=== block 1 ===
==> block_1/layer_met1.png <==
Scale bar: 10 um. Supply wires on this layer in gray.
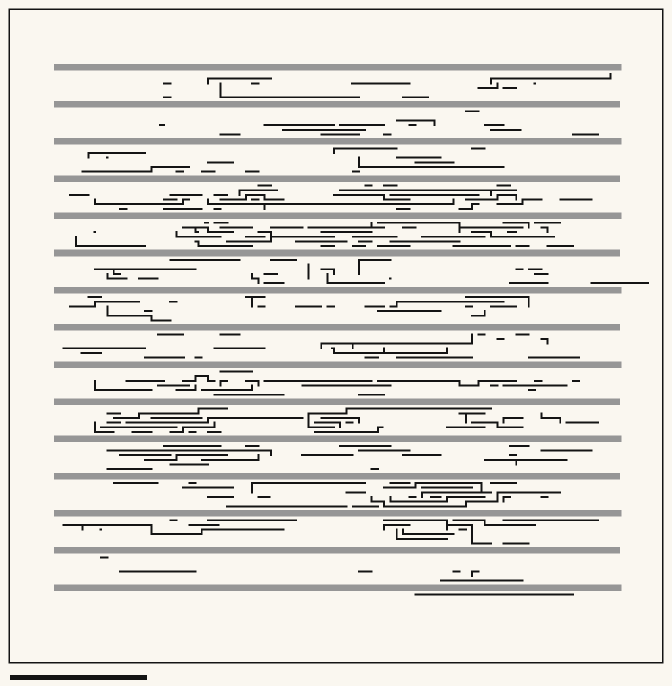
==> block_1/layer_met2.png <==
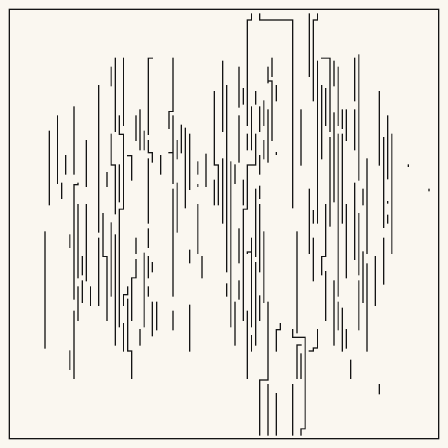
$ cat src/rtl/conv_sequencer.sv
// Convolution job sequencer: walks filters x channels, launching one MAC per
// (filter, channel) pair and flagging the accumulated result per filter.
//
// state  | meaning
// IDLE   | waiting for start
// ISSUE  | one-cycle MAC launch for the current filter/channel
// WAIT   | waiting for mac_done, timeout counter running
// FINISH | one-cycle job-complete pulse
module conv_sequencer #(
  parameter int NUM_FILTERS  = 4,
  parameter int NUM_CHANNELS = 3,
  parameter int TIMEOUT      = 255
) (
  input  logic       clk,
  input  logic       rst_n,
  input  logic       start,
  input  logic       abort,
  input  logic       mac_done,
  output logic [1:0] filter_used,
  output logic [1:0] chanel,
  output logic       mac_start,
  output logic       acc_clear,
  output logic       acc_en,
  output logic       result_valid,
  output logic [1:0] result_filter,
  output logic       busy,
  output logic       done,
  output logic       error
);

  typedef enum logic [1:0] {IDLE, ISSUE, WAIT, FINISH} state_t;

  localparam logic [1:0] LAST_CH  = 2'(NUM_CHANNELS - 1);
  localparam logic [1:0] LAST_F   = 2'(NUM_FILTERS - 1);
  localparam logic [7:0] TO_LAST  = 8'(TIMEOUT - 1);

  state_t     state;
  logic [7:0] wait_cnt;

  always_ff @(posedge clk) begin
    if (!rst_n) begin
      state       <= IDLE;
      filter_used <= '0;
      chanel      <= '0;
      wait_cnt    <= '0;
      error       <= 1'b0;
    end else if (abort && state != IDLE) begin
      state       <= IDLE;
      filter_used <= '0;
      chanel      <= '0;
      wait_cnt    <= '0;
    end else begin
      case (state)
        IDLE: begin
          if (start) begin
            state       <= ISSUE;
            filter_used <= '0;
            chanel      <= '0;
            error       <= 1'b0;
          end
        end
        ISSUE: begin
          state    <= WAIT;
          wait_cnt <= '0;
        end
        WAIT: begin
          // a completion in the last allowed cycle still wins over the timeout
          if (mac_done) begin
            if (chanel != LAST_CH) begin
              chanel <= chanel + 2'd1;
              state  <= ISSUE;
            end else if (filter_used != LAST_F) begin
              filter_used <= filter_used + 2'd1;
              chanel      <= '0;
              state       <= ISSUE;
            end else begin
              filter_used <= '0;
              chanel      <= '0;
              state       <= FINISH;
            end
          end else if (wait_cnt == TO_LAST) begin
            state       <= IDLE;
            error       <= 1'b1;
            filter_used <= '0;
            chanel      <= '0;
            wait_cnt    <= '0;
          end else begin
            wait_cnt <= wait_cnt + 8'd1;
          end
        end
        FINISH: state <= IDLE;
        default: state <= IDLE;
      endcase
    end
  end

  // Outputs are state decodes, held low while reset is asserted
  assign busy          = rst_n && (state != IDLE);
  assign mac_start     = rst_n && (state == ISSUE);
  assign acc_clear     = mac_start && (chanel == 2'd0);
  assign done          = rst_n && (state == FINISH);
  assign acc_en        = rst_n && (state == WAIT) && mac_done && !abort;
  assign result_valid  = acc_en && (chanel == LAST_CH);
  assign result_filter = filter_used;

endmodule
$ cat config.mk
export PLATFORM = sky130hd
export DESIGN_NAME = conv_sequencer
export DESIGN_NICKNAME = d
export VERILOG_FILES = /design/src/rtl/conv_sequencer.sv
export SDC_FILE = /design/constraint.sdc
export NUM_CORES = 1
export LEC_CHECK = 0
export CORE_MARGIN = 3
export CORE_UTILIZATION = 48
export CTS_CLUSTER_DIAMETER = 40
export DETAILED_ROUTE_END_ITERATION = 16
export GPL_TIMING_DRIVEN = 1
export PLACE_DENSITY_LB_ADDON = 0.2
export SLEW_MARGIN = 0
export SYNTH_ARGS = -nofsm -noshare
export SYNTH_HDL_FRONTEND = slang
export SYNTH_SLANG_ARGS = --single-unit
export TNS_END_PERCENT = 30
$ cat constraint.sdc
create_clock -name clk -period 1.8 [get_ports clk]
set_input_delay 0.18 -clock clk [delete_from_list [all_inputs] [get_ports clk]]
set_output_delay 0.18 -clock clk [all_outputs]
set_load 0.01 [all_outputs]
==> impl_metrics.py <==
# Auto-generated metrics
metrics = {
    "status": {
        "run_status": "completed",
    },
    "global_routing": {
        "grt_first_pass_wirelength_um": 2990,
        "vias_in_the_first_global_route": 727,
        "groute.usage.overall": 0.185,
        "grt_max_degree": 9,
    },
    "finish": {
        "drive_above_1_share": 0.178,
        "logic_gate_count": 71,
        "nonClockInverterCount": 1,
        "layout.buffer.nonclock.area_share": 0.220,
        "clock_buffer_count": 4,
        "fin_util": 0.693,
        "most-common-layout-cells": "dfxtp_1 (14), clkdlybuf4s50_1 (14), buf_4 (11)",
        "finish.net_count": 127,
        "clk_share": 0.0241,
        "register_area_um2": 302,
        "final.fill_count": 134,
        "antenna-diode-count": 0,
    },
    "route": {
        "wirelength_um": 1880,
        "avgViaCountPerCell": 5.78,
        "drt_drc_violations_left": 0,
        "first_iter_violations": 9,
        "dr.pass1.iters": 4,
        "wire_per_inst_um": 14.0,
    },
    "floorplan": {
        "taps": 16,
        "core_mm2": 0.00158,
        "floorplanUtilization": 0.529,
        "dieHeight_um": 47.7,
        "die_area_mm2": 0.00227,
    },
    "cts": {
        "cts_hold_buffers": 0,
        "ctsHtreeMaxLevel": 1,
        "cts_tree": "built",
        "number_of_gates_resized_after_cts": 4,
        "cts-root-to-sink-buffers": 2,
        "cts-buffers-inserted": 3,
        "clock.latency.late_pin_ns": 0.28,
    },
    "sta": {
        "max_frequency_ghz": 0.594,
        "timing.final.crit_period_ns": 1.68,
        "timing_max_transition_violations_final": 0,
        "finalHoldViolations": 0,
        "setup_skew_ns": 0.00770,
    },
    "placement": {
        "place.gp.congestion": 0.791,
    },
    "setup_path": {
        "critical_path.top_delay_family": "buffers and inverters",
        "timing.critical_path.to": "done",
        "timing.rr.end": "chanel[0]$_SDFFE_PP0P_",
        "path_max_fanout": 4,
        "slowest_stage": "clkdlybuf4s50_1",
        "worst_path_most_repeated_cell": "clkdlybuf4s50_1",
        "rr_worst_depth": 5,
    },
    "yosys": {
        "numSynthFlops": 15,
        "synthArstFlopShare": 0,
        "mappedNetlistNets": 100,
        "ys.warnings.count": 0,
        "enable_flop_cells": 0,
    },
    "worst_hold_path": {
        "min_delay_path_depth": 1,
        "min_from": "error$_SDFFE_PN0P_",
    },
    "power": {
        "total_power_uw": 673,
        "power.share.clock": 0.286,
        "comb_cell_power_uw": 126,
    },
}
## Picture notes: block_1/layer_met1.png
The layer carries 798 um of wire. The wires run mostly horizontal. The longest straight run is 17.9 um. 113 nets have wire on it.

## Picture notes: block_1/layer_met2.png
The longest straight run is 20.9 um. The layer holds 53% of the routed length.


=== block 2 ===
[src/rtl/mult_div_unit.sv]
// Multi-cycle MIPS-style HI/LO unit: radix-2 shift-add multiply and restoring divide.
// An operation occupies 34 cycles from the start edge; MTHI/MTLO writes land only while idle.
module mult_div_unit #(
    parameter int DATA_WIDTH = 32
) (
    input  logic                    clk,
    input  logic                    reset,
    input  logic                    start,
    input  logic [1:0]              op,
    input  logic [DATA_WIDTH-1:0]   readData1,
    input  logic [DATA_WIDTH-1:0]   readData2,
    input  logic                    mtWrite,
    input  logic                    mtSel,
    output logic                    busy,
    output logic                    done,
    output logic [DATA_WIDTH-1:0]   hi,
    output logic [DATA_WIDTH-1:0]   lo
);

    localparam int W  = DATA_WIDTH;
    localparam int W2 = 2 * DATA_WIDTH;

    localparam logic [1:0] S_IDLE = 2'd0;
    localparam logic [1:0] S_BUSY = 2'd1;
    localparam logic [1:0] S_DONE = 2'd2;

    localparam logic [1:0] OP_MULT = 2'b00;
    localparam logic [1:0] OP_DIV  = 2'b10;

    logic [1:0]    r_state;
    logic [5:0]    r_count;
    logic          r_isDiv;
    logic          r_negRes;
    logic          r_negRem;
    logic          r_divZero;
    logic [W-1:0]  r_dividend;
    logic [W2-1:0] r_acc;
    logic [W2-1:0] r_mcand;
    logic [W-1:0]  r_b;
    logic [W-1:0]  r_hi;
    logic [W-1:0]  r_lo;

    logic          w_signedOp;
    logic          w_negA;
    logic          w_negB;
    logic [W-1:0]  w_magA;
    logic [W-1:0]  w_magB;
    logic [W2-1:0] w_mulAcc;
    logic [W:0]    w_shift;
    logic          w_fits;
    logic [W-1:0]  w_diff;
    logic [W-1:0]  w_nextRem;
    logic [W-1:0]  w_nextQuo;
    logic [W2-1:0] w_prod;
    logic [W-1:0]  w_quo;
    logic [W-1:0]  w_rem;

    // op[0] clear means signed (MULT/DIV); magnitudes are taken before the datapath sees them
    assign w_signedOp = ~op[0];
    assign w_negA     = w_signedOp & readData1[W-1];
    assign w_negB     = w_signedOp & readData2[W-1];
    assign w_magA     = w_negA ? -readData1 : readData1;
    assign w_magB     = w_negB ? -readData2 : readData2;

    assign w_mulAcc   = r_b[0] ? (r_acc + r_mcand) : r_acc;

    // Divide keeps remainder in r_acc upper half and the dividend/quotient in the lower half
    assign w_shift    = {r_acc[W2-1:W], r_acc[W-1]};
    assign w_fits     = (w_shift >= {1'b0, r_b});
    assign w_diff     = w_shift[W-1:0] - r_b;
    assign w_nextRem  = w_fits ? w_diff : w_shift[W-1:0];
    assign w_nextQuo  = {r_acc[W-2:0], w_fits};

    assign w_prod     = r_negRes ? -r_acc : r_acc;
    assign w_quo      = r_negRes ? -r_acc[W-1:0] : r_acc[W-1:0];
    assign w_rem      = r_negRem ? -r_acc[W2-1:W] : r_acc[W2-1:W];

    always_ff @(posedge clk) begin
        if (!reset) begin
            r_state    <= S_IDLE;
            r_count    <= 6'd0;
            r_isDiv    <= 1'b0;
            r_negRes   <= 1'b0;
            r_negRem   <= 1'b0;
            r_divZero  <= 1'b0;
            r_dividend <= '0;
            r_acc      <= '0;
            r_mcand    <= '0;
            r_b        <= '0;
            r_hi       <= '0;
            r_lo       <= '0;
        end else begin
            case (r_state)
                S_IDLE: begin
                    if (start) begin
                        r_state    <= S_BUSY;
                        r_count    <= 6'd0;
                        r_isDiv    <= op[1];
                        r_negRes   <= ((op == OP_MULT) || (op == OP_DIV)) && (readData1[W-1] ^ readData2[W-1]);
                        r_negRem   <= (op == OP_DIV) && readData1[W-1];
                        r_divZero  <= (readData2 == '0);
                        r_dividend <= readData1;
                        r_acc      <= op[1] ? {{W{1'b0}}, w_magA} : '0;
                        r_mcand    <= {{W{1'b0}}, w_magA};
                        r_b        <= w_magB;
                    end else if (mtWrite) begin
                        if (mtSel) begin
                            r_hi <= readData1;
                        end else begin
                            r_lo <= readData1;
                        end
                    end
                end
                S_BUSY: begin
                    if (r_count == 6'd32) begin
                        r_state <= S_DONE;
                        if (!r_isDiv) begin
                            r_hi <= w_prod[W2-1:W];
                            r_lo <= w_prod[W-1:0];
                        end else if (r_divZero) begin
                            r_hi <= r_dividend;
                            r_lo <= '1;
                        end else begin
                            r_hi <= w_rem;
                            r_lo <= w_quo;
                        end
                    end else begin
                        r_count <= r_count + 6'd1;
                        if (r_isDiv) begin
                            r_acc <= {w_nextRem, w_nextQuo};
                        end else begin
                            r_acc   <= w_mulAcc;
                            r_mcand <= {r_mcand[W2-2:0], 1'b0};
                            r_b     <= {1'b0, r_b[W-1:1]};
                        end
                    end
                end
                S_DONE: begin
                    r_state <= S_IDLE;
                end
                default: begin
                    r_state <= S_IDLE;
                end
            endcase
        end
    end

    assign busy = (r_state != S_IDLE);
    assign done = (r_state == S_DONE);
    assign hi   = r_hi;
    assign lo   = r_lo;

endmodule

[config.mk]
export PLATFORM = sky130hd
export DESIGN_NAME = mult_div_unit
export DESIGN_NICKNAME = d
export VERILOG_FILES = /design/src/rtl/mult_div_unit.sv
export SDC_FILE = /design/constraint.sdc
export NUM_CORES = 1
export LEC_CHECK = 0
export CORE_MARGIN = 2
export CORE_UTILIZATION = 35
export DETAILED_ROUTE_END_ITERATION = 8
export PLACE_DENSITY = 0.5
export REMOVE_ABC_BUFFERS = 1
export SLEW_MARGIN = 40
export SYNTH_ARGS = -nofsm -noshare
export SYNTH_HDL_FRONTEND = slang
export SYNTH_SLANG_ARGS = --single-unit
[constraint.sdc]
create_clock -name clk -period 5.7 [get_ports clk]
set_clock_uncertainty 0.15 [all_clocks]
set_input_delay 1.14 -clock clk [delete_from_list [all_inputs] [get_ports clk]]
set_output_delay 1.14 -clock clk [all_outputs]
set_load 0.01 [all_outputs]
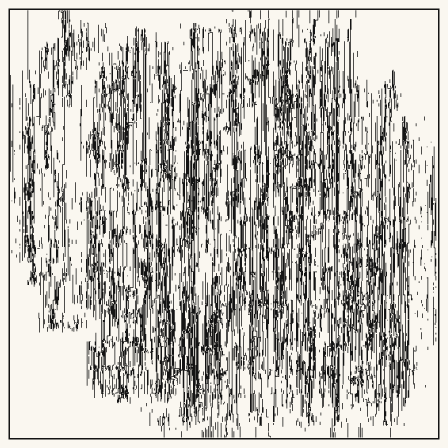
(block_2/layer_met2.png)
The layer carries 37.0 mm of wire. 2432 nets have wire on it. The wires run mostly vertical.

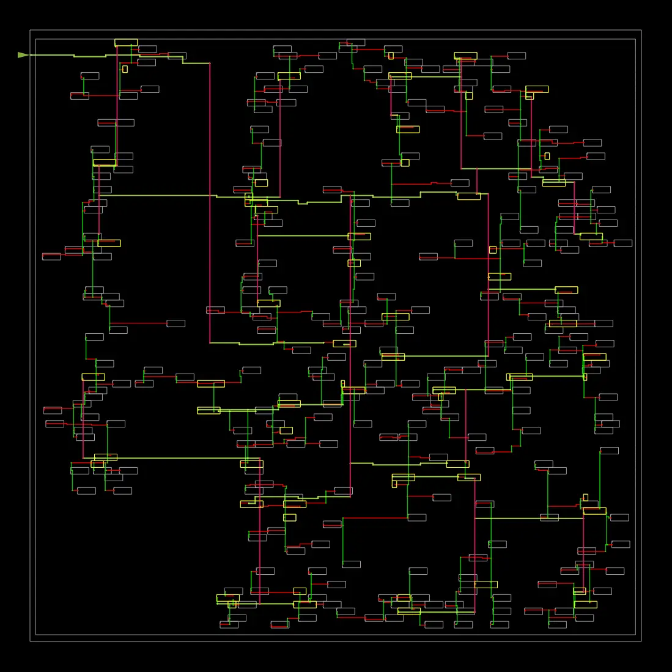
(block_2/clocks.png)
clock latency on the worst-skew pair: 0.57 ns
sequential cell count: 268

==> impl_metrics.py <==
# Auto-generated metrics
metrics = {
    "yosys": {
        "commonest_register_cell_after_synthesis": "dfxtp_1",
        "synth.cellmix.xorXnorShare": 0.0984,
        "mux_area_frac": 0.0233,
        "synth_top_cell_by_count": "nand2_1",
        "postSynthCellCount": 2898,
        "synthArstFlopShare": 0,
        "largest_area_cell": "dfxtp_1",
        "ys_cells": 2898,
        "ys_chip_area_mm2": 0.0209,
    },
    "power": {
        "powerSeq_mw": 2.16,
        "cell_internal_pwr_mw": 4.10,
        "comb_cell_power_mw": 1.65,
        "largestPowerGroup": "clock",
    },
    "sta": {
        "timing.final.crit_period_ns": 4.43,
        "grt_setup_unrepaired": "no",
        "finalSetupTns_ns": 0,
        "fin_crit_sh": 0.777,
        "max_slew_margin": 0.438,
    },
    "route": {
        "wire_per_inst_um": 22.9,
        "route.met3.wl_um": 5840,
        "detailroute.wirelength.met2_um": 37000,
    },
    "floorplan": {
        "core.rowCount": 89,
        "die_width_um": 249,
        "die_area_mm2": 0.0618,
        "core_mm2": 0.0590,
    },
    "finish": {
        "registers_with_the_most_flip_flops": "r_acc: 64 flops, r_mcand: 64 flops",
        "finalInstanceArea_mm2": 0.0243,
        "comb-cell-share": 0.598,
        "clock_buffer_count": 50,
        "flow.area_growth_from_synthesis_pct": 16.0,
        "sh_seq_area": 0.221,
        "finish.net_count": 3087,
        "fin_util": 0.411,
        "layout.area.top_class": "combinational gates",
    },
    "cts": {
        "clkSlewWorstSetupHoldPaths_ns": 0.06,
        "ctsHtreeMaxLevel": 2,
        "cts-root-buf": "clkbuf_16",
    },
    "setup_path": {
        "worst_ep_arrival_time_ns": 4.72,
        "class_of_the_most_critical_setup_path": "flip-flop to flip-flop",
        "timing.critical_path.cells": "ha_1, fa_1, a21o_1, a221o_1, o22ai_1, nor2_1, o311ai_0, buf_4, o2111ai_1, nand2_1, a21oi_1, xor2_1, a221o_1",
        "timing.critical_path.to": "r_acc[62]$_SDFFE_PN0P_",
        "endpoint_type_of_the_worst_setup_path": "flip-flop",
        "critical_path_buffers_and_inverters": 1,
    },
    "global_routing": {
        "grt_max_degree": 76,
        "initial_antenna_violation_count": 1,
        "globalRoute.totalOverflow": 0,
        "vias_in_the_first_global_route": 21000,
        "met1_track_demand_over_resource_in_global_routing": 0.360,
    },
    "placement": {
        "placed_cells_incl_taps": 3647,
        "hpwl_um": 63600,
        "place.gp.congestion": 0.949,
        "port_buffers": 136,
    },
    "status": {
        "run_status": "completed",
    },
    "run": {
        "max-cap-violations": 0,
        "stage_log_warnings": 26,
    },
    "worst_hold_path": {
        "min_delay_path_depth": 2,
    },
}

=== block 3 ===
==> block_3/layer_met1.png <==
Scale bar: 20 um. Supply wires on this layer in gray.
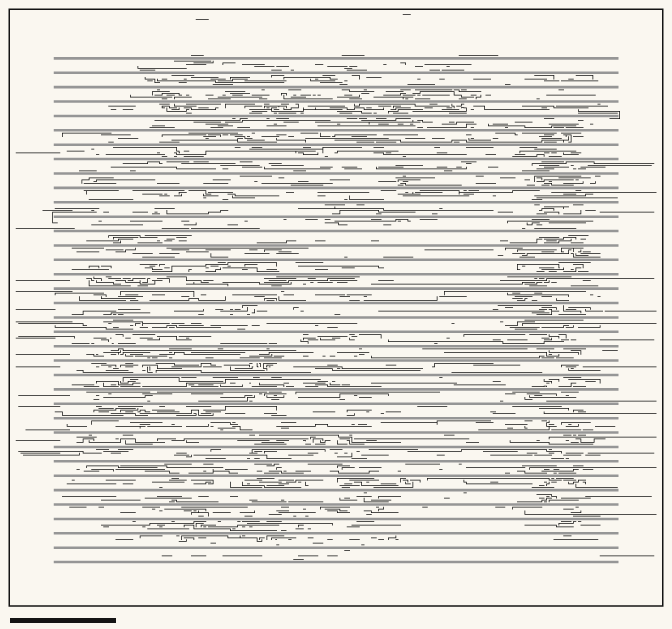
==> block_3/layer_met2.png <==
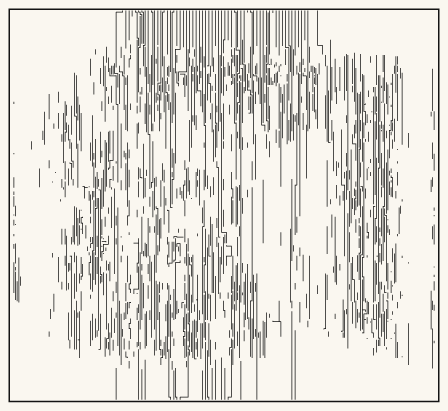
==> block_3/layer_met3.png <==
Scale bar: 20 um.
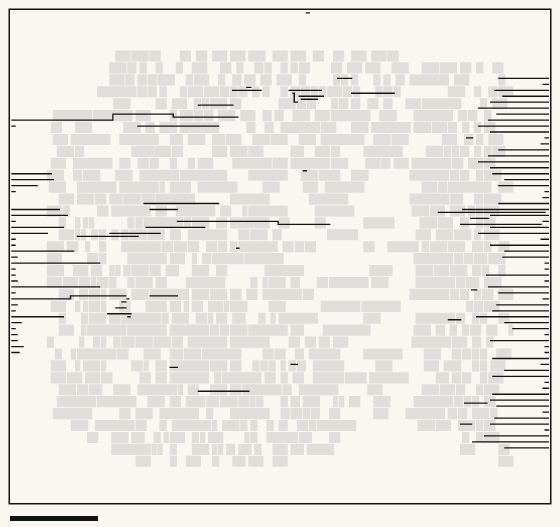
===== src/rtl/airi5c_hasti_to_sram_bridge_if.sv =====
// HASTI (AHB-lite) slave-side signal bundle for the SRAM bridge.
// Also supplies default HASTI width macros when no HASTI constants header is present.
`ifndef HASTI_ADDR_WIDTH
`define HASTI_ADDR_WIDTH 32
`endif
`ifndef HASTI_BUS_WIDTH
`define HASTI_BUS_WIDTH 32
`endif
`ifndef HASTI_SIZE_WIDTH
`define HASTI_SIZE_WIDTH 3
`endif
`ifndef HASTI_BURST_WIDTH
`define HASTI_BURST_WIDTH 3
`endif
`ifndef HASTI_PROT_WIDTH
`define HASTI_PROT_WIDTH 4
`endif
`ifndef HASTI_TRANS_WIDTH
`define HASTI_TRANS_WIDTH 2
`endif
`ifndef HASTI_RESP_WIDTH
`define HASTI_RESP_WIDTH 1
`endif

interface airi5c_hasti_to_sram_bridge_if;
    logic                           hsel;
    logic [`HASTI_ADDR_WIDTH-1:0]   haddr;
    logic                           hwrite;
    logic [`HASTI_SIZE_WIDTH-1:0]   hsize;
    logic [`HASTI_BURST_WIDTH-1:0]  hburst;
    logic                           hmastlock;
    logic [`HASTI_PROT_WIDTH-1:0]   hprot;
    logic [`HASTI_TRANS_WIDTH-1:0]  htrans;
    logic [`HASTI_BUS_WIDTH-1:0]    hwdata;
    logic [`HASTI_BUS_WIDTH-1:0]    hrdata;
    logic                           hready;
    logic [`HASTI_RESP_WIDTH-1:0]   hresp;

    modport master (
        output hsel, haddr, hwrite, hsize, hburst, hmastlock, hprot, htrans, hwdata,
        input  hrdata, hready, hresp
    );

    modport slave (
        input  hsel, haddr, hwrite, hsize, hburst, hmastlock, hprot, htrans, hwdata,
        output hrdata, hready, hresp
    );
endinterface


===== src/rtl/airi5c_hasti_to_sram_bridge.sv =====
// HASTI slave into a 1-cycle-latency single-port SRAM: zero-wait reads, one-entry write buffer
// with byte-merge forwarding. Optional alignment checking: AIRI5C_HASTI_SRAM_ALIGN_CHECK_EN.
module airi5c_hasti_to_sram_bridge #(
    parameter int ADDR_WIDTH = 14
) (
    input  logic                         clk,
    input  logic                         nreset,
    airi5c_hasti_to_sram_bridge_if.slave bus,
    output logic                         sram_en,
    output logic                         sram_we,
    output logic [ADDR_WIDTH-1:0]        sram_addr,
    output logic [3:0]                   sram_be,
    output logic [31:0]                  sram_wdata,
    input  logic [31:0]                  sram_rdata
);

    localparam logic [`HASTI_RESP_WIDTH-1:0] HRESP_OKAY  = '0;
    localparam logic [`HASTI_RESP_WIDTH-1:0] HRESP_ERROR = `HASTI_RESP_WIDTH'(1);

    typedef enum logic [2:0] {
        PH_IDLE,
        PH_READ,
        PH_WRITE,
        PH_ERR1,
        PH_ERR2
    } phase_e;

    phase_e                phase_q, phase_d;
    logic [ADDR_WIDTH-1:0] dp_addr_q, dp_addr_d;
    logic [3:0]            dp_be_q, dp_be_d;

    logic                  wb_valid_q, wb_valid_d;
    logic [ADDR_WIDTH-1:0] wb_addr_q, wb_addr_d;
    logic [3:0]            wb_be_q, wb_be_d;
    logic [31:0]           wb_data_q, wb_data_d;

    logic [ADDR_WIDTH-1:0] ap_word;
    logic [3:0]            ap_be;
    logic                  ap_req;
    logic                  ap_err;
    logic                  dp_read;
    logic                  dp_write;
    logic                  collision;
    logic                  ready;
    logic                  accept;
    logic                  rd_issue;
    logic                  wr_capture;
    logic                  fwd_hit;
    logic [31:0]           merged;
    logic                  unused_inputs;

    assign unused_inputs = ^{bus.hburst, bus.hmastlock, bus.hprot, bus.htrans[0],
                             bus.haddr[`HASTI_ADDR_WIDTH-1:ADDR_WIDTH+2]};

    // Address-phase decode
    always_comb begin
        ap_word = bus.haddr[ADDR_WIDTH+1:2];
        ap_req  = bus.hsel & bus.htrans[1];
        case (bus.hsize)
            3'd0:    ap_be = 4'b0001 << bus.haddr[1:0];
            3'd1:    ap_be = bus.haddr[1] ? 4'b1100 : 4'b0011;
            default: ap_be = 4'b1111;
        endcase
`ifdef AIRI5C_HASTI_SRAM_ALIGN_CHECK_EN
        ap_err = ((bus.hsize == 3'd1) & bus.haddr[0])
               | ((bus.hsize == 3'd2) & (|bus.haddr[1:0]))
               | (bus.hsize > 3'd2);
`else
        ap_err = 1'b0;
`endif
    end

    // A read address phase needs the port in the same cycle a buffered write must make room
    // for the write in its data phase; the buffer wins for one cycle and the read waits.
    always_comb begin
        dp_read    = (phase_q == PH_READ);
        dp_write   = (phase_q == PH_WRITE);
        collision  = wb_valid_q & dp_write & ap_req & ~bus.hwrite & ~ap_err;
        ready      = ~collision & (phase_q != PH_ERR1);
        accept     = ap_req & ready;
        rd_issue   = accept & ~bus.hwrite & ~ap_err;
        wr_capture = dp_write & ready;
    end

    // Data-phase context and response sequencing
    always_comb begin
        phase_d   = phase_q;
        dp_addr_d = dp_addr_q;
        dp_be_d   = dp_be_q;
        if (phase_q == PH_ERR1) begin
            phase_d = PH_ERR2;
        end else if (ready) begin
            if (accept) begin
                if (ap_err) begin
                    phase_d = PH_ERR1;
                end else if (bus.hwrite) begin
                    phase_d = PH_WRITE;
                end else begin
                    phase_d = PH_READ;
                end
                dp_addr_d = ap_word;
                dp_be_d   = ap_be;
            end else begin
                phase_d = PH_IDLE;
            end
        end
    end

    // Write buffer: a capture replaces the entry even while it is being drained
    always_comb begin
        wb_valid_d = wb_valid_q;
        wb_addr_d  = wb_addr_q;
        wb_be_d    = wb_be_q;
        wb_data_d  = wb_data_q;
        if (wr_capture) begin
            wb_valid_d = 1'b1;
            wb_addr_d  = dp_addr_q;
            wb_be_d    = dp_be_q;
            wb_data_d  = bus.hwdata;
        end else if (wb_valid_q & ~rd_issue) begin
            wb_valid_d = 1'b0;
        end
    end

    // SRAM port: read address phase has priority over the drain
    always_comb begin
        sram_en    = 1'b0;
        sram_we    = 1'b0;
        sram_addr  = '0;
        sram_be    = '0;
        sram_wdata = '0;
        if (rd_issue) begin
            sram_en   = 1'b1;
            sram_addr = ap_word;
            sram_be   = ap_be;
        end else if (wb_valid_q) begin
            sram_en    = 1'b1;
            sram_we    = 1'b1;
            sram_addr  = wb_addr_q;
            sram_be    = wb_be_q;
            sram_wdata = wb_data_q;
        end
    end

    // Read data with byte-lane forwarding from the buffered write
    always_comb begin
        fwd_hit = wb_valid_q & (wb_addr_q == dp_addr_q);
        merged  = sram_rdata;
        for (int unsigned i = 0; i < 4; i++) begin
            if (fwd_hit & wb_be_q[i]) begin
                merged[8*i +: 8] = wb_data_q[8*i +: 8];
            end
        end
        bus.hrdata = dp_read ? merged : '0;
        bus.hready = ready;
`ifdef AIRI5C_HASTI_SRAM_ALIGN_CHECK_EN
        bus.hresp  = ((phase_q == PH_ERR1) | (phase_q == PH_ERR2)) ? HRESP_ERROR : HRESP_OKAY;
`else
        bus.hresp  = HRESP_OKAY;
`endif
    end

    always_ff @(posedge clk or negedge nreset) begin
        if (!nreset) begin
            phase_q    <= PH_IDLE;
            dp_addr_q  <= '0;
            dp_be_q    <= '0;
            wb_valid_q <= 1'b0;
            wb_addr_q  <= '0;
            wb_be_q    <= '0;
            wb_data_q  <= '0;
        end else begin
            phase_q    <= phase_d;
            dp_addr_q  <= dp_addr_d;
            dp_be_q    <= dp_be_d;
            wb_valid_q <= wb_valid_d;
            wb_addr_q  <= wb_addr_d;
            wb_be_q    <= wb_be_d;
            wb_data_q  <= wb_data_d;
        end
    end

endmodule


===== src/flat_wrapper.sv =====
// flat-port wrapper written by rule: the top's interface ports become plain ports
module airi5c_hasti_to_sram_bridge_flat 
#(
    parameter int ADDR_WIDTH = 14
)
  (clk, nreset, sram_en, sram_we, sram_addr, sram_be, sram_wdata, sram_rdata, bus_hsel, bus_haddr, bus_hwrite, bus_hsize, bus_hburst, bus_hmastlock, bus_hprot, bus_htrans, bus_hwdata, bus_hrdata, bus_hready, bus_hresp);
  airi5c_hasti_to_sram_bridge_if bus_i ();
  input  logic clk;
  input  logic nreset;
  output logic sram_en;
  output logic sram_we;
  output logic [ADDR_WIDTH-1:0] sram_addr;
  output logic [3:0] sram_be;
  output logic [31:0] sram_wdata;
  input  logic [31:0] sram_rdata;
  input wire logic [$bits(bus_i.hsel)-1:0] bus_hsel;
  input wire logic [$bits(bus_i.haddr)-1:0] bus_haddr;
  input wire logic [$bits(bus_i.hwrite)-1:0] bus_hwrite;
  input wire logic [$bits(bus_i.hsize)-1:0] bus_hsize;
  input wire logic [$bits(bus_i.hburst)-1:0] bus_hburst;
  input wire logic [$bits(bus_i.hmastlock)-1:0] bus_hmastlock;
  input wire logic [$bits(bus_i.hprot)-1:0] bus_hprot;
  input wire logic [$bits(bus_i.htrans)-1:0] bus_htrans;
  input wire logic [$bits(bus_i.hwdata)-1:0] bus_hwdata;
  output wire logic [$bits(bus_i.hrdata)-1:0] bus_hrdata;
  output wire logic [$bits(bus_i.hready)-1:0] bus_hready;
  output wire logic [$bits(bus_i.hresp)-1:0] bus_hresp;
  assign bus_i.hsel = bus_hsel;
  assign bus_i.haddr = bus_haddr;
  assign bus_i.hwrite = bus_hwrite;
  assign bus_i.hsize = bus_hsize;
  assign bus_i.hburst = bus_hburst;
  assign bus_i.hmastlock = bus_hmastlock;
  assign bus_i.hprot = bus_hprot;
  assign bus_i.htrans = bus_htrans;
  assign bus_i.hwdata = bus_hwdata;
  assign bus_hrdata = bus_i.hrdata;
  assign bus_hready = bus_i.hready;
  assign bus_hresp = bus_i.hresp;
  airi5c_hasti_to_sram_bridge #(.ADDR_WIDTH(ADDR_WIDTH)) u_core (.clk(clk), .nreset(nreset), .bus(bus_i), .sram_en(sram_en), .sram_we(sram_we), .sram_addr(sram_addr), .sram_be(sram_be), .sram_wdata(sram_wdata), .sram_rdata(sram_rdata));
endmodule

===== config.mk =====
export PLATFORM = sky130hd
export DESIGN_NAME = airi5c_hasti_to_sram_bridge_flat
export DESIGN_NICKNAME = d
export VERILOG_FILES = /design/src/rtl/airi5c_hasti_to_sram_bridge_if.sv /design/src/rtl/airi5c_hasti_to_sram_bridge.sv /design/src/flat_wrapper.sv
export SDC_FILE = /design/constraint.sdc
export NUM_CORES = 1
export LEC_CHECK = 0
export CORE_ASPECT_RATIO = 0.9
export CORE_MARGIN = 8
export CORE_UTILIZATION = 40
export CTS_CLUSTER_DIAMETER = 150
export DETAILED_ROUTE_END_ITERATION = 10
export PLACE_DENSITY = 0.79
export SLEW_MARGIN = 10
export SYNTH_ARGS = -nofsm -noshare
export SYNTH_HDL_FRONTEND = slang
export SYNTH_SLANG_ARGS = --single-unit

===== constraint.sdc =====
create_clock -name clk -period 2.4 [get_ports clk]
set_input_delay 0.48 -clock clk [delete_from_list [all_inputs] [get_ports clk]]
set_output_delay 0.48 -clock clk [all_outputs]
set_load 0.02 [all_outputs]

==> impl_metrics.py <==
# Auto-generated metrics
metrics = {
    "finish": {
        "nonClockInverterCount": 5,
        "antenna-diode-count": 0,
        "drive_above_1_share": 0.387,
        "logic_gate_count": 303,
        "buffers": 247,
        "sh_seq_area": 0.269,
        "finalInstanceArea_mm2": 0.00670,
        "clock_buffer_count": 12,
        "registers_with_the_most_flip_flops": "u_core.wb_data_q: 32 flops, u_core.dp_addr_q: 14 flops, u_core.wb_addr_q: 14 flops",
        "combGateArea_mm2": 0.00211,
    },
    "route": {
        "first_iter_violations": 258,
        "detailroute.wirelength.met2_um": 7260,
        "avgViaCountPerCell": 5.35,
        "drtAntennaViolNets": 0,
        "dr.pass1.iters": 6,
    },
    "setup_path": {
        "slowest_stage": "dfrtp_1",
        "timing.critical_path.to": "bus_hrdata[27]",
        "timing.rr.end": "u_core.wb_data_q[1]$_DFFE_PN0P_",
        "rr_worst_depth": 7,
        "worst_setup_path_start_kind": "flip-flop",
        "worst_path_most_repeated_cell": "buf_6",
        "endpoint_type_of_the_worst_setup_path": "output pin",
        "cp.required_ns": 1.92,
        "class_of_the_most_critical_setup_path": "flip-flop to output pin",
        "rrSetupSlack_ns": 0.50,
        "timing.critical_path.from": "u_core.dp_addr_q[10]$_DFFE_PN0P_",
    },
    "global_routing": {
        "grt_first_pass_wirelength_um": 22000,
        "groute.usage.overall": 0.198,
        "vias_in_the_first_global_route": 4210,
        "met2_usage": 0.349,
        "grt_max_degree": 73,
        "globalRoute.totalOverflow": 0,
    },
    "run": {
        "stage_log_warnings": 53,
    },
    "cts": {
        "clock.latency.late_pin_ns": 0.32,
        "ctsHtreeMaxLevel": 3,
        "cts_hold_buffers": 0,
    },
    "power": {
        "power.share.switching": 0.284,
        "pwr.group.clock_mw": 1.50,
        "static-leakage-power_nw": 2.98,
        "powerSeq_mw": 1.68,
        "cell_internal_pwr_mw": 3.20,
    },
    "sta": {
        "setup_skew_ns": 0.00540,
        "worst_hold_slack_ns": 0.281,
        "worst_slack_ns": -0.272,
        "max_frequency_ghz": 0.374,
        "finalSetupTns_ns": -7.39,
        "fin_crit_sh": 1.11,
        "report.final.setup_viol": 32,
        "timing.final.crit_period_ns": 2.67,
    },
    "yosys": {
        "synth-simple-area-share": 0.188,
        "ys_chip_area_mm2": 0.00414,
        "synth.top_cell.area_share": 0.435,
        "netlist-cell-type-count": 37,
        "synthArstFlopShare": 1.00,
    },
    "status": {
        "run_status": "complete, but fails checks",
        "violations": "setup timing",
    },
    "placement": {
        "place.gp.congestion": 0.794,
        "port_buffers": 172,
    },
    "worst_hold_path": {
        "hold_path_class": "input pin to async pin",
    },
}
Notes on block_3/layer_met1.png above:
The wires run mostly horizontal. The layer holds 41% of the routed length. 637 nets have wire on it. The longest straight run is 32.7 um. The layer carries 5810 um of wire.

Notes on block_3/layer_met2.png above:
The layer holds 51% of the routed length. The wires run mostly vertical. The longest straight run is 63.2 um. 639 nets have wire on it.
total wire length: 14300 um
routed vias: 4127

Notes on block_3/layer_met3.png above:
The longest straight run is 24.4 um. The layer carries 1070 um of wire.
grt met3 use: 0.0457


=== block 4 ===
==> block_4/layer_met1.png <==
Scale bar: 50 um. Supply wires on this layer in gray.
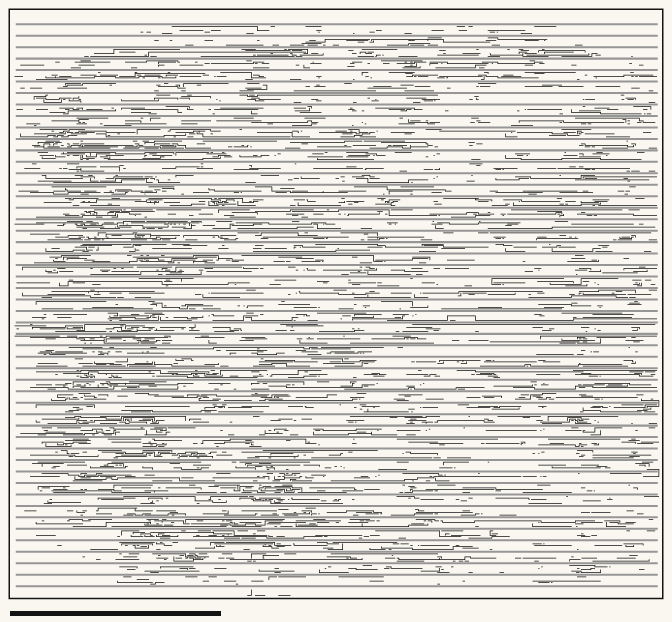
==> block_4/layer_met2.png <==
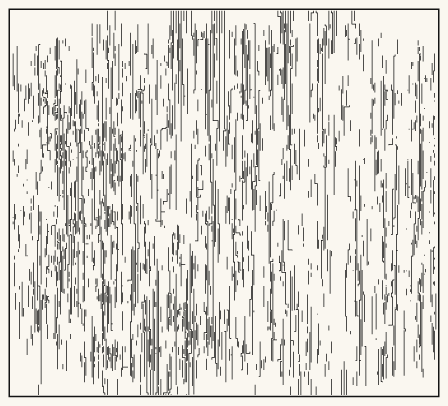
==> block_4/layer_met3.png <==
Scale bar: 50 um.
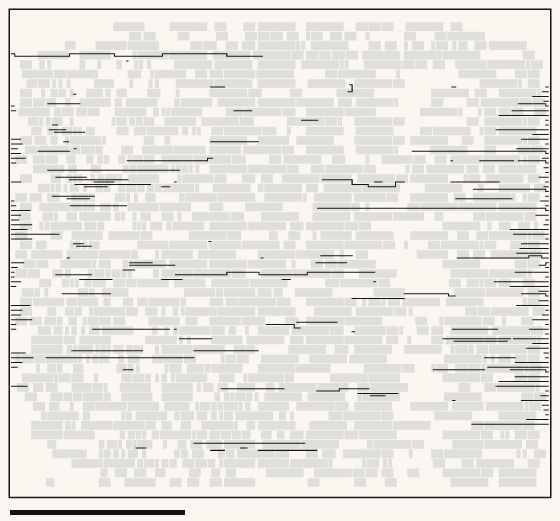
## src/rtl/if_fetch_pkg.sv

```systemverilog
// if_fetch_pkg: shared definitions for the instruction-fetch slice.
//   INST_ADDR_BUS / INST_BUS : address and instruction widths
//   INST_NOP                 : instruction presented when nothing is valid
//   RESET_PC_DEFAULT         : default reset program counter
//   WRITE_ENABLE / _DISABLE  : write-strobe flags
//   fetch_entry_t            : {addr, inst} word stored in the fetch buffer
package if_fetch_pkg;

  localparam int INST_ADDR_BUS = 32;
  localparam int INST_BUS      = 32;

  localparam logic [INST_BUS-1:0]      INST_NOP         = 32'h0000_0013;
  localparam logic [INST_ADDR_BUS-1:0] RESET_PC_DEFAULT = 32'h0000_0000;

  localparam logic WRITE_ENABLE  = 1'b1;
  localparam logic WRITE_DISABLE = 1'b0;

  typedef struct packed {
    logic [INST_ADDR_BUS-1:0] addr;
    logic [INST_BUS-1:0]      inst;
  } fetch_entry_t;

  function automatic logic [INST_ADDR_BUS-1:0] align_word(input logic [INST_ADDR_BUS-1:0] a);
    return {a[INST_ADDR_BUS-1:2], 2'b00};
  endfunction

endpackage

```

## src/rtl/if_fifo.sv

```systemverilog
// if_fifo: parameterised synchronous FIFO with flush.
//   clk, rst (async, active-low)
//   push, push_data : write one entry (ignored when full unless popping)
//   pop             : remove the head entry (ignored when empty)
//   flush           : empty the FIFO; takes priority over push/pop
//   head            : current head entry (undefined when empty)
//   full, empty, count : occupancy status
module if_fifo #(
  parameter int WIDTH = 64,
  parameter int DEPTH = 2
) (
  input  logic                     clk,
  input  logic                     rst,
  input  logic                     push,
  input  logic [WIDTH-1:0]         push_data,
  input  logic                     pop,
  input  logic                     flush,
  output logic [WIDTH-1:0]         head,
  output logic                     full,
  output logic                     empty,
  output logic [$clog2(DEPTH):0]   count
);

  localparam int AW = $clog2(DEPTH);

  logic [WIDTH-1:0] mem [DEPTH];
  logic [AW-1:0]    wr_ptr;
  logic [AW-1:0]    rd_ptr;
  logic             do_push;
  logic             do_pop;

  assign empty = (count == '0);
  assign full  = (count == (AW+1)'(DEPTH));

  // A push into a full FIFO is only accepted when the head leaves in the same cycle.
  assign do_push = push && (!full || pop);
  assign do_pop  = pop && !empty;
  assign head    = mem[rd_ptr];

  always_ff @(posedge clk or negedge rst) begin
    if (!rst) begin
      wr_ptr <= '0;
      rd_ptr <= '0;
      count  <= '0;
    end else if (flush) begin
      wr_ptr <= '0;
      rd_ptr <= '0;
      count  <= '0;
    end else begin
      if (do_push) wr_ptr <= wr_ptr + AW'(1);
      if (do_pop)  rd_ptr <= rd_ptr + AW'(1);
      case ({do_push, do_pop})
        2'b10:   count <= count + (AW+1)'(1);
        2'b01:   count <= count - (AW+1)'(1);
        default: count <= count;
      endcase
    end
  end

  always_ff @(posedge clk) begin
    if (do_push) mem[wr_ptr] <= push_data;
  end

  // The owner's credit scheme must never push into a full FIFO without a pop.
  assert property (@(posedge clk) disable iff (!rst) !(push && full && !pop));

endmodule

```

## src/rtl/if_fetch.sv

```systemverilog
// if_fetch: instruction-fetch stage.
//   clk, rst (async, active-low)
//   jump_flag_i, jump_addr_i : redirect from execute
//   hold_i                   : stall, blocks new fetch requests
//   ibus_req_o, ibus_addr_o, ibus_gnt_i, ibus_rvalid_i, ibus_rdata_i : instruction bus
//   inst_valid_o, inst_addr_o, inst_o, inst_ready_i : valid/ready output to if_id
module if_fetch
  import if_fetch_pkg::*;
#(
  parameter logic [INST_ADDR_BUS-1:0] RESET_PC   = RESET_PC_DEFAULT,
  parameter int                       FIFO_DEPTH = 2
) (
  input  logic                     clk,
  input  logic                     rst,
  input  logic                     jump_flag_i,
  input  logic [INST_ADDR_BUS-1:0] jump_addr_i,
  input  logic                     hold_i,
  output logic                     ibus_req_o,
  output logic [INST_ADDR_BUS-1:0] ibus_addr_o,
  input  logic                     ibus_gnt_i,
  input  logic                     ibus_rvalid_i,
  input  logic [INST_BUS-1:0]      ibus_rdata_i,
  output logic                     inst_valid_o,
  output logic [INST_ADDR_BUS-1:0] inst_addr_o,
  output logic [INST_BUS-1:0]      inst_o,
  input  logic                     inst_ready_i
);

  localparam int              CW         = $clog2(FIFO_DEPTH) + 1;
  localparam logic [CW-1:0]   ONE        = CW'(1);
  localparam logic [CW:0]     CREDIT_MAX = (CW+1)'(FIFO_DEPTH);

  logic [INST_ADDR_BUS-1:0] pc_q;
  logic [INST_ADDR_BUS-1:0] req_addr_q;
  logic [INST_ADDR_BUS-1:0] pc_src;
  logic                     req_q;
  logic                     stale_q;
  logic [CW-1:0]            outstanding_q;
  logic [CW-1:0]            discard_q;
  logic [CW-1:0]            out_next;
  logic [CW-1:0]            discard_next;
  logic [CW-1:0]            count_next;
  logic [CW-1:0]            fifo_count;
  logic [CW-1:0]            tag_count_unused;
  logic                     fifo_full;
  logic                     fifo_empty;
  logic                     tag_full;
  logic                     tag_empty;
  logic                     gnt_fire;
  logic                     fifo_push;
  logic                     fifo_pop;
  logic                     bus_free;
  logic                     credit_ok;
  logic                     issue;
  logic [INST_ADDR_BUS-1:0] tag_head;
  fetch_entry_t             head;
  logic                     unused_ok;

  assign unused_ok = &{1'b0, tag_count_unused, tag_full, fifo_full, jump_addr_i[1:0]};

  assign ibus_req_o  = req_q;
  assign ibus_addr_o = req_addr_q;

  assign gnt_fire  = req_q && ibus_gnt_i;
  // Responses are dropped while wrong-path fetches drain and on the redirect cycle itself.
  assign fifo_push = (ibus_rvalid_i && !tag_empty && (discard_q == '0) && !jump_flag_i)
                     ? WRITE_ENABLE : WRITE_DISABLE;
  assign fifo_pop  = !fifo_empty && inst_ready_i && !jump_flag_i;

  // The bus is free for a new request once nothing is pending or the pending one is granted.
  assign bus_free = !req_q || ibus_gnt_i;
  assign pc_src   = jump_flag_i ? align_word(jump_addr_i) : pc_q;

  always_comb begin
    out_next = outstanding_q;
    if (gnt_fire)      out_next = out_next + ONE;
    if (ibus_rvalid_i) out_next = out_next - ONE;

    count_next = fifo_count;
    if (jump_flag_i) begin
      count_next = '0;
    end else begin
      if (fifo_push) count_next = count_next + ONE;
      if (fifo_pop)  count_next = count_next - ONE;
    end

    // A redirect marks everything still in flight (including this cycle's grant) as wrong-path.
    // A request that was pending across a redirect is discarded once it is finally granted.
    if (jump_flag_i) begin
      discard_next = out_next;
    end else begin
      discard_next = discard_q;
      if (ibus_rvalid_i && (discard_q != '0)) discard_next = discard_next - ONE;
      if (gnt_fire && stale_q)                discard_next = discard_next + ONE;
    end
  end

  // Credit uses post-update occupancy, so buffered plus in-flight never exceeds FIFO_DEPTH.
  assign credit_ok = ({1'b0, count_next} + {1'b0, out_next}) < CREDIT_MAX;
  assign issue     = bus_free && !hold_i && credit_ok;

  always_ff @(posedge clk or negedge rst) begin
    if (!rst) begin
      pc_q          <= RESET_PC;
      req_q         <= 1'b0;
      req_addr_q    <= RESET_PC;
      stale_q       <= 1'b0;
      outstanding_q <= '0;
      discard_q     <= '0;
    end else begin
      outstanding_q <= out_next;
      discard_q     <= discard_next;
      if (issue) begin
        req_q      <= 1'b1;
        req_addr_q <= pc_src;
        pc_q       <= pc_src + 32'd4;
      end else begin
        pc_q <= pc_src;
        if (bus_free) req_q <= 1'b0;
      end
      if (jump_flag_i && req_q && !ibus_gnt_i) stale_q <= 1'b1;
      else if (gnt_fire)                       stale_q <= 1'b0;
    end
  end

  // In-order address tags for granted requests; popped by every response, kept or dropped.
  if_fifo #(.WIDTH(INST_ADDR_BUS), .DEPTH(FIFO_DEPTH)) u_tag_fifo (
    .clk       (clk),
    .rst       (rst),
    .push      (gnt_fire),
    .push_data (req_addr_q),
    .pop       (ibus_rvalid_i),
    .flush     (1'b0),
    .head      (tag_head),
    .full      (tag_full),
    .empty     (tag_empty),
    .count     (tag_count_unused)
  );

  if_fifo #(.WIDTH(INST_ADDR_BUS + INST_BUS), .DEPTH(FIFO_DEPTH)) u_inst_fifo (
    .clk       (clk),
    .rst       (rst),
    .push      (fifo_push),
    .push_data ({tag_head, ibus_rdata_i}),
    .pop       (fifo_pop),
    .flush     (jump_flag_i),
    .head      (head),
    .full      (fifo_full),
    .empty     (fifo_empty),
    .count     (fifo_count)
  );

  assign inst_valid_o = !fifo_empty;
  assign inst_addr_o  = inst_valid_o ? head.addr : '0;
  assign inst_o       = inst_valid_o ? head.inst : INST_NOP;

endmodule

```

## config.mk

```make
export PLATFORM = sky130hd
export DESIGN_NAME = if_fetch
export DESIGN_NICKNAME = d
export VERILOG_FILES = /design/src/rtl/if_fetch_pkg.sv /design/src/rtl/if_fifo.sv /design/src/rtl/if_fetch.sv
export SDC_FILE = /design/constraint.sdc
export NUM_CORES = 1
export LEC_CHECK = 0
export CAP_MARGIN = 30
export CORE_ASPECT_RATIO = 0.9
export CORE_UTILIZATION = 54
export CTS_CLUSTER_DIAMETER = 40
export DETAILED_ROUTE_END_ITERATION = 10
export PLACE_DENSITY_LB_ADDON = 0.25
export SYNTH_ARGS = -nofsm -noshare
export SYNTH_HDL_FRONTEND = slang
export SYNTH_SLANG_ARGS = --single-unit
```

## constraint.sdc

```tcl
create_clock -name clk -period 7.8 [get_ports clk]
set_input_delay 1.56 -clock clk [delete_from_list [all_inputs] [get_ports clk]]
set_output_delay 1.56 -clock clk [all_outputs]
set_load 0.02 [all_outputs]
```

==> impl_metrics.py <==
# Auto-generated metrics
metrics = {
    "route": {
        "top_signal_layer_used": "met4",
        "avgViaCountPerCell": 5.30,
        "detailroute.wirelength.met2_um": 10300,
        "drtAntennaViolNets": 0,
        "wl_met1_um": 10400,
    },
    "worst_hold_path": {
        "min_delay_path_depth": 1,
    },
    "placement": {
        "postPlaceCellArea_mm2": 0.0133,
        "hpwl_um": 14700,
        "dp_slack_ns": 2.43,
        "placed_cells_incl_taps": 1226,
        "place.gp.congestion": 0.834,
    },
    "finish": {
        "register_area_mm2": 0.00772,
        "combGateArea_mm2": 0.00341,
        "sequential_cell_count": 270,
        "largest_register_ff_count": 128,
        "finalInstanceArea_mm2": 0.0145,
    },
    "yosys": {
        "mux_area_frac": 0.117,
        "netlist-cell-type-count": 51,
        "synth_top_cell_by_count": "edfxtp_1",
        "mappedNetlistNets": 880,
        "synth_area_per_cell_um2": 14.1,
        "synth.area.top_cells": "edfxtp_1 (51%), dfrtp_1 (17%), mux2i_1 (7.9%), mux2_2 (3.9%), nor2_1 (2.8%)",
        "ys_chip_area_mm2": 0.0113,
        "synthArstFlopShare": 0.289,
        "synth-simple-area-share": 0.0964,
    },
    "cts": {
        "cts_tree": "built",
        "clkSlewWorstSetupHoldPaths_ns": 0.06,
        "cts_hold_buffers": 0,
        "cts_num_sinks": 270,
        "ctsHtreeMaxLevel": 2,
    },
    "global_routing": {
        "globalRoute.totalOverflow": 0,
        "grt_util_met3": 0.0420,
        "busiest_layer_in_global_routing": "met2",
        "initial_antenna_violation_count": 0,
        "vias_in_the_first_global_route": 6787,
    },
    "setup_path": {
        "critical_path.top_delay_family": "simple AND/OR/NAND/NOR gates",
        "worst-path-stages": 13,
        "timing.critical_path.from": "ibus_rvalid_i",
        "critPathMaxStageDelay_ns": 0.57,
        "class_of_the_most_critical_setup_path": "input pin to flip-flop",
        "timing.rr.end": "pc_q[26]$_DFF_PN0_",
        "endpoint_type_of_the_worst_setup_path": "flip-flop",
    },
    "sta": {
        "max_slew_margin": 0.375,
        "max_frequency_ghz": 0.207,
        "setup_skew_ns": 0.0191,
    },
    "power": {
        "powerSeq_mw": 2.07,
        "largestPowerGroup": "sequential cells",
        "cell_internal_pwr_mw": 3.63,
        "pwr.group.clock_mw": 1.54,
    },
    "run": {
        "stage_log_warnings": 29,
    },
    "floorplan": {
        "taps": 280,
        "io-pin-count": 169,
        "core.rowCount": 49,
        "dieHeight_um": 139,
    },
    "status": {
        "run_status": "completed",
    },
}
Notes on block_4/layer_met1.png above:
The layer holds 46% of the routed length. The longest straight run is 57.5 um. 956 nets have wire on it. The layer carries 10400 um of wire. The wires run mostly horizontal.

Notes on block_4/layer_met2.png above:
The layer carries 10300 um of wire. The layer holds 45% of the routed length. The wires run mostly vertical. 890 nets have wire on it.
total wire length: 22600 um
met2 usage: 0.338
routed vias: 6830

Notes on block_4/layer_met3.png above:
The layer holds 6.6% of the routed length. The longest straight run is 65.3 um. 153 nets have wire on it. The wires run mostly horizontal.


=== block 5 ===
==> block_5/layer_met1.png <==
Scale bar: 50 um. Supply wires on this layer in gray.
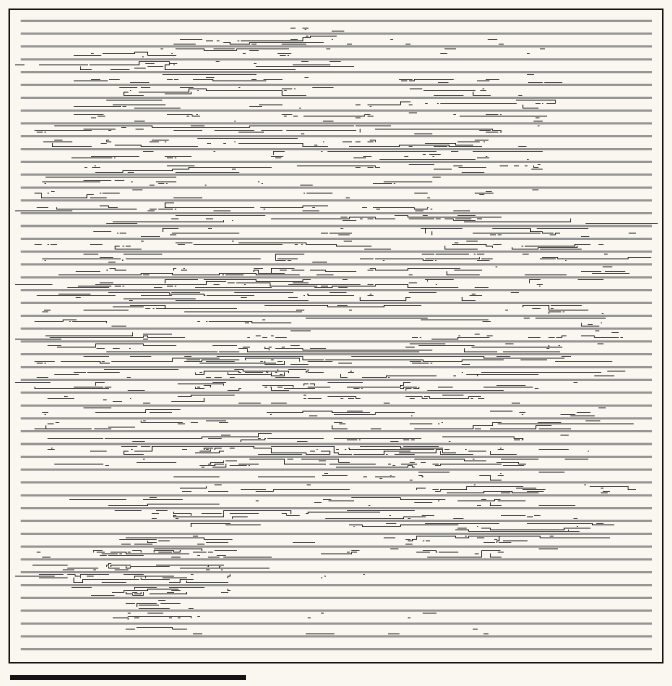
==> block_5/layer_met2.png <==
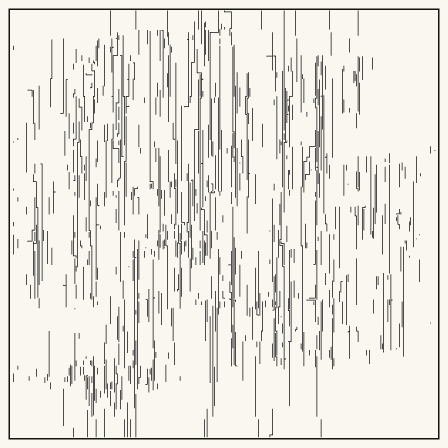
==> block_5/layer_met3.png <==
Scale bar: 50 um.
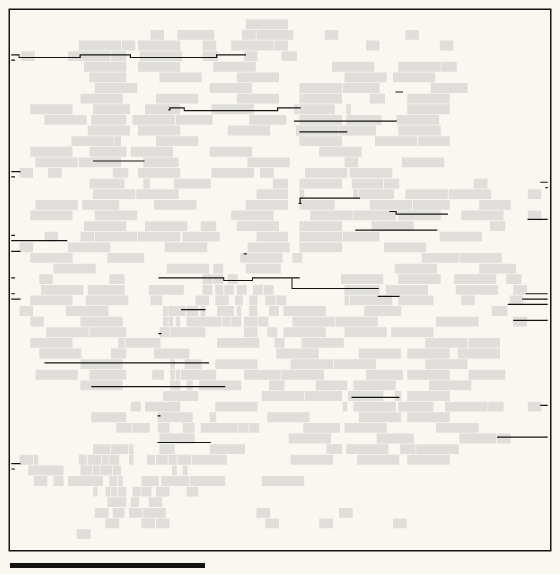
File: src/rtl/mac_result_fifo.sv
// Result FIFO behind the 8x8 MAC: captures {ovf, frame-last, f} per accepted result,
// first-word-fall-through valid/ready output, sticky drop flag. Optional MAC_RESULT_SAT_EN.
module mac_result_fifo #(
  parameter int DEPTH     = 8,
  parameter int FRAME_LEN = 4
) (
  input  logic                     clk,
  input  logic                     reset,
  input  logic                     valid_in,
  input  logic [15:0]              f_in,
  input  logic                     ovf_in,
  input  logic                     out_ready,
  output logic                     out_valid,
  output logic [15:0]              out_data,
  output logic                     out_ovf,
  output logic                     out_last,
  output logic [$clog2(DEPTH):0]   count,
  output logic                     full,
  output logic                     drop_err
);
  localparam int AW = $clog2(DEPTH);
  localparam int CW = AW + 1;
  localparam int FW = (FRAME_LEN > 1) ? $clog2(FRAME_LEN) : 1;

  typedef struct packed {
    logic        ovf;
    logic        last;
    logic [15:0] data;
  } entry_t;

  entry_t        mem [DEPTH];
  logic [AW-1:0] wr_ptr, rd_ptr;
  logic [FW-1:0] frame_cnt;
  logic          push, pop, last_tag;
  logic [15:0]   wr_data;

  assign pop      = out_valid & out_ready;
  // A full FIFO still accepts when the head leaves in the same cycle.
  assign push     = valid_in & (~full | pop);
  assign last_tag = (frame_cnt == FW'(FRAME_LEN - 1));

`ifdef MAC_RESULT_SAT_EN
  // Sign of the last non-overflowed result picks the saturation rail.
  logic last_good_neg;
  always_ff @(posedge clk or posedge reset) begin
    if (reset)                last_good_neg <= 1'b0;
    else if (push && !ovf_in) last_good_neg <= f_in[15];
  end
  assign wr_data = ovf_in ? (last_good_neg ? 16'h8000 : 16'h7FFF) : f_in;
`else
  assign wr_data = f_in;
`endif

  // Storage is not reset.
  always_ff @(posedge clk) begin
    if (push) mem[wr_ptr] <= '{ovf: ovf_in, last: last_tag, data: wr_data};
  end

  always_ff @(posedge clk or posedge reset) begin
    if (reset) begin
      wr_ptr    <= '0;
      rd_ptr    <= '0;
      count     <= '0;
      frame_cnt <= '0;
      drop_err  <= 1'b0;
    end else begin
      if (push) begin
        wr_ptr    <= wr_ptr + AW'(1);
        frame_cnt <= last_tag ? '0 : frame_cnt + FW'(1);
      end
      if (pop) rd_ptr <= rd_ptr + AW'(1);
      case ({push, pop})
        2'b10:   count <= count + CW'(1);
        2'b01:   count <= count - CW'(1);
        default: ;
      endcase
      if (valid_in && !push) drop_err <= 1'b1;
    end
  end

  assign out_valid = (count != '0);
  assign full      = (count == CW'(DEPTH));
  assign out_data  = mem[rd_ptr].data;
  assign out_ovf   = mem[rd_ptr].ovf;
  assign out_last  = mem[rd_ptr].last;
endmodule

File: config.mk
export PLATFORM = sky130hd
export DESIGN_NAME = mac_result_fifo
export DESIGN_NICKNAME = d
export VERILOG_FILES = /design/src/rtl/mac_result_fifo.sv
export SDC_FILE = /design/constraint.sdc
export NUM_CORES = 1
export LEC_CHECK = 0
export CORE_MARGIN = 2
export CORE_UTILIZATION = 35
export DETAILED_ROUTE_END_ITERATION = 8
export PLACE_DENSITY_LB_ADDON = 0.15
export SLEW_MARGIN = 10
export SYNTH_ARGS = -nofsm -noshare
export SYNTH_HDL_FRONTEND = slang
export SYNTH_SLANG_ARGS = --single-unit
File: constraint.sdc
create_clock -name clk -period 3.51 [get_ports clk]
set_input_delay 0.702 -clock clk [delete_from_list [all_inputs] [get_ports clk]]
set_output_delay 0.702 -clock clk [all_outputs]
set_load 0.01 [all_outputs]
==> impl_metrics.py <==
# Auto-generated metrics
metrics = {
    "status": {
        "run_status": "completed",
    },
    "cts": {
        "ctsHtreeMaxLevel": 4,
        "clkSlewWorstSetupHoldPaths_ns": 0.06,
        "clock.latency.late_pin_ns": 0.42,
        "cts-buffers-inserted": 17,
    },
    "power": {
        "largestPowerGroup": "sequential cells",
        "sequentialPowerShare": 0.415,
    },
    "finish": {
        "most-common-layout-cells": "edfxtp_1 (144), clkdlybuf4s50_1 (45), mux4_1 (29)",
        "logic_gate_count": 115,
        "top_layout_cell": "edfxtp_1",
        "antenna-diode-count": 0,
        "register_area_mm2": 0.00465,
        "layout.area.top_class": "registers",
        "drive_above_1_share": 0.226,
    },
    "setup_path": {
        "class_of_the_most_critical_setup_path": "flip-flop to output pin",
        "timing.critical_path.from": "rd_ptr[0]$_DFFE_PP0P_",
    },
    "sta": {
        "report.final.setup_viol": 0,
        "timing_max_transition_violations_final": 0,
    },
    "global_routing": {
        "vias_in_the_first_global_route": 3019,
        "grt_first_pass_wirelength_um": 17600,
    },
    "yosys": {
        "synth_top_cell_by_count": "edfxtp_1",
        "ys_cells": 288,
        "ys.warnings.count": 0,
    },
    "floorplan": {
        "die_width_um": 138,
    },
    "placement": {
        "dp_slack_ns": 0.571,
    },
    "route": {
        "dr.pass1.iters": 4,
        "route.met3.wl_um": 455,
    },
    "worst_hold_path": {
        "hold_path_class": "flip-flop to flip-flop",
        "min_from": "drop_err$_DFFE_PP0P_",
    },
}
## Picture notes: block_5/layer_met1.png
The wires run mostly horizontal. 363 nets have wire on it. The layer holds 46% of the routed length.

## Picture notes: block_5/layer_met2.png
The layer holds 48% of the routed length. 343 nets have wire on it. The wires run mostly vertical.
total wire length: 11600 um
routed vias: 2941
met2 usage: 0.194

## Picture notes: block_5/layer_met3.png
The layer holds 3.9% of the routed length. 27 nets have wire on it.


=== block 6 ===
==> block_6/layer_met1.png <==
Scale bar: 20 um. Supply wires on this layer in gray.
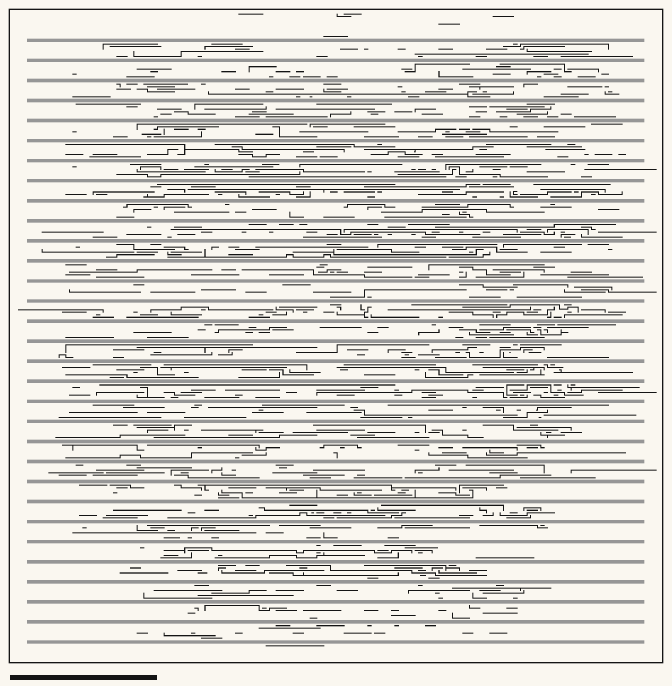
==> block_6/layer_met2.png <==
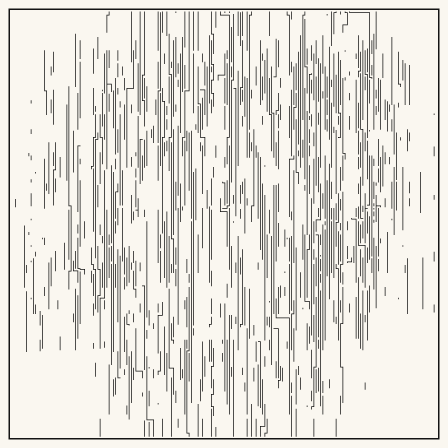
--- config.mk ---
export PLATFORM = sky130hd
export DESIGN_NAME = axis_unpack_words
export DESIGN_NICKNAME = d
export VERILOG_FILES = /design/src/rtl/axis_pkg.sv /design/src/rtl/axis_lowest_set.sv /design/src/rtl/axis_unpack_words.sv
export SDC_FILE = /design/constraint.sdc
export NUM_CORES = 1
export LEC_CHECK = 0
export CORE_MARGIN = 2
export CORE_UTILIZATION = 45
export CTS_BUF_LIST = sky130_fd_sc_hd__clkbuf_8
export DETAILED_ROUTE_END_ITERATION = 7
export GPL_TIMING_DRIVEN = 0
export PLACE_DENSITY = 0.78
export SYNTH_ARGS = -nofsm -noshare
export SYNTH_HDL_FRONTEND = slang
export SYNTH_SLANG_ARGS = --single-unit
--- constraint.sdc ---
create_clock -name aclk -period 1.93 [get_ports aclk]
set_input_delay 0.386 -clock aclk [delete_from_list [all_inputs] [get_ports aclk]]
set_output_delay 0.386 -clock aclk [all_outputs]
set_load 0.005 [all_outputs]
--- src/rtl/axis_pkg.sv ---
// Shared defaults and width helpers for the AXI-Stream word-unpacking path.
package axis_pkg;

  localparam int DEF_WORD_WIDTH = 16;
  localparam int DEF_BUS_WIDTH  = 64;

  function automatic int words_per_beat(input int bus, input int word);
    return bus / word;
  endfunction

endpackage

--- src/rtl/axis_lowest_set.sv ---
// Lowest-set-bit finder: index of the lowest 1, any-bit-set, and at-most-one-bit-set flags.
module axis_lowest_set #(
  parameter int N  = 4,
  parameter int IW = (N > 1) ? $clog2(N) : 1
) (
  input  logic [N-1:0]  vec_i,
  output logic [IW-1:0] idx_o,
  output logic          any_o,
  output logic          single_o
);

  // Scan from the top down so the lowest set bit is the last one to win.
  always_comb begin
    idx_o = '0;
    for (int i = N - 1; i >= 0; i--) begin
      if (vec_i[i]) idx_o = IW'(i);
    end
  end

  assign any_o    = |vec_i;
  assign single_o = ((vec_i & (vec_i - N'(1))) == '0);

endmodule

--- src/rtl/axis_unpack_words.sv ---
// Splits a wide keep-masked AXI-Stream beat into one word per output beat; 1-cycle latency.
// s_ready drops while more than one kept word remains; last word out and next beat in share a cycle.
module axis_unpack_words
  import axis_pkg::*;
#(
  parameter int WORD_WIDTH     = DEF_WORD_WIDTH,
  parameter int BUS_WIDTH      = DEF_BUS_WIDTH,
  parameter int WORDS_PER_BEAT = words_per_beat(BUS_WIDTH, WORD_WIDTH)
) (
  input  logic                                 aclk,
  input  logic                                 aresetn,
  output logic                                 s_ready,
  input  logic                                 s_valid,
  input  logic                                 s_last,
  input  logic [WORDS_PER_BEAT*WORD_WIDTH-1:0] s_data,
  input  logic [WORDS_PER_BEAT-1:0]            s_keep,
  input  logic                                 m_ready,
  output logic                                 m_valid,
  output logic                                 m_last,
  output logic [WORD_WIDTH-1:0]                m_data,
  output logic                                 m_keep
);

  localparam int IW = (WORDS_PER_BEAT > 1) ? $clog2(WORDS_PER_BEAT) : 1;
  localparam int DW = WORDS_PER_BEAT * WORD_WIDTH;

  logic [DW-1:0]             buf_data_q, buf_data_d;
  logic [WORDS_PER_BEAT-1:0] mask_q, mask_d;
  logic                      buf_last_q, buf_last_d;
  logic                      buf_valid_q, buf_valid_d;

  logic [IW-1:0] idx;
  logic          any;
  logic          single;
  logic          s_hs;
  logic          m_hs;

  axis_lowest_set #(
    .N  (WORDS_PER_BEAT),
    .IW (IW)
  ) u_lowest (
    .vec_i    (mask_q),
    .idx_o    (idx),
    .any_o    (any),
    .single_o (single)
  );

  assign s_ready = !buf_valid_q || (m_ready && single);
  assign s_hs    = s_valid && s_ready;
  assign m_hs    = buf_valid_q && m_ready;

  assign m_valid = buf_valid_q;
  assign m_keep  = any;
  assign m_last  = buf_last_q && single;

  always_comb begin
    m_data = '0;
    for (int i = 0; i < WORDS_PER_BEAT; i++) begin
      if (any && (idx == IW'(i))) m_data = buf_data_q[i*WORD_WIDTH +: WORD_WIDTH];
    end
  end

  // A load in the same cycle as the final word-out overrides the drain.
  always_comb begin
    buf_data_d  = buf_data_q;
    mask_d      = mask_q;
    buf_last_d  = buf_last_q;
    buf_valid_d = buf_valid_q;
    if (m_hs) begin
      if (any) mask_d[idx] = 1'b0;
      if (single) buf_valid_d = 1'b0;
    end
    if (s_hs) begin
      buf_data_d  = s_data;
      mask_d      = s_keep;
      buf_last_d  = s_last;
      buf_valid_d = (|s_keep) || s_last;
    end
  end

  always_ff @(posedge aclk or negedge aresetn) begin
    if (!aresetn) begin
      buf_data_q  <= '0;
      mask_q      <= '0;
      buf_last_q  <= 1'b0;
      buf_valid_q <= 1'b0;
    end else begin
      buf_data_q  <= buf_data_d;
      mask_q      <= mask_d;
      buf_last_q  <= buf_last_d;
      buf_valid_q <= buf_valid_d;
    end
  end

endmodule

==> impl_metrics.py <==
# Auto-generated metrics
metrics = {
    "cts": {
        "cts-root-to-sink-buffers": 2,
        "cts_hold_buffers": 0,
        "cts_setup_buffers": 10,
        "number_of_gates_resized_after_cts": 130,
        "cts-buffers-inserted": 9,
    },
    "yosys": {
        "postSynthCellCount": 251,
        "numSynthFlops": 70,
        "synth.cellmix.xorXnorShare": 0,
        "synthTopCellsByCount": "dfrtp_1 (70), mux2_2 (48), nor2b_1 (18)",
        "synth.top_cell.area_share": 0.546,
        "ys_chip_area_mm2": 0.00321,
        "synthArstFlopShare": 1.00,
        "commonest_register_cell_after_synthesis": "dfrtp_1",
        "mux_area_frac": 0.228,
    },
    "global_routing": {
        "vias_in_the_first_global_route": 2684,
        "initial_antenna_violation_count": 0,
    },
    "sta": {
        "worst_hold_slack_ns": 0.145,
        "max_slew_margin": 0.413,
        "report.final.setup_viol": 84,
        "worst_slack_ns": -0.244,
        "setup_skew_ns": 0.00740,
    },
    "route": {
        "first_iter_violations": 94,
        "wire_per_inst_um": 20.7,
    },
    "power": {
        "power.share.switching": 0.348,
        "static-leakage-power_nw": 2.21,
        "largestPowerGroup": "combinational logic",
        "power-per-cell-area_mw_per_mm2": 1700,
        "total_power_mw": 8.80,
        "power.share.clock": 0.157,
    },
    "finish": {
        "layout.area.top_class": "registers",
        "top_layout_cell": "clkdlybuf4s50_1",
        "nonClockInverterCount": 4,
        "comb-cell-share": 0.317,
        "sh_seq_area": 0.339,
    },
    "run": {
        "max-cap-violations": 0,
    },
    "floorplan": {
        "taps": 96,
        "core.rowCount": 30,
        "io-pin-count": 93,
    },
    "setup_path": {
        "path_max_fanout": 7,
        "slowest_stage": "dfrtp_2",
        "timing.critical_path.to": "m_data[5]",
        "class_of_the_most_critical_setup_path": "flip-flop to output pin",
        "timing.critical_path.cells": "nor2b_4, clkbuf_16, clkbuf_16, a221oi_2, o31ai_2, buf_2",
        "worst_path_most_repeated_cell": "clkbuf_16",
        "worst-path-stages": 6,
    },
    "status": {
        "violations": "setup timing",
        "run_status": "complete, but fails checks",
    },
    "placement": {
        "postPlaceCellArea_mm2": 0.00425,
        "place.gp.congestion": 0.814,
        "dp_slack_ns": -0.874,
    },
}
Notes on block_6/layer_met1.png above:
395 nets have wire on it. The layer carries 4260 um of wire.
routed vias: 2679
total wire length: 9910 um
met1 track demand over resource in global routing: 0.316

Notes on block_6/layer_met2.png above:
The longest straight run is 37.4 um. The layer carries 4900 um of wire. The layer holds 49% of the routed length. The wires run mostly vertical. 422 nets have wire on it.
met2 usage: 0.403


=== block 7 ===
==> block_7/layer_met1.png <==
Scale bar: 100 um. Supply wires on this layer in gray.
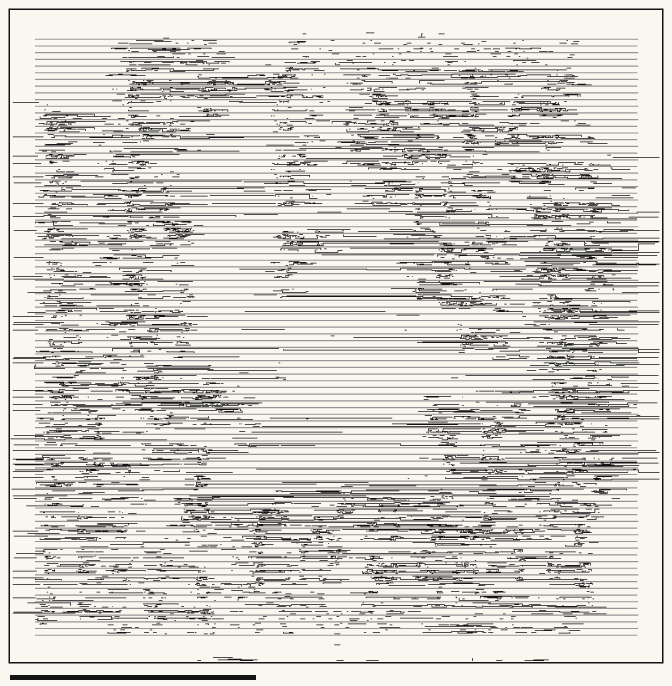
$ cat src/rtl/ex_mem_stage.sv
// EX/MEM pipeline boundary: captures ALU result and controls, resolves B/CBZ with a
// one-cycle redirect, and decouples EX from MEM through a 2-entry skid buffer.
module ex_mem_stage #(
  parameter int unsigned dataWidth    = 64,
  parameter int unsigned regAddrWidth = 5
) (
  input  logic                    clk,
  input  logic                    rst,
  input  logic                    in_valid,
  output logic                    in_ready,
  input  logic [dataWidth-1:0]    alu_result,
  input  logic                    alu_zero,
  input  logic [dataWidth-1:0]    store_data,
  input  logic [regAddrWidth-1:0] rd,
  input  logic                    mem_read,
  input  logic                    mem_write,
  input  logic                    reg_write,
  input  logic                    mem_to_reg,
  input  logic                    branch,
  input  logic                    uncond_branch,
  input  logic [dataWidth-1:0]    branch_target,
  output logic                    out_valid,
  input  logic                    out_ready,
  output logic [dataWidth-1:0]    out_result,
  output logic [dataWidth-1:0]    out_store_data,
  output logic [regAddrWidth-1:0] out_rd,
  output logic                    out_mem_read,
  output logic                    out_mem_write,
  output logic                    out_reg_write,
  output logic                    out_mem_to_reg,
  output logic                    out_zero,
  output logic                    redirect,
  output logic [dataWidth-1:0]    redirect_pc
);

  typedef struct packed {
    logic [dataWidth-1:0]    result;
    logic [dataWidth-1:0]    store_data;
    logic [regAddrWidth-1:0] rd;
    logic                    mem_read;
    logic                    mem_write;
    logic                    reg_write;
    logic                    mem_to_reg;
    logic                    zero;
  } payload_t;

  typedef enum logic [1:0] {
    EMPTY = 2'd0,
    ONE   = 2'd1,
    TWO   = 2'd2
  } state_e;

  state_e               state_q, state_d;
  payload_t             out_q, out_d;
  payload_t             skid_q, skid_d;
  payload_t             in_pl_c;
  logic                 out_valid_q, in_ready_q;
  logic                 redirect_q, redirect_d;
  logic [dataWidth-1:0] redirect_pc_q, redirect_pc_d;
  logic                 accept_c, is_br_c, taken_c, store_c, pop_c;

  assign in_pl_c = '{result: alu_result, store_data: store_data, rd: rd,
                     mem_read: mem_read, mem_write: mem_write, reg_write: reg_write,
                     mem_to_reg: mem_to_reg, zero: alu_zero};

  // The cycle carrying a redirect squashes the wrong-path instruction at the input.
  assign accept_c = in_valid && in_ready_q && !redirect_q;
  assign is_br_c  = branch || uncond_branch;
  assign taken_c  = uncond_branch || (branch && alu_zero);
  assign store_c  = accept_c && !is_br_c;
  assign pop_c    = out_valid_q && out_ready;

  // Occupancy, payload movement and branch resolution.
  always_comb begin
    state_d       = state_q;
    out_d         = out_q;
    skid_d        = skid_q;
    redirect_d    = 1'b0;
    redirect_pc_d = redirect_pc_q;

    if (accept_c && is_br_c && taken_c) begin
      redirect_d    = 1'b1;
      redirect_pc_d = branch_target;
    end

    case (state_q)
      EMPTY: begin
        if (store_c) begin
          out_d   = in_pl_c;
          state_d = ONE;
        end
      end
      ONE: begin
        if (store_c && !pop_c) begin
          skid_d  = in_pl_c;
          state_d = TWO;
        end else if (store_c && pop_c) begin
          out_d   = in_pl_c;
        end else if (pop_c) begin
          state_d = EMPTY;
        end
      end
      TWO: begin
        if (pop_c) begin
          out_d   = skid_q;
          state_d = ONE;
        end
      end
      default: state_d = EMPTY;
    endcase
  end

  always_ff @(posedge clk) begin
    if (rst) begin
      state_q       <= EMPTY;
      out_q         <= '0;
      skid_q        <= '0;
      out_valid_q   <= 1'b0;
      in_ready_q    <= 1'b1;
      redirect_q    <= 1'b0;
      redirect_pc_q <= '0;
    end else begin
      state_q       <= state_d;
      out_q         <= out_d;
      skid_q        <= skid_d;
      out_valid_q   <= (state_d != EMPTY);
      in_ready_q    <= (state_d != TWO);
      redirect_q    <= redirect_d;
      redirect_pc_q <= redirect_pc_d;
    end
  end

  assign in_ready       = in_ready_q;
  assign out_valid      = out_valid_q;
  assign out_result     = out_q.result;
  assign out_store_data = out_q.store_data;
  assign out_rd         = out_q.rd;
  assign out_mem_read   = out_q.mem_read;
  assign out_mem_write  = out_q.mem_write;
  assign out_reg_write  = out_q.reg_write;
  assign out_mem_to_reg = out_q.mem_to_reg;
  assign out_zero       = out_q.zero;
  assign redirect       = redirect_q;
  assign redirect_pc    = redirect_pc_q;

endmodule

$ cat config.mk
export PLATFORM = sky130hd
export DESIGN_NAME = ex_mem_stage
export DESIGN_NICKNAME = d
export VERILOG_FILES = /design/src/rtl/ex_mem_stage.sv
export SDC_FILE = /design/constraint.sdc
export NUM_CORES = 1
export LEC_CHECK = 0
export ABC_CLOCK_PERIOD_IN_PS = 2100
export CORE_MARGIN = 10
export CORE_UTILIZATION = 25
export CTS_CLUSTER_DIAMETER = 200
export CTS_CLUSTER_SIZE = 16
export DETAILED_ROUTE_END_ITERATION = 7
export GPL_TIMING_DRIVEN = 0
export PLACE_DENSITY = 0.45
export SLEW_MARGIN = 20
export SYNTH_ARGS = -nofsm -noshare
export SYNTH_HDL_FRONTEND = slang
export SYNTH_SLANG_ARGS = --single-unit
$ cat constraint.sdc
create_clock -name clk -period 2.1 [get_ports clk]
set_input_delay 0.63 -clock clk [delete_from_list [all_inputs] [get_ports clk]]
set_output_delay 0.63 -clock clk [all_outputs]
set_load 0.05 [all_outputs]
==> impl_metrics.py <==
# Auto-generated metrics
metrics = {
    "status": {
        "run_status": "completed",
    },
    "setup_path": {
        "critPathMaxStageDelay_ns": 0.38,
        "class_of_the_most_critical_setup_path": "flip-flop to flip-flop",
        "critical_path_buffers_and_inverters": 4,
    },
    "finish": {
        "final.fill_count": 6233,
        "number_of_cells_in_the_finished_layout_apart_from_fillers": 3043,
    },
    "cts": {
        "clkSlewWorstSetupHoldPaths_ns": 0.08,
        "clock.latency.late_pin_ns": 0.56,
        "cts_num_sinks": 345,
    },
    "yosys": {
        "ys_chip_area_mm2": 0.0150,
        "synthArstFlopShare": 0,
    },
    "route": {
        "detailroute.wirelength.met2_um": 27400,
        "top_signal_layer_used": "met5",
    },
    "worst_hold_path": {
        "hold_path_class": "flip-flop to flip-flop",
    },
    "placement": {
        "place.gp.congestion": 0.791,
    },
    "global_routing": {
        "grt_max_degree": 17,
    },
    "floorplan": {
        "die_width_um": 265,
        "floorplanUtilization": 0.253,
    },
}
## Picture notes: block_7/layer_met1.png
The layer carries 24.3 mm of wire. The layer holds 42% of the routed length. 2294 nets have wire on it.
total wire length: 58100 um
met1 track demand over resource in global routing: 0.183
routed vias: 13400


=== block 8 ===
==> block_8/layer_met1.png <==
Scale bar: 20 um. Supply wires on this layer in gray.
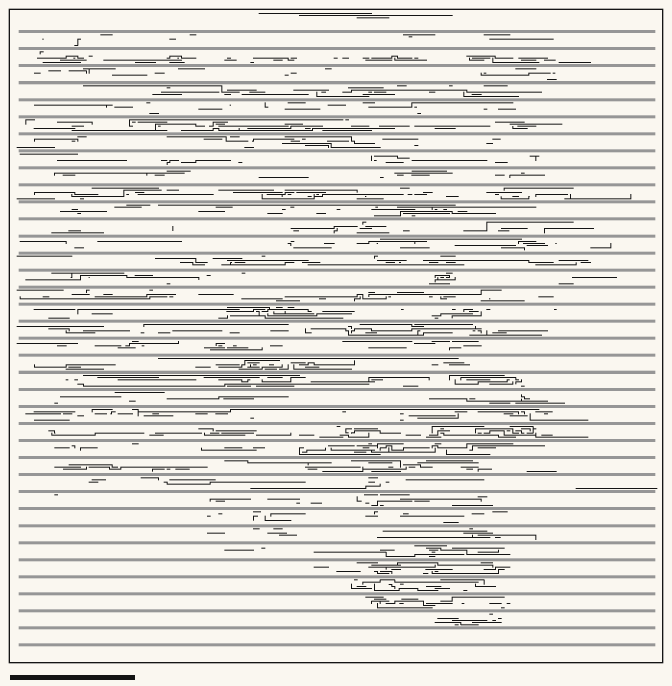
===== src/rtl/spi_reg_pkg.sv =====
// Shared definitions for the SPI register bank.
//   - Register address map (five 8-bit registers at 0x00..0x04)
//   - Frame geometry and bit-counter limits
//   - Receiver state encoding and frame field layout
//   - Saturating bit-counter increment helper
package spi_reg_pkg;

    localparam int FRAME_BITS = 16;

    localparam logic [6:0] ADDR_EN_OUT_LO = 7'h00;
    localparam logic [6:0] ADDR_EN_OUT_HI = 7'h01;
    localparam logic [6:0] ADDR_EN_PWM_LO = 7'h02;
    localparam logic [6:0] ADDR_EN_PWM_HI = 7'h03;
    localparam logic [6:0] ADDR_DUTY      = 7'h04;

    // A frame is well-formed only with exactly CNT_FULL bits; the counter
    // stops at CNT_SAT so any longer frame stays distinguishable from 16.
    localparam logic [4:0] CNT_FULL = 5'd16;
    localparam logic [4:0] CNT_SAT  = 5'd17;

    typedef enum logic [1:0] {
        IDLE    = 2'd0,
        RECV    = 2'd1,
        WAIT_HI = 2'd2
    } state_e;

    // Field view of the 16-bit shift register, MSB first on the wire.
    typedef struct packed {
        logic       wr;
        logic [6:0] addr;
        logic [7:0] data;
    } frame_t;

    function automatic logic [4:0] cnt_inc(input logic [4:0] cnt);
        logic [4:0] nxt;
        if (cnt >= CNT_SAT) begin
            nxt = CNT_SAT;
        end else begin
            nxt = cnt + 5'd1;
        end
        return nxt;
    endfunction

endpackage


===== src/rtl/sync_edge.sv =====
// Multi-flop synchronizer for one asynchronous input, followed by a history
// flop so that edges of the synchronized level can be detected.
// Ports:
//   clk       in   system clock
//   rst       in   synchronous active-high reset (all flops -> RESET_VAL)
//   async_in  in   asynchronous input pin
//   level     out  synchronized level (last synchronizer stage)
//   rise      out  one-cycle strobe on a 0->1 change of level
//   fall      out  one-cycle strobe on a 1->0 change of level
module sync_edge #(
    parameter int   STAGES    = 2,
    parameter logic RESET_VAL = 1'b0
) (
    input  logic clk,
    input  logic rst,
    input  logic async_in,
    output logic level,
    output logic rise,
    output logic fall
);

    logic [STAGES-1:0] sync_q;
    logic [STAGES-1:0] sync_d;
    logic              hist_q;
    logic              hist_d;

    // Next values: shift the pin into the chain, remember the last level.
    always_comb begin
        sync_d = {sync_q[STAGES-2:0], async_in};
        hist_d = sync_q[STAGES-1];
    end

    // Synchronizer and history flops.
    always_ff @(posedge clk) begin
        if (rst) begin
            sync_q <= {STAGES{RESET_VAL}};
            hist_q <= RESET_VAL;
        end else begin
            sync_q <= sync_d;
            hist_q <= hist_d;
        end
    end

    assign level = sync_q[STAGES-1];
    assign rise  = sync_q[STAGES-1] & ~hist_q;
    assign fall  = ~sync_q[STAGES-1] & hist_q;

endmodule


===== src/rtl/spi_reg_bank.sv =====
// SPI mode-0, write-only configuration port feeding the PWM peripheral.
// SCLK/COPI/nCS are oversampled on clk; a register is written only when a
// complete 16-bit write frame to a valid address is closed by nCS rising.
// Ports:
//   clk               in   system clock (only clock)
//   rst               in   synchronous active-high reset
//   sclk, copi, ncs   in   asynchronous SPI pins (ncs active-low)
//   en_reg_out_7_0    out  register 0x00
//   en_reg_out_15_8   out  register 0x01
//   en_reg_pwm_7_0    out  register 0x02
//   en_reg_pwm_15_8   out  register 0x03
//   pwm_duty_cycle    out  register 0x04
//   wr_pulse          out  one-cycle strobe per committed write
//   frame_err         out  one-cycle strobe per discarded (wrong-length) frame
module spi_reg_bank
    import spi_reg_pkg::*;
#(
    parameter int         SYNC_STAGES = 2,
    parameter logic [6:0] MAX_ADDR    = 7'h04
) (
    input  logic       clk,
    input  logic       rst,
    input  logic       sclk,
    input  logic       copi,
    input  logic       ncs,
    output logic [7:0] en_reg_out_7_0,
    output logic [7:0] en_reg_out_15_8,
    output logic [7:0] en_reg_pwm_7_0,
    output logic [7:0] en_reg_pwm_15_8,
    output logic [7:0] pwm_duty_cycle,
    output logic       wr_pulse,
    output logic       frame_err
);

    localparam int SETTLE_W = $clog2(SYNC_STAGES + 1);

    logic sclk_level_s;
    logic sclk_rise_s;
    logic sclk_fall_s;
    logic ncs_level_s;
    logic ncs_rise_s;
    logic ncs_fall_s;

    logic [SYNC_STAGES-1:0] copi_sync_q;
    logic [SYNC_STAGES-1:0] copi_sync_d;
    logic                   copi_level_s;

    state_e                  state_q;
    state_e                  state_d;
    logic [4:0]              cnt_q;
    logic [4:0]              cnt_d;
    logic [FRAME_BITS-1:0]   shift_q;
    logic [FRAME_BITS-1:0]   shift_d;
    logic [SETTLE_W-1:0]     settle_q;
    logic [SETTLE_W-1:0]     settle_d;
    logic [4:0][7:0]         regs_q;
    logic [4:0][7:0]         regs_d;
    logic                    wr_pulse_q;
    logic                    wr_pulse_d;
    logic                    frame_err_q;
    logic                    frame_err_d;

    frame_t frame_s;
    logic   commit_s;
    logic   discard_s;

    sync_edge #(
        .STAGES    (SYNC_STAGES),
        .RESET_VAL (1'b0)
    ) u_sync_sclk (
        .clk      (clk),
        .rst      (rst),
        .async_in (sclk),
        .level    (sclk_level_s),
        .rise     (sclk_rise_s),
        .fall     (sclk_fall_s)
    );

    // nCS idles high, so its synchronizer resets to 1 to avoid a false fall.
    sync_edge #(
        .STAGES    (SYNC_STAGES),
        .RESET_VAL (1'b1)
    ) u_sync_ncs (
        .clk      (clk),
        .rst      (rst),
        .async_in (ncs),
        .level    (ncs_level_s),
        .rise     (ncs_rise_s),
        .fall     (ncs_fall_s)
    );

    // COPI only needs its level, delayed exactly like SCLK so the sampled
    // data bit lines up with the detected SCLK rise.
    always_comb begin
        copi_sync_d = {copi_sync_q[SYNC_STAGES-2:0], copi};
    end

    // COPI synchronizer flops.
    always_ff @(posedge clk) begin
        if (rst) begin
            copi_sync_q <= {SYNC_STAGES{1'b0}};
        end else begin
            copi_sync_q <= copi_sync_d;
        end
    end

    assign copi_level_s = copi_sync_q[SYNC_STAGES-1];
    assign frame_s      = frame_t'(shift_q);

    // Receiver FSM, bit counter, shift register and reset-settle timer.
    always_comb begin
        state_d   = state_q;
        cnt_d     = cnt_q;
        shift_d   = shift_q;
        commit_s  = 1'b0;
        discard_s = 1'b0;

        // After reset the nCS synchronizer still shows its reset value for
        // SYNC_STAGES cycles; settle_q counts those cycles down so WAIT_HI
        // knows when the synchronized level really reflects the pin.
        if (settle_q != {SETTLE_W{1'b0}}) begin
            settle_d = settle_q - SETTLE_W'(1);
        end else begin
            settle_d = settle_q;
        end

        case (state_q)
            IDLE: begin
                cnt_d = 5'd0;
                if (ncs_fall_s) begin
                    state_d = RECV;
                    shift_d = {FRAME_BITS{1'b0}};
                end else begin
                    state_d = IDLE;
                end
            end
            RECV: begin
                // nCS rising wins over a simultaneous SCLK rise: the frame
                // has already ended, so that late edge is not shifted in.
                if (ncs_rise_s) begin
                    state_d = IDLE;
                    if (cnt_q == CNT_FULL) begin
                        if (frame_s.wr && (frame_s.addr <= MAX_ADDR)) begin
                            commit_s = 1'b1;
                        end else begin
                            commit_s = 1'b0;
                        end
                    end else begin
                        discard_s = 1'b1;
                    end
                end else if (sclk_rise_s) begin
                    shift_d = {shift_q[FRAME_BITS-2:0], copi_level_s};
                    cnt_d   = cnt_inc(cnt_q);
                end else begin
                    state_d = RECV;
                end
            end
            WAIT_HI: begin
                // A frame interrupted by reset is drained here silently.
                cnt_d = 5'd0;
                if (ncs_rise_s || ((settle_q == {SETTLE_W{1'b0}}) && ncs_level_s)) begin
                    state_d = IDLE;
                end else begin
                    state_d = WAIT_HI;
                end
            end
            default: begin
                state_d = IDLE;
                cnt_d   = 5'd0;
            end
        endcase
    end

    // Register file update and output strobes.
    always_comb begin
        regs_d      = regs_q;
        wr_pulse_d  = commit_s;
        frame_err_d = discard_s;
        if (commit_s) begin
            case (frame_s.addr)
                ADDR_EN_OUT_LO: regs_d[0] = frame_s.data;
                ADDR_EN_OUT_HI: regs_d[1] = frame_s.data;
                ADDR_EN_PWM_LO: regs_d[2] = frame_s.data;
                ADDR_EN_PWM_HI: regs_d[3] = frame_s.data;
                ADDR_DUTY:      regs_d[4] = frame_s.data;
                default:        regs_d    = regs_q;
            endcase
        end else begin
            regs_d = regs_q;
        end
    end

    // State and datapath flops. Reset lands in WAIT_HI so that a frame which
    // was in flight when reset hit is ignored up to its nCS rise.
    always_ff @(posedge clk) begin
        if (rst) begin
            state_q     <= WAIT_HI;
            cnt_q       <= 5'd0;
            shift_q     <= {FRAME_BITS{1'b0}};
            settle_q    <= SETTLE_W'(SYNC_STAGES);
            regs_q      <= {5{8'h00}};
            wr_pulse_q  <= 1'b0;
            frame_err_q <= 1'b0;
        end else begin
            state_q     <= state_d;
            cnt_q       <= cnt_d;
            shift_q     <= shift_d;
            settle_q    <= settle_d;
            regs_q      <= regs_d;
            wr_pulse_q  <= wr_pulse_d;
            frame_err_q <= frame_err_d;
        end
    end

    assign en_reg_out_7_0  = regs_q[0];
    assign en_reg_out_15_8 = regs_q[1];
    assign en_reg_pwm_7_0  = regs_q[2];
    assign en_reg_pwm_15_8 = regs_q[3];
    assign pwm_duty_cycle  = regs_q[4];
    assign wr_pulse        = wr_pulse_q;
    assign frame_err       = frame_err_q;

    // SCLK level and fall are not needed: mode 0 samples on rise only.
    logic unused_s;
    assign unused_s = sclk_level_s ^ sclk_fall_s;

endmodule

===== config.mk =====
export PLATFORM = sky130hd
export DESIGN_NAME = spi_reg_bank
export DESIGN_NICKNAME = d
export VERILOG_FILES = /design/src/rtl/spi_reg_pkg.sv /design/src/rtl/sync_edge.sv /design/src/rtl/spi_reg_bank.sv
export SDC_FILE = /design/constraint.sdc
export NUM_CORES = 1
export LEC_CHECK = 0
export CORE_MARGIN = 1
export CORE_UTILIZATION = 28
export CTS_CLUSTER_DIAMETER = 100
export CTS_CLUSTER_SIZE = 24
export DETAILED_ROUTE_END_ITERATION = 7
export PLACE_DENSITY = 0.47
export SKIP_LAST_GASP = 1
export SLEW_MARGIN = 0
export SYNTH_ARGS = -nofsm -noshare
export SYNTH_HDL_FRONTEND = slang
export SYNTH_SLANG_ARGS = --single-unit

===== constraint.sdc =====
create_clock -name clk -period 3.9 [get_ports clk]
set_clock_uncertainty 0.1 [all_clocks]
set_input_delay 1.17 -clock clk [delete_from_list [all_inputs] [get_ports clk]]
set_output_delay 1.17 -clock clk [all_outputs]
set_load 0.02 [all_outputs]

==> impl_metrics.py <==
# Auto-generated metrics
metrics = {
    "power": {
        "power.net_switching_uw": 342,
        "powerSeq_uw": 806,
        "power.share.switching": 0.207,
    },
    "cts": {
        "number_of_gates_resized_after_cts": 0,
        "cts-buffers-inserted": 9,
    },
    "setup_path": {
        "slowest_stage": "clkdlybuf4s50_1",
        "endpoint_type_of_the_worst_setup_path": "output pin",
        "critical_path_buffers_and_inverters": 1,
        "timing.rr.end": "en_reg_pwm_7_0[6]$_SDFFE_PP0P_",
    },
    "run": {
        "stage_log_warnings": 28,
    },
    "yosys": {
        "synthArstFlopShare": 0,
        "synthTopCellsByCount": "dfxtp_1 (75), nand2b_1 (49), mux2i_1 (41)",
        "synth.top_cell.area_share": 0.515,
        "synth_area_per_cell_um2": 11.0,
        "netlist-cell-type-count": 37,
        "mappedNetlistNets": 275,
    },
    "floorplan": {
        "floorplanUtilization": 0.293,
    },
    "route": {
        "route.met3.wl_um": 155,
        "drt_drc_violations_left": 0,
    },
    "sta": {
        "worst_slack_ns": 1.29,
    },
    "global_routing": {
        "globalRoute.totalOverflow": 0,
    },
    "finish": {
        "layout.buffer.nonclock.area_share": 0.128,
        "sh_seq_area": 0.398,
    },
    "status": {
        "run_status": "completed",
    },
}
Notes on block_8/layer_met1.png above:
The layer carries 3460 um of wire. The longest straight run is 49.2 um.
routed vias: 2022
met1 track demand over resource in global routing: 0.181
total wire length: 6660 um


=== block 9 ===
==> block_9/layer_met1.png <==
Scale bar: 20 um. Supply wires on this layer in gray.
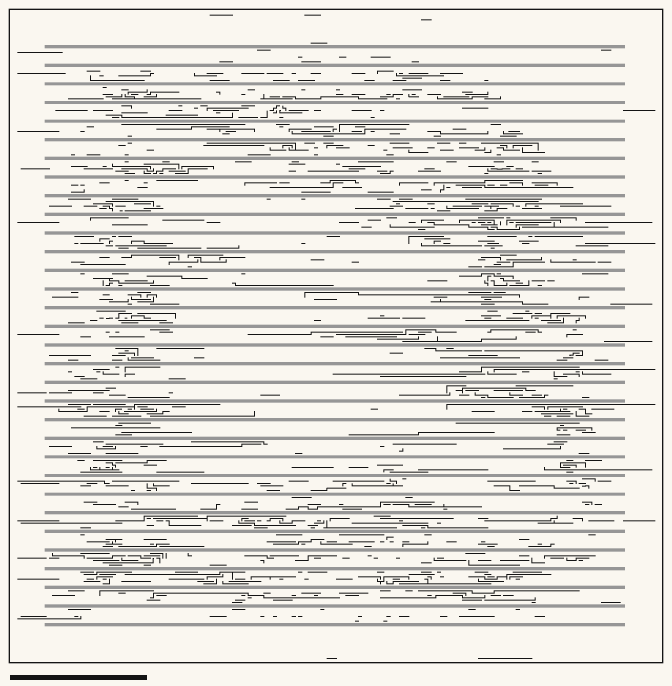
==> block_9/clocks.png <==
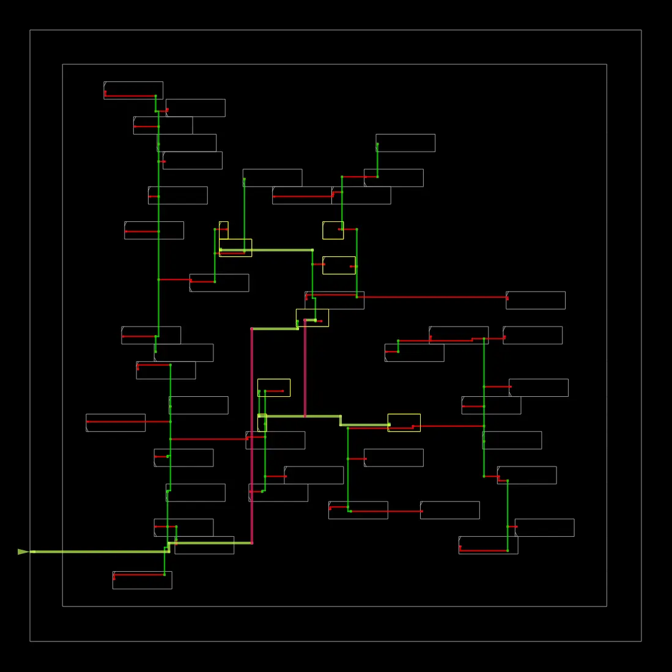
$ cat src/rtl/regfile_wb_arbiter_pkg.sv
// rtl/regfile_wb_arbiter_pkg.sv - shared types and parameters for the register-file writeback arbiter
package regfile_wb_arbiter_pkg;

  localparam int NUM_REGS         = 32;
  localparam int WB_N_REQ_DEFAULT = 3;

  typedef logic [$clog2(NUM_REGS)-1:0] reg_id_t;
  typedef logic [31:0]                 op_t;

  typedef struct packed {
    reg_id_t id;
    op_t     data;
  } wb_req_t;

endpackage

$ cat src/rtl/regfile_wb_arbiter_if.sv
// rtl/regfile_wb_arbiter_if.sv - writeback request, register-file write and scoreboard signals
interface regfile_wb_arbiter_if
  import regfile_wb_arbiter_pkg::*;
#(
  parameter int N_REQ = WB_N_REQ_DEFAULT
) ();

  logic    [N_REQ-1:0]    req_valid;
  reg_id_t [N_REQ-1:0]    req_id;
  op_t     [N_REQ-1:0]    req_data;
  logic    [N_REQ-1:0]    req_ready;
  logic                   wb_enable;
  reg_id_t                wb_id;
  op_t                    wb_data;
  logic                   claim_valid;
  reg_id_t                claim_id;
  logic    [NUM_REGS-1:0] busy_mask;

  modport master (
    output req_valid, req_id, req_data, claim_valid, claim_id,
    input  req_ready, wb_enable, wb_id, wb_data, busy_mask
  );

  modport slave (
    input  req_valid, req_id, req_data, claim_valid, claim_id,
    output req_ready, wb_enable, wb_id, wb_data, busy_mask
  );

endinterface

$ cat src/rtl/regfile_wb_arbiter_rr_grant.sv
// rtl/regfile_wb_arbiter_rr_grant.sv - combinational round-robin picker: first request at or after rr_ptr
module regfile_wb_arbiter_rr_grant #(
  parameter int N  = 3,
  parameter int PW = $clog2(N)
) (
  input  logic [N-1:0]  req,
  input  logic [PW-1:0] rr_ptr,
  output logic [N-1:0]  grant,
  output logic [PW-1:0] idx,
  output logic          found
);

  always_comb begin
    int           j;
    logic [N-1:0] req_shift;
    grant = '0;
    idx   = '0;
    found = 1'b0;
    for (int k = 0; k < N; k++) begin
      j = int'(rr_ptr) + k;
      if (j >= N) j = j - N;
      req_shift = req >> j;
      if (!found && req_shift[0]) begin
        found = 1'b1;
        idx   = PW'(j);
        grant = N'(1) << j;
      end
    end
  end

endmodule

$ cat src/rtl/regfile_wb_arbiter.sv
// rtl/regfile_wb_arbiter.sv - round-robin writeback arbiter for the register file write port
// Optional pending-write scoreboard built when WB_SCOREBOARD_EN is defined.
module regfile_wb_arbiter
  import regfile_wb_arbiter_pkg::*;
#(
  parameter int N_REQ = WB_N_REQ_DEFAULT
) (
  input logic                clk,
  input logic                rst_n,
  regfile_wb_arbiter_if.slave bus
);

  localparam int PW = $clog2(N_REQ);

  logic [PW-1:0]    rr_ptr;
  logic [PW-1:0]    sel_idx;
  logic [N_REQ-1:0] grant;
  logic             found;
  wb_req_t          sel;
  logic             wb_enable_q;
  reg_id_t          wb_id_q;
  op_t              wb_data_q;

  regfile_wb_arbiter_rr_grant #(.N(N_REQ), .PW(PW)) u_rr_grant (
    .req    (bus.req_valid),
    .rr_ptr (rr_ptr),
    .grant  (grant),
    .idx    (sel_idx),
    .found  (found)
  );

  // Grant is held off during reset so no requester sees a handshake it cannot complete.
  assign bus.req_ready = rst_n ? grant : '0;

  always_comb begin
    sel      = '0;
    sel.id   = bus.req_id[sel_idx];
    sel.data = bus.req_data[sel_idx];
  end

  always_ff @(posedge clk or negedge rst_n) begin
    if (!rst_n) begin
      rr_ptr      <= '0;
      wb_enable_q <= 1'b0;
      wb_id_q     <= '0;
      wb_data_q   <= '0;
    end else if (found) begin
      rr_ptr      <= (sel_idx == PW'(N_REQ - 1)) ? '0 : sel_idx + 1'b1;
      wb_enable_q <= (sel.id != '0);
      wb_id_q     <= sel.id;
      wb_data_q   <= sel.data;
    end else begin
      wb_enable_q <= 1'b0;
    end
  end

  assign bus.wb_enable = wb_enable_q;
  assign bus.wb_id     = wb_id_q;
  assign bus.wb_data   = wb_data_q;

`ifdef WB_SCOREBOARD_EN
  logic [NUM_REGS-1:0] busy;
  logic [NUM_REGS-1:0] busy_next;

  // Clear first, then claim, so a same-cycle claim on the retiring id keeps it busy.
  always_comb begin
    busy_next = busy;
    if (found) busy_next[sel.id] = 1'b0;
    if (bus.claim_valid) busy_next[bus.claim_id] = 1'b1;
    busy_next[0] = 1'b0;
  end

  always_ff @(posedge clk or negedge rst_n) begin
    if (!rst_n) busy <= '0;
    else        busy <= busy_next;
  end

  assign bus.busy_mask = busy;
`else
  logic unused_claim;
  assign unused_claim  = ^{bus.claim_valid, bus.claim_id};
  assign bus.busy_mask = '0;
`endif

endmodule

$ cat src/flat_wrapper.sv
// flat-port wrapper written by rule: the top's interface ports become plain ports
module regfile_wb_arbiter_flat import regfile_wb_arbiter_pkg::*;
#(
  parameter int N_REQ = WB_N_REQ_DEFAULT
)
  (clk, rst_n, bus_req_valid, bus_req_id, bus_req_data, bus_claim_valid, bus_claim_id, bus_req_ready, bus_wb_enable, bus_wb_id, bus_wb_data, bus_busy_mask);
  regfile_wb_arbiter_if #(.N_REQ(N_REQ)) bus_i ();
  input logic clk;
  input logic rst_n;
  input wire logic [$bits(bus_i.req_valid)-1:0] bus_req_valid;
  input wire logic [$bits(bus_i.req_id)-1:0] bus_req_id;
  input wire logic [$bits(bus_i.req_data)-1:0] bus_req_data;
  input wire logic [$bits(bus_i.claim_valid)-1:0] bus_claim_valid;
  input wire logic [$bits(bus_i.claim_id)-1:0] bus_claim_id;
  output wire logic [$bits(bus_i.req_ready)-1:0] bus_req_ready;
  output wire logic [$bits(bus_i.wb_enable)-1:0] bus_wb_enable;
  output wire logic [$bits(bus_i.wb_id)-1:0] bus_wb_id;
  output wire logic [$bits(bus_i.wb_data)-1:0] bus_wb_data;
  output wire logic [$bits(bus_i.busy_mask)-1:0] bus_busy_mask;
  assign bus_i.req_valid = bus_req_valid;
  assign bus_i.req_id = bus_req_id;
  assign bus_i.req_data = bus_req_data;
  assign bus_i.claim_valid = bus_claim_valid;
  assign bus_i.claim_id = bus_claim_id;
  assign bus_req_ready = bus_i.req_ready;
  assign bus_wb_enable = bus_i.wb_enable;
  assign bus_wb_id = bus_i.wb_id;
  assign bus_wb_data = bus_i.wb_data;
  assign bus_busy_mask = bus_i.busy_mask;
  regfile_wb_arbiter #(.N_REQ(N_REQ)) u_core (.clk(clk), .rst_n(rst_n), .bus(bus_i));
endmodule
$ cat config.mk
export PLATFORM = sky130hd
export DESIGN_NAME = regfile_wb_arbiter_flat
export DESIGN_NICKNAME = d
export VERILOG_FILES = /design/src/rtl/regfile_wb_arbiter_pkg.sv /design/src/rtl/regfile_wb_arbiter_if.sv /design/src/rtl/regfile_wb_arbiter_rr_grant.sv /design/src/rtl/regfile_wb_arbiter.sv /design/src/flat_wrapper.sv
export SDC_FILE = /design/constraint.sdc
export NUM_CORES = 1
export LEC_CHECK = 0
export CAP_MARGIN = 15
export CORE_MARGIN = 5
export CORE_UTILIZATION = 38
export DETAILED_ROUTE_END_ITERATION = 6
export PLACE_DENSITY = 0.88
export REMOVE_ABC_BUFFERS = 1
export SYNTH_ARGS = -nofsm -noshare
export SYNTH_HDL_FRONTEND = slang
export SYNTH_HIERARCHICAL = 1
export SYNTH_SLANG_ARGS = --single-unit
$ cat constraint.sdc
create_clock -name clk -period 4.55 [get_ports clk]
set_input_delay 0.455 -clock clk [delete_from_list [all_inputs] [get_ports clk]]
set_output_delay 0.455 -clock clk [all_outputs]
set_load 0.1 [all_outputs]
==> impl_metrics.py <==
# Auto-generated metrics
metrics = {
    "yosys": {
        "yosys.stat.seqShare": 0.364,
        "synthTopCellsByCount": "nor2_1 (57), a21oi_1 (49), dfrtp_1 (40)",
        "netlist-cell-type-count": 42,
        "ys_top_logic_family": "AND-OR/OR-AND gates",
        "synthArstFlopShare": 1.00,
        "synth_top_cell_by_count": "nor2_1",
        "synth-simple-area-share": 0.136,
        "mux_area_frac": 0.141,
        "ys_cells": 310,
        "enable_flop_cells": 0,
        "numSynthFlops": 40,
        "postSynthCellCount": 310,
    },
    "global_routing": {
        "grt_util_met3": 0.0631,
        "grt_max_degree": 44,
        "vias_in_the_first_global_route": 2772,
        "groute.usage.overall": 0.188,
        "grt_first_pass_wirelength_um": 13300,
        "globalRoute.totalOverflow": 0,
    },
    "finish": {
        "top_layout_cell": "clkdlybuf4s50_1",
        "most-common-layout-cells": "clkdlybuf4s50_1 (152), nor2_1 (57), a21oi_1 (49)",
        "combGateArea_mm2": 0.00153,
        "number_of_cells_in_the_finished_layout_apart_from_fillers": 559,
        "largest_register_ff_count": 32,
        "final.fill_count": 629,
        "comb-cell-share": 0.350,
        "buffers": 163,
        "layout.buffer.nonclock.area_share": 0.368,
        "layout.area.top_class": "non-clock buffers",
        "finalInstanceArea_mm2": 0.00435,
        "drive_above_1_share": 0.0804,
        "sh_seq_area": 0.230,
    },
    "setup_path": {
        "slowest_stage": "o21ai_4",
        "timing.rr.end": "u_core/bus.wb_enable$_DFF_PN0_",
        "timing.critical_path.from": "u_core/rr_ptr[1]$_DFFE_PN0P_",
        "rr_startpoint": "u_core/rr_ptr[1]$_DFFE_PN0P_",
        "rrSetupSlack_ns": 0.90,
        "endpoint_type_of_the_worst_setup_path": "flip-flop",
        "worst_setup_path_start_kind": "flip-flop",
    },
    "route": {
        "wl_met1_um": 3060,
        "route.met3.wl_um": 898,
        "drtAntennaViolNets": 0,
        "detailroute.wirelength.met2_um": 4290,
        "dr.pass1.iters": 4,
    },
    "floorplan": {
        "core.rowCount": 31,
        "dieHeight_um": 95.1,
        "die_width_um": 95.1,
        "core_mm2": 0.00714,
        "die_area_mm2": 0.00904,
    },
    "cts": {
        "cts_tree": "built",
        "clkSlewWorstSetupHoldPaths_ns": 0.08,
        "cts_hold_buffers": 0,
    },
    "sta": {
        "max_slew_margin": 0.328,
        "fin_crit_sh": 0.803,
        "max_frequency_ghz": 0.274,
        "finalHoldViolations": 0,
    },
    "run": {
        "max-cap-violations": 0,
        "stage_log_warnings": 37,
    },
    "status": {
        "run_status": "completed",
    },
    "placement": {
        "postPlaceCellArea_mm2": 0.00427,
        "port_buffers": 156,
    },
}
About block_9/layer_met1.png:
The wires run mostly horizontal. The layer holds 37% of the routed length.
met1 track demand over resource in global routing: 0.217
routed vias: 2703

About block_9/clocks.png:
clock sink total: 40
number of buffers added by the clock tree synthesis step: 5
Setup Skew: 0.00939 ns
clock latency on the worst-skew pair: 0.29 ns


=== block 10 ===
==> block_10/layer_met1.png <==
Scale bar: 50 um. Supply wires on this layer in gray.
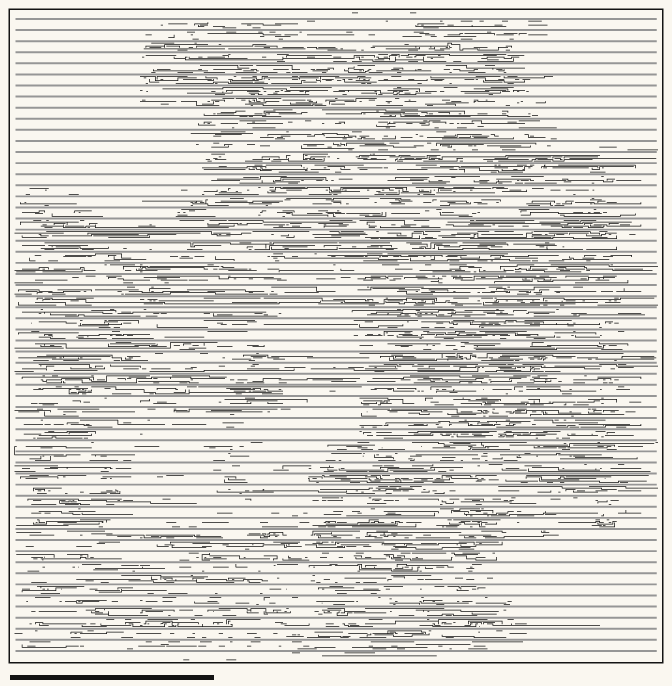
==> block_10/layer_met2.png <==
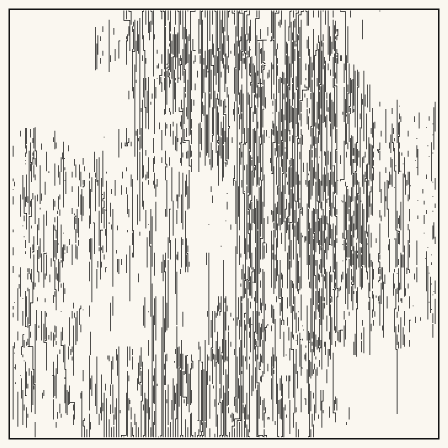
===== config.mk =====
export PLATFORM = sky130hd
export DESIGN_NAME = fetch_unit
export DESIGN_NICKNAME = d
export VERILOG_FILES = /design/src/rtl/fetch_pkg.sv /design/src/rtl/fetch_unit.sv
export SDC_FILE = /design/constraint.sdc
export NUM_CORES = 1
export LEC_CHECK = 0
export CAP_MARGIN = 20
export CELL_PAD_IN_SITES_DETAIL_PLACEMENT = 1
export CELL_PAD_IN_SITES_GLOBAL_PLACEMENT = 1
export CORE_MARGIN = 1
export CORE_UTILIZATION = 28
export DETAILED_ROUTE_END_ITERATION = 8
export PLACE_DENSITY = 0.79
export SETUP_SLACK_MARGIN = 0.5
export SLEW_MARGIN = 25
export SYNTH_ARGS = -nofsm -noshare
export SYNTH_HDL_FRONTEND = slang
export SYNTH_SLANG_ARGS = --single-unit

===== constraint.sdc =====
create_clock -name clk -period 2.4 [get_ports clk]
set_input_delay 0.48 -clock clk [delete_from_list [all_inputs] [get_ports clk]]
set_output_delay 0.48 -clock clk [all_outputs]
set_load 0.02 [all_outputs]

===== src/rtl/fetch_pkg.sv =====
// ---------------------------------------------------------------------------
// fetch_pkg
// Shared definitions for the instruction-fetch stage:
//   fetch_state_t : FSM state encoding (FETCH / WAIT / READY / DRAIN)
//   INSN_BUBBLE   : instruction value presented when nothing valid is held;
//                   matches what the IF/ID register loads on a flush
//   PC_STEP       : sequential PC increment in bytes
// ---------------------------------------------------------------------------
package fetch_pkg;

    typedef enum logic [1:0] {
        FETCH = 2'd0,
        WAIT  = 2'd1,
        READY = 2'd2,
        DRAIN = 2'd3
    } fetch_state_t;

    localparam logic [31:0] INSN_BUBBLE = 32'h0000_0000;
    localparam logic [63:0] PC_STEP     = 64'd4;

endpackage


===== src/rtl/fetch_unit.sv =====
// ---------------------------------------------------------------------------
// fetch_unit
// Instruction-fetch stage feeding the IF/ID register. Keeps the program
// counter, issues one instruction-memory request at a time and presents the
// fetched pc/instruction pair, holding it while the IF/ID register is stalled.
// A redirect from EX abandons any in-flight fetch and restarts at the target.
//
// Ports:
//   clk          in   rising-edge clock
//   reset        in   synchronous active-high reset
//   redirect     in   change of control flow (highest priority)
//   redirect_pc  in   new fetch target, low two bits ignored
//   if_write     in   IF/ID write enable (0 = stall)
//   imem_req     out  request strobe (one cycle per request)
//   imem_addr    out  request address (internal PC)
//   imem_valid   in   response strobe
//   imem_rdata   in   instruction word, valid with imem_valid
//   pc           out  PC of the presented instruction
//   instruction  out  presented instruction, bubble when not valid
//   fetch_valid  out  pc/instruction hold a real fetched instruction
// ---------------------------------------------------------------------------
module fetch_unit
    import fetch_pkg::*;
#(
    parameter logic [63:0] RESET_PC = 64'h0
) (
    input  logic        clk,
    input  logic        reset,
    input  logic        redirect,
    input  logic [63:0] redirect_pc,
    input  logic        if_write,
    output logic        imem_req,
    output logic [63:0] imem_addr,
    input  logic        imem_valid,
    input  logic [31:0] imem_rdata,
    output logic [63:0] pc,
    output logic [31:0] instruction,
    output logic        fetch_valid
);

    fetch_state_t state_reg, state_next;
    logic [63:0]  pc_reg, pc_next;
    logic [63:0]  pc_out_reg, pc_out_next;
    logic [31:0]  insn_reg, insn_next;
    logic         valid_reg, valid_next;

    // State and datapath registers
    always_ff @(posedge clk) begin
        if (reset) begin
            state_reg  <= FETCH;
            pc_reg     <= RESET_PC;
            pc_out_reg <= 64'h0;
            insn_reg   <= INSN_BUBBLE;
            valid_reg  <= 1'b0;
        end else begin
            state_reg  <= state_next;
            pc_reg     <= pc_next;
            pc_out_reg <= pc_out_next;
            insn_reg   <= insn_next;
            valid_reg  <= valid_next;
        end
    end

    // Next-state logic. A redirect must go to DRAIN whenever a request is
    // still outstanding after this edge, so the stale response is swallowed
    // rather than mistaken for the new target's instruction.
    always_comb begin
        state_next = state_reg;
        case (state_reg)
            FETCH: state_next = redirect ? DRAIN : WAIT;
            WAIT: begin
                if (imem_valid)
                    state_next = redirect ? FETCH : READY;
                else
                    state_next = redirect ? DRAIN : WAIT;
            end
            READY: begin
                if (redirect || if_write)
                    state_next = FETCH;
            end
            DRAIN: begin
                if (imem_valid)
                    state_next = FETCH;
            end
            default: state_next = FETCH;
        endcase
    end

    // Datapath next values: PC and the presented pc/instruction/valid.
    always_comb begin
        pc_next     = pc_reg;
        pc_out_next = pc_out_reg;
        insn_next   = insn_reg;
        valid_next  = valid_reg;
        if (redirect) begin
            pc_next    = redirect_pc & ~64'h3;
            insn_next  = INSN_BUBBLE;
            valid_next = 1'b0;
        end else if (state_reg == WAIT && imem_valid) begin
            pc_out_next = pc_reg;
            insn_next   = imem_rdata;
            valid_next  = 1'b1;
            pc_next     = pc_reg + PC_STEP;   // wraps modulo 2^64
        end else if (state_reg == READY && if_write) begin
            // Instruction consumed by IF/ID; pc is left as-is.
            insn_next  = INSN_BUBBLE;
            valid_next = 1'b0;
        end
    end

    // Outputs: request is purely a function of state.
    always_comb begin
        imem_req    = (state_reg == FETCH);
        imem_addr   = pc_reg;
        pc          = pc_out_reg;
        instruction = insn_reg;
        fetch_valid = valid_reg;
    end

endmodule


==> impl_metrics.py <==
# Auto-generated metrics
metrics = {
    "setup_path": {
        "timing.critical_path.to": "imem_addr[54]$_SDFFE_PP0P_",
        "critical_path.top_delay_family": "simple AND/OR/NAND/NOR gates",
        "rr_worst_depth": 5,
        "class_of_the_most_critical_setup_path": "flip-flop to flip-flop",
        "slowest_stage": "or4_4",
        "endpoint_type_of_the_worst_setup_path": "flip-flop",
        "rr_startpoint": "imem_addr[32]$_SDFFE_PP0P_",
        "rrSetupSlack_ns": 0.08,
        "timing.rr.end": "imem_addr[54]$_SDFFE_PP0P_",
        "cp.required_ns": 2.74,
    },
    "cts": {
        "number_of_gates_resized_after_cts": 128,
        "cts-root-buf": "clkbuf_16",
        "clock.latency.late_pin_ns": 0.44,
        "cts_hold_buffers": 0,
    },
    "yosys": {
        "post_synth_instance_area_mm2": 0.00699,
        "enable_flop_cells": 0,
        "ys.warnings.count": 0,
        "postSynthCellCount": 869,
        "ys_top_logic_family": "simple AND/OR/NAND/NOR gates",
        "synth_area_per_cell_um2": 8.04,
        "ys_cells": 869,
        "synthAoiAreaFrac": 0.172,
        "largest_area_cell": "dfxtp_1",
        "synthArstFlopShare": 0,
    },
    "finish": {
        "top_layout_cell": "clkdlybuf4s50_1",
        "finish.net_count": 1307,
        "clock_buffer_count": 18,
        "clk_share": 0.0496,
        "flow.area_growth_from_synthesis_pct": 71.9,
        "most-common-layout-cells": "clkdlybuf4s50_1 (163), nand2_1 (162), dfxtp_1 (113)",
        "layout.buffer.nonclock.area_share": 0.308,
        "register_area_mm2": 0.00330,
        "comb-cell-share": 0.329,
    },
    "route": {
        "drt_drc_violations_left": 0,
        "detailroute.wirelength.met2_um": 14900,
        "top_signal_layer_used": "met4",
        "first_iter_violations": 451,
        "route.met3.wl_um": 1660,
        "drtAntennaViolNets": 0,
    },
    "floorplan": {
        "core_mm2": 0.0244,
        "core.rowCount": 57,
    },
    "global_routing": {
        "busiest_layer_in_global_routing": "met2",
        "met1_track_demand_over_resource_in_global_routing": 0.276,
        "grt_util_met3": 0.0481,
    },
    "worst_hold_path": {
        "hold_path_class": "flip-flop to flip-flop",
        "worstHoldEndpoint": "pc[34]$_SDFFE_PP0P_",
    },
    "power": {
        "total_power_mw": 6.79,
        "sequentialPowerShare": 0.419,
        "powerSeq_mw": 2.85,
        "cell_internal_pwr_mw": 4.83,
        "power.share.switching": 0.288,
        "power.net_switching_mw": 1.96,
        "power-per-cell-area_mw_per_mm2": 566,
        "comb_power_share": 0.162,
    },
    "sta": {
        "setup_skew_ns": 0.0120,
        "max_frequency_ghz": 0.431,
        "worst_hold_slack_ns": 0.455,
        "report.final.setup_viol": 0,
        "finalSetupTns_ns": 0,
        "finalHoldViolations": 0,
    },
    "placement": {
        "postPlaceCellArea_mm2": 0.0104,
        "placed_cells_incl_taps": 1444,
        "place.gp.congestion": 0.795,
        "hpwl_um": 19200,
    },
    "status": {
        "run_status": "completed",
    },
}
Notes on block_10/layer_met1.png above:
1168 nets have wire on it. The layer holds 42% of the routed length. The longest straight run is 40.5 um. The wires run mostly horizontal. The layer carries 12800 um of wire.
routed vias: 7970
total wire length: 30300 um

Notes on block_10/layer_met2.png above:
The wires run mostly vertical. The longest straight run is 79.6 um. The layer carries 14900 um of wire.


=== block 11 ===
==> block_11/layer_met1.png <==
Scale bar: 10 um. Supply wires on this layer in gray.
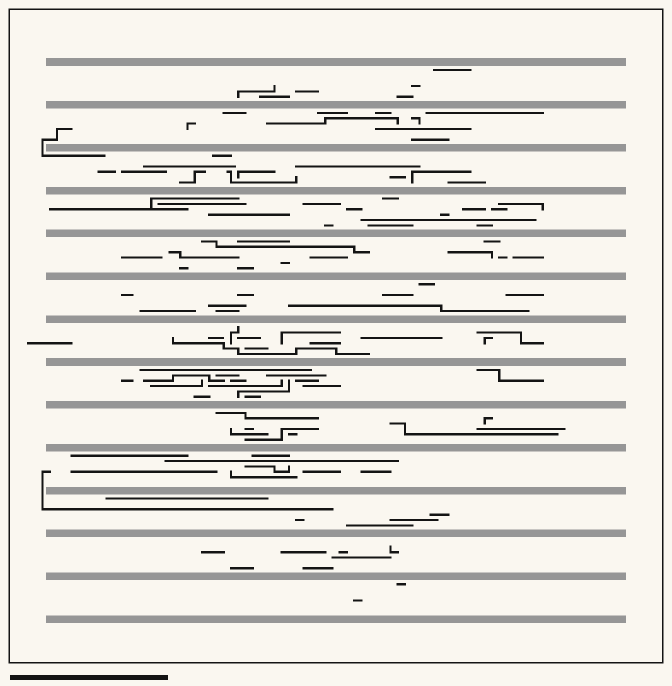
==> block_11/layer_met2.png <==
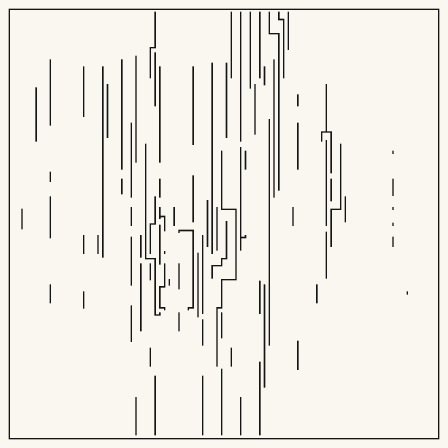
[src/rtl/async_fifo_wr_ctl.sv]
// Write-side control for the dual-clock FIFO: write pointer, RAM write strobe, level/full/almost-full.
// Optional sticky error flag enabled by defining ASYNC_FIFO_WR_ERR_EN.
module async_fifo_wr_ctl #(
    parameter int ADDR_W    = 4,
    parameter int AFULL_LVL = 2**ADDR_W - 2
) (
    input  logic              rst_i,
    input  logic              a_clk_i,
    input  logic              wr_i,
    input  logic [ADDR_W:0]   rd_ptr_i,
    output logic [ADDR_W:0]   wr_ptr_o,
    output logic [ADDR_W-1:0] ram_addr_o,
    output logic              ram_we_o,
    output logic              full_o,
    output logic              afull_o,
    output logic [ADDR_W:0]   level_o,
    output logic              err_o
);

    localparam logic [ADDR_W:0] DEPTH = (ADDR_W+1)'(2**ADDR_W);
    localparam logic [ADDR_W:0] AFULL = (ADDR_W+1)'(AFULL_LVL);

    logic [ADDR_W:0] wr_ptr_reg;
    logic [ADDR_W:0] level_reg;
    logic            full_reg;
    logic            afull_reg;

    logic            acc;
    logic [ADDR_W:0] nxt_ptr;
    logic [ADDR_W:0] lvl_next;
    logic            fault;
    logic            full_next;
    logic            afull_next;

    // The level looks ahead by the push of this cycle so full_o always
    // matches the pointer it is reported alongside.
    always_comb begin
        acc        = wr_i & ~full_reg;
        nxt_ptr    = wr_ptr_reg + {{ADDR_W{1'b0}}, acc};
        lvl_next   = nxt_ptr - rd_ptr_i;
        fault      = (lvl_next > DEPTH);
        full_next  = (lvl_next == DEPTH) | fault;
        afull_next = (lvl_next >= AFULL);
    end

    always_ff @(posedge a_clk_i or posedge rst_i) begin
        if (rst_i) begin
            wr_ptr_reg <= '0;
            level_reg  <= '0;
            full_reg   <= 1'b0;
            afull_reg  <= 1'b0;
        end else begin
            wr_ptr_reg <= nxt_ptr;
            level_reg  <= lvl_next;
            full_reg   <= full_next;
            afull_reg  <= afull_next;
        end
    end

`ifdef ASYNC_FIFO_WR_ERR_EN
    logic err_reg;

    always_ff @(posedge a_clk_i or posedge rst_i) begin
        if (rst_i) begin
            err_reg <= 1'b0;
        end else if ((wr_i & full_reg) | fault) begin
            err_reg <= 1'b1;
        end
    end

    assign err_o = err_reg;
`else
    assign err_o = 1'b0;
`endif

    assign wr_ptr_o   = wr_ptr_reg;
    assign ram_addr_o = wr_ptr_reg[ADDR_W-1:0];
    assign ram_we_o   = acc;
    assign full_o     = full_reg;
    assign afull_o    = afull_reg;
    assign level_o    = level_reg;

endmodule

[config.mk]
export PLATFORM = sky130hd
export DESIGN_NAME = async_fifo_wr_ctl
export DESIGN_NICKNAME = d
export VERILOG_FILES = /design/src/rtl/async_fifo_wr_ctl.sv
export SDC_FILE = /design/constraint.sdc
export NUM_CORES = 1
export LEC_CHECK = 0
export CORE_MARGIN = 2
export CORE_UTILIZATION = 42
export CTS_CLUSTER_DIAMETER = 50
export CTS_CLUSTER_SIZE = 40
export DETAILED_ROUTE_END_ITERATION = 8
export PLACE_DENSITY = 0.8
export SYNTH_ARGS = -nofsm -noshare
export SYNTH_HDL_FRONTEND = slang
export SYNTH_SLANG_ARGS = --single-unit
export TNS_END_PERCENT = 50
[constraint.sdc]
create_clock -name a_clk_i -period 3.7 [get_ports a_clk_i]
set_clock_uncertainty 0.2 [all_clocks]
set_input_delay 0.74 -clock a_clk_i [delete_from_list [all_inputs] [get_ports a_clk_i]]
set_output_delay 0.74 -clock a_clk_i [all_outputs]
set_load 0.01 [all_outputs]
==> impl_metrics.py <==
# Auto-generated metrics
metrics = {
    "status": {
        "run_status": "completed",
    },
    "finish": {
        "largest_register_ff_count": 5,
        "buffers": 24,
        "combGateArea_um2": 240,
        "finish.net_count": 87,
        "logic_gate_count": 25,
        "nonClockInverterCount": 7,
        "finalInstanceArea_um2": 827,
        "register_area_um2": 275,
        "final.fill_count": 113,
        "sequential_cell_count": 11,
        "layout.buffer.nonclock.area_share": 0.290,
        "layout.area.top_class": "registers",
        "sh_seq_area": 0.333,
        "drive_above_1_share": 0.0704,
    },
    "floorplan": {
        "die_width_um": 41.4,
        "core.rowCount": 13,
        "io-pin-count": 26,
        "taps": 15,
    },
    "yosys": {
        "enable_flop_cells": 0,
        "post_synth_instance_area_um2": 587,
        "synth.cellmix.adderShare": 0.162,
        "yosys.stat.seqShare": 0.469,
        "largest_area_cell": "dfrtp_1",
        "synthArstFlopShare": 1.00,
    },
    "power": {
        "pwr.group.clock_uw": 78.0,
        "power.ir.vdd_worst_v": 0.000427,
        "total_power_uw": 788,
        "cell_internal_pwr_uw": 504,
        "largestPowerGroup": "combinational logic",
        "power.share.switching": 0.361,
        "static-leakage-power_nw": 0.394,
    },
    "sta": {
        "timing_max_transition_violations_final": 0,
        "worst_hold_slack_ns": 0.331,
        "max_frequency_ghz": 0.329,
        "finalSetupTns_ns": 0,
        "timing.final.crit_period_ns": 3.04,
        "grt_setup_unrepaired": "no",
    },
    "cts": {
        "ctsHtreeMaxLevel": 1,
        "cts-root-to-sink-buffers": 2,
        "clkSlewWorstSetupHoldPaths_ns": 0.06,
        "cts_hold_buffers": 0,
        "cts_num_sinks": 11,
        "cts-buffers-inserted": 3,
    },
    "setup_path": {
        "timing.critical_path.from": "wr_i",
        "path_max_fanout": 3,
        "rr_worst_depth": 8,
        "rrSetupSlack_ns": 1.21,
        "slowest_stage": "clkdlybuf4s50_1",
        "worst-path-stages": 9,
        "rr_startpoint": "full_o$_DFF_PP0_",
        "critical_path.top_delay_family": "adder cells",
        "timing.critical_path.cells": "clkdlybuf4s50_1, nor2b_1, ha_1, ha_1, xor2_1, ha_1, o21a_1, or3_1, a41o_1",
    },
    "placement": {
        "hpwl_um": 808,
        "place.gp.congestion": 0.791,
    },
    "global_routing": {
        "initial_antenna_violation_count": 0,
        "grt_util_met3": 0.0372,
        "grt_max_degree": 12,
    },
    "route": {
        "detailroute.wirelength.met2_um": 486,
        "drtAntennaViolNets": 0,
        "avgViaCountPerCell": 4.47,
        "route.met3.wl_um": 56,
        "top_signal_layer_used": "met4",
        "wirelength_um": 968,
    },
}
## Picture notes: block_11/layer_met1.png
The layer holds 43% of the routed length. The longest straight run is 18.4 um. 72 nets have wire on it. The wires run mostly horizontal. The layer carries 413 um of wire.

## Picture notes: block_11/layer_met2.png
The longest straight run is 21.8 um. The layer holds 50% of the routed length. The layer carries 487 um of wire.


=== block 12 ===
==> block_12/layer_met1.png <==
Scale bar: 10 um. Supply wires on this layer in gray.
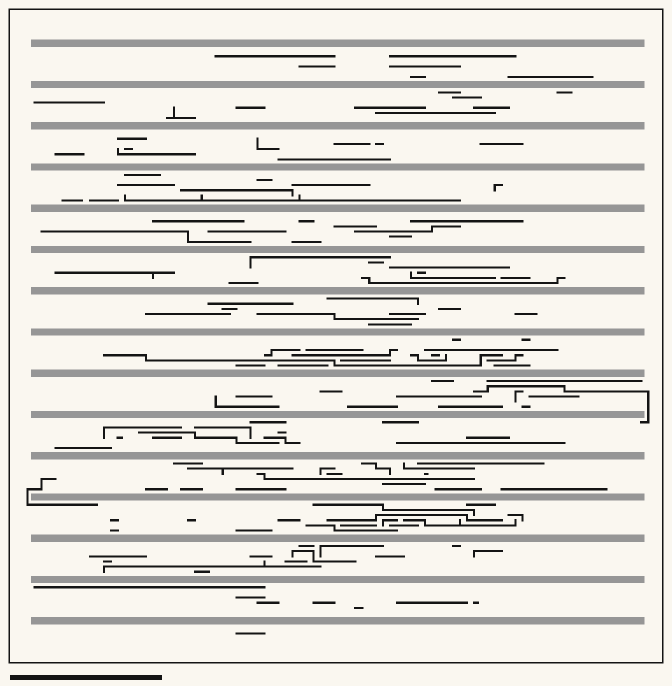
==> block_12/layer_met2.png <==
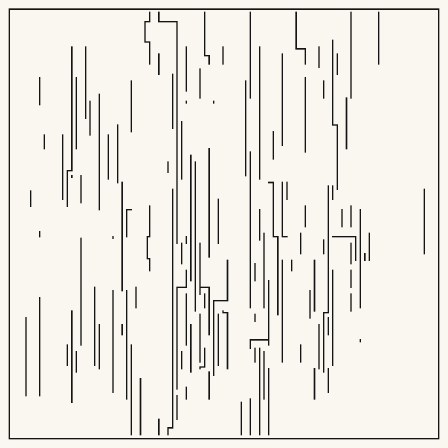
==> src/rtl/board_loader_pkg.sv <==
// Shared types and helpers for the Game-of-Life board row loader.
//   loader_state_t : FSM encoding (FILL, PRESENT, DONE)
//   row_addr_width : width of the row address bus, at least one bit
package board_loader_pkg;

  typedef enum logic [1:0] {
    FILL    = 2'd0,
    PRESENT = 2'd1,
    DONE    = 2'd2
  } loader_state_t;

  // A single-row board still needs a one-bit address bus.
  function automatic int row_addr_width(input int height);
    int w;
    w = $clog2(height);
    return (w < 1) ? 1 : w;
  endfunction

endpackage

==> src/rtl/SERIAL_TO_PARALLEL.sv <==
// Serial-in / parallel-out shift register.
//   CLK     : clock, rising edge
//   RST     : asynchronous active-high reset, clears DATA
//   EN      : shift enable
//   DATA_IN : serial input, enters at the LSB
//   DATA    : register contents; the oldest bit sits at the MSB
module SERIAL_TO_PARALLEL #(
  parameter int WIDTH = 8
) (
  input  logic             CLK,
  input  logic             RST,
  input  logic             EN,
  input  logic             DATA_IN,
  output logic [WIDTH-1:0] DATA
);

  logic [WIDTH-1:0] data_q;
  logic [WIDTH-1:0] data_d;

  always_comb begin
    data_d = data_q;
    if (EN) begin
      data_d = {data_q[WIDTH-2:0], DATA_IN};
    end
  end

  always_ff @(posedge CLK or posedge RST) begin
    if (RST) begin
      data_q <= '0;
    end else begin
      data_q <= data_d;
    end
  end

  assign DATA = data_q;

endmodule

==> src/rtl/board_row_loader.sv <==
// Collects a serial stream of cell bits into WIDTH-bit rows and hands each
// row, tagged with its row address, to the grid write port over valid/ready.
// After HEIGHT rows have been accepted, LOAD_DONE stays high until ABORT/RST.
//   CLK, RST          : clock, asynchronous active-low reset
//   BIT_IN/BIT_VALID  : serial cell input; BIT_READY high while filling
//   ABORT             : synchronous restart of the whole board load
//   ROW_DATA/ROW_ADDR : assembled row (column 0 at MSB) and its index
//   ROW_VALID/READY   : row handshake towards the grid
//   LOAD_DONE         : all rows delivered
module board_row_loader
  import board_loader_pkg::*;
#(
  parameter int WIDTH  = 8,
  parameter int HEIGHT = 8
) (
  input  logic                               CLK,
  input  logic                               RST,
  input  logic                               BIT_IN,
  input  logic                               BIT_VALID,
  output logic                               BIT_READY,
  input  logic                               ABORT,
  output logic [WIDTH-1:0]                   ROW_DATA,
  output logic [row_addr_width(HEIGHT)-1:0]  ROW_ADDR,
  output logic                               ROW_VALID,
  input  logic                               ROW_READY,
  output logic                               LOAD_DONE
);

  localparam int CW = $clog2(WIDTH + 1);
  localparam int AW = row_addr_width(HEIGHT);
  localparam logic [CW-1:0] LAST_BIT = CW'(WIDTH - 1);
  localparam logic [AW-1:0] LAST_ROW = AW'(HEIGHT - 1);

  loader_state_t   state_q,    state_d;
  logic [CW-1:0]   bit_cnt_q,  bit_cnt_d;
  logic [AW-1:0]   row_addr_q, row_addr_d;

  logic bit_ready;
  logic bit_accept;
  logic s2p_rst;

  // Handshake outputs are pure state decodes, so nothing from the inputs
  // reaches them combinationally.
  assign bit_ready  = (state_q == FILL);
  assign bit_accept = BIT_VALID & bit_ready;
  assign s2p_rst    = ~RST;

  // The shift register may take a bit on an ABORT edge; that is harmless
  // because a full row of fresh bits always precedes the next ROW_VALID.
  SERIAL_TO_PARALLEL #(
    .WIDTH (WIDTH)
  ) u_row_shift (
    .CLK     (CLK),
    .RST     (s2p_rst),
    .EN      (bit_accept),
    .DATA_IN (BIT_IN),
    .DATA    (ROW_DATA)
  );

  always_comb begin
    state_d    = state_q;
    bit_cnt_d  = bit_cnt_q;
    row_addr_d = row_addr_q;

    if (ABORT) begin
      state_d    = FILL;
      bit_cnt_d  = '0;
      row_addr_d = '0;
    end else begin
      unique case (state_q)
        FILL: begin
          if (BIT_VALID) begin
            if (bit_cnt_q == LAST_BIT) begin
              bit_cnt_d = '0;
              state_d   = PRESENT;
            end else begin
              bit_cnt_d = bit_cnt_q + 1'b1;
            end
          end
        end
        PRESENT: begin
          if (ROW_READY) begin
            if (row_addr_q == LAST_ROW) begin
              state_d = DONE;
            end else begin
              row_addr_d = row_addr_q + 1'b1;
              state_d    = FILL;
            end
          end
        end
        DONE: begin
          state_d = DONE;
        end
        default: begin
          state_d = FILL;
        end
      endcase
    end
  end

  always_ff @(posedge CLK or negedge RST) begin
    if (!RST) begin
      state_q    <= FILL;
      bit_cnt_q  <= '0;
      row_addr_q <= '0;
    end else begin
      state_q    <= state_d;
      bit_cnt_q  <= bit_cnt_d;
      row_addr_q <= row_addr_d;
    end
  end

  assign BIT_READY = bit_ready;
  assign ROW_VALID = (state_q == PRESENT);
  assign LOAD_DONE = (state_q == DONE);
  assign ROW_ADDR  = row_addr_q;

endmodule

==> config.mk <==
export PLATFORM = sky130hd
export DESIGN_NAME = board_row_loader
export DESIGN_NICKNAME = d
export VERILOG_FILES = /design/src/rtl/board_loader_pkg.sv /design/src/rtl/SERIAL_TO_PARALLEL.sv /design/src/rtl/board_row_loader.sv
export SDC_FILE = /design/constraint.sdc
export NUM_CORES = 1
export LEC_CHECK = 0
export CAP_MARGIN = 20
export CORE_UTILIZATION = 46
export CTS_CLUSTER_DIAMETER = 150
export DETAILED_ROUTE_END_ITERATION = 10
export PLACE_DENSITY = 0.8
export SLEW_MARGIN = 20
export SYNTH_ARGS = -nofsm -noshare
export SYNTH_HDL_FRONTEND = slang
export SYNTH_SLANG_ARGS = --single-unit
==> constraint.sdc <==
create_clock -name CLK -period 2 [get_ports CLK]
set_clock_uncertainty 0.15 [all_clocks]
set_input_delay 0.2 -clock CLK [delete_from_list [all_inputs] [get_ports CLK]]
set_output_delay 0.2 -clock CLK [all_outputs]
set_load 0.05 [all_outputs]
==> impl_metrics.py <==
# Auto-generated metrics
metrics = {
    "status": {
        "run_status": "completed",
    },
    "cts": {
        "ctsHtreeMaxLevel": 1,
        "cts-root-buf": "clkbuf_4",
    },
    "global_routing": {
        "globalRoute.totalOverflow": 0,
        "grt_first_pass_wirelength_um": 2350,
    },
    "power": {
        "powerSeq_uw": 421,
    },
    "setup_path": {
        "timing.critical_path.from": "ROW_ADDR[0]$_DFFE_PN0P_",
    },
    "floorplan": {
        "core.rowCount": 14,
    },
    "sta": {
        "finalSetupTns_ns": 0,
        "tightest_slew_ns": 0.519,
        "fin_crit_sh": 0.941,
    },
    "yosys": {
        "synthArstFlopShare": 1.00,
        "synth.top_cell.area_share": 0.550,
        "post_synth_instance_area_um2": 773,
        "synth_area_per_cell_um2": 12.9,
    },
    "finish": {
        "clk_share": 0.0269,
        "most-common-layout-cells": "dfrtp_1 (17), clkdlybuf4s50_1 (16), mux2_2 (8)",
        "logic_gate_count": 40,
        "comb-cell-share": 0.326,
    },
    "route": {
        "avgViaCountPerCell": 5.28,
    },
}
## Picture notes: block_12/layer_met1.png
The layer holds 45% of the routed length. The longest straight run is 22.1 um. 79 nets have wire on it. The layer carries 615 um of wire.

## Picture notes: block_12/layer_met2.png
The layer carries 683 um of wire. 84 nets have wire on it. The longest straight run is 24.0 um.


=== block 13 ===
==> block_13/layer_met1.png <==
Scale bar: 20 um. Supply wires on this layer in gray.
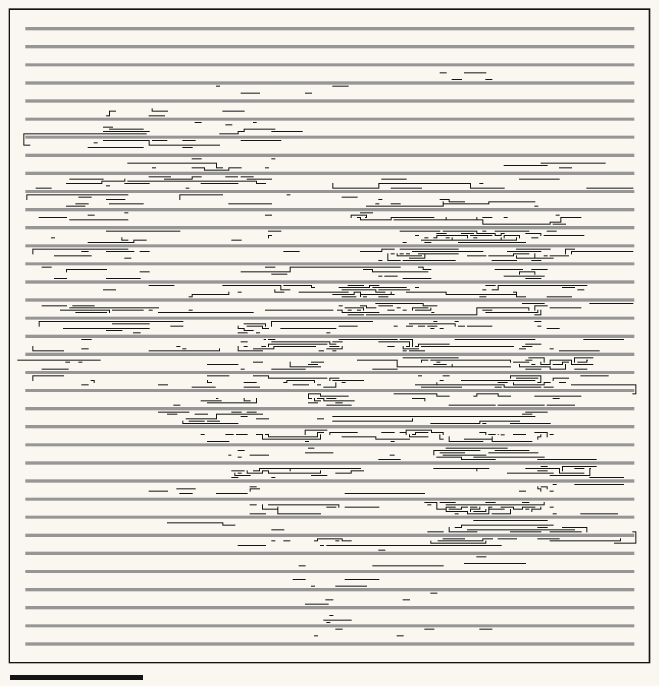
$ cat src/rtl/spi_cmd_pkg.sv
// rtl/spi_cmd_pkg.sv - shared types and frame helpers for the SPI command master
package spi_cmd_pkg;

  localparam int CMD_RW_BIT = 7;
  localparam int ADDR_W     = 6;
  localparam int DATA_W     = 8;
  localparam int FRAME_BITS = 16;

  typedef enum logic [2:0] {
    IDLE,
    SETUP,
    SHIFT,
    HOLD,
    GAP
  } state_t;

  typedef struct packed {
    logic              write;
    logic [ADDR_W-1:0] addr;
    logic [DATA_W-1:0] wdata;
  } spi_req_t;

  // Command byte {rw, 0, addr} followed by the data byte; reads send 0x00.
  function automatic logic [FRAME_BITS-1:0] build_frame(spi_req_t r);
    logic [FRAME_BITS-1:0] f;
    f = '0;
    f[DATA_W + CMD_RW_BIT]   = r.write;
    f[DATA_W +: ADDR_W]      = r.addr;
    f[DATA_W-1:0]            = r.write ? r.wdata : '0;
    return f;
  endfunction

endpackage

$ cat src/rtl/spi_cmd_master_if.sv
// rtl/spi_cmd_master_if.sv - request/response bundle between sequencer and SPI command master
interface spi_cmd_master_if;
  import spi_cmd_pkg::*;

  logic              req_valid;
  logic              req_ready;
  logic              req_write;
  logic [ADDR_W-1:0] req_addr;
  logic [DATA_W-1:0] req_wdata;
  logic              rsp_valid;
  logic [DATA_W-1:0] rsp_rdata;
  logic              busy;

  modport master (
    output req_valid, req_write, req_addr, req_wdata,
    input  req_ready, rsp_valid, rsp_rdata, busy
  );

  modport slave (
    input  req_valid, req_write, req_addr, req_wdata,
    output req_ready, rsp_valid, rsp_rdata, busy
  );

endinterface

$ cat src/rtl/spi_req_fifo.sv
// rtl/spi_req_fifo.sv - 2-deep request FIFO, used only when SPI_CMD_MASTER_QUEUE_EN is defined
module spi_req_fifo
  import spi_cmd_pkg::*;
(
  input  logic     clk,
  input  logic     rst_n,
  input  logic     push,
  input  spi_req_t push_data,
  input  logic     pop,
  output spi_req_t pop_data,
  output logic     full,
  output logic     empty
);

  spi_req_t   mem [2];
  logic       wr_ptr;
  logic       rd_ptr;
  logic [1:0] count;
  logic       do_push;
  logic       do_pop;

  assign full     = (count == 2'd2);
  assign empty    = (count == 2'd0);
  assign do_push  = push && !full;
  assign do_pop   = pop && !empty;
  assign pop_data = mem[rd_ptr];

  always_ff @(posedge clk or negedge rst_n) begin
    if (!rst_n) begin
      wr_ptr <= 1'b0;
      rd_ptr <= 1'b0;
      count  <= 2'd0;
    end else begin
      if (do_push) wr_ptr <= ~wr_ptr;
      if (do_pop)  rd_ptr <= ~rd_ptr;
      count <= count + {1'b0, do_push} - {1'b0, do_pop};
    end
  end

  always_ff @(posedge clk) begin
    if (do_push) mem[wr_ptr] <= push_data;
  end

endmodule

$ cat src/rtl/spi_cmd_master.sv
// rtl/spi_cmd_master.sv - SPI mode-0 initiator for two-byte register command frames
// Optional request queue: define SPI_CMD_MASTER_QUEUE_EN.
module spi_cmd_master #(
  parameter int CLK_DIV = 4,
  parameter int CS_GAP  = 2
) (
  input  logic            clk,
  input  logic            rst_n,
  spi_cmd_master_if.slave bus,
  output logic            sclk,
  output logic            cs_n,
  output logic            mosi,
  input  logic            miso
);
  import spi_cmd_pkg::*;

  localparam int CNT_MAX = (CLK_DIV > CS_GAP) ? CLK_DIV : CS_GAP;
  localparam int CNT_W   = $clog2(CNT_MAX + 1);
  localparam logic [CNT_W-1:0] DIV_LAST = CNT_W'(CLK_DIV - 1);
  localparam logic [CNT_W-1:0] GAP_LAST = CNT_W'(CS_GAP - 1);

  state_t                state, state_d;
  logic [CNT_W-1:0]      cnt;
  logic [3:0]            bit_cnt;
  logic                  sck;
  logic                  tail;
  logic [FRAME_BITS-1:0] tx_sr;
  logic [DATA_W-1:0]     rx_sr;
  logic                  start;
  logic                  have_req;
  spi_req_t              start_req;
  logic                  div_done;
  logic                  shift_fall;
  logic                  last_bit;
  logic                  active;

`ifdef SPI_CMD_MASTER_QUEUE_EN
  spi_req_t push_req;
  logic     fifo_full;
  logic     fifo_empty;

  assign push_req = '{write: bus.req_write, addr: bus.req_addr, wdata: bus.req_wdata};

  spi_req_fifo u_fifo (
    .clk       (clk),
    .rst_n     (rst_n),
    .push      (bus.req_valid),
    .push_data (push_req),
    .pop       (start),
    .pop_data  (start_req),
    .full      (fifo_full),
    .empty     (fifo_empty)
  );

  assign bus.req_ready = !fifo_full;
  assign have_req      = !fifo_empty;
`else
  assign start_req     = '{write: bus.req_write, addr: bus.req_addr, wdata: bus.req_wdata};
  assign bus.req_ready = (state == IDLE);
  assign have_req      = bus.req_valid;
`endif

  assign bus.busy   = (state != IDLE);
  assign div_done   = (cnt == DIV_LAST);
  assign shift_fall = (state == SHIFT) && div_done && sck;
  assign last_bit   = (bit_cnt == 4'(FRAME_BITS - 1));
  assign active     = (state == SETUP) || (state == SHIFT) || (state == HOLD);

  always_ff @(posedge clk or negedge rst_n) begin
    if (!rst_n) state <= IDLE;
    else        state <= state_d;
  end

  // tail marks the final low half-period after the 16th falling edge.
  always_comb begin
    state_d = state;
    start   = 1'b0;
    case (state)
      IDLE:  if (have_req) begin
               state_d = SETUP;
               start   = 1'b1;
             end
      SETUP: if (div_done) state_d = SHIFT;
      SHIFT: if (div_done && tail) state_d = HOLD;
      HOLD:  if (div_done) state_d = GAP;
      GAP:   if (cnt == GAP_LAST) begin
               state_d = IDLE;
`ifdef SPI_CMD_MASTER_QUEUE_EN
               if (have_req) begin
                 state_d = SETUP;
                 start   = 1'b1;
               end
`endif
             end
      default: state_d = IDLE;
    endcase
  end

  // Pin outputs are registered from the internal state, so they trail it by one clk.
  always_ff @(posedge clk or negedge rst_n) begin
    if (!rst_n) begin
      cnt           <= '0;
      bit_cnt       <= '0;
      sck           <= 1'b0;
      tail          <= 1'b0;
      tx_sr         <= '0;
      rx_sr         <= '0;
      sclk          <= 1'b0;
      cs_n          <= 1'b1;
      mosi          <= 1'b0;
      bus.rsp_valid <= 1'b0;
      bus.rsp_rdata <= '0;
    end else begin
      if (state == IDLE || state_d != state || (state == SHIFT && div_done)) cnt <= '0;
      else                                                                    cnt <= cnt + CNT_W'(1);

      if (state == SETUP && div_done)               sck <= 1'b1;
      else if (state == SHIFT && div_done && !tail) sck <= ~sck;

      if (start) begin
        tx_sr   <= build_frame(start_req);
        bit_cnt <= '0;
        tail    <= 1'b0;
      end else if (shift_fall) begin
        if (last_bit) begin
          tail <= 1'b1;
        end else begin
          tx_sr   <= {tx_sr[FRAME_BITS-2:0], 1'b0};
          bit_cnt <= bit_cnt + 4'd1;
        end
      end

      if (sck && !sclk) rx_sr <= {rx_sr[DATA_W-2:0], miso};

      sclk          <= sck;
      cs_n          <= !active;
      mosi          <= active && tx_sr[FRAME_BITS-1];
      bus.rsp_valid <= (state == GAP) && (cnt == '0);
      if (state == GAP && cnt == '0) bus.rsp_rdata <= rx_sr;
    end
  end

endmodule
$ cat src/flat_wrapper.sv
// flat-port wrapper written by rule: the top's interface ports become plain ports
module spi_cmd_master_flat import spi_cmd_pkg::*;
#(
  parameter int CLK_DIV = 4,
  parameter int CS_GAP  = 2
)
  (clk, rst_n, sclk, cs_n, mosi, miso, bus_req_valid, bus_req_write, bus_req_addr, bus_req_wdata, bus_req_ready, bus_rsp_valid, bus_rsp_rdata, bus_busy);
  spi_cmd_master_if bus_i ();
  input  logic clk;
  input  logic rst_n;
  output logic sclk;
  output logic cs_n;
  output logic mosi;
  input  logic miso;
  input wire logic [$bits(bus_i.req_valid)-1:0] bus_req_valid;
  input wire logic [$bits(bus_i.req_write)-1:0] bus_req_write;
  input wire logic [$bits(bus_i.req_addr)-1:0] bus_req_addr;
  input wire logic [$bits(bus_i.req_wdata)-1:0] bus_req_wdata;
  output wire logic [$bits(bus_i.req_ready)-1:0] bus_req_ready;
  output wire logic [$bits(bus_i.rsp_valid)-1:0] bus_rsp_valid;
  output wire logic [$bits(bus_i.rsp_rdata)-1:0] bus_rsp_rdata;
  output wire logic [$bits(bus_i.busy)-1:0] bus_busy;
  assign bus_i.req_valid = bus_req_valid;
  assign bus_i.req_write = bus_req_write;
  assign bus_i.req_addr = bus_req_addr;
  assign bus_i.req_wdata = bus_req_wdata;
  assign bus_req_ready = bus_i.req_ready;
  assign bus_rsp_valid = bus_i.rsp_valid;
  assign bus_rsp_rdata = bus_i.rsp_rdata;
  assign bus_busy = bus_i.busy;
  spi_cmd_master #(.CLK_DIV(CLK_DIV), .CS_GAP(CS_GAP)) u_core (.clk(clk), .rst_n(rst_n), .bus(bus_i), .sclk(sclk), .cs_n(cs_n), .mosi(mosi), .miso(miso));
endmodule
$ cat config.mk
export PLATFORM = sky130hd
export DESIGN_NAME = spi_cmd_master_flat
export DESIGN_NICKNAME = d
export VERILOG_FILES = /design/src/rtl/spi_cmd_pkg.sv /design/src/rtl/spi_cmd_master_if.sv /design/src/rtl/spi_req_fifo.sv /design/src/rtl/spi_cmd_master.sv /design/src/flat_wrapper.sv
export SDC_FILE = /design/constraint.sdc
export NUM_CORES = 1
export LEC_CHECK = 0
export CAP_MARGIN = 20
export CORE_AREA = 2 2 94 96
export DETAILED_ROUTE_END_ITERATION = 10
export DIE_AREA = 0 0 96 98
export PLACE_DENSITY = 0.58
export SLEW_MARGIN = 20
export SYNTH_ARGS = -nofsm -noshare
export SYNTH_HDL_FRONTEND = slang
export SYNTH_SLANG_ARGS = --single-unit
export TNS_END_PERCENT = 20
$ cat constraint.sdc
create_clock -name clk -period 2.3 [get_ports clk]
set_clock_uncertainty 0.1 [all_clocks]
set_input_delay 0.23 -clock clk [delete_from_list [all_inputs] [get_ports clk]]
set_output_delay 0.23 -clock clk [all_outputs]
set_load 0.02 [all_outputs]
==> impl_metrics.py <==
# Auto-generated metrics
metrics = {
    "finish": {
        "clk_share": 0.0383,
        "comb-cell-share": 0.346,
        "nonClockInverterCount": 9,
        "flow.area_growth_from_synthesis_pct": 23.6,
        "antenna-diode-count": 0,
        "top_layout_cell": "dfrtp_1",
        "combGateArea_mm2": 0.00101,
        "final.fill_count": 865,
        "fin_util": 0.344,
        "registers_with_the_most_flip_flops": "u_core.tx_sr: 16 flops, u_core.bus.rsp_rdata: 8 flops, u_core.rx_sr: 8 flops",
    },
    "global_routing": {
        "grt_max_degree": 36,
        "grt_util_met3": 0.0278,
        "vias_in_the_first_global_route": 1742,
        "groute.usage.overall": 0.109,
        "globalRoute.totalOverflow": 0,
    },
    "placement": {
        "place.gp.congestion": 0.783,
        "placed_cells_incl_taps": 340,
        "hpwl_um": 3250,
    },
    "worst_hold_path": {
        "hold_path_class": "flip-flop to flip-flop",
        "worstHoldEndpoint": "u_core.cnt[0]$_DFF_PN0_",
    },
    "floorplan": {
        "taps": 108,
        "floorplanUtilization": 0.278,
        "core.rowCount": 34,
        "die_width_um": 96,
    },
    "setup_path": {
        "timing.critical_path.to": "bus_req_ready",
        "timing.rr.end": "u_core.tx_sr[5]$_DFFE_PN0P_",
        "critical_path_buffers_and_inverters": 2,
        "cp.required_ns": 1.97,
        "rr_worst_depth": 7,
    },
    "route": {
        "drtAntennaViolNets": 0,
        "wirelength_um": 4930,
        "route.met3.wl_um": 211,
        "wl_met1_um": 2270,
        "first_iter_violations": 83,
        "dr.pass1.iters": 4,
        "detailroute.wirelength.met2_um": 2420,
    },
    "yosys": {
        "commonest_register_cell_after_synthesis": "dfrtp_1",
        "synth_area_per_cell_um2": 11.4,
        "synth_top_cell_by_count": "dfrtp_1",
        "synthArstFlopShare": 1.00,
        "synth-simple-area-share": 0.171,
        "synth.area.top_cells": "dfrtp_1 (50%), mux2_2 (7.7%), a31oi_1 (4.3%), o32a_1 (3.0%), nand2_1 (2.7%)",
        "largest_area_cell": "dfrtp_1",
        "ys.warnings.count": 0,
    },
    "cts": {
        "clock.latency.late_pin_ns": 0.30,
        "cts-root-to-sink-buffers": 2,
        "cts_setup_buffers": 0,
        "clkSlewWorstSetupHoldPaths_ns": 0.08,
        "ctsHtreeMaxLevel": 2,
        "cts_hold_buffers": 1,
    },
    "sta": {
        "timing.final.crit_period_ns": 2.19,
        "timing_max_transition_violations_final": 0,
        "max_slew_margin": 0.528,
    },
    "power": {
        "powerSeq_mw": 1.45,
        "comb_power_share": 0.368,
        "total_power_mw": 3.27,
        "static-leakage-power_nw": 1.23,
    },
    "status": {
        "run_status": "completed",
    },
    "run": {
        "stage_log_warnings": 28,
    },
}
About block_13/layer_met1.png:
230 nets have wire on it. The longest straight run is 30.4 um. The layer carries 2270 um of wire.
routed vias: 1702
met1 track demand over resource in global routing: 0.143


=== block 14 ===
==> block_14/layer_met1.png <==
Scale bar: 20 um. Supply wires on this layer in gray.
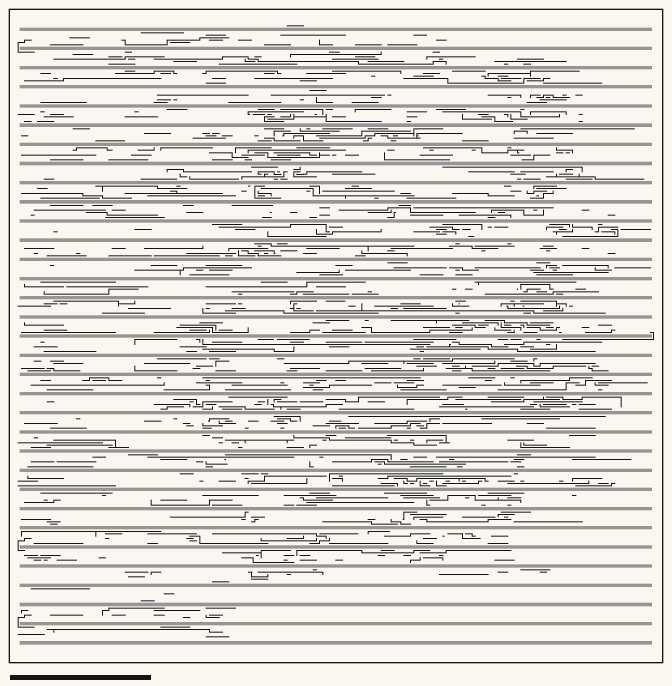
==> block_14/layer_met2.png <==
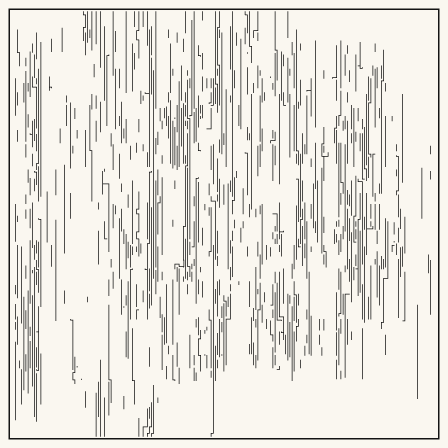
==> block_14/layer_met3.png <==
Scale bar: 20 um.
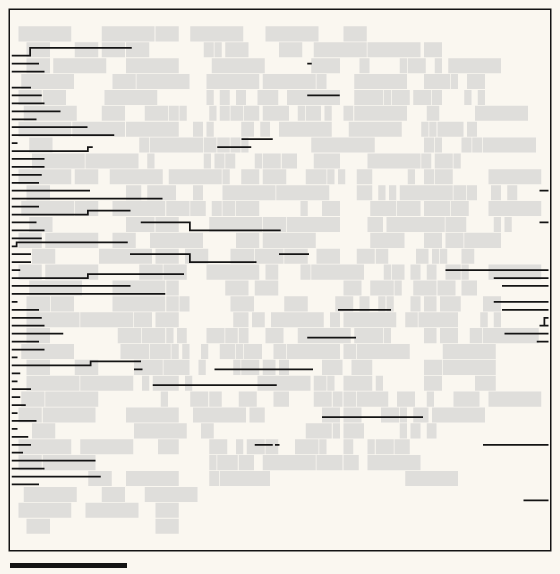
===== config.mk =====
export PLATFORM = sky130hd
export DESIGN_NAME = rv_debug_ctrl
export DESIGN_NICKNAME = d
export VERILOG_FILES = /design/src/rtl/rv_debug_pkg.sv /design/src/rtl/dbg_step_gen.sv /design/src/rtl/rv_debug_ctrl.sv
export SDC_FILE = /design/constraint.sdc
export NUM_CORES = 1
export LEC_CHECK = 0
export CORE_UTILIZATION = 51
export CTS_CLUSTER_DIAMETER = 200
export DETAILED_ROUTE_END_ITERATION = 8
export DONT_BUFFER_PORTS = 1
export GPL_TIMING_DRIVEN = 0
export HOLD_SLACK_MARGIN = 0.08
export PLACE_DENSITY_LB_ADDON = 0.2
export REMOVE_ABC_BUFFERS = 1
export SLEW_MARGIN = 20
export SYNTH_ARGS = -nofsm -noshare
export SYNTH_HDL_FRONTEND = slang
export SYNTH_HIERARCHICAL = 1
export SYNTH_SLANG_ARGS = --single-unit

===== constraint.sdc =====
create_clock -name clk -period 3 [get_ports clk]
set_input_delay 0.75 -clock clk [delete_from_list [all_inputs] [get_ports clk]]
set_output_delay 0.75 -clock clk [all_outputs]
set_load 0.03 [all_outputs]

===== src/rtl/rv_debug_pkg.sv =====
// Shared definitions for the RV32 debug sequencer.
// Holds the host command encodings, the controller state enum and the
// debug-port widths used by the RV32 core.
package rv_debug_pkg;

   localparam int DBG_ADDR_W = 7;
   localparam int DBG_DATA_W = 32;

   typedef enum logic [1:0] {
      OP_RUN  = 2'b00,
      OP_HALT = 2'b01,
      OP_STEP = 2'b10,
      OP_DUMP = 2'b11
   } dbg_op_e;

   typedef enum logic [2:0] {
      ST_RUN,
      ST_HALTED,
      ST_HALT_ENTRY,
      ST_STEP_PULSE,
      ST_STEP_GAP_WAIT,
      ST_DUMP_WAIT,
      ST_DUMP_RSP
   } dbg_state_e;

endpackage


===== src/rtl/dbg_step_gen.sv =====
// Step pulse generator: emits n single-cycle pulses spaced STEP_GAP cycles
// apart, then holds off STEP_GAP-1 cycles after the last pulse.
// Ports:
//   clk, rst  clock, async active-low reset
//   start, n  launch a burst of n pulses (n = 0 does nothing)
//   step      registered pulse output
//   busy      burst in progress (pulses or trailing gap)
//   fire      next edge starts another pulse
//   done      next edge ends the burst
module dbg_step_gen #(
   parameter int STEP_GAP = 2
) (
   input  logic       clk,
   input  logic       rst,
   input  logic       start,
   input  logic [7:0] n,
   output logic       step,
   output logic       busy,
   output logic       fire,
   output logic       done
);

   localparam int GW = $clog2(STEP_GAP);
   localparam logic [GW-1:0] GAP_LOAD = GW'(STEP_GAP - 1);

   logic [7:0]    rem_q;
   logic [GW-1:0] gap_q;

   assign fire = busy && (gap_q == '0) && (rem_q != 8'd0);
   assign done = busy && (gap_q == '0) && (rem_q == 8'd0);

   always_ff @(posedge clk or negedge rst) begin
      if (!rst) begin
         step  <= 1'b0;
         busy  <= 1'b0;
         rem_q <= 8'd0;
         gap_q <= '0;
      end else if (start) begin
         step  <= |n;
         busy  <= |n;
         rem_q <= (n == 8'd0) ? 8'd0 : n - 8'd1;
         gap_q <= GAP_LOAD;
      end else if (busy) begin
         if (gap_q != '0) begin
            gap_q <= gap_q - GW'(1);
            step  <= 1'b0;
         end else if (rem_q != 8'd0) begin
            step  <= 1'b1;
            rem_q <= rem_q - 8'd1;
            gap_q <= GAP_LOAD;
         end else begin
            busy <= 1'b0;
         end
      end
   end

endmodule


===== src/rtl/rv_debug_ctrl.sv =====
// Command-driven debug sequencer for the RV32 core debug port.
// Turns host RUN / HALT / STEP / DUMP commands into debug_en, debug_step and
// debug_addr signalling and returns dumped words over a valid/ready stream.
// Ports:
//   clk, rst                      clock, async active-low reset
//   cmd_valid/ready/op/arg        host command channel
//   dbg_en, dbg_step, dbg_addr    to core debug port
//   dbg_data                      from core debug port
//   rsp_valid/ready/addr/data/last  dump word stream
//   halted                        mirrors dbg_en
//
// state            | meaning
// ST_RUN           | core free-running, commands accepted
// ST_HALTED        | core halted, commands accepted
// ST_HALT_ENTRY    | one-cycle halt before a STEP/DUMP issued while running
// ST_STEP_PULSE    | dbg_step high this cycle
// ST_STEP_GAP_WAIT | spacing between pulses / tail after the last pulse
// ST_DUMP_WAIT     | dbg_addr held while core read data settles
// ST_DUMP_RSP      | captured word offered on rsp_*, waiting for rsp_ready
module rv_debug_ctrl
   import rv_debug_pkg::*;
#(
   parameter int ADDR_W       = DBG_ADDR_W,
   parameter int DATA_W       = DBG_DATA_W,
   parameter int DUMP_LEN     = 32,
   parameter int READ_LAT     = 1,
   parameter int STEP_GAP     = 2,
   parameter bit RESET_HALTED = 1'b0
) (
   input  logic              clk,
   input  logic              rst,
   input  logic              cmd_valid,
   output logic              cmd_ready,
   input  logic [1:0]        cmd_op,
   input  logic [7:0]        cmd_arg,
   output logic              dbg_en,
   output logic              dbg_step,
   output logic [ADDR_W-1:0] dbg_addr,
   input  logic [DATA_W-1:0] dbg_data,
   output logic              rsp_valid,
   input  logic              rsp_ready,
   output logic [ADDR_W-1:0] rsp_addr,
   output logic [DATA_W-1:0] rsp_data,
   output logic              rsp_last,
   output logic              halted
);

   localparam int CW = ADDR_W + 1;
   // A zero-latency read still needs the address on the bus for one cycle
   // before capture, so READ_LAT 0 and 1 share the same wait.
   localparam logic [2:0]    LAT_LOAD  = (READ_LAT > 1) ? 3'(READ_LAT - 1) : 3'd0;
   localparam logic [CW-1:0] BEAT_LOAD = CW'(DUMP_LEN - 1);
   localparam dbg_state_e    RST_STATE = RESET_HALTED ? ST_HALTED : ST_RUN;

   dbg_state_e state_q, state_d;
   dbg_op_e    pend_op_q, pend_op_d, launch_op;
   logic [7:0] pend_arg_q, pend_arg_d, launch_arg;
   logic [2:0] lat_q, lat_d;
   logic [CW-1:0] beat_q, beat_d;

   logic              dbg_en_d, cmd_ready_d, rsp_valid_d, rsp_last_d;
   logic [ADDR_W-1:0] dbg_addr_d, rsp_addr_d;
   logic [DATA_W-1:0] rsp_data_d;

   logic accept, launch, step_start, dump_start, capture, beat_done, dump_end;
   logic step_busy, step_fire, step_done;

   assign halted     = dbg_en;
   assign accept     = cmd_valid && cmd_ready;
   // HALT_ENTRY replays the latched command as if it arrived in HALTED.
   assign launch     = (state_q == ST_HALT_ENTRY) || (state_q == ST_HALTED && accept);
   assign launch_op  = (state_q == ST_HALT_ENTRY) ? pend_op_q : dbg_op_e'(cmd_op);
   assign launch_arg = (state_q == ST_HALT_ENTRY) ? pend_arg_q : cmd_arg;
   assign step_start = launch && (launch_op == OP_STEP) && (|launch_arg);
   assign dump_start = launch && (launch_op == OP_DUMP);
   assign capture    = (state_q == ST_DUMP_WAIT) && (lat_q == 3'd0);
   assign beat_done  = (state_q == ST_DUMP_RSP) && rsp_ready;
   assign dump_end   = beat_done && (beat_q == '0);

   dbg_step_gen #(.STEP_GAP(STEP_GAP)) u_step_gen (
      .clk   (clk),
      .rst   (rst),
      .start (step_start),
      .n     (launch_arg),
      .step  (dbg_step),
      .busy  (step_busy),
      .fire  (step_fire),
      .done  (step_done)
   );

   always_ff @(posedge clk or negedge rst) begin
      if (!rst) begin
         state_q    <= RST_STATE;
         dbg_en     <= RESET_HALTED;
         cmd_ready  <= 1'b1;
         dbg_addr   <= '0;
         rsp_valid  <= 1'b0;
         rsp_last   <= 1'b0;
         rsp_addr   <= '0;
         rsp_data   <= '0;
         lat_q      <= 3'd0;
         beat_q     <= '0;
         pend_op_q  <= OP_RUN;
         pend_arg_q <= 8'd0;
      end else begin
         state_q    <= state_d;
         dbg_en     <= dbg_en_d;
         cmd_ready  <= cmd_ready_d;
         dbg_addr   <= dbg_addr_d;
         rsp_valid  <= rsp_valid_d;
         rsp_last   <= rsp_last_d;
         rsp_addr   <= rsp_addr_d;
         rsp_data   <= rsp_data_d;
         lat_q      <= lat_d;
         beat_q     <= beat_d;
         pend_op_q  <= pend_op_d;
         pend_arg_q <= pend_arg_d;
      end
   end

   always_comb begin
      state_d = state_q;
      case (state_q)
         ST_RUN: begin
            if (accept) begin
               if (dbg_op_e'(cmd_op) == OP_HALT)
                  state_d = ST_HALTED;
               else if (dbg_op_e'(cmd_op) != OP_RUN)
                  state_d = ST_HALT_ENTRY;
            end
         end
         ST_HALTED, ST_HALT_ENTRY: begin
            if (launch) begin
               if (step_start)              state_d = ST_STEP_PULSE;
               else if (dump_start)         state_d = ST_DUMP_WAIT;
               else if (launch_op == OP_RUN) state_d = ST_RUN;
               else                         state_d = ST_HALTED;
            end
         end
         ST_STEP_PULSE:    state_d = ST_STEP_GAP_WAIT;
         ST_STEP_GAP_WAIT: begin
            if (step_done || !step_busy) state_d = ST_HALTED;
            else if (step_fire)          state_d = ST_STEP_PULSE;
         end
         ST_DUMP_WAIT: begin
            if (capture) state_d = ST_DUMP_RSP;
         end
         ST_DUMP_RSP: begin
            if (beat_done) state_d = dump_end ? ST_HALTED : ST_DUMP_WAIT;
         end
         default: state_d = RST_STATE;
      endcase
   end

   always_comb begin
      dbg_en_d    = (state_d != ST_RUN);
      cmd_ready_d = (state_d == ST_RUN) || (state_d == ST_HALTED);
      dbg_addr_d  = dbg_addr;
      lat_d       = lat_q;
      beat_d      = beat_q;
      rsp_valid_d = rsp_valid;
      rsp_last_d  = rsp_last;
      rsp_addr_d  = rsp_addr;
      rsp_data_d  = rsp_data;
      pend_op_d   = pend_op_q;
      pend_arg_d  = pend_arg_q;

      if (state_q == ST_RUN && accept) begin
         pend_op_d  = dbg_op_e'(cmd_op);
         pend_arg_d = cmd_arg;
      end

      if (dump_start) begin
         dbg_addr_d = launch_arg[ADDR_W-1:0];
         lat_d      = LAT_LOAD;
         beat_d     = BEAT_LOAD;
      end else if (beat_done && !dump_end) begin
         dbg_addr_d = dbg_addr + ADDR_W'(1);
         lat_d      = LAT_LOAD;
         beat_d     = beat_q - CW'(1);
      end else if (state_q == ST_DUMP_WAIT && lat_q != 3'd0) begin
         lat_d = lat_q - 3'd1;
      end

      if (capture) begin
         rsp_valid_d = 1'b1;
         rsp_last_d  = (beat_q == '0);
         rsp_addr_d  = dbg_addr;
         rsp_data_d  = dbg_data;
      end else if (beat_done) begin
         rsp_valid_d = 1'b0;
         rsp_last_d  = 1'b0;
      end
   end

endmodule

==> impl_metrics.py <==
# Auto-generated metrics
metrics = {
    "route": {
        "wl_met1_um": 3990,
    },
    "yosys": {
        "synthArstFlopShare": 1.00,
        "postSynthCellCount": 359,
    },
    "finish": {
        "sh_seq_area": 0.471,
        "fin_util": 0.579,
        "flow.area_growth_from_synthesis_pct": 8.21,
        "buffers": 7,
        "register_area_mm2": 0.00213,
        "layout.area.top_class": "registers",
    },
    "sta": {
        "finalHoldViolations": 0,
        "worst_slack_ns": 0.320,
        "grt_setup_unrepaired": "no",
        "timing_max_transition_violations_final": 0,
    },
    "setup_path": {
        "critical_path_buffers_and_inverters": 0,
        "rr_worst_depth": 6,
        "worst-path-stages": 6,
        "cp.required_ns": 3.21,
        "worst_setup_path_start_kind": "flip-flop",
    },
    "global_routing": {
        "globalRoute.totalOverflow": 0,
    },
    "placement": {
        "hpwl_um": 5880,
        "dp_slack_ns": 0.0309,
        "place.gp.congestion": 0.866,
    },
    "cts": {
        "number_of_gates_resized_after_cts": 0,
        "cts-root-buf": "clkbuf_8",
    },
    "floorplan": {
        "floorplanUtilization": 0.535,
    },
    "power": {
        "total_power_mw": 5.19,
        "cell_internal_pwr_mw": 2.85,
    },
    "status": {
        "run_status": "completed",
    },
}
About block_14/layer_met1.png:
The longest straight run is 36.3 um. The layer carries 3990 um of wire. The layer holds 45% of the routed length. 375 nets have wire on it. The wires run mostly horizontal.

About block_14/layer_met2.png:
The wires run mostly vertical. The longest straight run is 44.9 um.
total wire length: 8790 um
met2 usage: 0.336
routed vias: 2792

About block_14/layer_met3.png:
74 nets have wire on it. The layer holds 7.3% of the routed length. The layer carries 642 um of wire.
grt met3 use: 0.0698


=== block 15 ===
## config.mk

```make
export PLATFORM = sky130hd
export DESIGN_NAME = bayer_stream_tx
export DESIGN_NICKNAME = d
export VERILOG_FILES = /design/src/rtl/bayer_stream_tx_pkg.sv /design/src/rtl/bayer_stream_tx_fifo.sv /design/src/rtl/bayer_stream_tx.sv
export SDC_FILE = /design/constraint.sdc
export NUM_CORES = 1
export LEC_CHECK = 0
export CAP_MARGIN = 20
export CORE_MARGIN = 2
export CORE_UTILIZATION = 44
export DETAILED_ROUTE_END_ITERATION = 8
export SYNTH_ARGS = -nofsm -noshare
export SYNTH_HDL_FRONTEND = slang
export SYNTH_SLANG_ARGS = --single-unit
```

## constraint.sdc

```tcl
create_clock -name clk -period 7.15 [get_ports clk]
set_clock_uncertainty 0.1 [all_clocks]
set_input_delay 1.43 -clock clk [delete_from_list [all_inputs] [get_ports clk]]
set_output_delay 1.43 -clock clk [all_outputs]
set_load 0.005 [all_outputs]
```

## src/rtl/bayer_stream_tx_pkg.sv

```systemverilog
// Shared definitions for the Bayer frame streamer: FSM encoding,
// pixel packing factor and default frame geometry.
package bayer_stream_tx_pkg;

    typedef enum logic [1:0] {
        IDLE   = 2'd0,
        START  = 2'd1,
        STREAM = 2'd2,
        FINISH = 2'd3
    } state_t;

    localparam int PIXELS_PER_WORD = 8;
    localparam int DEFAULT_WIDTH   = 320;
    localparam int DEFAULT_HEIGHT  = 240;

endpackage

```

## src/rtl/bayer_stream_tx_fifo.sv

```systemverilog
// Synchronous 64-bit word FIFO; a push into a full FIFO is dropped
// unless a pop frees a slot in the same cycle.
module sync_word_fifo #(
    parameter int DEPTH = 4
) (
    input  logic                     clk,
    input  logic                     reset,
    input  logic                     push_i,
    input  logic [63:0]              data_i,
    input  logic                     pop_i,
    output logic [63:0]              data_o,
    output logic                     full_o,
    output logic                     empty_o,
    output logic [$clog2(DEPTH):0]   count_o
);

    localparam int AW = $clog2(DEPTH);
    localparam int CW = AW + 1;

    logic [63:0]   mem_q [DEPTH];
    logic [AW-1:0] wr_q;
    logic [AW-1:0] rd_q;
    logic [CW-1:0] cnt_q;
    logic          do_push;
    logic          do_pop;

    assign full_o  = (cnt_q == CW'(DEPTH));
    assign empty_o = (cnt_q == '0);
    assign count_o = cnt_q;
    assign data_o  = mem_q[rd_q];

    // Qualify requests against occupancy; pop first so full+pop accepts a push.
    always_comb begin
        do_pop  = pop_i && !empty_o;
        do_push = push_i && (!full_o || do_pop);
    end

    // Pointer and occupancy bookkeeping.
    always_ff @(posedge clk or posedge reset) begin
        if (reset) begin
            wr_q  <= '0;
            rd_q  <= '0;
            cnt_q <= '0;
        end else begin
            if (do_push) begin
                wr_q <= wr_q + AW'(1);
            end
            if (do_pop) begin
                rd_q <= rd_q + AW'(1);
            end
            unique case ({do_push, do_pop})
                2'b10:   cnt_q <= cnt_q + CW'(1);
                2'b01:   cnt_q <= cnt_q - CW'(1);
                default: cnt_q <= cnt_q;
            endcase
        end
    end

    // Storage array, no reset needed.
    always_ff @(posedge clk) begin
        if (do_push) begin
            mem_q[wr_q] <= data_i;
        end
    end

endmodule

```

## src/rtl/bayer_stream_tx.sv

```systemverilog
// Streams one raw Bayer frame from word memory: issues reads, buffers
// the words and unpacks them into one 8-bit pixel per cycle.
module bayer_stream_tx
    import bayer_stream_tx_pkg::*;
#(
    parameter int          width       = DEFAULT_WIDTH,
    parameter int          height      = DEFAULT_HEIGHT,
    parameter int          fifoDepth   = 4,
    parameter logic [31:0] baseAddress = 32'd0
) (
    input  logic        clk,
    input  logic        reset,
    input  logic        iStart,
    output logic        oReq,
    output logic [31:0] oRdAddress,
    input  logic        iRdValid,
    input  logic [63:0] iRdData,
    output logic        oNewFrame,
    output logic        oValid,
    output logic [7:0]  oData,
    output logic [31:0] oPixelCnt,
    output logic        oBusy,
    output logic        oDone,
    output logic        oError
);

    localparam int          CW          = $clog2(fifoDepth) + 1;
    localparam logic [31:0] TOTAL_PIX   = 32'(width * height);
    localparam logic [31:0] TOTAL_WORDS = 32'(width * height / PIXELS_PER_WORD);
    localparam logic [31:0] DEPTH       = 32'(fifoDepth);

    state_t        state_q;
    logic [31:0]   words_req_q;
    logic [31:0]   pix_cnt_q;
    logic [CW-1:0] outstanding_q;
    logic [2:0]    byte_idx_q;
    logic          new_frame_q;
    logic          valid_q;
    logic          done_q;
    logic          busy_q;
    logic          error_q;
    logic [7:0]    data_q;

    logic [63:0]   fifo_data;
    logic          fifo_full;
    logic          fifo_empty;
    logic [CW-1:0] fifo_count;

    logic          active;
    logic          req;
    logic          rsp_accept;
    logic          rsp_idle;
    logic          rsp_dec;
    logic          emit;
    logic          pop;
    logic          overflow;

    // Request gating, response routing and unpacker handshake.
    always_comb begin
        active     = (state_q == START) || (state_q == STREAM);
        req        = active
                     && (words_req_q < TOTAL_WORDS)
                     && ((32'(outstanding_q) + 32'(fifo_count)) < DEPTH);
        rsp_accept = iRdValid && (state_q != IDLE);
        rsp_idle   = iRdValid && (state_q == IDLE);
        rsp_dec    = rsp_accept && (outstanding_q != '0);
        emit       = (state_q == STREAM) && !fifo_empty
                     && (pix_cnt_q < TOTAL_PIX);
        pop        = emit && (byte_idx_q == 3'd7);
        overflow   = rsp_accept && fifo_full && !pop;
    end

    assign oReq       = req;
    assign oRdAddress = req ? (baseAddress + words_req_q) : 32'd0;
    assign oNewFrame  = new_frame_q;
    assign oValid     = valid_q;
    assign oData      = data_q;
    assign oPixelCnt  = pix_cnt_q;
    assign oBusy      = busy_q;
    assign oDone      = done_q;
    assign oError     = error_q;

    sync_word_fifo #(
        .DEPTH (fifoDepth)
    ) u_fifo (
        .clk     (clk),
        .reset   (reset),
        .push_i  (rsp_accept),
        .data_i  (iRdData),
        .pop_i   (pop),
        .data_o  (fifo_data),
        .full_o  (fifo_full),
        .empty_o (fifo_empty),
        .count_o (fifo_count)
    );

    // Read address and in-flight request tracking.
    always_ff @(posedge clk or posedge reset) begin
        if (reset) begin
            words_req_q   <= '0;
            outstanding_q <= '0;
        end else begin
            if ((state_q == IDLE) && iStart) begin
                words_req_q <= '0;
            end else if (req) begin
                words_req_q <= words_req_q + 32'd1;
            end
            unique case ({req, rsp_dec})
                2'b10:   outstanding_q <= outstanding_q + CW'(1);
                2'b01:   outstanding_q <= outstanding_q - CW'(1);
                default: outstanding_q <= outstanding_q;
            endcase
        end
    end

    // Frame FSM with registered outputs and byte unpacker.
    always_ff @(posedge clk or posedge reset) begin
        if (reset) begin
            state_q     <= IDLE;
            new_frame_q <= 1'b0;
            valid_q     <= 1'b0;
            done_q      <= 1'b0;
            busy_q      <= 1'b0;
            error_q     <= 1'b0;
            data_q      <= '0;
            pix_cnt_q   <= '0;
            byte_idx_q  <= '0;
        end else begin
            new_frame_q <= 1'b0;
            valid_q     <= 1'b0;
            done_q      <= 1'b0;
            if (rsp_idle || overflow) begin
                error_q <= 1'b1;
            end
            unique case (state_q)
                IDLE: begin
                    if (iStart) begin
                        state_q     <= START;
                        new_frame_q <= 1'b1;
                        busy_q      <= 1'b1;
                        pix_cnt_q   <= '0;
                        byte_idx_q  <= '0;
                    end
                end
                START: begin
                    state_q <= STREAM;
                end
                STREAM: begin
                    if (emit) begin
                        valid_q    <= 1'b1;
                        data_q     <= fifo_data[{byte_idx_q, 3'b000} +: 8];
                        byte_idx_q <= byte_idx_q + 3'd1;
                        pix_cnt_q  <= pix_cnt_q + 32'd1;
                    end
                    if (pix_cnt_q == TOTAL_PIX) begin
                        state_q <= FINISH;
                        done_q  <= 1'b1;
                    end
                end
                FINISH: begin
                    state_q <= IDLE;
                    busy_q  <= 1'b0;
                end
                default: begin
                    state_q <= IDLE;
                end
            endcase
        end
    end

endmodule

```

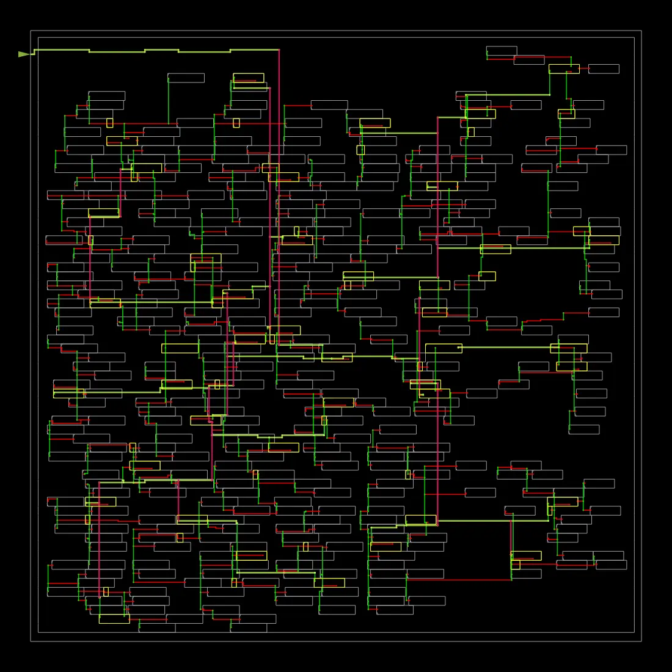
(block_15/clocks.png)
clock latency on the worst-skew pair: 0.54 ns
total clock network power: 1.89 mW

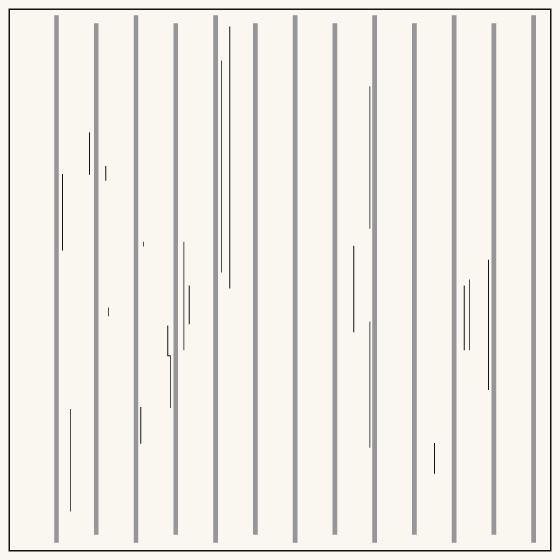
(block_15/layer_met4.png)
Supply wires on this layer in gray.
The layer holds 1.9% of the routed length. The longest straight run is 89.1 um. The wires run mostly vertical. The layer carries 556 um of wire.
routed vias: 7834
total wire length: 28900 um

==> impl_metrics.py <==
# Auto-generated metrics
metrics = {
    "status": {
        "run_status": "completed",
    },
    "power": {
        "comb_cell_power_mw": 1.79,
        "powerSeq_mw": 2.89,
        "total_power_mw": 6.57,
        "sequentialPowerShare": 0.440,
        "comb_power_share": 0.272,
        "cell_internal_pwr_mw": 4.61,
    },
    "yosys": {
        "synth_area_per_cell_um2": 16.4,
        "synth.area.top_cells": "edfxtp_1 (54%), dfrtp_1 (16%), mux4_2 (10%), and2_1 (2.1%), mux2i_1 (1.7%)",
        "ys.warnings.count": 0,
        "commonest_register_cell_after_synthesis": "edfxtp_1",
        "mux_area_frac": 0.119,
        "synthTopCellsByCount": "edfxtp_1 (256), dfrtp_1 (92), mux4_2 (64)",
        "ys_cells": 873,
        "yosys.stat.seqShare": 0.698,
        "synth.cellmix.adderShare": 0.0159,
        "synthAoiAreaFrac": 0.0499,
        "post_synth_instance_area_mm2": 0.0143,
        "postSynthCellCount": 873,
        "synth-simple-area-share": 0.0828,
        "largest_area_cell": "edfxtp_1",
        "ys_chip_area_mm2": 0.0143,
    },
    "setup_path": {
        "slowest_stage": "o2111a_1",
        "class_of_the_most_critical_setup_path": "flip-flop to output pin",
        "worst_setup_path_start_kind": "flip-flop",
        "worst_ep_arrival_time_ns": 3.51,
        "endpoint_type_of_the_worst_setup_path": "output pin",
        "cp.required_ns": 5.62,
        "rrSetupSlack_ns": 2.91,
    },
    "finish": {
        "largest_register_ff_count": 256,
        "fin_util": 0.533,
        "flow.area_growth_from_synthesis_pct": 20.2,
        "combGateArea_mm2": 0.00397,
        "top_layout_cell": "edfxtp_1",
        "clk_share": 0.0713,
        "finish.net_count": 1096,
        "number_of_cells_in_the_finished_layout_apart_from_fillers": 1484,
        "buffers": 137,
        "sequential_cell_count": 348,
        "logic_gate_count": 460,
        "finalInstanceArea_mm2": 0.0172,
        "nonClockInverterCount": 26,
    },
    "placement": {
        "place.gp.congestion": 0.781,
        "port_buffers": 127,
        "placed_cells_incl_taps": 1413,
    },
    "floorplan": {
        "floorplanUtilization": 0.443,
        "core_mm2": 0.0323,
        "taps": 442,
        "core.rowCount": 66,
    },
    "route": {
        "detailroute.wirelength.met2_um": 14000,
        "wire_per_inst_um": 19.5,
        "wl_met1_um": 12600,
        "route.met3.wl_um": 1740,
        "top_signal_layer_used": "met5",
        "drtAntennaViolNets": 0,
        "first_iter_violations": 428,
    },
    "global_routing": {
        "groute.usage.overall": 0.175,
        "initial_antenna_violation_count": 3,
        "grt_max_degree": 66,
        "met2_usage": 0.288,
        "globalRoute.totalOverflow": 0,
        "vias_in_the_first_global_route": 8031,
    },
    "worst_hold_path": {
        "min_delay_path_depth": 1,
    },
    "sta": {
        "grt_setup_unrepaired": "no",
        "max_slew_margin": 0.314,
        "timing.final.crit_period_ns": 5.04,
    },
    "cts": {
        "number_of_gates_resized_after_cts": 0,
        "cts-root-buf": "clkbuf_16",
        "cts-root-to-sink-buffers": 3,
    },
    "run": {
        "max-cap-violations": 0,
    },
}
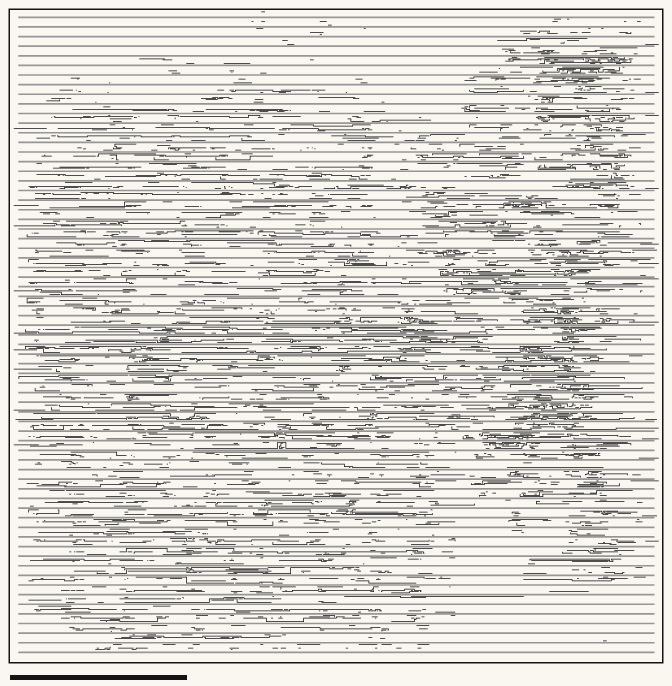
(block_15/layer_met1.png)
Scale bar: 50 um. Supply wires on this layer in gray.
The layer holds 44% of the routed length. The layer carries 12600 um of wire.
met1 track demand over resource in global routing: 0.234


=== block 16 ===
==> block_16/layer_met1.png <==
Scale bar: 20 um. Supply wires on this layer in gray.
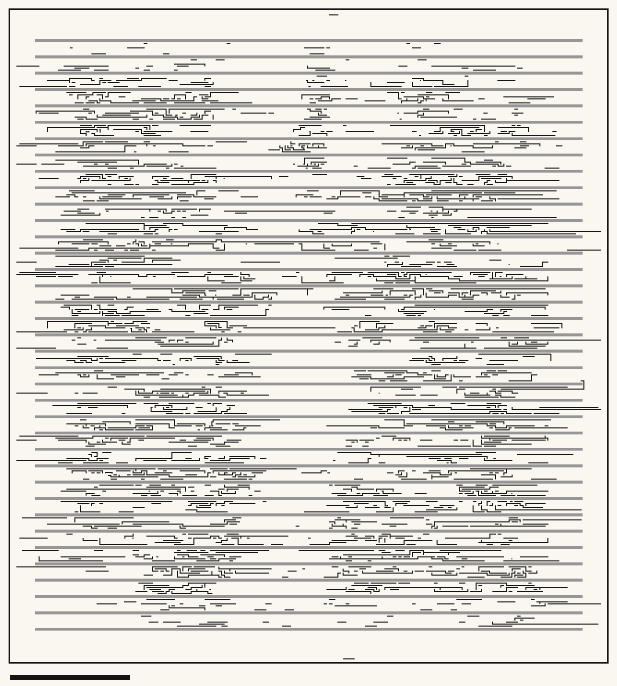
==> block_16/layer_met2.png <==
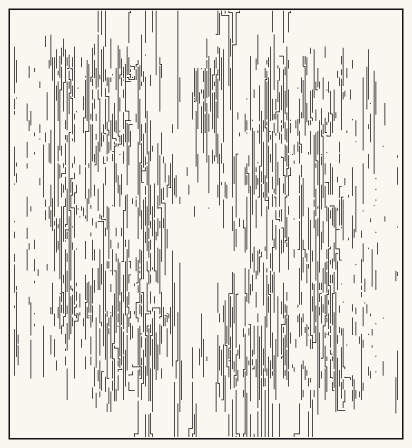
## src/rtl/fp_pkg.sv

```systemverilog
`default_nettype none
// ============================================================================
//  Module      : fp_pkg
//  Description : Shared constants, class-bit indices and FSM state encoding
//                for the single-precision FP unpack front end.
//  Revision    : 1.0  initial release
// ============================================================================
package fp_pkg;

    // Field widths of an IEEE 754 single-precision operand
    localparam int FRAC_W   = 23;
    localparam int EXP_W    = 8;
    // Unpacked exponent is two bits wider so normalized subnormals can go below 1
    localparam int EXPO_W   = EXP_W + 2;
    localparam int OP_W     = 1 + EXP_W + FRAC_W;
    localparam int MANT_W   = FRAC_W + 1;

    localparam int EXP_BIAS = 127;
    localparam int EXP_MAX  = 255;

    // Class vector layout: {nan, snan, inf, zero, sub}
    localparam int CLS_W    = 5;
    localparam int CLS_NAN  = 4;
    localparam int CLS_SNAN = 3;
    localparam int CLS_INF  = 2;
    localparam int CLS_ZERO = 1;
    localparam int CLS_SUB  = 0;

    typedef enum logic [1:0] {
        IDLE = 2'd0,
        NORM = 2'd1,
        HOLD = 2'd2
    } state_t;

endpackage
`default_nettype wire

```

## src/rtl/fp_unpack_lane.sv

```systemverilog
`default_nettype none
// ============================================================================
//  Module      : fp_unpack_lane
//  Description : One operand lane: decodes sign/exponent/mantissa/class from
//                an IEEE 754 single, holds the result, and performs one
//                normalization step (shift left, exponent minus one) per
//                cycle on request while the mantissa is still subnormal.
//  Revision    : 1.0  initial release
// ============================================================================
module fp_unpack_lane
    import fp_pkg::*;
(
    input  logic              clk,
    input  logic              rst,
    input  logic              i_load,
    input  logic              i_step,
    input  logic [OP_W-1:0]   i_op,
    output logic              o_dec_sub,
    output logic              o_norm_done,
    output logic              o_done_next,
    output logic              o_sign,
    output logic [EXPO_W-1:0] o_exp,
    output logic [MANT_W-1:0] o_mant,
    output logic [CLS_W-1:0]  o_cls
);

    logic [EXP_W-1:0]  w_e;
    logic [FRAC_W-1:0] w_f;
    logic [EXPO_W-1:0] w_exp;
    logic [MANT_W-1:0] w_mant;
    logic [CLS_W-1:0]  w_cls;

    logic              r_sign;
    logic [EXPO_W-1:0] r_exp;
    logic [MANT_W-1:0] r_mant;
    logic [CLS_W-1:0]  r_cls;

    assign w_e = i_op[FRAC_W +: EXP_W];
    assign w_f = i_op[FRAC_W-1:0];

    // Subnormal at decode time: the FSM uses this to choose NORM over HOLD
    assign o_dec_sub = (w_e == '0) && (w_f != '0);

    // Decode the raw operand into exponent, mantissa and class
    always_comb begin
        w_exp  = EXPO_W'(w_e);
        w_mant = {1'b1, w_f};
        w_cls  = '0;
        if (w_e == EXP_W'(EXP_MAX)) begin
            if (w_f == '0) begin
                w_cls[CLS_INF] = 1'b1;
            end else begin
                w_cls[CLS_NAN]  = 1'b1;
                w_cls[CLS_SNAN] = ~w_f[FRAC_W-1];
            end
        end else if (w_e == '0) begin
            if (w_f == '0) begin
                w_cls[CLS_ZERO] = 1'b1;
                w_exp           = '0;
                w_mant          = '0;
            end else begin
                // Subnormals behave as exponent 1 with no hidden bit
                w_cls[CLS_SUB] = 1'b1;
                w_exp          = EXPO_W'(1);
                w_mant         = {1'b0, w_f};
            end
        end
    end

    // A lane is settled when it is not subnormal or its leading 1 is in place;
    // done_next looks one shift ahead so the FSM can leave NORM on the last step
    assign o_norm_done = ~r_cls[CLS_SUB] | r_mant[MANT_W-1];
    assign o_done_next = o_norm_done | r_mant[MANT_W-2];

    // Load a freshly decoded operand, or apply one normalization step
    always_ff @(posedge clk) begin
        if (rst) begin
            r_sign <= 1'b0;
            r_exp  <= '0;
            r_mant <= '0;
            r_cls  <= '0;
        end else if (i_load) begin
            r_sign <= i_op[OP_W-1];
            r_exp  <= w_exp;
            r_mant <= w_mant;
            r_cls  <= w_cls;
        end else if (i_step && !o_norm_done) begin
            r_mant <= {r_mant[MANT_W-2:0], 1'b0};
            r_exp  <= r_exp - EXPO_W'(1);
        end
    end

    assign o_sign = r_sign;
    assign o_exp  = r_exp;
    assign o_mant = r_mant;
    assign o_cls  = r_cls;

endmodule
`default_nettype wire

```

## src/rtl/fp_unpack.sv

```systemverilog
`default_nettype none
// ============================================================================
//  Module      : fp_unpack
//  Description : FP divide/multiply front end. Accepts an operand pair over a
//                valid/ready handshake, unpacks both operands, normalizes any
//                subnormal one bit per cycle, and presents the pair until the
//                downstream stage accepts it.
//  Revision    : 1.0  initial release
// ============================================================================
module fp_unpack
    import fp_pkg::*;
(
    input  logic              clk,
    input  logic              rst,
    input  logic              in_valid,
    output logic              in_ready,
    input  logic [OP_W-1:0]   a_in,
    input  logic [OP_W-1:0]   b_in,
    output logic              out_valid,
    input  logic              out_ready,
    output logic              a_sign,
    output logic              b_sign,
    output logic [EXPO_W-1:0] a_exp,
    output logic [EXPO_W-1:0] b_exp,
    output logic [MANT_W-1:0] a_mant,
    output logic [MANT_W-1:0] b_mant,
    output logic [CLS_W-1:0]  a_class,
    output logic [CLS_W-1:0]  b_class
);

    state_t r_state;
    state_t w_state_nxt;

    logic w_load;
    logic w_step;
    logic w_a_dec_sub, w_b_dec_sub;
    logic w_a_done, w_b_done;
    logic w_a_done_next, w_b_done_next;
    logic w_any_sub;

    fp_unpack_lane u_lane_a (
        .clk         (clk),
        .rst         (rst),
        .i_load      (w_load),
        .i_step      (w_step),
        .i_op        (a_in),
        .o_dec_sub   (w_a_dec_sub),
        .o_norm_done (w_a_done),
        .o_done_next (w_a_done_next),
        .o_sign      (a_sign),
        .o_exp       (a_exp),
        .o_mant      (a_mant),
        .o_cls       (a_class)
    );

    fp_unpack_lane u_lane_b (
        .clk         (clk),
        .rst         (rst),
        .i_load      (w_load),
        .i_step      (w_step),
        .i_op        (b_in),
        .o_dec_sub   (w_b_dec_sub),
        .o_norm_done (w_b_done),
        .o_done_next (w_b_done_next),
        .o_sign      (b_sign),
        .o_exp       (b_exp),
        .o_mant      (b_mant),
        .o_cls       (b_class)
    );

    assign w_any_sub = w_a_dec_sub | w_b_dec_sub;
    assign out_valid = (r_state == HOLD);

    // State register
    always_ff @(posedge clk) begin
        if (rst) begin
            r_state <= IDLE;
        end else begin
            r_state <= w_state_nxt;
        end
    end

    // Next-state, handshake and lane control
    always_comb begin
        w_state_nxt = r_state;
        in_ready    = 1'b0;
        w_load      = 1'b0;
        w_step      = 1'b0;
        case (r_state)
            IDLE: begin
                in_ready = 1'b1;
                if (in_valid) begin
                    w_load      = 1'b1;
                    w_state_nxt = w_any_sub ? NORM : HOLD;
                end
            end
            NORM: begin
                // Lanes that are already settled ignore the step
                w_step = 1'b1;
                if (w_a_done_next && w_b_done_next) begin
                    w_state_nxt = HOLD;
                end
            end
            HOLD: begin
                // Pass-through ready lets a new pair in on the same edge
                in_ready = out_ready;
                if (out_ready) begin
                    if (in_valid) begin
                        w_load      = 1'b1;
                        w_state_nxt = w_any_sub ? NORM : HOLD;
                    end else begin
                        w_state_nxt = IDLE;
                    end
                end
            end
            default: begin
                w_state_nxt = IDLE;
            end
        endcase
    end

endmodule
`default_nettype wire

```

## config.mk

```make
export PLATFORM = sky130hd
export DESIGN_NAME = fp_unpack
export DESIGN_NICKNAME = d
export VERILOG_FILES = /design/src/rtl/fp_pkg.sv /design/src/rtl/fp_unpack_lane.sv /design/src/rtl/fp_unpack.sv
export SDC_FILE = /design/constraint.sdc
export NUM_CORES = 1
export LEC_CHECK = 0
export ABC_AREA = 1
export CAP_MARGIN = 20
export CORE_ASPECT_RATIO = 1.1
export CORE_MARGIN = 4
export CORE_UTILIZATION = 45
export DETAILED_ROUTE_END_ITERATION = 12
export PLACE_DENSITY = 0.81
export SYNTH_ARGS = -nofsm -noshare
export SYNTH_HDL_FRONTEND = slang
export SYNTH_HIERARCHICAL = 1
export SYNTH_SLANG_ARGS = --single-unit
```

## constraint.sdc

```tcl
create_clock -name clk -period 2.2 [get_ports clk]
set_clock_uncertainty 0.15 [all_clocks]
set_input_delay 0.33 -clock clk [delete_from_list [all_inputs] [get_ports clk]]
set_output_delay 0.33 -clock clk [all_outputs]
set_load 0.01 [all_outputs]
```

==> impl_metrics.py <==
# Auto-generated metrics
metrics = {
    "status": {
        "run_status": "completed",
    },
    "cts": {
        "cts_setup_buffers": 0,
        "cts_hold_buffers": 0,
        "cts_tree": "built",
        "cts_num_sinks": 82,
        "clock.latency.late_pin_ns": 0.36,
        "clkSlewWorstSetupHoldPaths_ns": 0.08,
    },
    "finish": {
        "layout.area.top_class": "combinational gates",
        "number_of_cells_in_the_finished_layout_apart_from_fillers": 855,
        "drive_above_1_share": 0.0756,
        "finish.net_count": 807,
        "layout.buffer.nonclock.area_share": 0.275,
        "clk_share": 0.0342,
        "logic_gate_count": 425,
        "top_layout_cell": "clkdlybuf4s50_1",
    },
    "route": {
        "drtAntennaViolNets": 0,
        "wl_met1_um": 5180,
        "wire_per_inst_um": 15.0,
        "avgViaCountPerCell": 5.44,
    },
    "sta": {
        "worst_hold_slack_ns": 0.301,
        "worst_slack_ns": 0.0444,
        "fin_crit_sh": 0.980,
        "max_frequency_ghz": 0.464,
        "finalSetupTns_ns": 0,
    },
    "global_routing": {
        "grt_first_pass_wirelength_um": 20300,
        "grt_util_met3": 0.0774,
    },
    "setup_path": {
        "timing.critical_path.cells": "clkdlybuf4s50_1, inv_1, a21oi_1, buf_4, clkdlybuf4s50_1",
        "worst_setup_path_start_kind": "input pin",
        "timing.critical_path.from": "out_ready",
        "critical_path.top_delay_family": "buffers and inverters",
    },
    "yosys": {
        "ys_chip_area_mm2": 0.00413,
        "netlist-cell-type-count": 35,
        "synth.cellmix.adderShare": 0.00606,
        "synth_area_per_cell_um2": 6.98,
        "ys.warnings.count": 6,
        "synth.top_cell.area_share": 0.398,
        "postSynthCellCount": 591,
    },
    "placement": {
        "postPlaceCellArea_mm2": 0.00569,
    },
    "power": {
        "comb_power_share": 0.225,
        "power.net_switching_mw": 1.03,
        "cell_internal_pwr_mw": 2.54,
    },
    "floorplan": {
        "taps": 114,
        "floorplanUtilization": 0.463,
    },
}
About block_16/layer_met1.png:
The layer holds 40% of the routed length. The wires run mostly horizontal.
total wire length: 12800 um
met1 track demand over resource in global routing: 0.281
routed vias: 4649

About block_16/layer_met2.png:
The layer carries 6100 um of wire. The wires run mostly vertical.
met2 usage: 0.395


=== block 17 ===
[config.mk]
export PLATFORM = sky130hd
export DESIGN_NAME = rs_select
export DESIGN_NICKNAME = d
export VERILOG_FILES = /design/src/rtl/rs_select.sv
export SDC_FILE = /design/constraint.sdc
export NUM_CORES = 2
export LEC_CHECK = 0
export CELL_PAD_IN_SITES_DETAIL_PLACEMENT = 1
export CELL_PAD_IN_SITES_GLOBAL_PLACEMENT = 1
export CORE_MARGIN = 10
export CORE_UTILIZATION = 48
export DETAILED_ROUTE_END_ITERATION = 6
export PLACE_DENSITY_LB_ADDON = 0.1
export SYNTH_ARGS = -nofsm -noshare
export SYNTH_HDL_FRONTEND = slang
export SYNTH_SLANG_ARGS = --single-unit
[constraint.sdc]
create_clock -name clock -period 27.8 [get_ports clock]
set_input_delay 4.17 -clock clock [delete_from_list [all_inputs] [get_ports clock]]
set_output_delay 4.17 -clock clock [all_outputs]
set_load 0.005 [all_outputs]
[src/rtl/rs_select.sv]
// Reservation station feeding the issue stage: buffers decoded instructions,
// wakes sources on CDB tag broadcasts, and selects the lowest-index ready
// entry into the ID/IS pipeline register each cycle.

`ifndef PHYS_REG_IDX_SZ
`define PHYS_REG_IDX_SZ 5
`endif

package rs_select_pkg;

   typedef struct packed {
      logic [`PHYS_REG_IDX_SZ:0] reg_num;
   } REG_IDX;

   typedef struct packed {
      logic        valid;
      logic [31:0] pc;
      logic [31:0] inst;
      REG_IDX      src1_reg;
      REG_IDX      src2_reg;
      REG_IDX      dest_reg;
   } ID_IS_PACKET;

endpackage

module rs_select
   import rs_select_pkg::*;
#(
   parameter int RS_SZ     = 8,
   parameter int RS_IDX_SZ = $clog2(RS_SZ)
) (
   input  logic                      clock,
   input  logic                      reset,
   input  logic                      dispatch_valid,
   input  ID_IS_PACKET               dispatch_packet,
   input  logic                      dispatch_src1_ready,
   input  logic                      dispatch_src2_ready,
   input  logic                      cdb_valid,
   input  logic [`PHYS_REG_IDX_SZ:0] cdb_tag,
   input  logic                      issue_stall,
   input  logic                      squash,
   output logic                      dispatch_ready,
   output logic [RS_IDX_SZ:0]        free_count,
   output ID_IS_PACKET               id_is_reg
);

   localparam logic [RS_IDX_SZ:0] RS_SZ_W = (RS_IDX_SZ + 1)'(RS_SZ);

   logic [RS_SZ-1:0] entry_valid;
   logic [RS_SZ-1:0] src1_rdy;
   logic [RS_SZ-1:0] src2_rdy;
   ID_IS_PACKET      entry_pkt [RS_SZ];

   logic [RS_IDX_SZ:0]   n_valid;
   logic                 free_found;
   logic [RS_IDX_SZ-1:0] free_idx;
   logic                 sel_found;
   logic [RS_IDX_SZ-1:0] sel_idx;
   logic                 dispatch_fire;
   logic                 issue_fire;
   logic                 disp_src1_hit;
   logic                 disp_src2_hit;

   // Occupancy count from registered state; entries freed this cycle are not anticipated.
   always_comb begin
      n_valid = '0;
      for (int i = 0; i < RS_SZ; i++) begin
         n_valid = n_valid + {{RS_IDX_SZ{1'b0}}, entry_valid[i]};
      end
   end

   assign free_count     = RS_SZ_W - n_valid;
   assign dispatch_ready = (free_count != '0);

   // Lowest-index free slot and lowest-index ready candidate (descending scan, last hit wins).
   always_comb begin
      free_found = 1'b0;
      free_idx   = '0;
      sel_found  = 1'b0;
      sel_idx    = '0;
      for (int i = RS_SZ - 1; i >= 0; i--) begin
         if (!entry_valid[i]) begin
            free_found = 1'b1;
            free_idx   = RS_IDX_SZ'(i);
         end
         if (entry_valid[i] && src1_rdy[i] && src2_rdy[i]) begin
            sel_found = 1'b1;
            sel_idx   = RS_IDX_SZ'(i);
         end
      end
   end

   // The dispatching instruction also snoops the CDB so a same-cycle broadcast isn't lost.
   always_comb begin
      dispatch_fire = dispatch_valid && dispatch_ready && free_found && !squash;
      issue_fire    = sel_found && !issue_stall && !squash;
      disp_src1_hit = cdb_valid && (dispatch_packet.src1_reg.reg_num == cdb_tag);
      disp_src2_hit = cdb_valid && (dispatch_packet.src2_reg.reg_num == cdb_tag);
   end

   // Entry storage: squash flush, CDB wakeup, free on issue, write on dispatch.
   always_ff @(posedge clock or posedge reset) begin
      if (reset) begin
         entry_valid <= '0;
         src1_rdy    <= '0;
         src2_rdy    <= '0;
         for (int i = 0; i < RS_SZ; i++) begin
            entry_pkt[i] <= '0;
         end
      end else if (squash) begin
         entry_valid <= '0;
      end else begin
         for (int i = 0; i < RS_SZ; i++) begin
            if (cdb_valid && entry_valid[i]) begin
               if (entry_pkt[i].src1_reg.reg_num == cdb_tag) src1_rdy[i] <= 1'b1;
               if (entry_pkt[i].src2_reg.reg_num == cdb_tag) src2_rdy[i] <= 1'b1;
            end
         end
         if (issue_fire) begin
            entry_valid[sel_idx] <= 1'b0;
         end
         if (dispatch_fire) begin
            entry_valid[free_idx] <= 1'b1;
            entry_pkt[free_idx]   <= dispatch_packet;
            src1_rdy[free_idx]    <= dispatch_src1_ready | disp_src1_hit;
            src2_rdy[free_idx]    <= dispatch_src2_ready | disp_src2_hit;
         end
      end
   end

   // ID/IS pipeline register: squash clears valid, stall holds, otherwise load the winner.
   always_ff @(posedge clock or posedge reset) begin
      if (reset) begin
         id_is_reg <= '0;
      end else if (squash) begin
         id_is_reg.valid <= 1'b0;
      end else if (!issue_stall) begin
         if (sel_found) begin
            id_is_reg       <= entry_pkt[sel_idx];
            id_is_reg.valid <= 1'b1;
         end else begin
            id_is_reg.valid <= 1'b0;
         end
      end
   end

endmodule

==> impl_metrics.py <==
# Auto-generated metrics
metrics = {
    "status": {
        "run_status": "completed",
    },
    "yosys": {
        "post_synth_instance_area_mm2": 0.0353,
        "synth_area_per_cell_um2": 10.3,
        "ys_chip_area_mm2": 0.0353,
    },
    "power": {
        "power.share.switching": 0.258,
        "pwr.group.clock_mw": 1.14,
        "power.net_switching_uw": 732,
    },
    "sta": {
        "max_slew_margin": 0.165,
        "timing_max_transition_violations_final": 0,
        "worst_hold_slack_ns": 0.471,
        "setup_skew_ns": 0.0168,
        "finalSetupTns_ns": 0,
    },
    "cts": {
        "number_of_gates_resized_after_cts": 0,
        "cts-root-buf": "clkbuf_16",
        "cts-root-to-sink-buffers": 3,
        "cts_hold_buffers": 0,
        "cts_tree": "built",
    },
    "finish": {
        "layout.area.top_class": "registers",
        "clock_buffer_count": 116,
        "sh_seq_area": 0.472,
        "logic_gate_count": 2370,
        "layout.buffer.nonclock.area_share": 0.0544,
        "drive_above_1_share": 0.145,
        "fin_util": 0.554,
        "combGateArea_mm2": 0.0151,
        "finish.net_count": 3573,
    },
    "worst_hold_path": {
        "worstHoldEndpoint": "entry_pkt[561]$_DFFE_PP0P_",
    },
    "route": {
        "drtAntennaViolNets": 0,
        "wl_met1_um": 49800,
    },
    "placement": {
        "postPlaceCellArea_mm2": 0.0377,
        "dp_slack_ns": 18.56,
    },
    "setup_path": {
        "critPathMaxStageDelay_ns": 0.91,
        "path_max_fanout": 132,
        "slowest_stage": "buf_4",
        "worst_setup_path_start_kind": "input pin",
    },
    "floorplan": {
        "dieHeight_um": 291,
    },
}
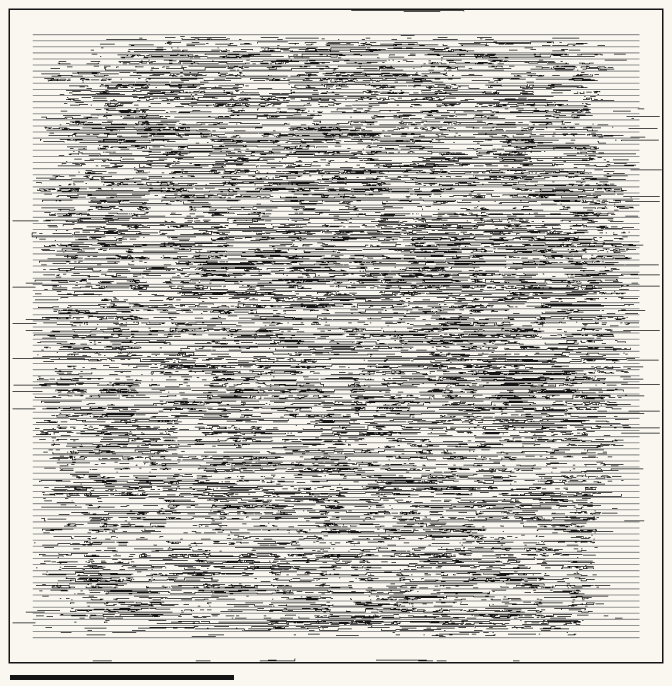
(block_17/layer_met1.png)
Scale bar: 100 um. Supply wires on this layer in gray.
3341 nets have wire on it. The longest straight run is 74.1 um. The layer carries 49.8 mm of wire. The layer holds 42% of the routed length.
met1 track demand over resource in global routing: 0.351
routed vias: 27300
total wire length: 118000 um

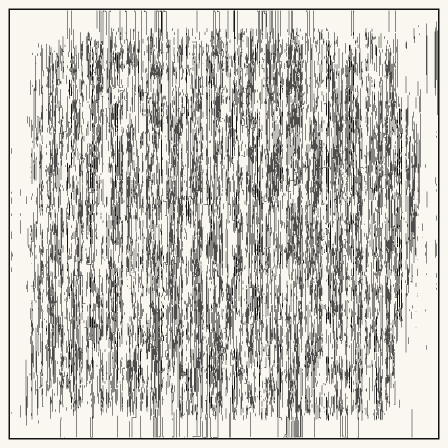
(block_17/layer_met2.png)
3173 nets have wire on it. The layer carries 58.2 mm of wire. The layer holds 50% of the routed length. The wires run mostly vertical. The longest straight run is 108 um.
met2 usage: 0.468

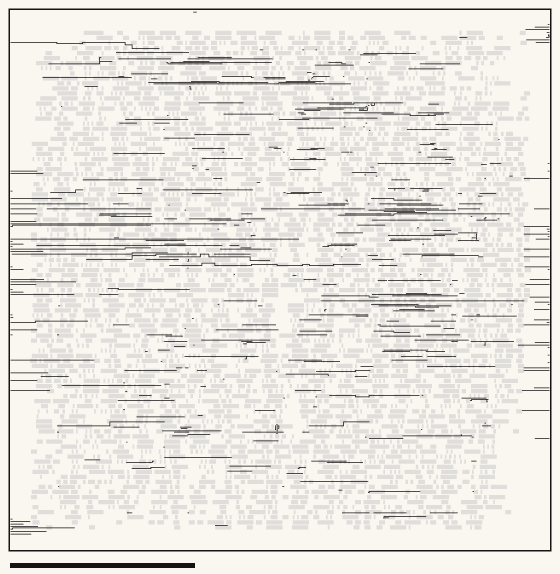
(block_17/layer_met3.png)
Scale bar: 100 um.
The layer holds 5.7% of the routed length. 230 nets have wire on it.
grt met3 use: 0.0442


=== block 18 ===
$ cat src/rtl/alu_pkg.sv
// alu_pkg: shared encodings, state type, flag bundle and the signed-overflow
// rule for the alu_seq slice.
package alu_pkg;

  // Arithmetic set (l = 0)
  localparam logic [1:0] OP_NEG_A = 2'b00;
  localparam logic [1:0] OP_NEG_B = 2'b01;
  localparam logic [1:0] OP_ADD   = 2'b10;
  localparam logic [1:0] OP_SUB   = 2'b11;

  // Logic set (l = 1)
  localparam logic [1:0] OP_AND   = 2'b00;
  localparam logic [1:0] OP_OR    = 2'b01;
  localparam logic [1:0] OP_XOR   = 2'b10;
  localparam logic [1:0] OP_NOT   = 2'b11;

  typedef enum logic {
    ST_IDLE = 1'b0,
    ST_MUL  = 1'b1
  } state_e;

  typedef struct packed {
    logic zero;
    logic carry;
    logic sign;
    logic overflow;
  } flags_t;

  localparam flags_t FLAGS_RST = '{zero: 1'b1, carry: 1'b0, sign: 1'b0, overflow: 1'b0};

  // Two same-signed adder inputs giving a result of the other sign
  function automatic logic signed_ovf(input logic x_msb, input logic y_msb, input logic r_msb);
    return (x_msb == y_msb) && (r_msb != x_msb);
  endfunction

endpackage

$ cat src/rtl/alu_seq_if.sv
// alu_seq_if: request/result bundle between the operand source (master) and
// alu_seq (slave).
//   master drives: start, ALUOp, l, mul, use_acc, A, B
//   slave drives : R, R_hi, zero, carry, sign, overflow, busy, done
interface alu_seq_if #(parameter int unsigned WIDTH = 8);
  logic             start;
  logic [1:0]       ALUOp;
  logic             l;
  logic             mul;
  logic             use_acc;
  logic [WIDTH-1:0] A;
  logic [WIDTH-1:0] B;
  logic [WIDTH-1:0] R;
  logic [WIDTH-1:0] R_hi;
  logic             zero;
  logic             carry;
  logic             sign;
  logic             overflow;
  logic             busy;
  logic             done;

  modport master (
    output start, ALUOp, l, mul, use_acc, A, B,
    input  R, R_hi, zero, carry, sign, overflow, busy, done
  );

  modport slave (
    input  start, ALUOp, l, mul, use_acc, A, B,
    output R, R_hi, zero, carry, sign, overflow, busy, done
  );
endinterface

$ cat src/rtl/alu_core.sv
// alu_core: combinational WIDTH-bit adder / logic unit.
//   op, l    : operation select (l = 1 picks the logic set)
//   a, b     : operands (a already substituted by the accumulator if needed)
//   result   : WIDTH-bit result
//   carry    : adder carry-out (0 for logic ops)
//   overflow : signed overflow of the adder (0 for logic ops)
module alu_core
  import alu_pkg::*;
#(
  parameter int unsigned WIDTH = 8
) (
  input  logic [1:0]       op,
  input  logic             l,
  input  logic [WIDTH-1:0] a,
  input  logic [WIDTH-1:0] b,
  output logic [WIDTH-1:0] result,
  output logic             carry,
  output logic             overflow
);

  logic [WIDTH-1:0] x_c;
  logic [WIDTH-1:0] y_c;
  logic             cin_c;
  logic [WIDTH:0]   sum_c;

  // Adder operand selection: negation and subtraction use complement + carry-in
  always_comb begin
    x_c   = '0;
    y_c   = '0;
    cin_c = 1'b0;
    case (op)
      OP_NEG_A: begin x_c = '0; y_c = ~a; cin_c = 1'b1; end
      OP_NEG_B: begin x_c = '0; y_c = ~b; cin_c = 1'b1; end
      OP_ADD:   begin x_c = a;  y_c = b;  cin_c = 1'b0; end
      default:  begin x_c = a;  y_c = ~b; cin_c = 1'b1; end
    endcase
    sum_c = {1'b0, x_c} + {1'b0, y_c} + (WIDTH+1)'(cin_c);
  end

  // Result and flag mux
  always_comb begin
    result   = sum_c[WIDTH-1:0];
    carry    = sum_c[WIDTH];
    overflow = signed_ovf(x_c[WIDTH-1], y_c[WIDTH-1], sum_c[WIDTH-1]);
    if (l) begin
      carry    = 1'b0;
      overflow = 1'b0;
      case (op)
        OP_AND:  result = a & b;
        OP_OR:   result = a | b;
        OP_XOR:  result = a ^ b;
        default: result = ~a;
      endcase
    end
  end

endmodule

$ cat src/rtl/alu_seq.sv
// alu_seq: clocked WIDTH-bit ALU with registered result/flags, start/done
// handshake and accumulator feedback (use_acc selects R as operand A).
//   clk, reset : clock, synchronous active-high reset
//   bus        : alu_seq_if slave (operands in, R/R_hi/flags/busy/done out)
// Macro ALU_MUL_EN builds the multi-cycle shift-add unsigned multiplier
// (MUL state, step counter, R_hi register); without it busy and R_hi are 0.
module alu_seq
  import alu_pkg::*;
#(
  parameter int unsigned WIDTH = 8
) (
  input  logic     clk,
  input  logic     reset,
  alu_seq_if.slave bus
);

  logic [WIDTH-1:0] r_q;
  flags_t           flags_q;
  logic             done_q;

  logic [WIDTH-1:0] a_sel_c;
  logic [WIDTH-1:0] core_res_c;
  logic             core_carry_c;
  logic             core_ovf_c;
  flags_t           alu_flags_c;

  assign a_sel_c = bus.use_acc ? r_q : bus.A;

  alu_core #(.WIDTH(WIDTH)) u_core (
    .op       (bus.ALUOp),
    .l        (bus.l),
    .a        (a_sel_c),
    .b        (bus.B),
    .result   (core_res_c),
    .carry    (core_carry_c),
    .overflow (core_ovf_c)
  );

  assign alu_flags_c = '{zero:     (core_res_c == '0),
                         carry:    core_carry_c,
                         sign:     core_res_c[WIDTH-1],
                         overflow: core_ovf_c};

  assign bus.R        = r_q;
  assign bus.zero     = flags_q.zero;
  assign bus.carry    = flags_q.carry;
  assign bus.sign     = flags_q.sign;
  assign bus.overflow = flags_q.overflow;
  assign bus.done     = done_q;

`ifdef ALU_MUL_EN
  localparam int unsigned CW = $clog2(WIDTH + 1);

  state_e             state_q, state_d;
  logic [CW-1:0]      cnt_q;
  logic [WIDTH-1:0]   mcand_q;
  logic [2*WIDTH-1:0] prod_q;
  logic [WIDTH-1:0]   r_hi_q;
  logic               busy_q;

  logic               accept_alu_c, accept_mul_c, step_c, finish_c;
  logic [WIDTH:0]     add_c;
  logic [2*WIDTH-1:0] prod_next_c;
  flags_t             mul_flags_c;

  // Next-state and control decode
  always_comb begin
    state_d      = state_q;
    accept_alu_c = 1'b0;
    accept_mul_c = 1'b0;
    step_c       = 1'b0;
    finish_c     = 1'b0;
    case (state_q)
      ST_IDLE: begin
        if (bus.start) begin
          if (bus.mul) begin
            accept_mul_c = 1'b1;
            state_d      = ST_MUL;
          end else begin
            accept_alu_c = 1'b1;
          end
        end
      end
      ST_MUL: begin
        if (cnt_q == CW'(WIDTH)) begin
          finish_c = 1'b1;
          state_d  = ST_IDLE;
        end else begin
          step_c = 1'b1;
        end
      end
      default: state_d = ST_IDLE;
    endcase
  end

  // One shift-add step: conditionally add multiplicand into the high half, shift right
  assign add_c       = {1'b0, prod_q[2*WIDTH-1:WIDTH]} + (prod_q[0] ? {1'b0, mcand_q} : '0);
  assign prod_next_c = {add_c, prod_q[WIDTH-1:1]};

  assign mul_flags_c = '{zero:     (prod_q == '0),
                         carry:    (prod_q[2*WIDTH-1:WIDTH] != '0),
                         sign:     prod_q[2*WIDTH-1],
                         overflow: 1'b0};

  always_ff @(posedge clk) begin
    if (reset) begin
      state_q <= ST_IDLE;
      cnt_q   <= '0;
      mcand_q <= '0;
      prod_q  <= '0;
      r_q     <= '0;
      r_hi_q  <= '0;
      flags_q <= FLAGS_RST;
      busy_q  <= 1'b0;
      done_q  <= 1'b0;
    end else begin
      state_q <= state_d;
      done_q  <= 1'b0;
      if (accept_alu_c) begin
        r_q     <= core_res_c;
        r_hi_q  <= '0;
        flags_q <= alu_flags_c;
        done_q  <= 1'b1;
      end
      if (accept_mul_c) begin
        mcand_q <= a_sel_c;
        prod_q  <= {{WIDTH{1'b0}}, bus.B};
        cnt_q   <= '0;
        busy_q  <= 1'b1;
      end
      if (step_c) begin
        prod_q <= prod_next_c;
        cnt_q  <= cnt_q + CW'(1);
      end
      if (finish_c) begin
        r_q     <= prod_q[WIDTH-1:0];
        r_hi_q  <= prod_q[2*WIDTH-1:WIDTH];
        flags_q <= mul_flags_c;
        busy_q  <= 1'b0;
        done_q  <= 1'b1;
      end
    end
  end

  assign bus.busy = busy_q;
  assign bus.R_hi = r_hi_q;
`else
  // Multiply request has no meaning in this build
  logic unused_mul;
  assign unused_mul = bus.mul;

  always_ff @(posedge clk) begin
    if (reset) begin
      r_q     <= '0;
      flags_q <= FLAGS_RST;
      done_q  <= 1'b0;
    end else begin
      done_q <= 1'b0;
      if (bus.start) begin
        r_q     <= core_res_c;
        flags_q <= alu_flags_c;
        done_q  <= 1'b1;
      end
    end
  end

  assign bus.busy = 1'b0;
  assign bus.R_hi = '0;
`endif

endmodule

$ cat src/flat_wrapper.sv
// flat-port wrapper written by rule: the top's interface ports become plain ports
module alu_seq_flat import alu_pkg::*;
#(
  parameter int unsigned WIDTH = 8
)
  (clk, reset, bus_start, bus_ALUOp, bus_l, bus_mul, bus_use_acc, bus_A, bus_B, bus_R, bus_R_hi, bus_zero, bus_carry, bus_sign, bus_overflow, bus_busy, bus_done);
  alu_seq_if #(.WIDTH(WIDTH)) bus_i ();
  input  logic clk;
  input  logic reset;
  input wire logic [$bits(bus_i.start)-1:0] bus_start;
  input wire logic [$bits(bus_i.ALUOp)-1:0] bus_ALUOp;
  input wire logic [$bits(bus_i.l)-1:0] bus_l;
  input wire logic [$bits(bus_i.mul)-1:0] bus_mul;
  input wire logic [$bits(bus_i.use_acc)-1:0] bus_use_acc;
  input wire logic [$bits(bus_i.A)-1:0] bus_A;
  input wire logic [$bits(bus_i.B)-1:0] bus_B;
  output wire logic [$bits(bus_i.R)-1:0] bus_R;
  output wire logic [$bits(bus_i.R_hi)-1:0] bus_R_hi;
  output wire logic [$bits(bus_i.zero)-1:0] bus_zero;
  output wire logic [$bits(bus_i.carry)-1:0] bus_carry;
  output wire logic [$bits(bus_i.sign)-1:0] bus_sign;
  output wire logic [$bits(bus_i.overflow)-1:0] bus_overflow;
  output wire logic [$bits(bus_i.busy)-1:0] bus_busy;
  output wire logic [$bits(bus_i.done)-1:0] bus_done;
  assign bus_i.start = bus_start;
  assign bus_i.ALUOp = bus_ALUOp;
  assign bus_i.l = bus_l;
  assign bus_i.mul = bus_mul;
  assign bus_i.use_acc = bus_use_acc;
  assign bus_i.A = bus_A;
  assign bus_i.B = bus_B;
  assign bus_R = bus_i.R;
  assign bus_R_hi = bus_i.R_hi;
  assign bus_zero = bus_i.zero;
  assign bus_carry = bus_i.carry;
  assign bus_sign = bus_i.sign;
  assign bus_overflow = bus_i.overflow;
  assign bus_busy = bus_i.busy;
  assign bus_done = bus_i.done;
  alu_seq #(.WIDTH(WIDTH)) u_core (.clk(clk), .reset(reset), .bus(bus_i));
endmodule
$ cat config.mk
export PLATFORM = sky130hd
export DESIGN_NAME = alu_seq_flat
export DESIGN_NICKNAME = d
export VERILOG_FILES = /design/src/rtl/alu_pkg.sv /design/src/rtl/alu_seq_if.sv /design/src/rtl/alu_core.sv /design/src/rtl/alu_seq.sv /design/src/flat_wrapper.sv
export SDC_FILE = /design/constraint.sdc
export NUM_CORES = 1
export LEC_CHECK = 0
export ABC_CLOCK_PERIOD_IN_PS = 5700
export CAP_MARGIN = 10
export CORE_MARGIN = 2
export CORE_UTILIZATION = 30
export DETAILED_ROUTE_END_ITERATION = 7
export GPL_TIMING_DRIVEN = 0
export PLACE_DENSITY = 0.56
export SYNTH_ARGS = -nofsm -noshare
export SYNTH_HDL_FRONTEND = slang
export SYNTH_HIERARCHICAL = 1
export SYNTH_SLANG_ARGS = --single-unit
$ cat constraint.sdc
create_clock -name clk -period 5.7 [get_ports clk]
set_input_delay 1.14 -clock clk [delete_from_list [all_inputs] [get_ports clk]]
set_output_delay 1.14 -clock clk [all_outputs]
set_load 0.01 [all_outputs]
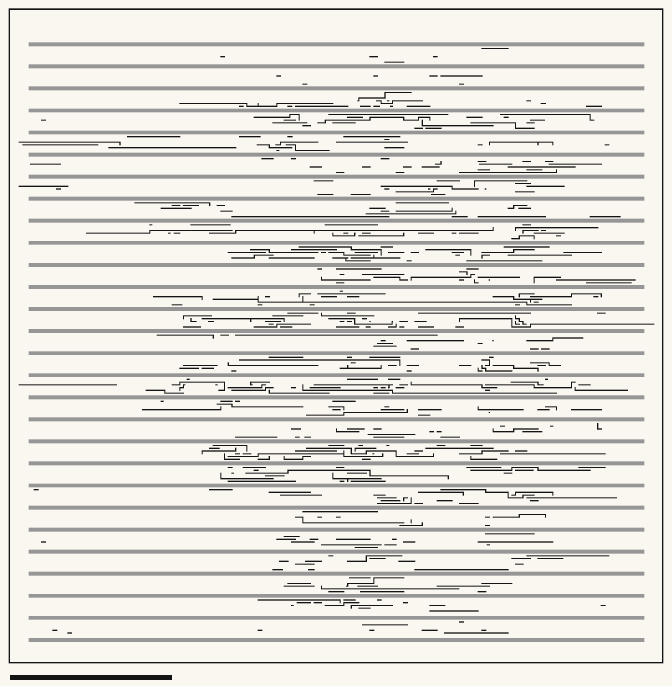
(block_18/layer_met1.png)
Scale bar: 20 um. Supply wires on this layer in gray.
The layer carries 1760 um of wire. The longest straight run is 33.1 um.

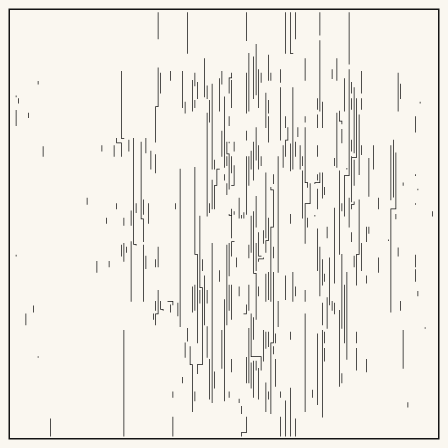
(block_18/layer_met2.png)
The layer holds 46% of the routed length. The wires run mostly vertical. The longest straight run is 29.9 um.
total wire length: 3640 um
met2 usage: 0.200
routed vias: 1436

==> impl_metrics.py <==
# Auto-generated metrics
metrics = {
    "status": {
        "run_status": "completed",
    },
    "worst_hold_path": {
        "min_from": "u_core/bus.zero$_SDFFE_PP1P_",
        "min_delay_path_depth": 2,
    },
    "run": {
        "stage_log_warnings": 35,
    },
    "yosys": {
        "ys.warnings.count": 6,
        "synth.cellmix.xorXnorShare": 0.0250,
        "largest_area_cell": "ha_1",
        "synth_area_per_cell_um2": 8.75,
        "numSynthFlops": 12,
        "synth.area.top_cells": "ha_1 (16%), dfxtp_1 (14%), mux2i_1 (13%), mux4_2 (10%), inv_1 (6.4%)",
    },
    "sta": {
        "finalSetupTns_ns": 0,
        "worst_hold_slack_ns": 0.467,
        "timing.final.crit_period_ns": 4.02,
    },
    "power": {
        "power.ir.vdd_worst_v": 0.0000954,
        "comb_power_share": 0.533,
        "comb_cell_power_uw": 196,
        "power.net_switching_uw": 127,
        "powerSeq_uw": 97.1,
    },
    "setup_path": {
        "critical_path_buffers_and_inverters": 2,
        "rrSetupSlack_ns": 2.67,
        "rr_worst_depth": 13,
        "slowest_stage": "clkdlybuf4s50_1",
        "timing.rr.end": "u_core/bus.zero$_SDFFE_PP1P_",
        "timing.critical_path.cells": "clkdlybuf4s50_1, mux2_2, inv_1, nor2_1, o31ai_1, ha_1, a211oi_1, o21ai_1, a31oi_2, xor2_1, o21ai_0, nor4_1, nand3_1, nand2_1",
        "cp.required_ns": 5.88,
    },
    "finish": {
        "buffers": 51,
        "finish.net_count": 293,
        "clock_buffer_count": 3,
        "fin_util": 0.399,
        "antenna-diode-count": 0,
    },
    "floorplan": {
        "core.rowCount": 27,
        "core_mm2": 0.00557,
        "io-pin-count": 46,
    },
    "cts": {
        "clkSlewWorstSetupHoldPaths_ns": 0.05,
        "cts-buffers-inserted": 3,
    },
    "route": {
        "wl_met1_um": 1760,
        "dr.pass1.iters": 4,
    },
    "global_routing": {
        "grt_max_degree": 11,
    },
}

=== block 19 ===
## src/rtl/seq_pkg.sv

```systemverilog
// Shared types for the program-fetch sequencer.
//   seq_state_t : sequencer FSM states (IDLE, RUN, DONE)
//   pc_sel_t    : next-PC source chosen by the FSM and evaluated by pc_next
package seq_pkg;

   typedef enum logic [1:0] {
      IDLE = 2'd0,
      RUN  = 2'd1,
      DONE = 2'd2
   } seq_state_t;

   typedef enum logic [1:0] {
      PC_HOLD = 2'd0,
      PC_ABS  = 2'd1,
      PC_REL  = 2'd2,
      PC_INC  = 2'd3
   } pc_sel_t;

endpackage

```

## src/rtl/pc_next.sv

```systemverilog
// Combinational next-PC calculator.
// Ports:
//   prog_ctr  in  D  current fetch address
//   target    in  D  absolute jump address or signed relative offset
//   sel       in  2  next-PC source (pc_sel_t)
//   next_pc   out D  candidate next address (equals prog_ctr on wrap)
//   wrap_err  out 1  relative jump or increment left the range [0, 2^D-1]
module pc_next
   import seq_pkg::*;
#(
   parameter int D = 12
) (
   input  logic [D-1:0] prog_ctr,
   input  logic [D-1:0] target,
   input  pc_sel_t      sel,
   output logic [D-1:0] next_pc,
   output logic         wrap_err
);

   logic [D:0] w_sum;

   // Sums are formed one bit wider than the PC. With an unsigned PC and a
   // sign-extended offset, any result outside [0, 2^D-1] sets bit D, both
   // for overflow and for underflow.
   always_comb begin
      w_sum    = '0;
      next_pc  = prog_ctr;
      wrap_err = 1'b0;
      case (sel)
         PC_ABS: next_pc = target;
         PC_REL: begin
            w_sum    = {1'b0, prog_ctr} + {target[D-1], target};
            wrap_err = w_sum[D];
            if (!w_sum[D]) next_pc = w_sum[D-1:0];
         end
         PC_INC: begin
            w_sum    = {1'b0, prog_ctr} + {{D{1'b0}}, 1'b1};
            wrap_err = w_sum[D];
            if (!w_sum[D]) next_pc = w_sum[D-1:0];
         end
         default: next_pc = prog_ctr;
      endcase
   end

endmodule

```

## src/rtl/fetch_sequencer.sv

```systemverilog
// Program-fetch sequencer: starts one of P stored programs on req, steps the
// fetch address with stall / jump / halt handling, and reports sticky
// done/error plus a saturating run-cycle count.
// Handshake: req is a one-cycle request with no ready; it is accepted on any
// rising clk edge where the FSM is in IDLE or DONE and ignored during RUN.
// Ports:
//   clk, reset            clock, asynchronous active-high reset
//   req, prog_sel         start request and program slot index
//   stall                 hold the PC this cycle (overrides halt and jumps)
//   absjump_en            load target as the new PC
//   reljump_en            add signed target to the PC
//   target                jump address / offset
//   halt_instr            halt opcode decoded at the current PC
//   prog_ctr              current fetch address
//   run, done, error      RUN state, DONE state, sticky fault
//   cycles                RUN cycles of the current/last run (saturating)
//   dbg_state             raw FSM state for observation
module fetch_sequencer
   import seq_pkg::*;
#(
   parameter int D   = 12,
   parameter int P   = 4,
   parameter int PSW = (P > 1) ? $clog2(P) : 1,
   parameter int CW  = 16,
   parameter logic [P*D-1:0] START_ADDR = {12'd600, 12'd400, 12'd200, 12'd0},
   parameter logic [P*D-1:0] END_ADDR   = {12'd700, 12'd500, 12'd300, 12'd160}
) (
   input  logic           clk,
   input  logic           reset,
   input  logic           req,
   input  logic [PSW-1:0] prog_sel,
   input  logic           stall,
   input  logic           absjump_en,
   input  logic           reljump_en,
   input  logic [D-1:0]   target,
   input  logic           halt_instr,
   output logic [D-1:0]   prog_ctr,
   output logic           run,
   output logic           done,
   output logic           error,
   output logic [CW-1:0]  cycles,
   output logic [1:0]     dbg_state
);

   seq_state_t     r_state, w_state_nxt;
   logic [PSW-1:0] r_sel_q, w_sel_nxt;
   logic [D-1:0]   r_pc, w_pc_nxt, w_pc_calc;
   logic [CW-1:0]  r_cycles, w_cycles_nxt;
   logic           r_error, w_error_nxt;
   pc_sel_t        w_pc_sel;
   logic           w_wrap, w_sel_ok, w_term;

   logic [D-1:0]   w_start_tab [P];
   logic [D-1:0]   w_end_tab   [P];

   for (genvar gi = 0; gi < P; gi++) begin : g_slot
      assign w_start_tab[gi] = START_ADDR[gi*D +: D];
      assign w_end_tab[gi]   = END_ADDR[gi*D +: D];
   end

   assign w_sel_ok = (int'(prog_sel) < P);
   assign w_term   = halt_instr | (r_pc >= w_end_tab[r_sel_q]);

   // Next-PC source; stall and termination both leave the PC where it is.
   always_comb begin
      w_pc_sel = PC_HOLD;
      if (r_state == RUN && !stall && !w_term) begin
         if (absjump_en)      w_pc_sel = PC_ABS;
         else if (reljump_en) w_pc_sel = PC_REL;
         else                 w_pc_sel = PC_INC;
      end
   end

   pc_next #(.D(D)) u_pc_next (
      .prog_ctr (r_pc),
      .target   (target),
      .sel      (w_pc_sel),
      .next_pc  (w_pc_calc),
      .wrap_err (w_wrap)
   );

   always_comb begin
      w_state_nxt  = r_state;
      w_sel_nxt    = r_sel_q;
      w_pc_nxt     = r_pc;
      w_cycles_nxt = r_cycles;
      w_error_nxt  = r_error;
      case (r_state)
         IDLE, DONE: begin
            if (req) begin
               if (w_sel_ok) begin
                  w_state_nxt  = RUN;
                  w_sel_nxt    = prog_sel;
                  w_pc_nxt     = w_start_tab[prog_sel];
                  w_cycles_nxt = '0;
                  w_error_nxt  = 1'b0;
               end else begin
                  w_state_nxt = DONE;
                  w_error_nxt = 1'b1;
               end
            end
         end
         RUN: begin
            if (r_cycles != '1) w_cycles_nxt = r_cycles + CW'(1);
            if (!stall && w_term) begin
               w_state_nxt = DONE;
            end else if (w_wrap) begin
               w_state_nxt = DONE;
               w_error_nxt = 1'b1;
            end else begin
               w_pc_nxt = w_pc_calc;
            end
         end
         default: w_state_nxt = IDLE;
      endcase
   end

   always_ff @(posedge clk or posedge reset) begin
      if (reset) begin
         r_state  <= IDLE;
         r_sel_q  <= '0;
         r_pc     <= '0;
         r_cycles <= '0;
         r_error  <= 1'b0;
      end else begin
         r_state  <= w_state_nxt;
         r_sel_q  <= w_sel_nxt;
         r_pc     <= w_pc_nxt;
         r_cycles <= w_cycles_nxt;
         r_error  <= w_error_nxt;
      end
   end

   assign prog_ctr  = r_pc;
   assign run       = (r_state == RUN);
   assign done      = (r_state == DONE);
   assign error     = r_error;
   assign cycles    = r_cycles;
   assign dbg_state = r_state;

endmodule

```

## config.mk

```make
export PLATFORM = sky130hd
export DESIGN_NAME = fetch_sequencer
export DESIGN_NICKNAME = d
export VERILOG_FILES = /design/src/rtl/seq_pkg.sv /design/src/rtl/pc_next.sv /design/src/rtl/fetch_sequencer.sv
export SDC_FILE = /design/constraint.sdc
export NUM_CORES = 1
export LEC_CHECK = 0
export ABC_CLOCK_PERIOD_IN_PS = 4570
export CORE_MARGIN = 5
export CORE_UTILIZATION = 45
export DETAILED_ROUTE_END_ITERATION = 10
export GPL_TIMING_DRIVEN = 0
export PLACE_DENSITY = 0.77
export SLEW_MARGIN = 20
export SYNTH_ARGS = -nofsm -noshare
export SYNTH_HDL_FRONTEND = slang
export SYNTH_HIERARCHICAL = 1
export SYNTH_SLANG_ARGS = --single-unit
```

## constraint.sdc

```tcl
create_clock -name clk -period 4.57 [get_ports clk]
set_clock_uncertainty 0.05 [all_clocks]
set_input_delay 1.371 -clock clk [delete_from_list [all_inputs] [get_ports clk]]
set_output_delay 1.371 -clock clk [all_outputs]
set_load 0.01 [all_outputs]
```

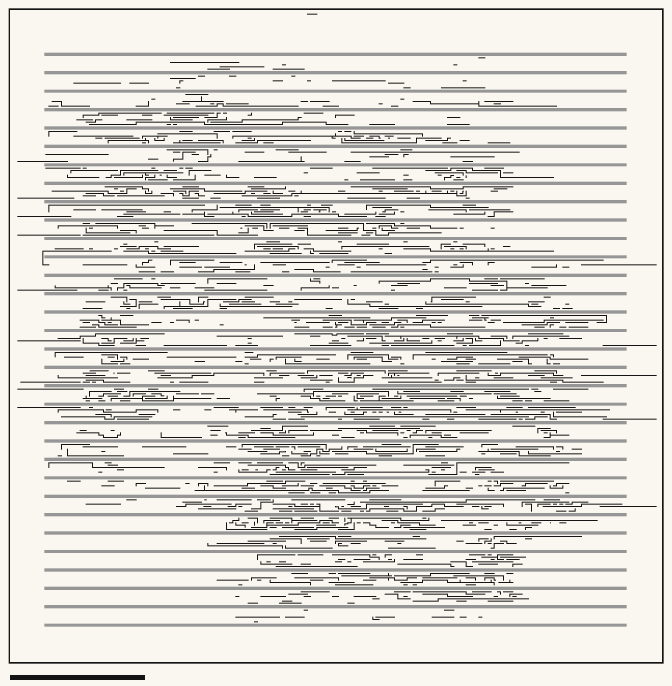
(block_19/layer_met1.png)
Scale bar: 20 um. Supply wires on this layer in gray.
The layer carries 4400 um of wire. The layer holds 43% of the routed length. The wires run mostly horizontal. The longest straight run is 33.6 um.
met1 track demand over resource in global routing: 0.293
total wire length: 10200 um

==> impl_metrics.py <==
# Auto-generated metrics
metrics = {
    "finish": {
        "buffers": 94,
        "sequential_cell_count": 33,
        "finish.net_count": 547,
        "largest_register_ff_count": 16,
        "nonClockInverterCount": 24,
    },
    "status": {
        "run_status": "completed",
    },
    "global_routing": {
        "initial_antenna_violation_count": 0,
        "met2_usage": 0.377,
        "globalRoute.totalOverflow": 0,
        "groute.usage.overall": 0.227,
    },
    "route": {
        "drt_drc_violations_left": 0,
        "dr.pass1.iters": 5,
        "detailroute.wirelength.met2_um": 4860,
        "vias": 3566,
    },
    "sta": {
        "timing_max_transition_violations_final": 0,
        "finalHoldViolations": 0,
        "timing.final.crit_period_ns": 4.52,
        "tightest_slew_ns": 0.675,
        "worst_slack_ns": 0.0455,
        "fin_crit_sh": 0.990,
    },
    "power": {
        "power.share.switching": 0.459,
        "pwr.group.clock_uw": 282,
        "power.net_switching_mw": 1.07,
        "power.share.clock": 0.120,
    },
    "yosys": {
        "synth.cellmix.adderShare": 0.107,
        "ys_cells": 414,
        "commonest_register_cell_after_synthesis": "dfrtp_1",
    },
    "worst_hold_path": {
        "min_from": "error$_DFFE_PP0P_",
    },
    "placement": {
        "hpwl_um": 7500,
    },
    "floorplan": {
        "die_area_mm2": 0.00927,
    },
    "cts": {
        "clock.latency.late_pin_ns": 0.29,
    },
}

=== block 20 ===
$ cat src/rtl/lsu_misalign_splitter.sv
`default_nettype none
// ============================================================================
// Module   : lsu_misalign_splitter
// Brief    : Load/store sequencer in front of a single-port data memory.
//            Aligned accesses pass straight through. Misaligned halfword/word
//            loads become two aligned word reads plus a merge. Misaligned
//            halfword/word stores become a run of byte stores.
//            Optional build macro MISALIGN_TRAP_EN: misaligned requests make
//            no memory access and are answered with rsp_misaligned instead.
// Revision : 1.0 - initial release
// ============================================================================
module lsu_misalign_splitter #(
    parameter int WIDTH = 32
) (
    input  logic             clk,
    input  logic             rst_n,
    input  logic             req_valid,
    output logic             req_ready,
    input  logic             req_we,
    input  logic [WIDTH-1:0] req_addr,
    input  logic [WIDTH-1:0] req_wdata,
    input  logic [2:0]       req_funct3,
    output logic             rsp_valid,
    output logic [WIDTH-1:0] rsp_rdata,
    output logic             rsp_misaligned,
    output logic [WIDTH-1:0] dm_addr,
    output logic             dm_MemWrite,
    output logic             dm_MemRead,
    output logic [WIDTH-1:0] dm_wdata,
    output logic [2:0]       dm_control,
    input  logic [WIDTH-1:0] dm_rdata
);

    localparam logic [2:0] F3_B = 3'b000;
    localparam logic [2:0] F3_H = 3'b001;
    localparam logic [2:0] F3_W = 3'b010;
    localparam logic [2:0] F3_HU = 3'b101;

    typedef enum logic [1:0] {
        S_IDLE = 2'd0,
        S_LD2  = 2'd1,
        S_ST   = 2'd2
    } state_t;

    state_t           state_q, state_d;
    logic [1:0]       cnt_q, cnt_d;
    logic [WIDTH-1:0] addr_q, addr_d;
    logic [WIDTH-1:0] wdata_q, wdata_d;
    logic [2:0]       funct3_q, funct3_d;
    logic [WIDTH-1:0] w0_q, w0_d;
    logic             rsp_valid_q, rsp_valid_d;
    logic [WIDTH-1:0] rsp_rdata_q, rsp_rdata_d;
`ifdef MISALIGN_TRAP_EN
    logic             rsp_mis_q, rsp_mis_d;
`endif

    logic             req_mis;
    logic [WIDTH-1:0] req_word_base;
    logic [WIDTH-1:0] lat_word_base;
    logic [WIDTH-1:0] merged;
    logic [1:0]       last_idx;

    // A request is misaligned when a halfword is odd or a word is not on a
    // 4-byte boundary; bytes and unsupported encodings never are.
    assign req_mis = (((req_funct3 == F3_H) || (req_funct3 == F3_HU)) && req_addr[0])
                   || ((req_funct3 == F3_W) && (req_addr[1:0] != 2'b00));

    assign req_word_base = {req_addr[WIDTH-1:2], 2'b00};
    assign lat_word_base = {addr_q[WIDTH-1:2], 2'b00};

    // Second word on top of the first, shifted down by the byte offset,
    // leaves the requested bytes in the low bits.
    assign merged = WIDTH'({dm_rdata, w0_q} >> {addr_q[1:0], 3'b000});

    // Index of the final byte of a split store: 1 for sh, 3 for sw.
    assign last_idx = (funct3_q == F3_W) ? 2'd3 : 2'd1;

    // State register and latched request fields.
    always_ff @(posedge clk or negedge rst_n) begin
        if (!rst_n) begin
            state_q     <= S_IDLE;
            cnt_q       <= 2'd0;
            addr_q      <= '0;
            wdata_q     <= '0;
            funct3_q    <= 3'b000;
            w0_q        <= '0;
            rsp_valid_q <= 1'b0;
            rsp_rdata_q <= '0;
`ifdef MISALIGN_TRAP_EN
            rsp_mis_q   <= 1'b0;
`endif
        end else begin
            state_q     <= state_d;
            cnt_q       <= cnt_d;
            addr_q      <= addr_d;
            wdata_q     <= wdata_d;
            funct3_q    <= funct3_d;
            w0_q        <= w0_d;
            rsp_valid_q <= rsp_valid_d;
            rsp_rdata_q <= rsp_rdata_d;
`ifdef MISALIGN_TRAP_EN
            rsp_mis_q   <= rsp_mis_d;
`endif
        end
    end

    // Next-state, DMEM drive and response computation.
    always_comb begin
        state_d     = state_q;
        cnt_d       = cnt_q;
        addr_d      = addr_q;
        wdata_d     = wdata_q;
        funct3_d    = funct3_q;
        w0_d        = w0_q;
        rsp_valid_d = 1'b0;
        rsp_rdata_d = '0;
`ifdef MISALIGN_TRAP_EN
        rsp_mis_d   = 1'b0;
`endif
        req_ready   = 1'b0;
        dm_addr     = '0;
        dm_MemWrite = 1'b0;
        dm_MemRead  = 1'b0;
        dm_wdata    = '0;
        dm_control  = 3'b000;

        case (state_q)
            S_IDLE: begin
                req_ready = 1'b1;
                if (req_valid) begin
                    addr_d   = req_addr;
                    wdata_d  = req_wdata;
                    funct3_d = req_funct3;
                    cnt_d    = 2'd0;
                    if (!req_mis) begin
                        // Aligned: one pass-through access, answer next cycle.
                        dm_addr     = req_addr;
                        dm_control  = req_funct3;
                        dm_MemRead  = !req_we;
                        dm_MemWrite = req_we;
                        dm_wdata    = req_wdata;
                        rsp_valid_d = 1'b1;
                        rsp_rdata_d = req_we ? '0 : dm_rdata;
                    end else begin
`ifdef MISALIGN_TRAP_EN
                        // Trap: no memory traffic, just flag the request.
                        rsp_valid_d = 1'b1;
                        rsp_mis_d   = 1'b1;
`else
                        if (!req_we) begin
                            // First of two aligned word reads.
                            dm_addr    = req_word_base;
                            dm_control = F3_W;
                            dm_MemRead = 1'b1;
                            w0_d       = dm_rdata;
                            state_d    = S_LD2;
                        end else begin
                            // Byte 0 of the split store goes out immediately.
                            dm_addr     = req_addr;
                            dm_control  = F3_B;
                            dm_MemWrite = 1'b1;
                            dm_wdata    = {{(WIDTH-8){1'b0}}, req_wdata[7:0]};
                            cnt_d       = 2'd1;
                            state_d     = S_ST;
                        end
`endif
                    end
                end
            end

            S_LD2: begin
                // Second word read (wraps modulo 2^WIDTH), then merge/extend.
                dm_addr     = lat_word_base + WIDTH'(4);
                dm_control  = F3_W;
                dm_MemRead  = 1'b1;
                rsp_valid_d = 1'b1;
                if (funct3_q == F3_W) begin
                    rsp_rdata_d = merged;
                end else begin
                    rsp_rdata_d = {{(WIDTH-16){merged[15] & ~funct3_q[2]}}, merged[15:0]};
                end
                state_d = S_IDLE;
            end

            S_ST: begin
                dm_addr     = addr_q + WIDTH'(cnt_q);
                dm_control  = F3_B;
                dm_MemWrite = 1'b1;
                dm_wdata    = {{(WIDTH-8){1'b0}}, wdata_q[8*cnt_q +: 8]};
                if (cnt_q == last_idx) begin
                    rsp_valid_d = 1'b1;
                    cnt_d       = 2'd0;
                    state_d     = S_IDLE;
                end else begin
                    cnt_d = cnt_q + 2'd1;
                end
            end

            default: begin
                state_d = S_IDLE;
            end
        endcase
    end

    assign rsp_valid = rsp_valid_q;
    assign rsp_rdata = rsp_rdata_q;
`ifdef MISALIGN_TRAP_EN
    assign rsp_misaligned = rsp_mis_q;
`else
    assign rsp_misaligned = 1'b0;
`endif

endmodule
`default_nettype wire

$ cat config.mk
export PLATFORM = sky130hd
export DESIGN_NAME = lsu_misalign_splitter
export DESIGN_NICKNAME = d
export VERILOG_FILES = /design/src/rtl/lsu_misalign_splitter.sv
export SDC_FILE = /design/constraint.sdc
export NUM_CORES = 1
export LEC_CHECK = 0
export CAP_MARGIN = 20
export CORE_MARGIN = 3
export CORE_UTILIZATION = 55
export CTS_BUF_LIST = sky130_fd_sc_hd__clkbuf_4
export DETAILED_ROUTE_END_ITERATION = 6
export PLACE_DENSITY = 0.87
export SLEW_MARGIN = 30
export SYNTH_ARGS = -nofsm -noshare
export SYNTH_HDL_FRONTEND = slang
export SYNTH_SLANG_ARGS = --single-unit
$ cat constraint.sdc
create_clock -name clk -period 4.8 [get_ports clk]
set_clock_uncertainty 0.05 [all_clocks]
set_input_delay 0.48 -clock clk [delete_from_list [all_inputs] [get_ports clk]]
set_output_delay 0.48 -clock clk [all_outputs]
set_load 0.01 [all_outputs]
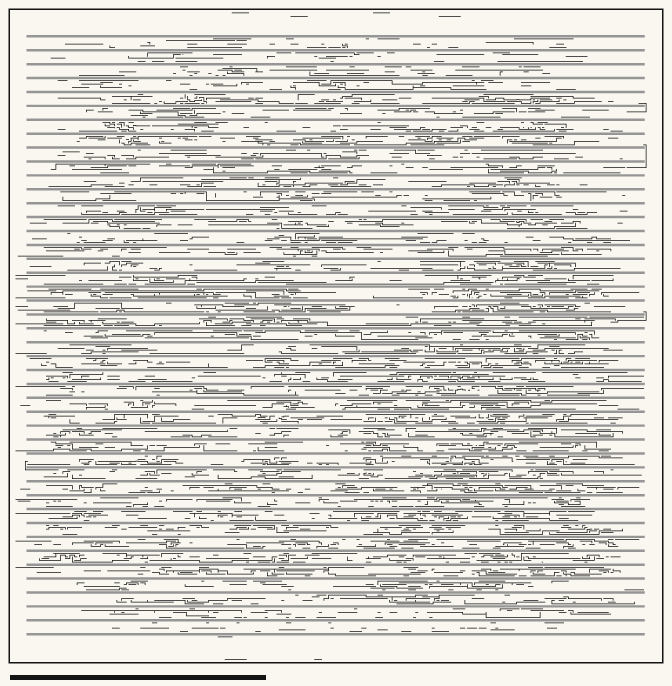
(block_20/layer_met1.png)
Scale bar: 50 um. Supply wires on this layer in gray.
The layer carries 9310 um of wire. The layer holds 40% of the routed length. The wires run mostly horizontal.
met1 track demand over resource in global routing: 0.375
routed vias: 7556

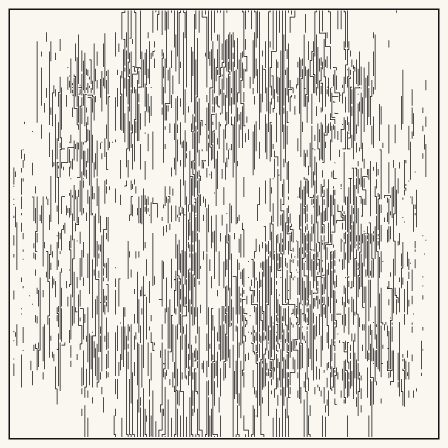
(block_20/layer_met2.png)
The layer holds 48% of the routed length. The wires run mostly vertical.

==> impl_metrics.py <==
# Auto-generated metrics
metrics = {
    "status": {
        "run_status": "completed",
    },
    "setup_path": {
        "worst-path-stages": 9,
        "endpoint_type_of_the_worst_setup_path": "output pin",
        "timing.critical_path.from": "cnt_q[0]$_DFFE_PN0P_",
        "worst_setup_path_start_kind": "flip-flop",
        "critical_path.top_delay_family": "simple AND/OR/NAND/NOR gates",
        "timing.critical_path.to": "dm_addr[18]",
        "critPathMaxStageDelay_ns": 0.63,
    },
    "global_routing": {
        "grt_first_pass_wirelength_um": 36700,
        "groute.usage.overall": 0.281,
        "vias_in_the_first_global_route": 7289,
        "globalRoute.totalOverflow": 0,
        "met2_usage": 0.450,
    },
    "run": {
        "stage_log_warnings": 26,
        "max-cap-violations": 0,
    },
    "power": {
        "total_power_mw": 4.70,
        "power-per-cell-area_mw_per_mm2": 447,
        "comb_power_share": 0.456,
        "power.share.switching": 0.383,
        "cell_internal_pwr_mw": 2.90,
        "sequentialPowerShare": 0.399,
        "power.share.clock": 0.145,
        "power.net_switching_mw": 1.80,
    },
    "finish": {
        "nonClockInverterCount": 7,
        "logic_gate_count": 668,
        "most-common-layout-cells": "nand2_1 (255), clkdlybuf4s50_1 (204), dfrtp_1 (134)",
        "number_of_cells_in_the_finished_layout_apart_from_fillers": 1248,
        "drive_above_1_share": 0.122,
        "register_area_mm2": 0.00341,
        "finalInstanceArea_mm2": 0.0105,
        "sh_seq_area": 0.325,
        "clk_share": 0.0229,
    },
    "yosys": {
        "synth.cellmix.adderShare": 0.00708,
        "mappedNetlistNets": 992,
        "largest_area_cell": "dfrtp_1",
        "netlist-cell-type-count": 62,
        "ys_top_logic_family": "simple AND/OR/NAND/NOR gates",
        "mux_area_frac": 0.157,
        "ys_chip_area_mm2": 0.00813,
        "synthAoiAreaFrac": 0.118,
        "post_synth_instance_area_mm2": 0.00813,
        "synthTopCellsByCount": "nand2_1 (256), dfrtp_1 (136), o21ai_0 (51)",
        "synth.area.top_cells": "dfrtp_1 (42%), nand2_1 (12%), mux4_2 (10%), mux2_2 (4.6%), o21ai_0 (3.1%)",
        "synth.cellmix.xorXnorShare": 0.0302,
    },
    "sta": {
        "max_slew_margin": 0.375,
        "max_frequency_ghz": 0.230,
        "timing_max_transition_violations_final": 0,
        "finalSetupTns_ns": 0,
        "worst_hold_slack_ns": 0.417,
        "worst_slack_ns": 0.454,
    },
    "cts": {
        "cts-buffers-inserted": 17,
        "clkSlewWorstSetupHoldPaths_ns": 0.12,
        "ctsHtreeMaxLevel": 4,
        "cts-root-buf": "clkbuf_4",
        "number_of_gates_resized_after_cts": 0,
        "cts_setup_buffers": 0,
    },
    "route": {
        "dr.pass1.iters": 6,
        "avgViaCountPerCell": 6.05,
        "first_iter_violations": 801,
    },
    "placement": {
        "placed_cells_incl_taps": 1214,
        "dp_slack_ns": 1.08,
    },
    "worst_hold_path": {
        "min_delay_path_depth": 3,
        "min_from": "req_addr[21]",
        "worstHoldEndpoint": "addr_q[21]$_DFFE_PN0P_",
    },
    "floorplan": {
        "die_width_um": 128,
        "core_mm2": 0.0141,
        "taps": 180,
        "floorplanUtilization": 0.574,
    },
}
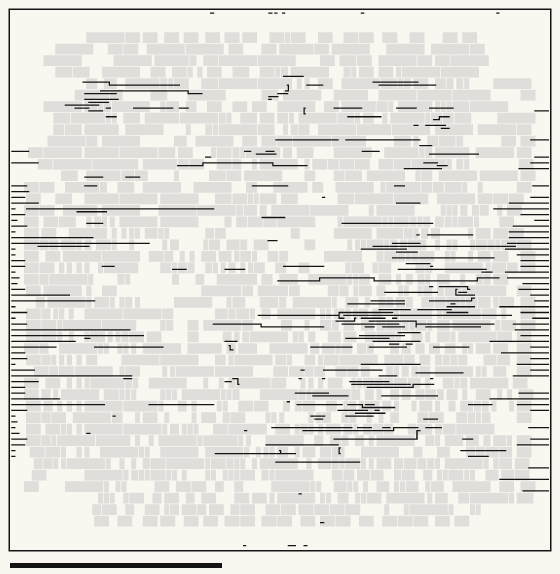
(block_20/layer_met3.png)
Scale bar: 50 um.
212 nets have wire on it. The longest straight run is 44.2 um. The wires run mostly horizontal. The layer carries 1960 um of wire.
total wire length: 23000 um
grt met3 use: 0.0673


=== block 21 ===
==> block_21/layer_met1.png <==
Scale bar: 50 um. Supply wires on this layer in gray.
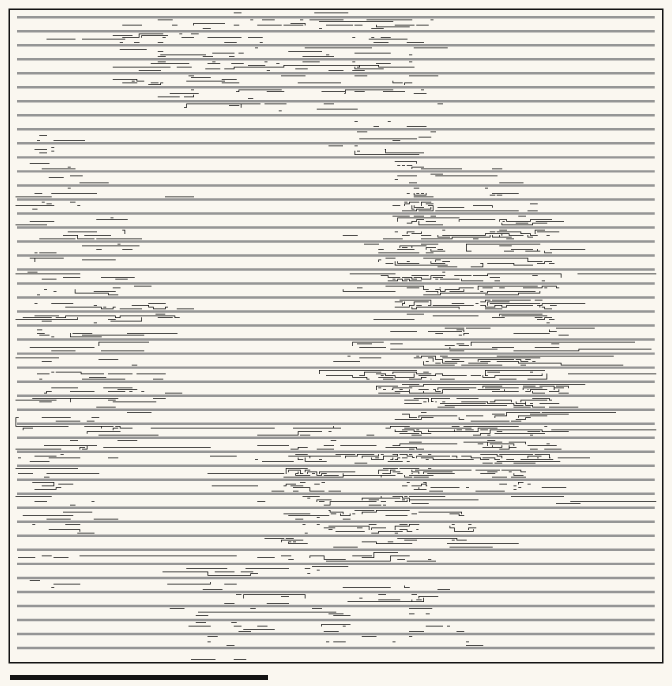
==> config.mk <==
export PLATFORM = sky130hd
export DESIGN_NAME = microsequencer
export DESIGN_NICKNAME = d
export VERILOG_FILES = /design/src/rtl/microseq_pkg.sv /design/src/rtl/useq_stack.sv /design/src/rtl/microsequencer.sv
export SDC_FILE = /design/constraint.sdc
export NUM_CORES = 1
export LEC_CHECK = 0
export ABC_CLOCK_PERIOD_IN_PS = 4050
export CAP_MARGIN = 25
export CORE_MARGIN = 1
export CORE_UTILIZATION = 23
export CTS_BUF_LIST = sky130_fd_sc_hd__clkbuf_16
export DETAILED_ROUTE_END_ITERATION = 6
export SETUP_SLACK_MARGIN = 0.2
export SLEW_MARGIN = 40
export SYNTH_ARGS = -nofsm -noshare
export SYNTH_HDL_FRONTEND = slang
export SYNTH_SLANG_ARGS = --single-unit
==> constraint.sdc <==
create_clock -name clk -period 4.05 [get_ports clk]
set_input_delay 0.81 -clock clk [delete_from_list [all_inputs] [get_ports clk]]
set_output_delay 0.81 -clock clk [all_outputs]
set_load 0.05 [all_outputs]
==> src/rtl/microseq_pkg.sv <==
// Shared constants and types for the CU microstore sequencer.
package microseq_pkg;

    localparam int unsigned AW_DEF = 7;
    localparam int unsigned DW_DEF = 45;

    localparam int unsigned NS_HI  = 9;
    localparam int unsigned NS_LO  = 7;
    localparam int unsigned CRA_HI = 6;
    localparam int unsigned CRA_LO = 0;

    typedef enum logic [2:0] {
        FETCH    = 3'd0,
        DECODE   = 3'd1,
        INC      = 3'd2,
        JUMP     = 3'd3,
        JCOND    = 3'd4,
        WAIT_MOC = 3'd5,
        CALL     = 3'd6,
        RET      = 3'd7
    } ns_op_e;

    localparam logic [6:0] ABORT_ADDR_DEF = 7'h5C;
    localparam logic [6:0] IRQ_ADDR_DEF   = 7'h51;

endpackage

==> src/rtl/useq_stack.sv <==
// Return-address LIFO for microsubroutines; refuses writes when full and pops when empty.
module useq_stack #(
    parameter int unsigned AW          = 7,
    parameter int unsigned STACK_DEPTH = 2
) (
    input  logic          clk,
    input  logic          reset_n,
    input  logic          push,
    input  logic          pop,
    input  logic [AW-1:0] din,
    output logic [AW-1:0] dout,
    output logic          full,
    output logic          empty
);

    localparam int unsigned SPW = $clog2(STACK_DEPTH + 1);

    logic [SPW-1:0] r_sp;
    logic [AW-1:0]  r_mem [STACK_DEPTH];

    assign full  = (r_sp == SPW'(STACK_DEPTH));
    assign empty = (r_sp == '0);

    always_comb begin
        dout = '0;
        for (int unsigned i = 0; i < STACK_DEPTH; i++) begin
            if (SPW'(i + 1) == r_sp) dout = r_mem[i];
        end
    end

    always_ff @(posedge clk or negedge reset_n) begin
        if (!reset_n) begin
            r_sp <= '0;
            for (int unsigned i = 0; i < STACK_DEPTH; i++) r_mem[i] <= '0;
        end else if (push && !full) begin
            for (int unsigned i = 0; i < STACK_DEPTH; i++) begin
                if (SPW'(i) == r_sp) r_mem[i] <= din;
            end
            r_sp <= r_sp + SPW'(1);
        end else if (pop && !empty) begin
            r_sp <= r_sp - SPW'(1);
        end
    end

endmodule

==> src/rtl/microsequencer.sv <==
// Micro-PC next-address sequencer with control register, return stack and MOC watchdog.
module microsequencer
    import microseq_pkg::*;
#(
    parameter int unsigned   AW          = AW_DEF,
    parameter int unsigned   DW          = DW_DEF,
    parameter int unsigned   STACK_DEPTH = 2,
    parameter int unsigned   MOC_TIMEOUT = 255,
    parameter logic [AW-1:0] ABORT_ADDR  = AW'(ABORT_ADDR_DEF),
    parameter logic [AW-1:0] IRQ_ADDR    = AW'(IRQ_ADDR_DEF)
) (
    input  logic          clk,
    input  logic          reset_n,
    input  logic          stall,
    output logic [AW-1:0] rom_index,
    input  logic [DW-1:0] rom_data,
    output logic [DW-1:0] cr,
    input  logic [AW-1:0] dec_addr,
    input  logic          cond,
    input  logic          moc,
    input  logic          irq,
    output logic          waiting,
    output logic          moc_abort,
    output logic          stack_err
);

    localparam int unsigned WW      = (MOC_TIMEOUT > 2) ? $clog2(MOC_TIMEOUT) : 1;
    localparam bit          WDOG_EN = (MOC_TIMEOUT != 0);

    logic [AW-1:0] r_upc;
    logic [DW-1:0] r_cr;
    logic [WW-1:0] r_wdog;
    logic          r_abort;
    logic          r_err;

    ns_op_e        w_op;
    logic [AW-1:0] w_cr_addr;
    logic [AW-1:0] w_inc;
    logic [AW-1:0] w_next;
    logic [AW-1:0] w_top;
    logic          w_push;
    logic          w_pop;
    logic          w_full;
    logic          w_empty;
    logic          w_expire;
    logic          w_hold;

    assign w_op      = ns_op_e'(rom_data[NS_HI:NS_LO]);
    assign w_cr_addr = AW'(rom_data[CRA_HI:CRA_LO]);
    assign w_inc     = r_upc + AW'(1);
    assign w_hold    = (w_op == WAIT_MOC) && !moc;
    assign w_expire  = WDOG_EN && w_hold && (r_wdog == WW'(MOC_TIMEOUT - 1));

    always_comb begin
        w_next = w_inc;
        w_push = 1'b0;
        w_pop  = 1'b0;
        case (w_op)
            FETCH:    w_next = irq ? IRQ_ADDR : '0;
            DECODE:   w_next = dec_addr;
            INC:      w_next = w_inc;
            JUMP:     w_next = w_cr_addr;
            JCOND:    w_next = cond ? w_cr_addr : w_inc;
            WAIT_MOC: w_next = moc ? w_inc : (w_expire ? ABORT_ADDR : r_upc);
            CALL: begin
                w_push = !stall;
                w_next = w_cr_addr;
            end
            RET: begin
                w_pop  = !stall;
                w_next = w_empty ? '0 : w_top;
            end
            default:  w_next = w_inc;
        endcase
    end

    useq_stack #(
        .AW          (AW),
        .STACK_DEPTH (STACK_DEPTH)
    ) u_stack (
        .clk     (clk),
        .reset_n (reset_n),
        .push    (w_push),
        .pop     (w_pop),
        .din     (w_inc),
        .dout    (w_top),
        .full    (w_full),
        .empty   (w_empty)
    );

    always_ff @(posedge clk or negedge reset_n) begin
        if (!reset_n) begin
            r_upc   <= '0;
            r_cr    <= '0;
            r_wdog  <= '0;
            r_abort <= 1'b0;
            r_err   <= 1'b0;
        end else if (stall) begin
            r_abort <= 1'b0;
        end else begin
            r_upc   <= w_next;
            r_cr    <= rom_data;
            r_abort <= w_expire;
            // Counter restarts after expiry so a re-entered wait gets a full timeout.
            r_wdog  <= (WDOG_EN && w_hold && !w_expire) ? r_wdog + WW'(1) : '0;
            if ((w_push && w_full) || (w_pop && w_empty)) r_err <= 1'b1;
        end
    end

    assign rom_index = r_upc;
    assign cr        = r_cr;
    assign waiting   = w_hold;
    assign moc_abort = r_abort;
    assign stack_err = r_err;

endmodule
==> impl_metrics.py <==
# Auto-generated metrics
metrics = {
    "floorplan": {
        "die_width_um": 127,
        "dieHeight_um": 127,
        "io-pin-count": 113,
        "core.rowCount": 45,
    },
    "cts": {
        "cts-root-to-sink-buffers": 2,
        "clock.latency.late_pin_ns": 0.34,
        "clkSlewWorstSetupHoldPaths_ns": 0.06,
        "ctsHtreeMaxLevel": 3,
        "cts_tree": "built",
        "cts_setup_buffers": 0,
        "cts_num_sinks": 78,
    },
    "sta": {
        "timing_max_transition_violations_final": 0,
        "grt_setup_unrepaired": "no",
        "worst_hold_slack_ns": 0.482,
    },
    "setup_path": {
        "rr_worst_depth": 5,
        "timing.critical_path.from": "rom_data[8]",
        "critical_path_buffers_and_inverters": 2,
        "rr_startpoint": "u_stack.r_sp[0]$_DFFE_PN0P_",
        "critPathMaxStageDelay_ns": 0.63,
        "path_max_fanout": 13,
        "endpoint_type_of_the_worst_setup_path": "output pin",
        "timing.critical_path.cells": "clkdlybuf4s50_1, nand2b_1, nor2_1, buf_4",
    },
    "power": {
        "comb_power_share": 0.284,
        "power.net_switching_uw": 832,
        "powerSeq_uw": 991,
        "power.ir.vdd_worst_v": 0.000254,
        "sequentialPowerShare": 0.398,
        "pwr.group.clock_uw": 792,
        "total_power_mw": 2.49,
        "power.share.switching": 0.334,
    },
    "global_routing": {
        "met2_usage": 0.202,
        "vias_in_the_first_global_route": 3008,
        "busiest_layer_in_global_routing": "met2",
    },
    "yosys": {
        "mappedNetlistNets": 375,
        "enable_flop_cells": 0,
        "ys_cells": 311,
        "synthTopCellsByCount": "dfrtp_1 (78), mux2_2 (44), nand2_1 (26)",
        "postSynthCellCount": 311,
        "mux_area_frac": 0.142,
        "ys.warnings.count": 0,
        "numSynthFlops": 78,
        "synth_area_per_cell_um2": 11.5,
        "synth.cellmix.adderShare": 0.0211,
        "synth.area.top_cells": "dfrtp_1 (55%), mux2_2 (14%), o21ai_0 (3.2%), nand2_1 (2.7%), ha_1 (2.1%)",
        "post_synth_instance_area_mm2": 0.00357,
        "netlist-cell-type-count": 40,
    },
    "finish": {
        "layout.buffer.nonclock.area_share": 0.222,
        "antenna-diode-count": 0,
        "finalInstanceArea_mm2": 0.00513,
        "clk_share": 0.0551,
        "sh_seq_area": 0.380,
        "drive_above_1_share": 0.157,
        "register_area_mm2": 0.00195,
        "nonClockInverterCount": 7,
        "sequential_cell_count": 78,
        "final.fill_count": 1513,
        "layout.area.top_class": "registers",
    },
    "route": {
        "wire_per_inst_um": 15.0,
        "first_iter_violations": 111,
        "top_signal_layer_used": "met4",
        "drtAntennaViolNets": 0,
        "detailroute.wirelength.met2_um": 4500,
    },
    "status": {
        "run_status": "completed",
    },
    "worst_hold_path": {
        "hold_path_class": "flip-flop to flip-flop",
        "min_delay_path_depth": 2,
    },
    "placement": {
        "port_buffers": 112,
        "dp_slack_ns": 1.02,
    },
    "run": {
        "stage_log_warnings": 29,
        "max-cap-violations": 0,
    },
}
Notes on block_21/layer_met1.png above:
The layer holds 41% of the routed length. The layer carries 3800 um of wire.
total wire length: 9200 um
routed vias: 2812
met1 track demand over resource in global routing: 0.142


=== block 22 ===
==> block_22/layer_met1.png <==
Scale bar: 50 um. Supply wires on this layer in gray.
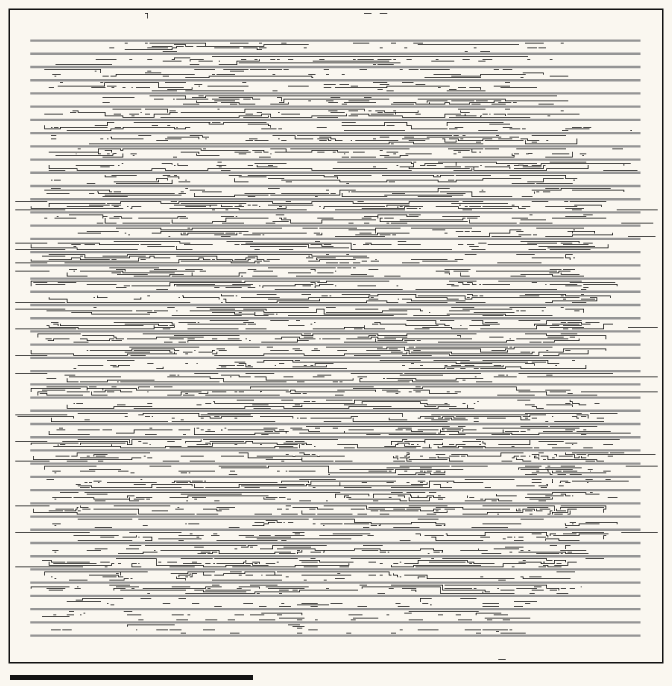
==> block_22/layer_met2.png <==
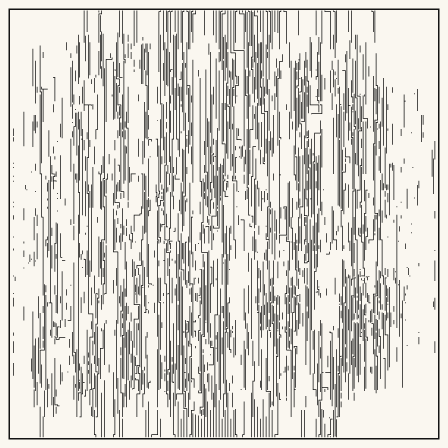
==> src/rtl/regfile_mp.sv <==
// regfile_mp: NREGS x WIDTH register file with two combinational read ports,
// one write port with same-cycle write-through bypass, and a per-register
// busy bit used to reserve a destination register ahead of its write.
module regfile_mp #(
    parameter int WIDTH = 16,
    parameter int NREGS = 8,
    parameter int AW    = 3
) (
    input  logic                     clk,
    input  logic                     rst_n,
    input  logic [WIDTH-1:0]         data_in,
    input  logic [AW-1:0]            writenum,
    input  logic                     write,
    input  logic [AW-1:0]            readnum_a,
    input  logic [AW-1:0]            readnum_b,
    output logic [WIDTH-1:0]         data_out_a,
    output logic [WIDTH-1:0]         data_out_b,
    output logic                     busy_a,
    output logic                     busy_b,
    input  logic                     reserve,
    input  logic [AW-1:0]            reservenum,
    output logic [NREGS-1:0]         busy_vec,
    output logic [WIDTH*NREGS-1:0]   regs_flat
);

    // Register contents and busy bits.
    logic [WIDTH-1:0] r_q [NREGS];
    logic [NREGS-1:0] b_q;
    logic [NREGS-1:0] b_d;

    // Per-register busy next state: a reservation wins over a same-cycle
    // write so an outstanding newer reservation (WAW) is not lost.
    genvar gi;
    generate
        for (gi = 0; gi < NREGS; gi++) begin : g_busy
            always_comb begin
                b_d[gi] = b_q[gi];
                if (reserve && (reservenum == AW'(gi))) begin
                    b_d[gi] = 1'b1;
                end else if (write && (writenum == AW'(gi))) begin
                    b_d[gi] = 1'b0;
                end
            end
        end
    endgenerate

    // Register storage: reset clears everything, otherwise one indexed write.
    always_ff @(posedge clk) begin
        if (!rst_n) begin
            for (int i = 0; i < NREGS; i++) begin
                r_q[i] <= '0;
            end
        end else if (write) begin
            r_q[writenum] <= data_in;
        end
    end

    // Busy flops: reset dominates reserve and write.
    always_ff @(posedge clk) begin
        if (!rst_n) begin
            b_q <= '0;
        end else begin
            b_q <= b_d;
        end
    end

    // Bypass and reservation compares for each read port.
    logic wr_hit_a, wr_hit_b;
    logic rs_hit_a, rs_hit_b;

    // Read port A: index mux with write-through bypass; a register being
    // written reads not-busy unless it is re-reserved in the same cycle.
    always_comb begin
        wr_hit_a   = write && (writenum == readnum_a);
        rs_hit_a   = reserve && (reservenum == readnum_a);
        data_out_a = wr_hit_a ? data_in : r_q[readnum_a];
        busy_a     = b_q[readnum_a] & ~(wr_hit_a & ~rs_hit_a);
    end

    // Read port B: identical structure to port A.
    always_comb begin
        wr_hit_b   = write && (writenum == readnum_b);
        rs_hit_b   = reserve && (reservenum == readnum_b);
        data_out_b = wr_hit_b ? data_in : r_q[readnum_b];
        busy_b     = b_q[readnum_b] & ~(wr_hit_b & ~rs_hit_b);
    end

    // Debug views of raw state, no bypass.
    assign busy_vec = b_q;

    generate
        for (gi = 0; gi < NREGS; gi++) begin : g_flat
            assign regs_flat[gi*WIDTH +: WIDTH] = r_q[gi];
        end
    endgenerate

endmodule

==> config.mk <==
export PLATFORM = sky130hd
export DESIGN_NAME = regfile_mp
export DESIGN_NICKNAME = d
export VERILOG_FILES = /design/src/rtl/regfile_mp.sv
export SDC_FILE = /design/constraint.sdc
export NUM_CORES = 1
export LEC_CHECK = 0
export CAP_MARGIN = 20
export CORE_MARGIN = 4
export CORE_UTILIZATION = 50
export CTS_CLUSTER_SIZE = 20
export DETAILED_ROUTE_END_ITERATION = 6
export PLACE_DENSITY_LB_ADDON = 0.1
export SYNTH_ARGS = -nofsm -noshare
export SYNTH_HDL_FRONTEND = slang
export SYNTH_SLANG_ARGS = --single-unit
export TNS_END_PERCENT = 5
==> constraint.sdc <==
create_clock -name clk -period 3.4 [get_ports clk]
set_clock_uncertainty 0.2 [all_clocks]
set_input_delay 0.51 -clock clk [delete_from_list [all_inputs] [get_ports clk]]
set_output_delay 0.51 -clock clk [all_outputs]
set_load 0.01 [all_outputs]
==> impl_metrics.py <==
# Auto-generated metrics
metrics = {
    "cts": {
        "clkSlewWorstSetupHoldPaths_ns": 0.06,
        "cts-root-to-sink-buffers": 2,
        "cts-root-buf": "clkbuf_16",
        "cts-buffers-inserted": 17,
        "clock.latency.late_pin_ns": 0.42,
        "cts_num_sinks": 136,
        "number_of_gates_resized_after_cts": 0,
    },
    "yosys": {
        "mux_area_frac": 0.314,
        "ys.warnings.count": 0,
        "post_synth_instance_area_mm2": 0.00795,
        "synth.top_cell.area_share": 0.483,
        "synth.area.top_cells": "edfxtp_1 (48%), mux4_1 (22%), and2_1 (10%), mux2_2 (9.1%), dfxtp_1 (2.0%)",
        "netlist-cell-type-count": 26,
        "yosys.stat.seqShare": 0.503,
        "synth-simple-area-share": 0.120,
        "numSynthFlops": 136,
        "largest_area_cell": "edfxtp_1",
        "synth_area_per_cell_um2": 16.1,
        "commonest_register_cell_after_synthesis": "edfxtp_1",
        "synthAoiAreaFrac": 0.0154,
    },
    "setup_path": {
        "rrSetupSlack_ns": 2.45,
        "endpoint_type_of_the_worst_setup_path": "output pin",
        "slowest_stage": "mux4_1",
        "path_max_fanout": 8,
        "critPathMaxStageDelay_ns": 0.62,
        "rr_startpoint": "busy_vec[2]$_SDFFE_PN0P_",
        "cp.required_ns": 2.69,
        "worst_ep_arrival_time_ns": 2.57,
        "rr_worst_depth": 2,
        "timing.critical_path.from": "readnum_a[0]",
    },
    "sta": {
        "tightest_slew_ns": 0.727,
        "finalHoldViolations": 0,
        "max_slew_margin": 0.514,
        "timing_max_transition_violations_final": 0,
        "grt_setup_unrepaired": "no",
    },
    "power": {
        "comb_power_share": 0.204,
        "largestPowerGroup": "sequential cells",
        "power.net_switching_mw": 1.30,
        "cell_internal_pwr_mw": 3.71,
        "comb_cell_power_mw": 1.03,
        "powerSeq_mw": 2.05,
        "power.share.clock": 0.387,
    },
    "finish": {
        "sequential_cell_count": 136,
        "final.fill_count": 999,
        "register_area_mm2": 0.00400,
        "sh_seq_area": 0.362,
        "number_of_cells_in_the_finished_layout_apart_from_fillers": 949,
        "comb-cell-share": 0.338,
        "top_layout_cell": "clkdlybuf4s50_1",
        "logic_gate_count": 316,
    },
    "route": {
        "avgViaCountPerCell": 6.10,
        "drtAntennaViolNets": 0,
        "wl_met1_um": 10600,
        "drt_drc_violations_left": 0,
        "detailroute.wirelength.met2_um": 11900,
    },
    "status": {
        "run_status": "completed",
    },
    "global_routing": {
        "initial_antenna_violation_count": 1,
        "grt_max_degree": 37,
    },
    "floorplan": {
        "dieHeight_um": 134,
        "die_area_mm2": 0.0180,
    },
    "run": {
        "stage_log_warnings": 26,
    },
    "placement": {
        "port_buffers": 201,
    },
}
## Picture notes: block_22/layer_met1.png
The longest straight run is 72.2 um. The layer holds 41% of the routed length. The layer carries 10600 um of wire. 685 nets have wire on it. The wires run mostly horizontal.
met1 track demand over resource in global routing: 0.397
total wire length: 25600 um
routed vias: 5793

## Picture notes: block_22/layer_met2.png
The layer holds 47% of the routed length. The longest straight run is 55.1 um. The layer carries 11900 um of wire.
met2 usage: 0.437



==> gallery <==
M4 wires.
Supply wires on this layer in gray.
image #1
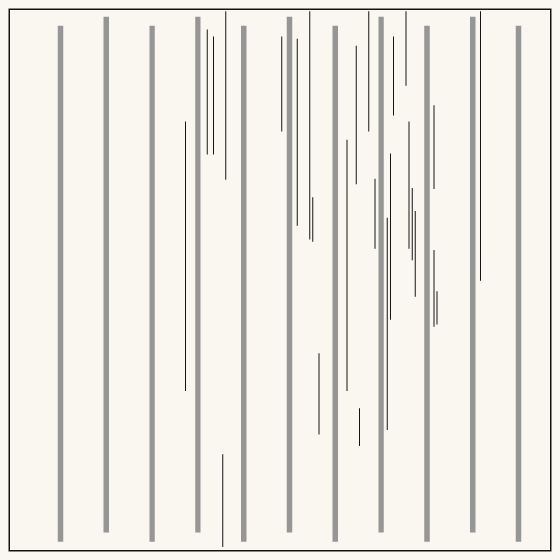
image #2
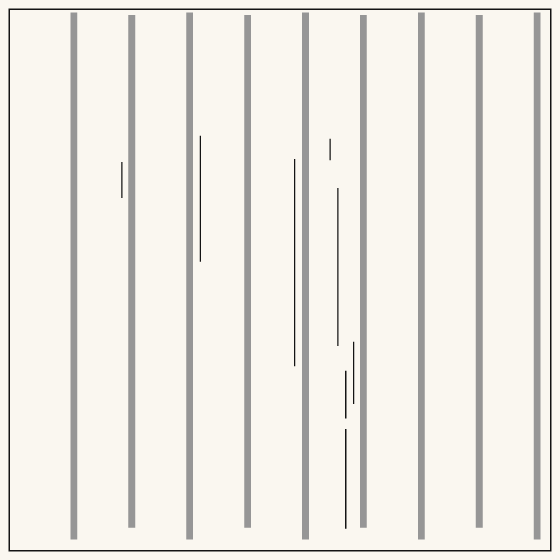
image #3
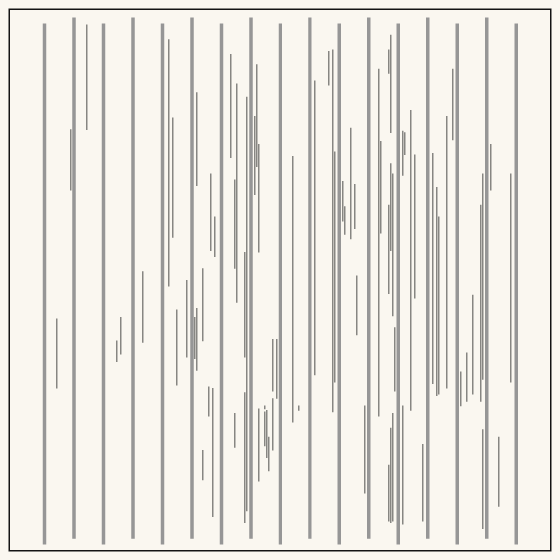
image #4
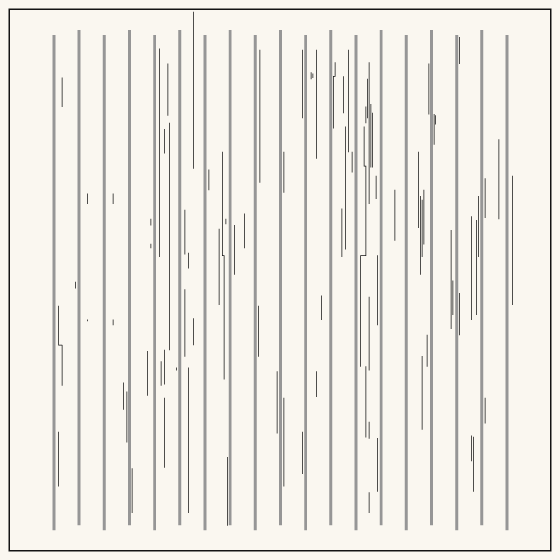
image #5
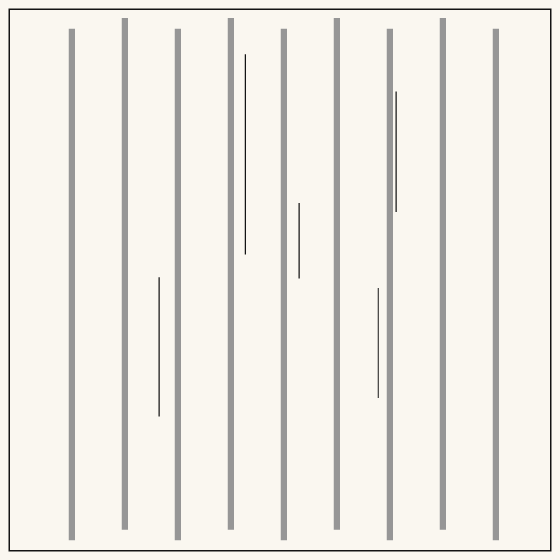
image #6
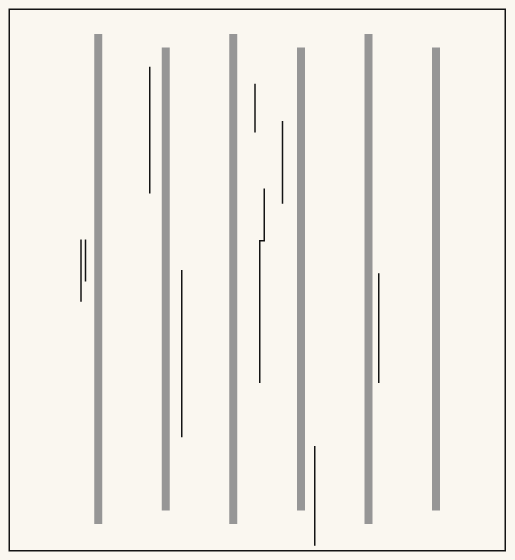
| picture | from |
|---|---|
| image #1 | block 10 |
| image #3 | block 2 |
| image #2 | block 21 |
| image #5 | block 5 |
| image #6 | block 16 |
| image #4 | block 17 |


==> layout pictures side by side <==
M4 wires.
Supply wires on this layer in gray.
Plate I
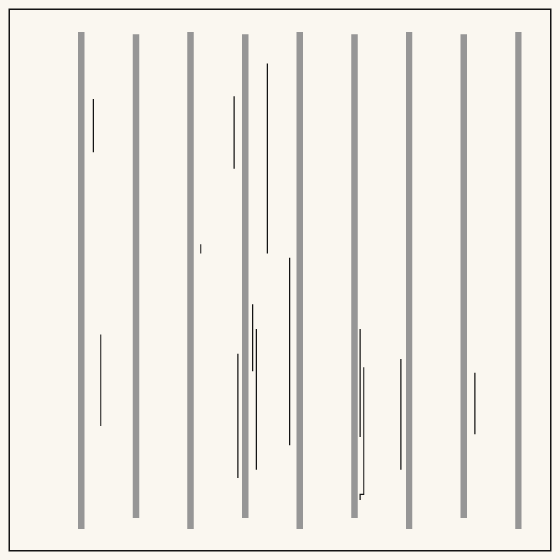
Plate II
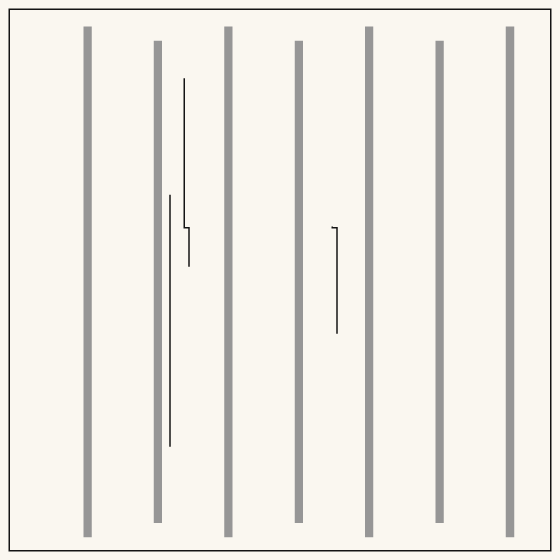
Plate III
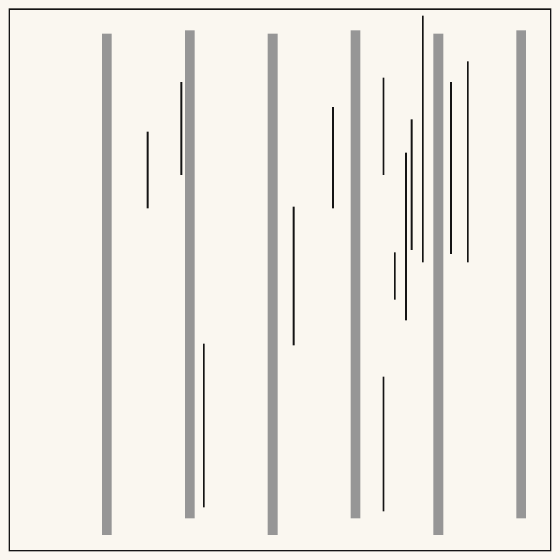
Plate IV
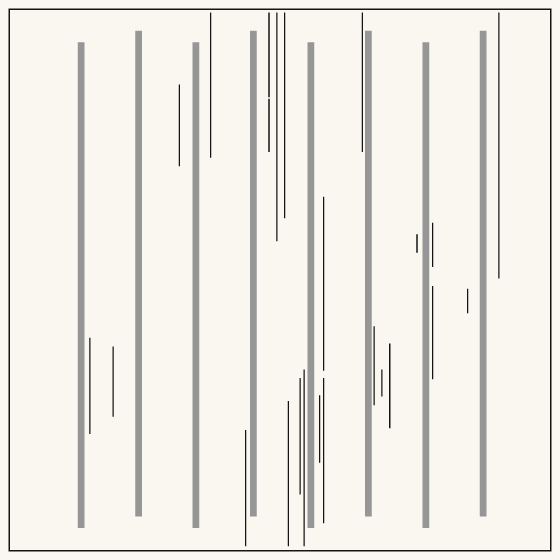
Plate IV is block 20.
Plate I is block 22.
Plate II is block 8.
Plate III is block 6.

Power and IR drop assume default switching activity.
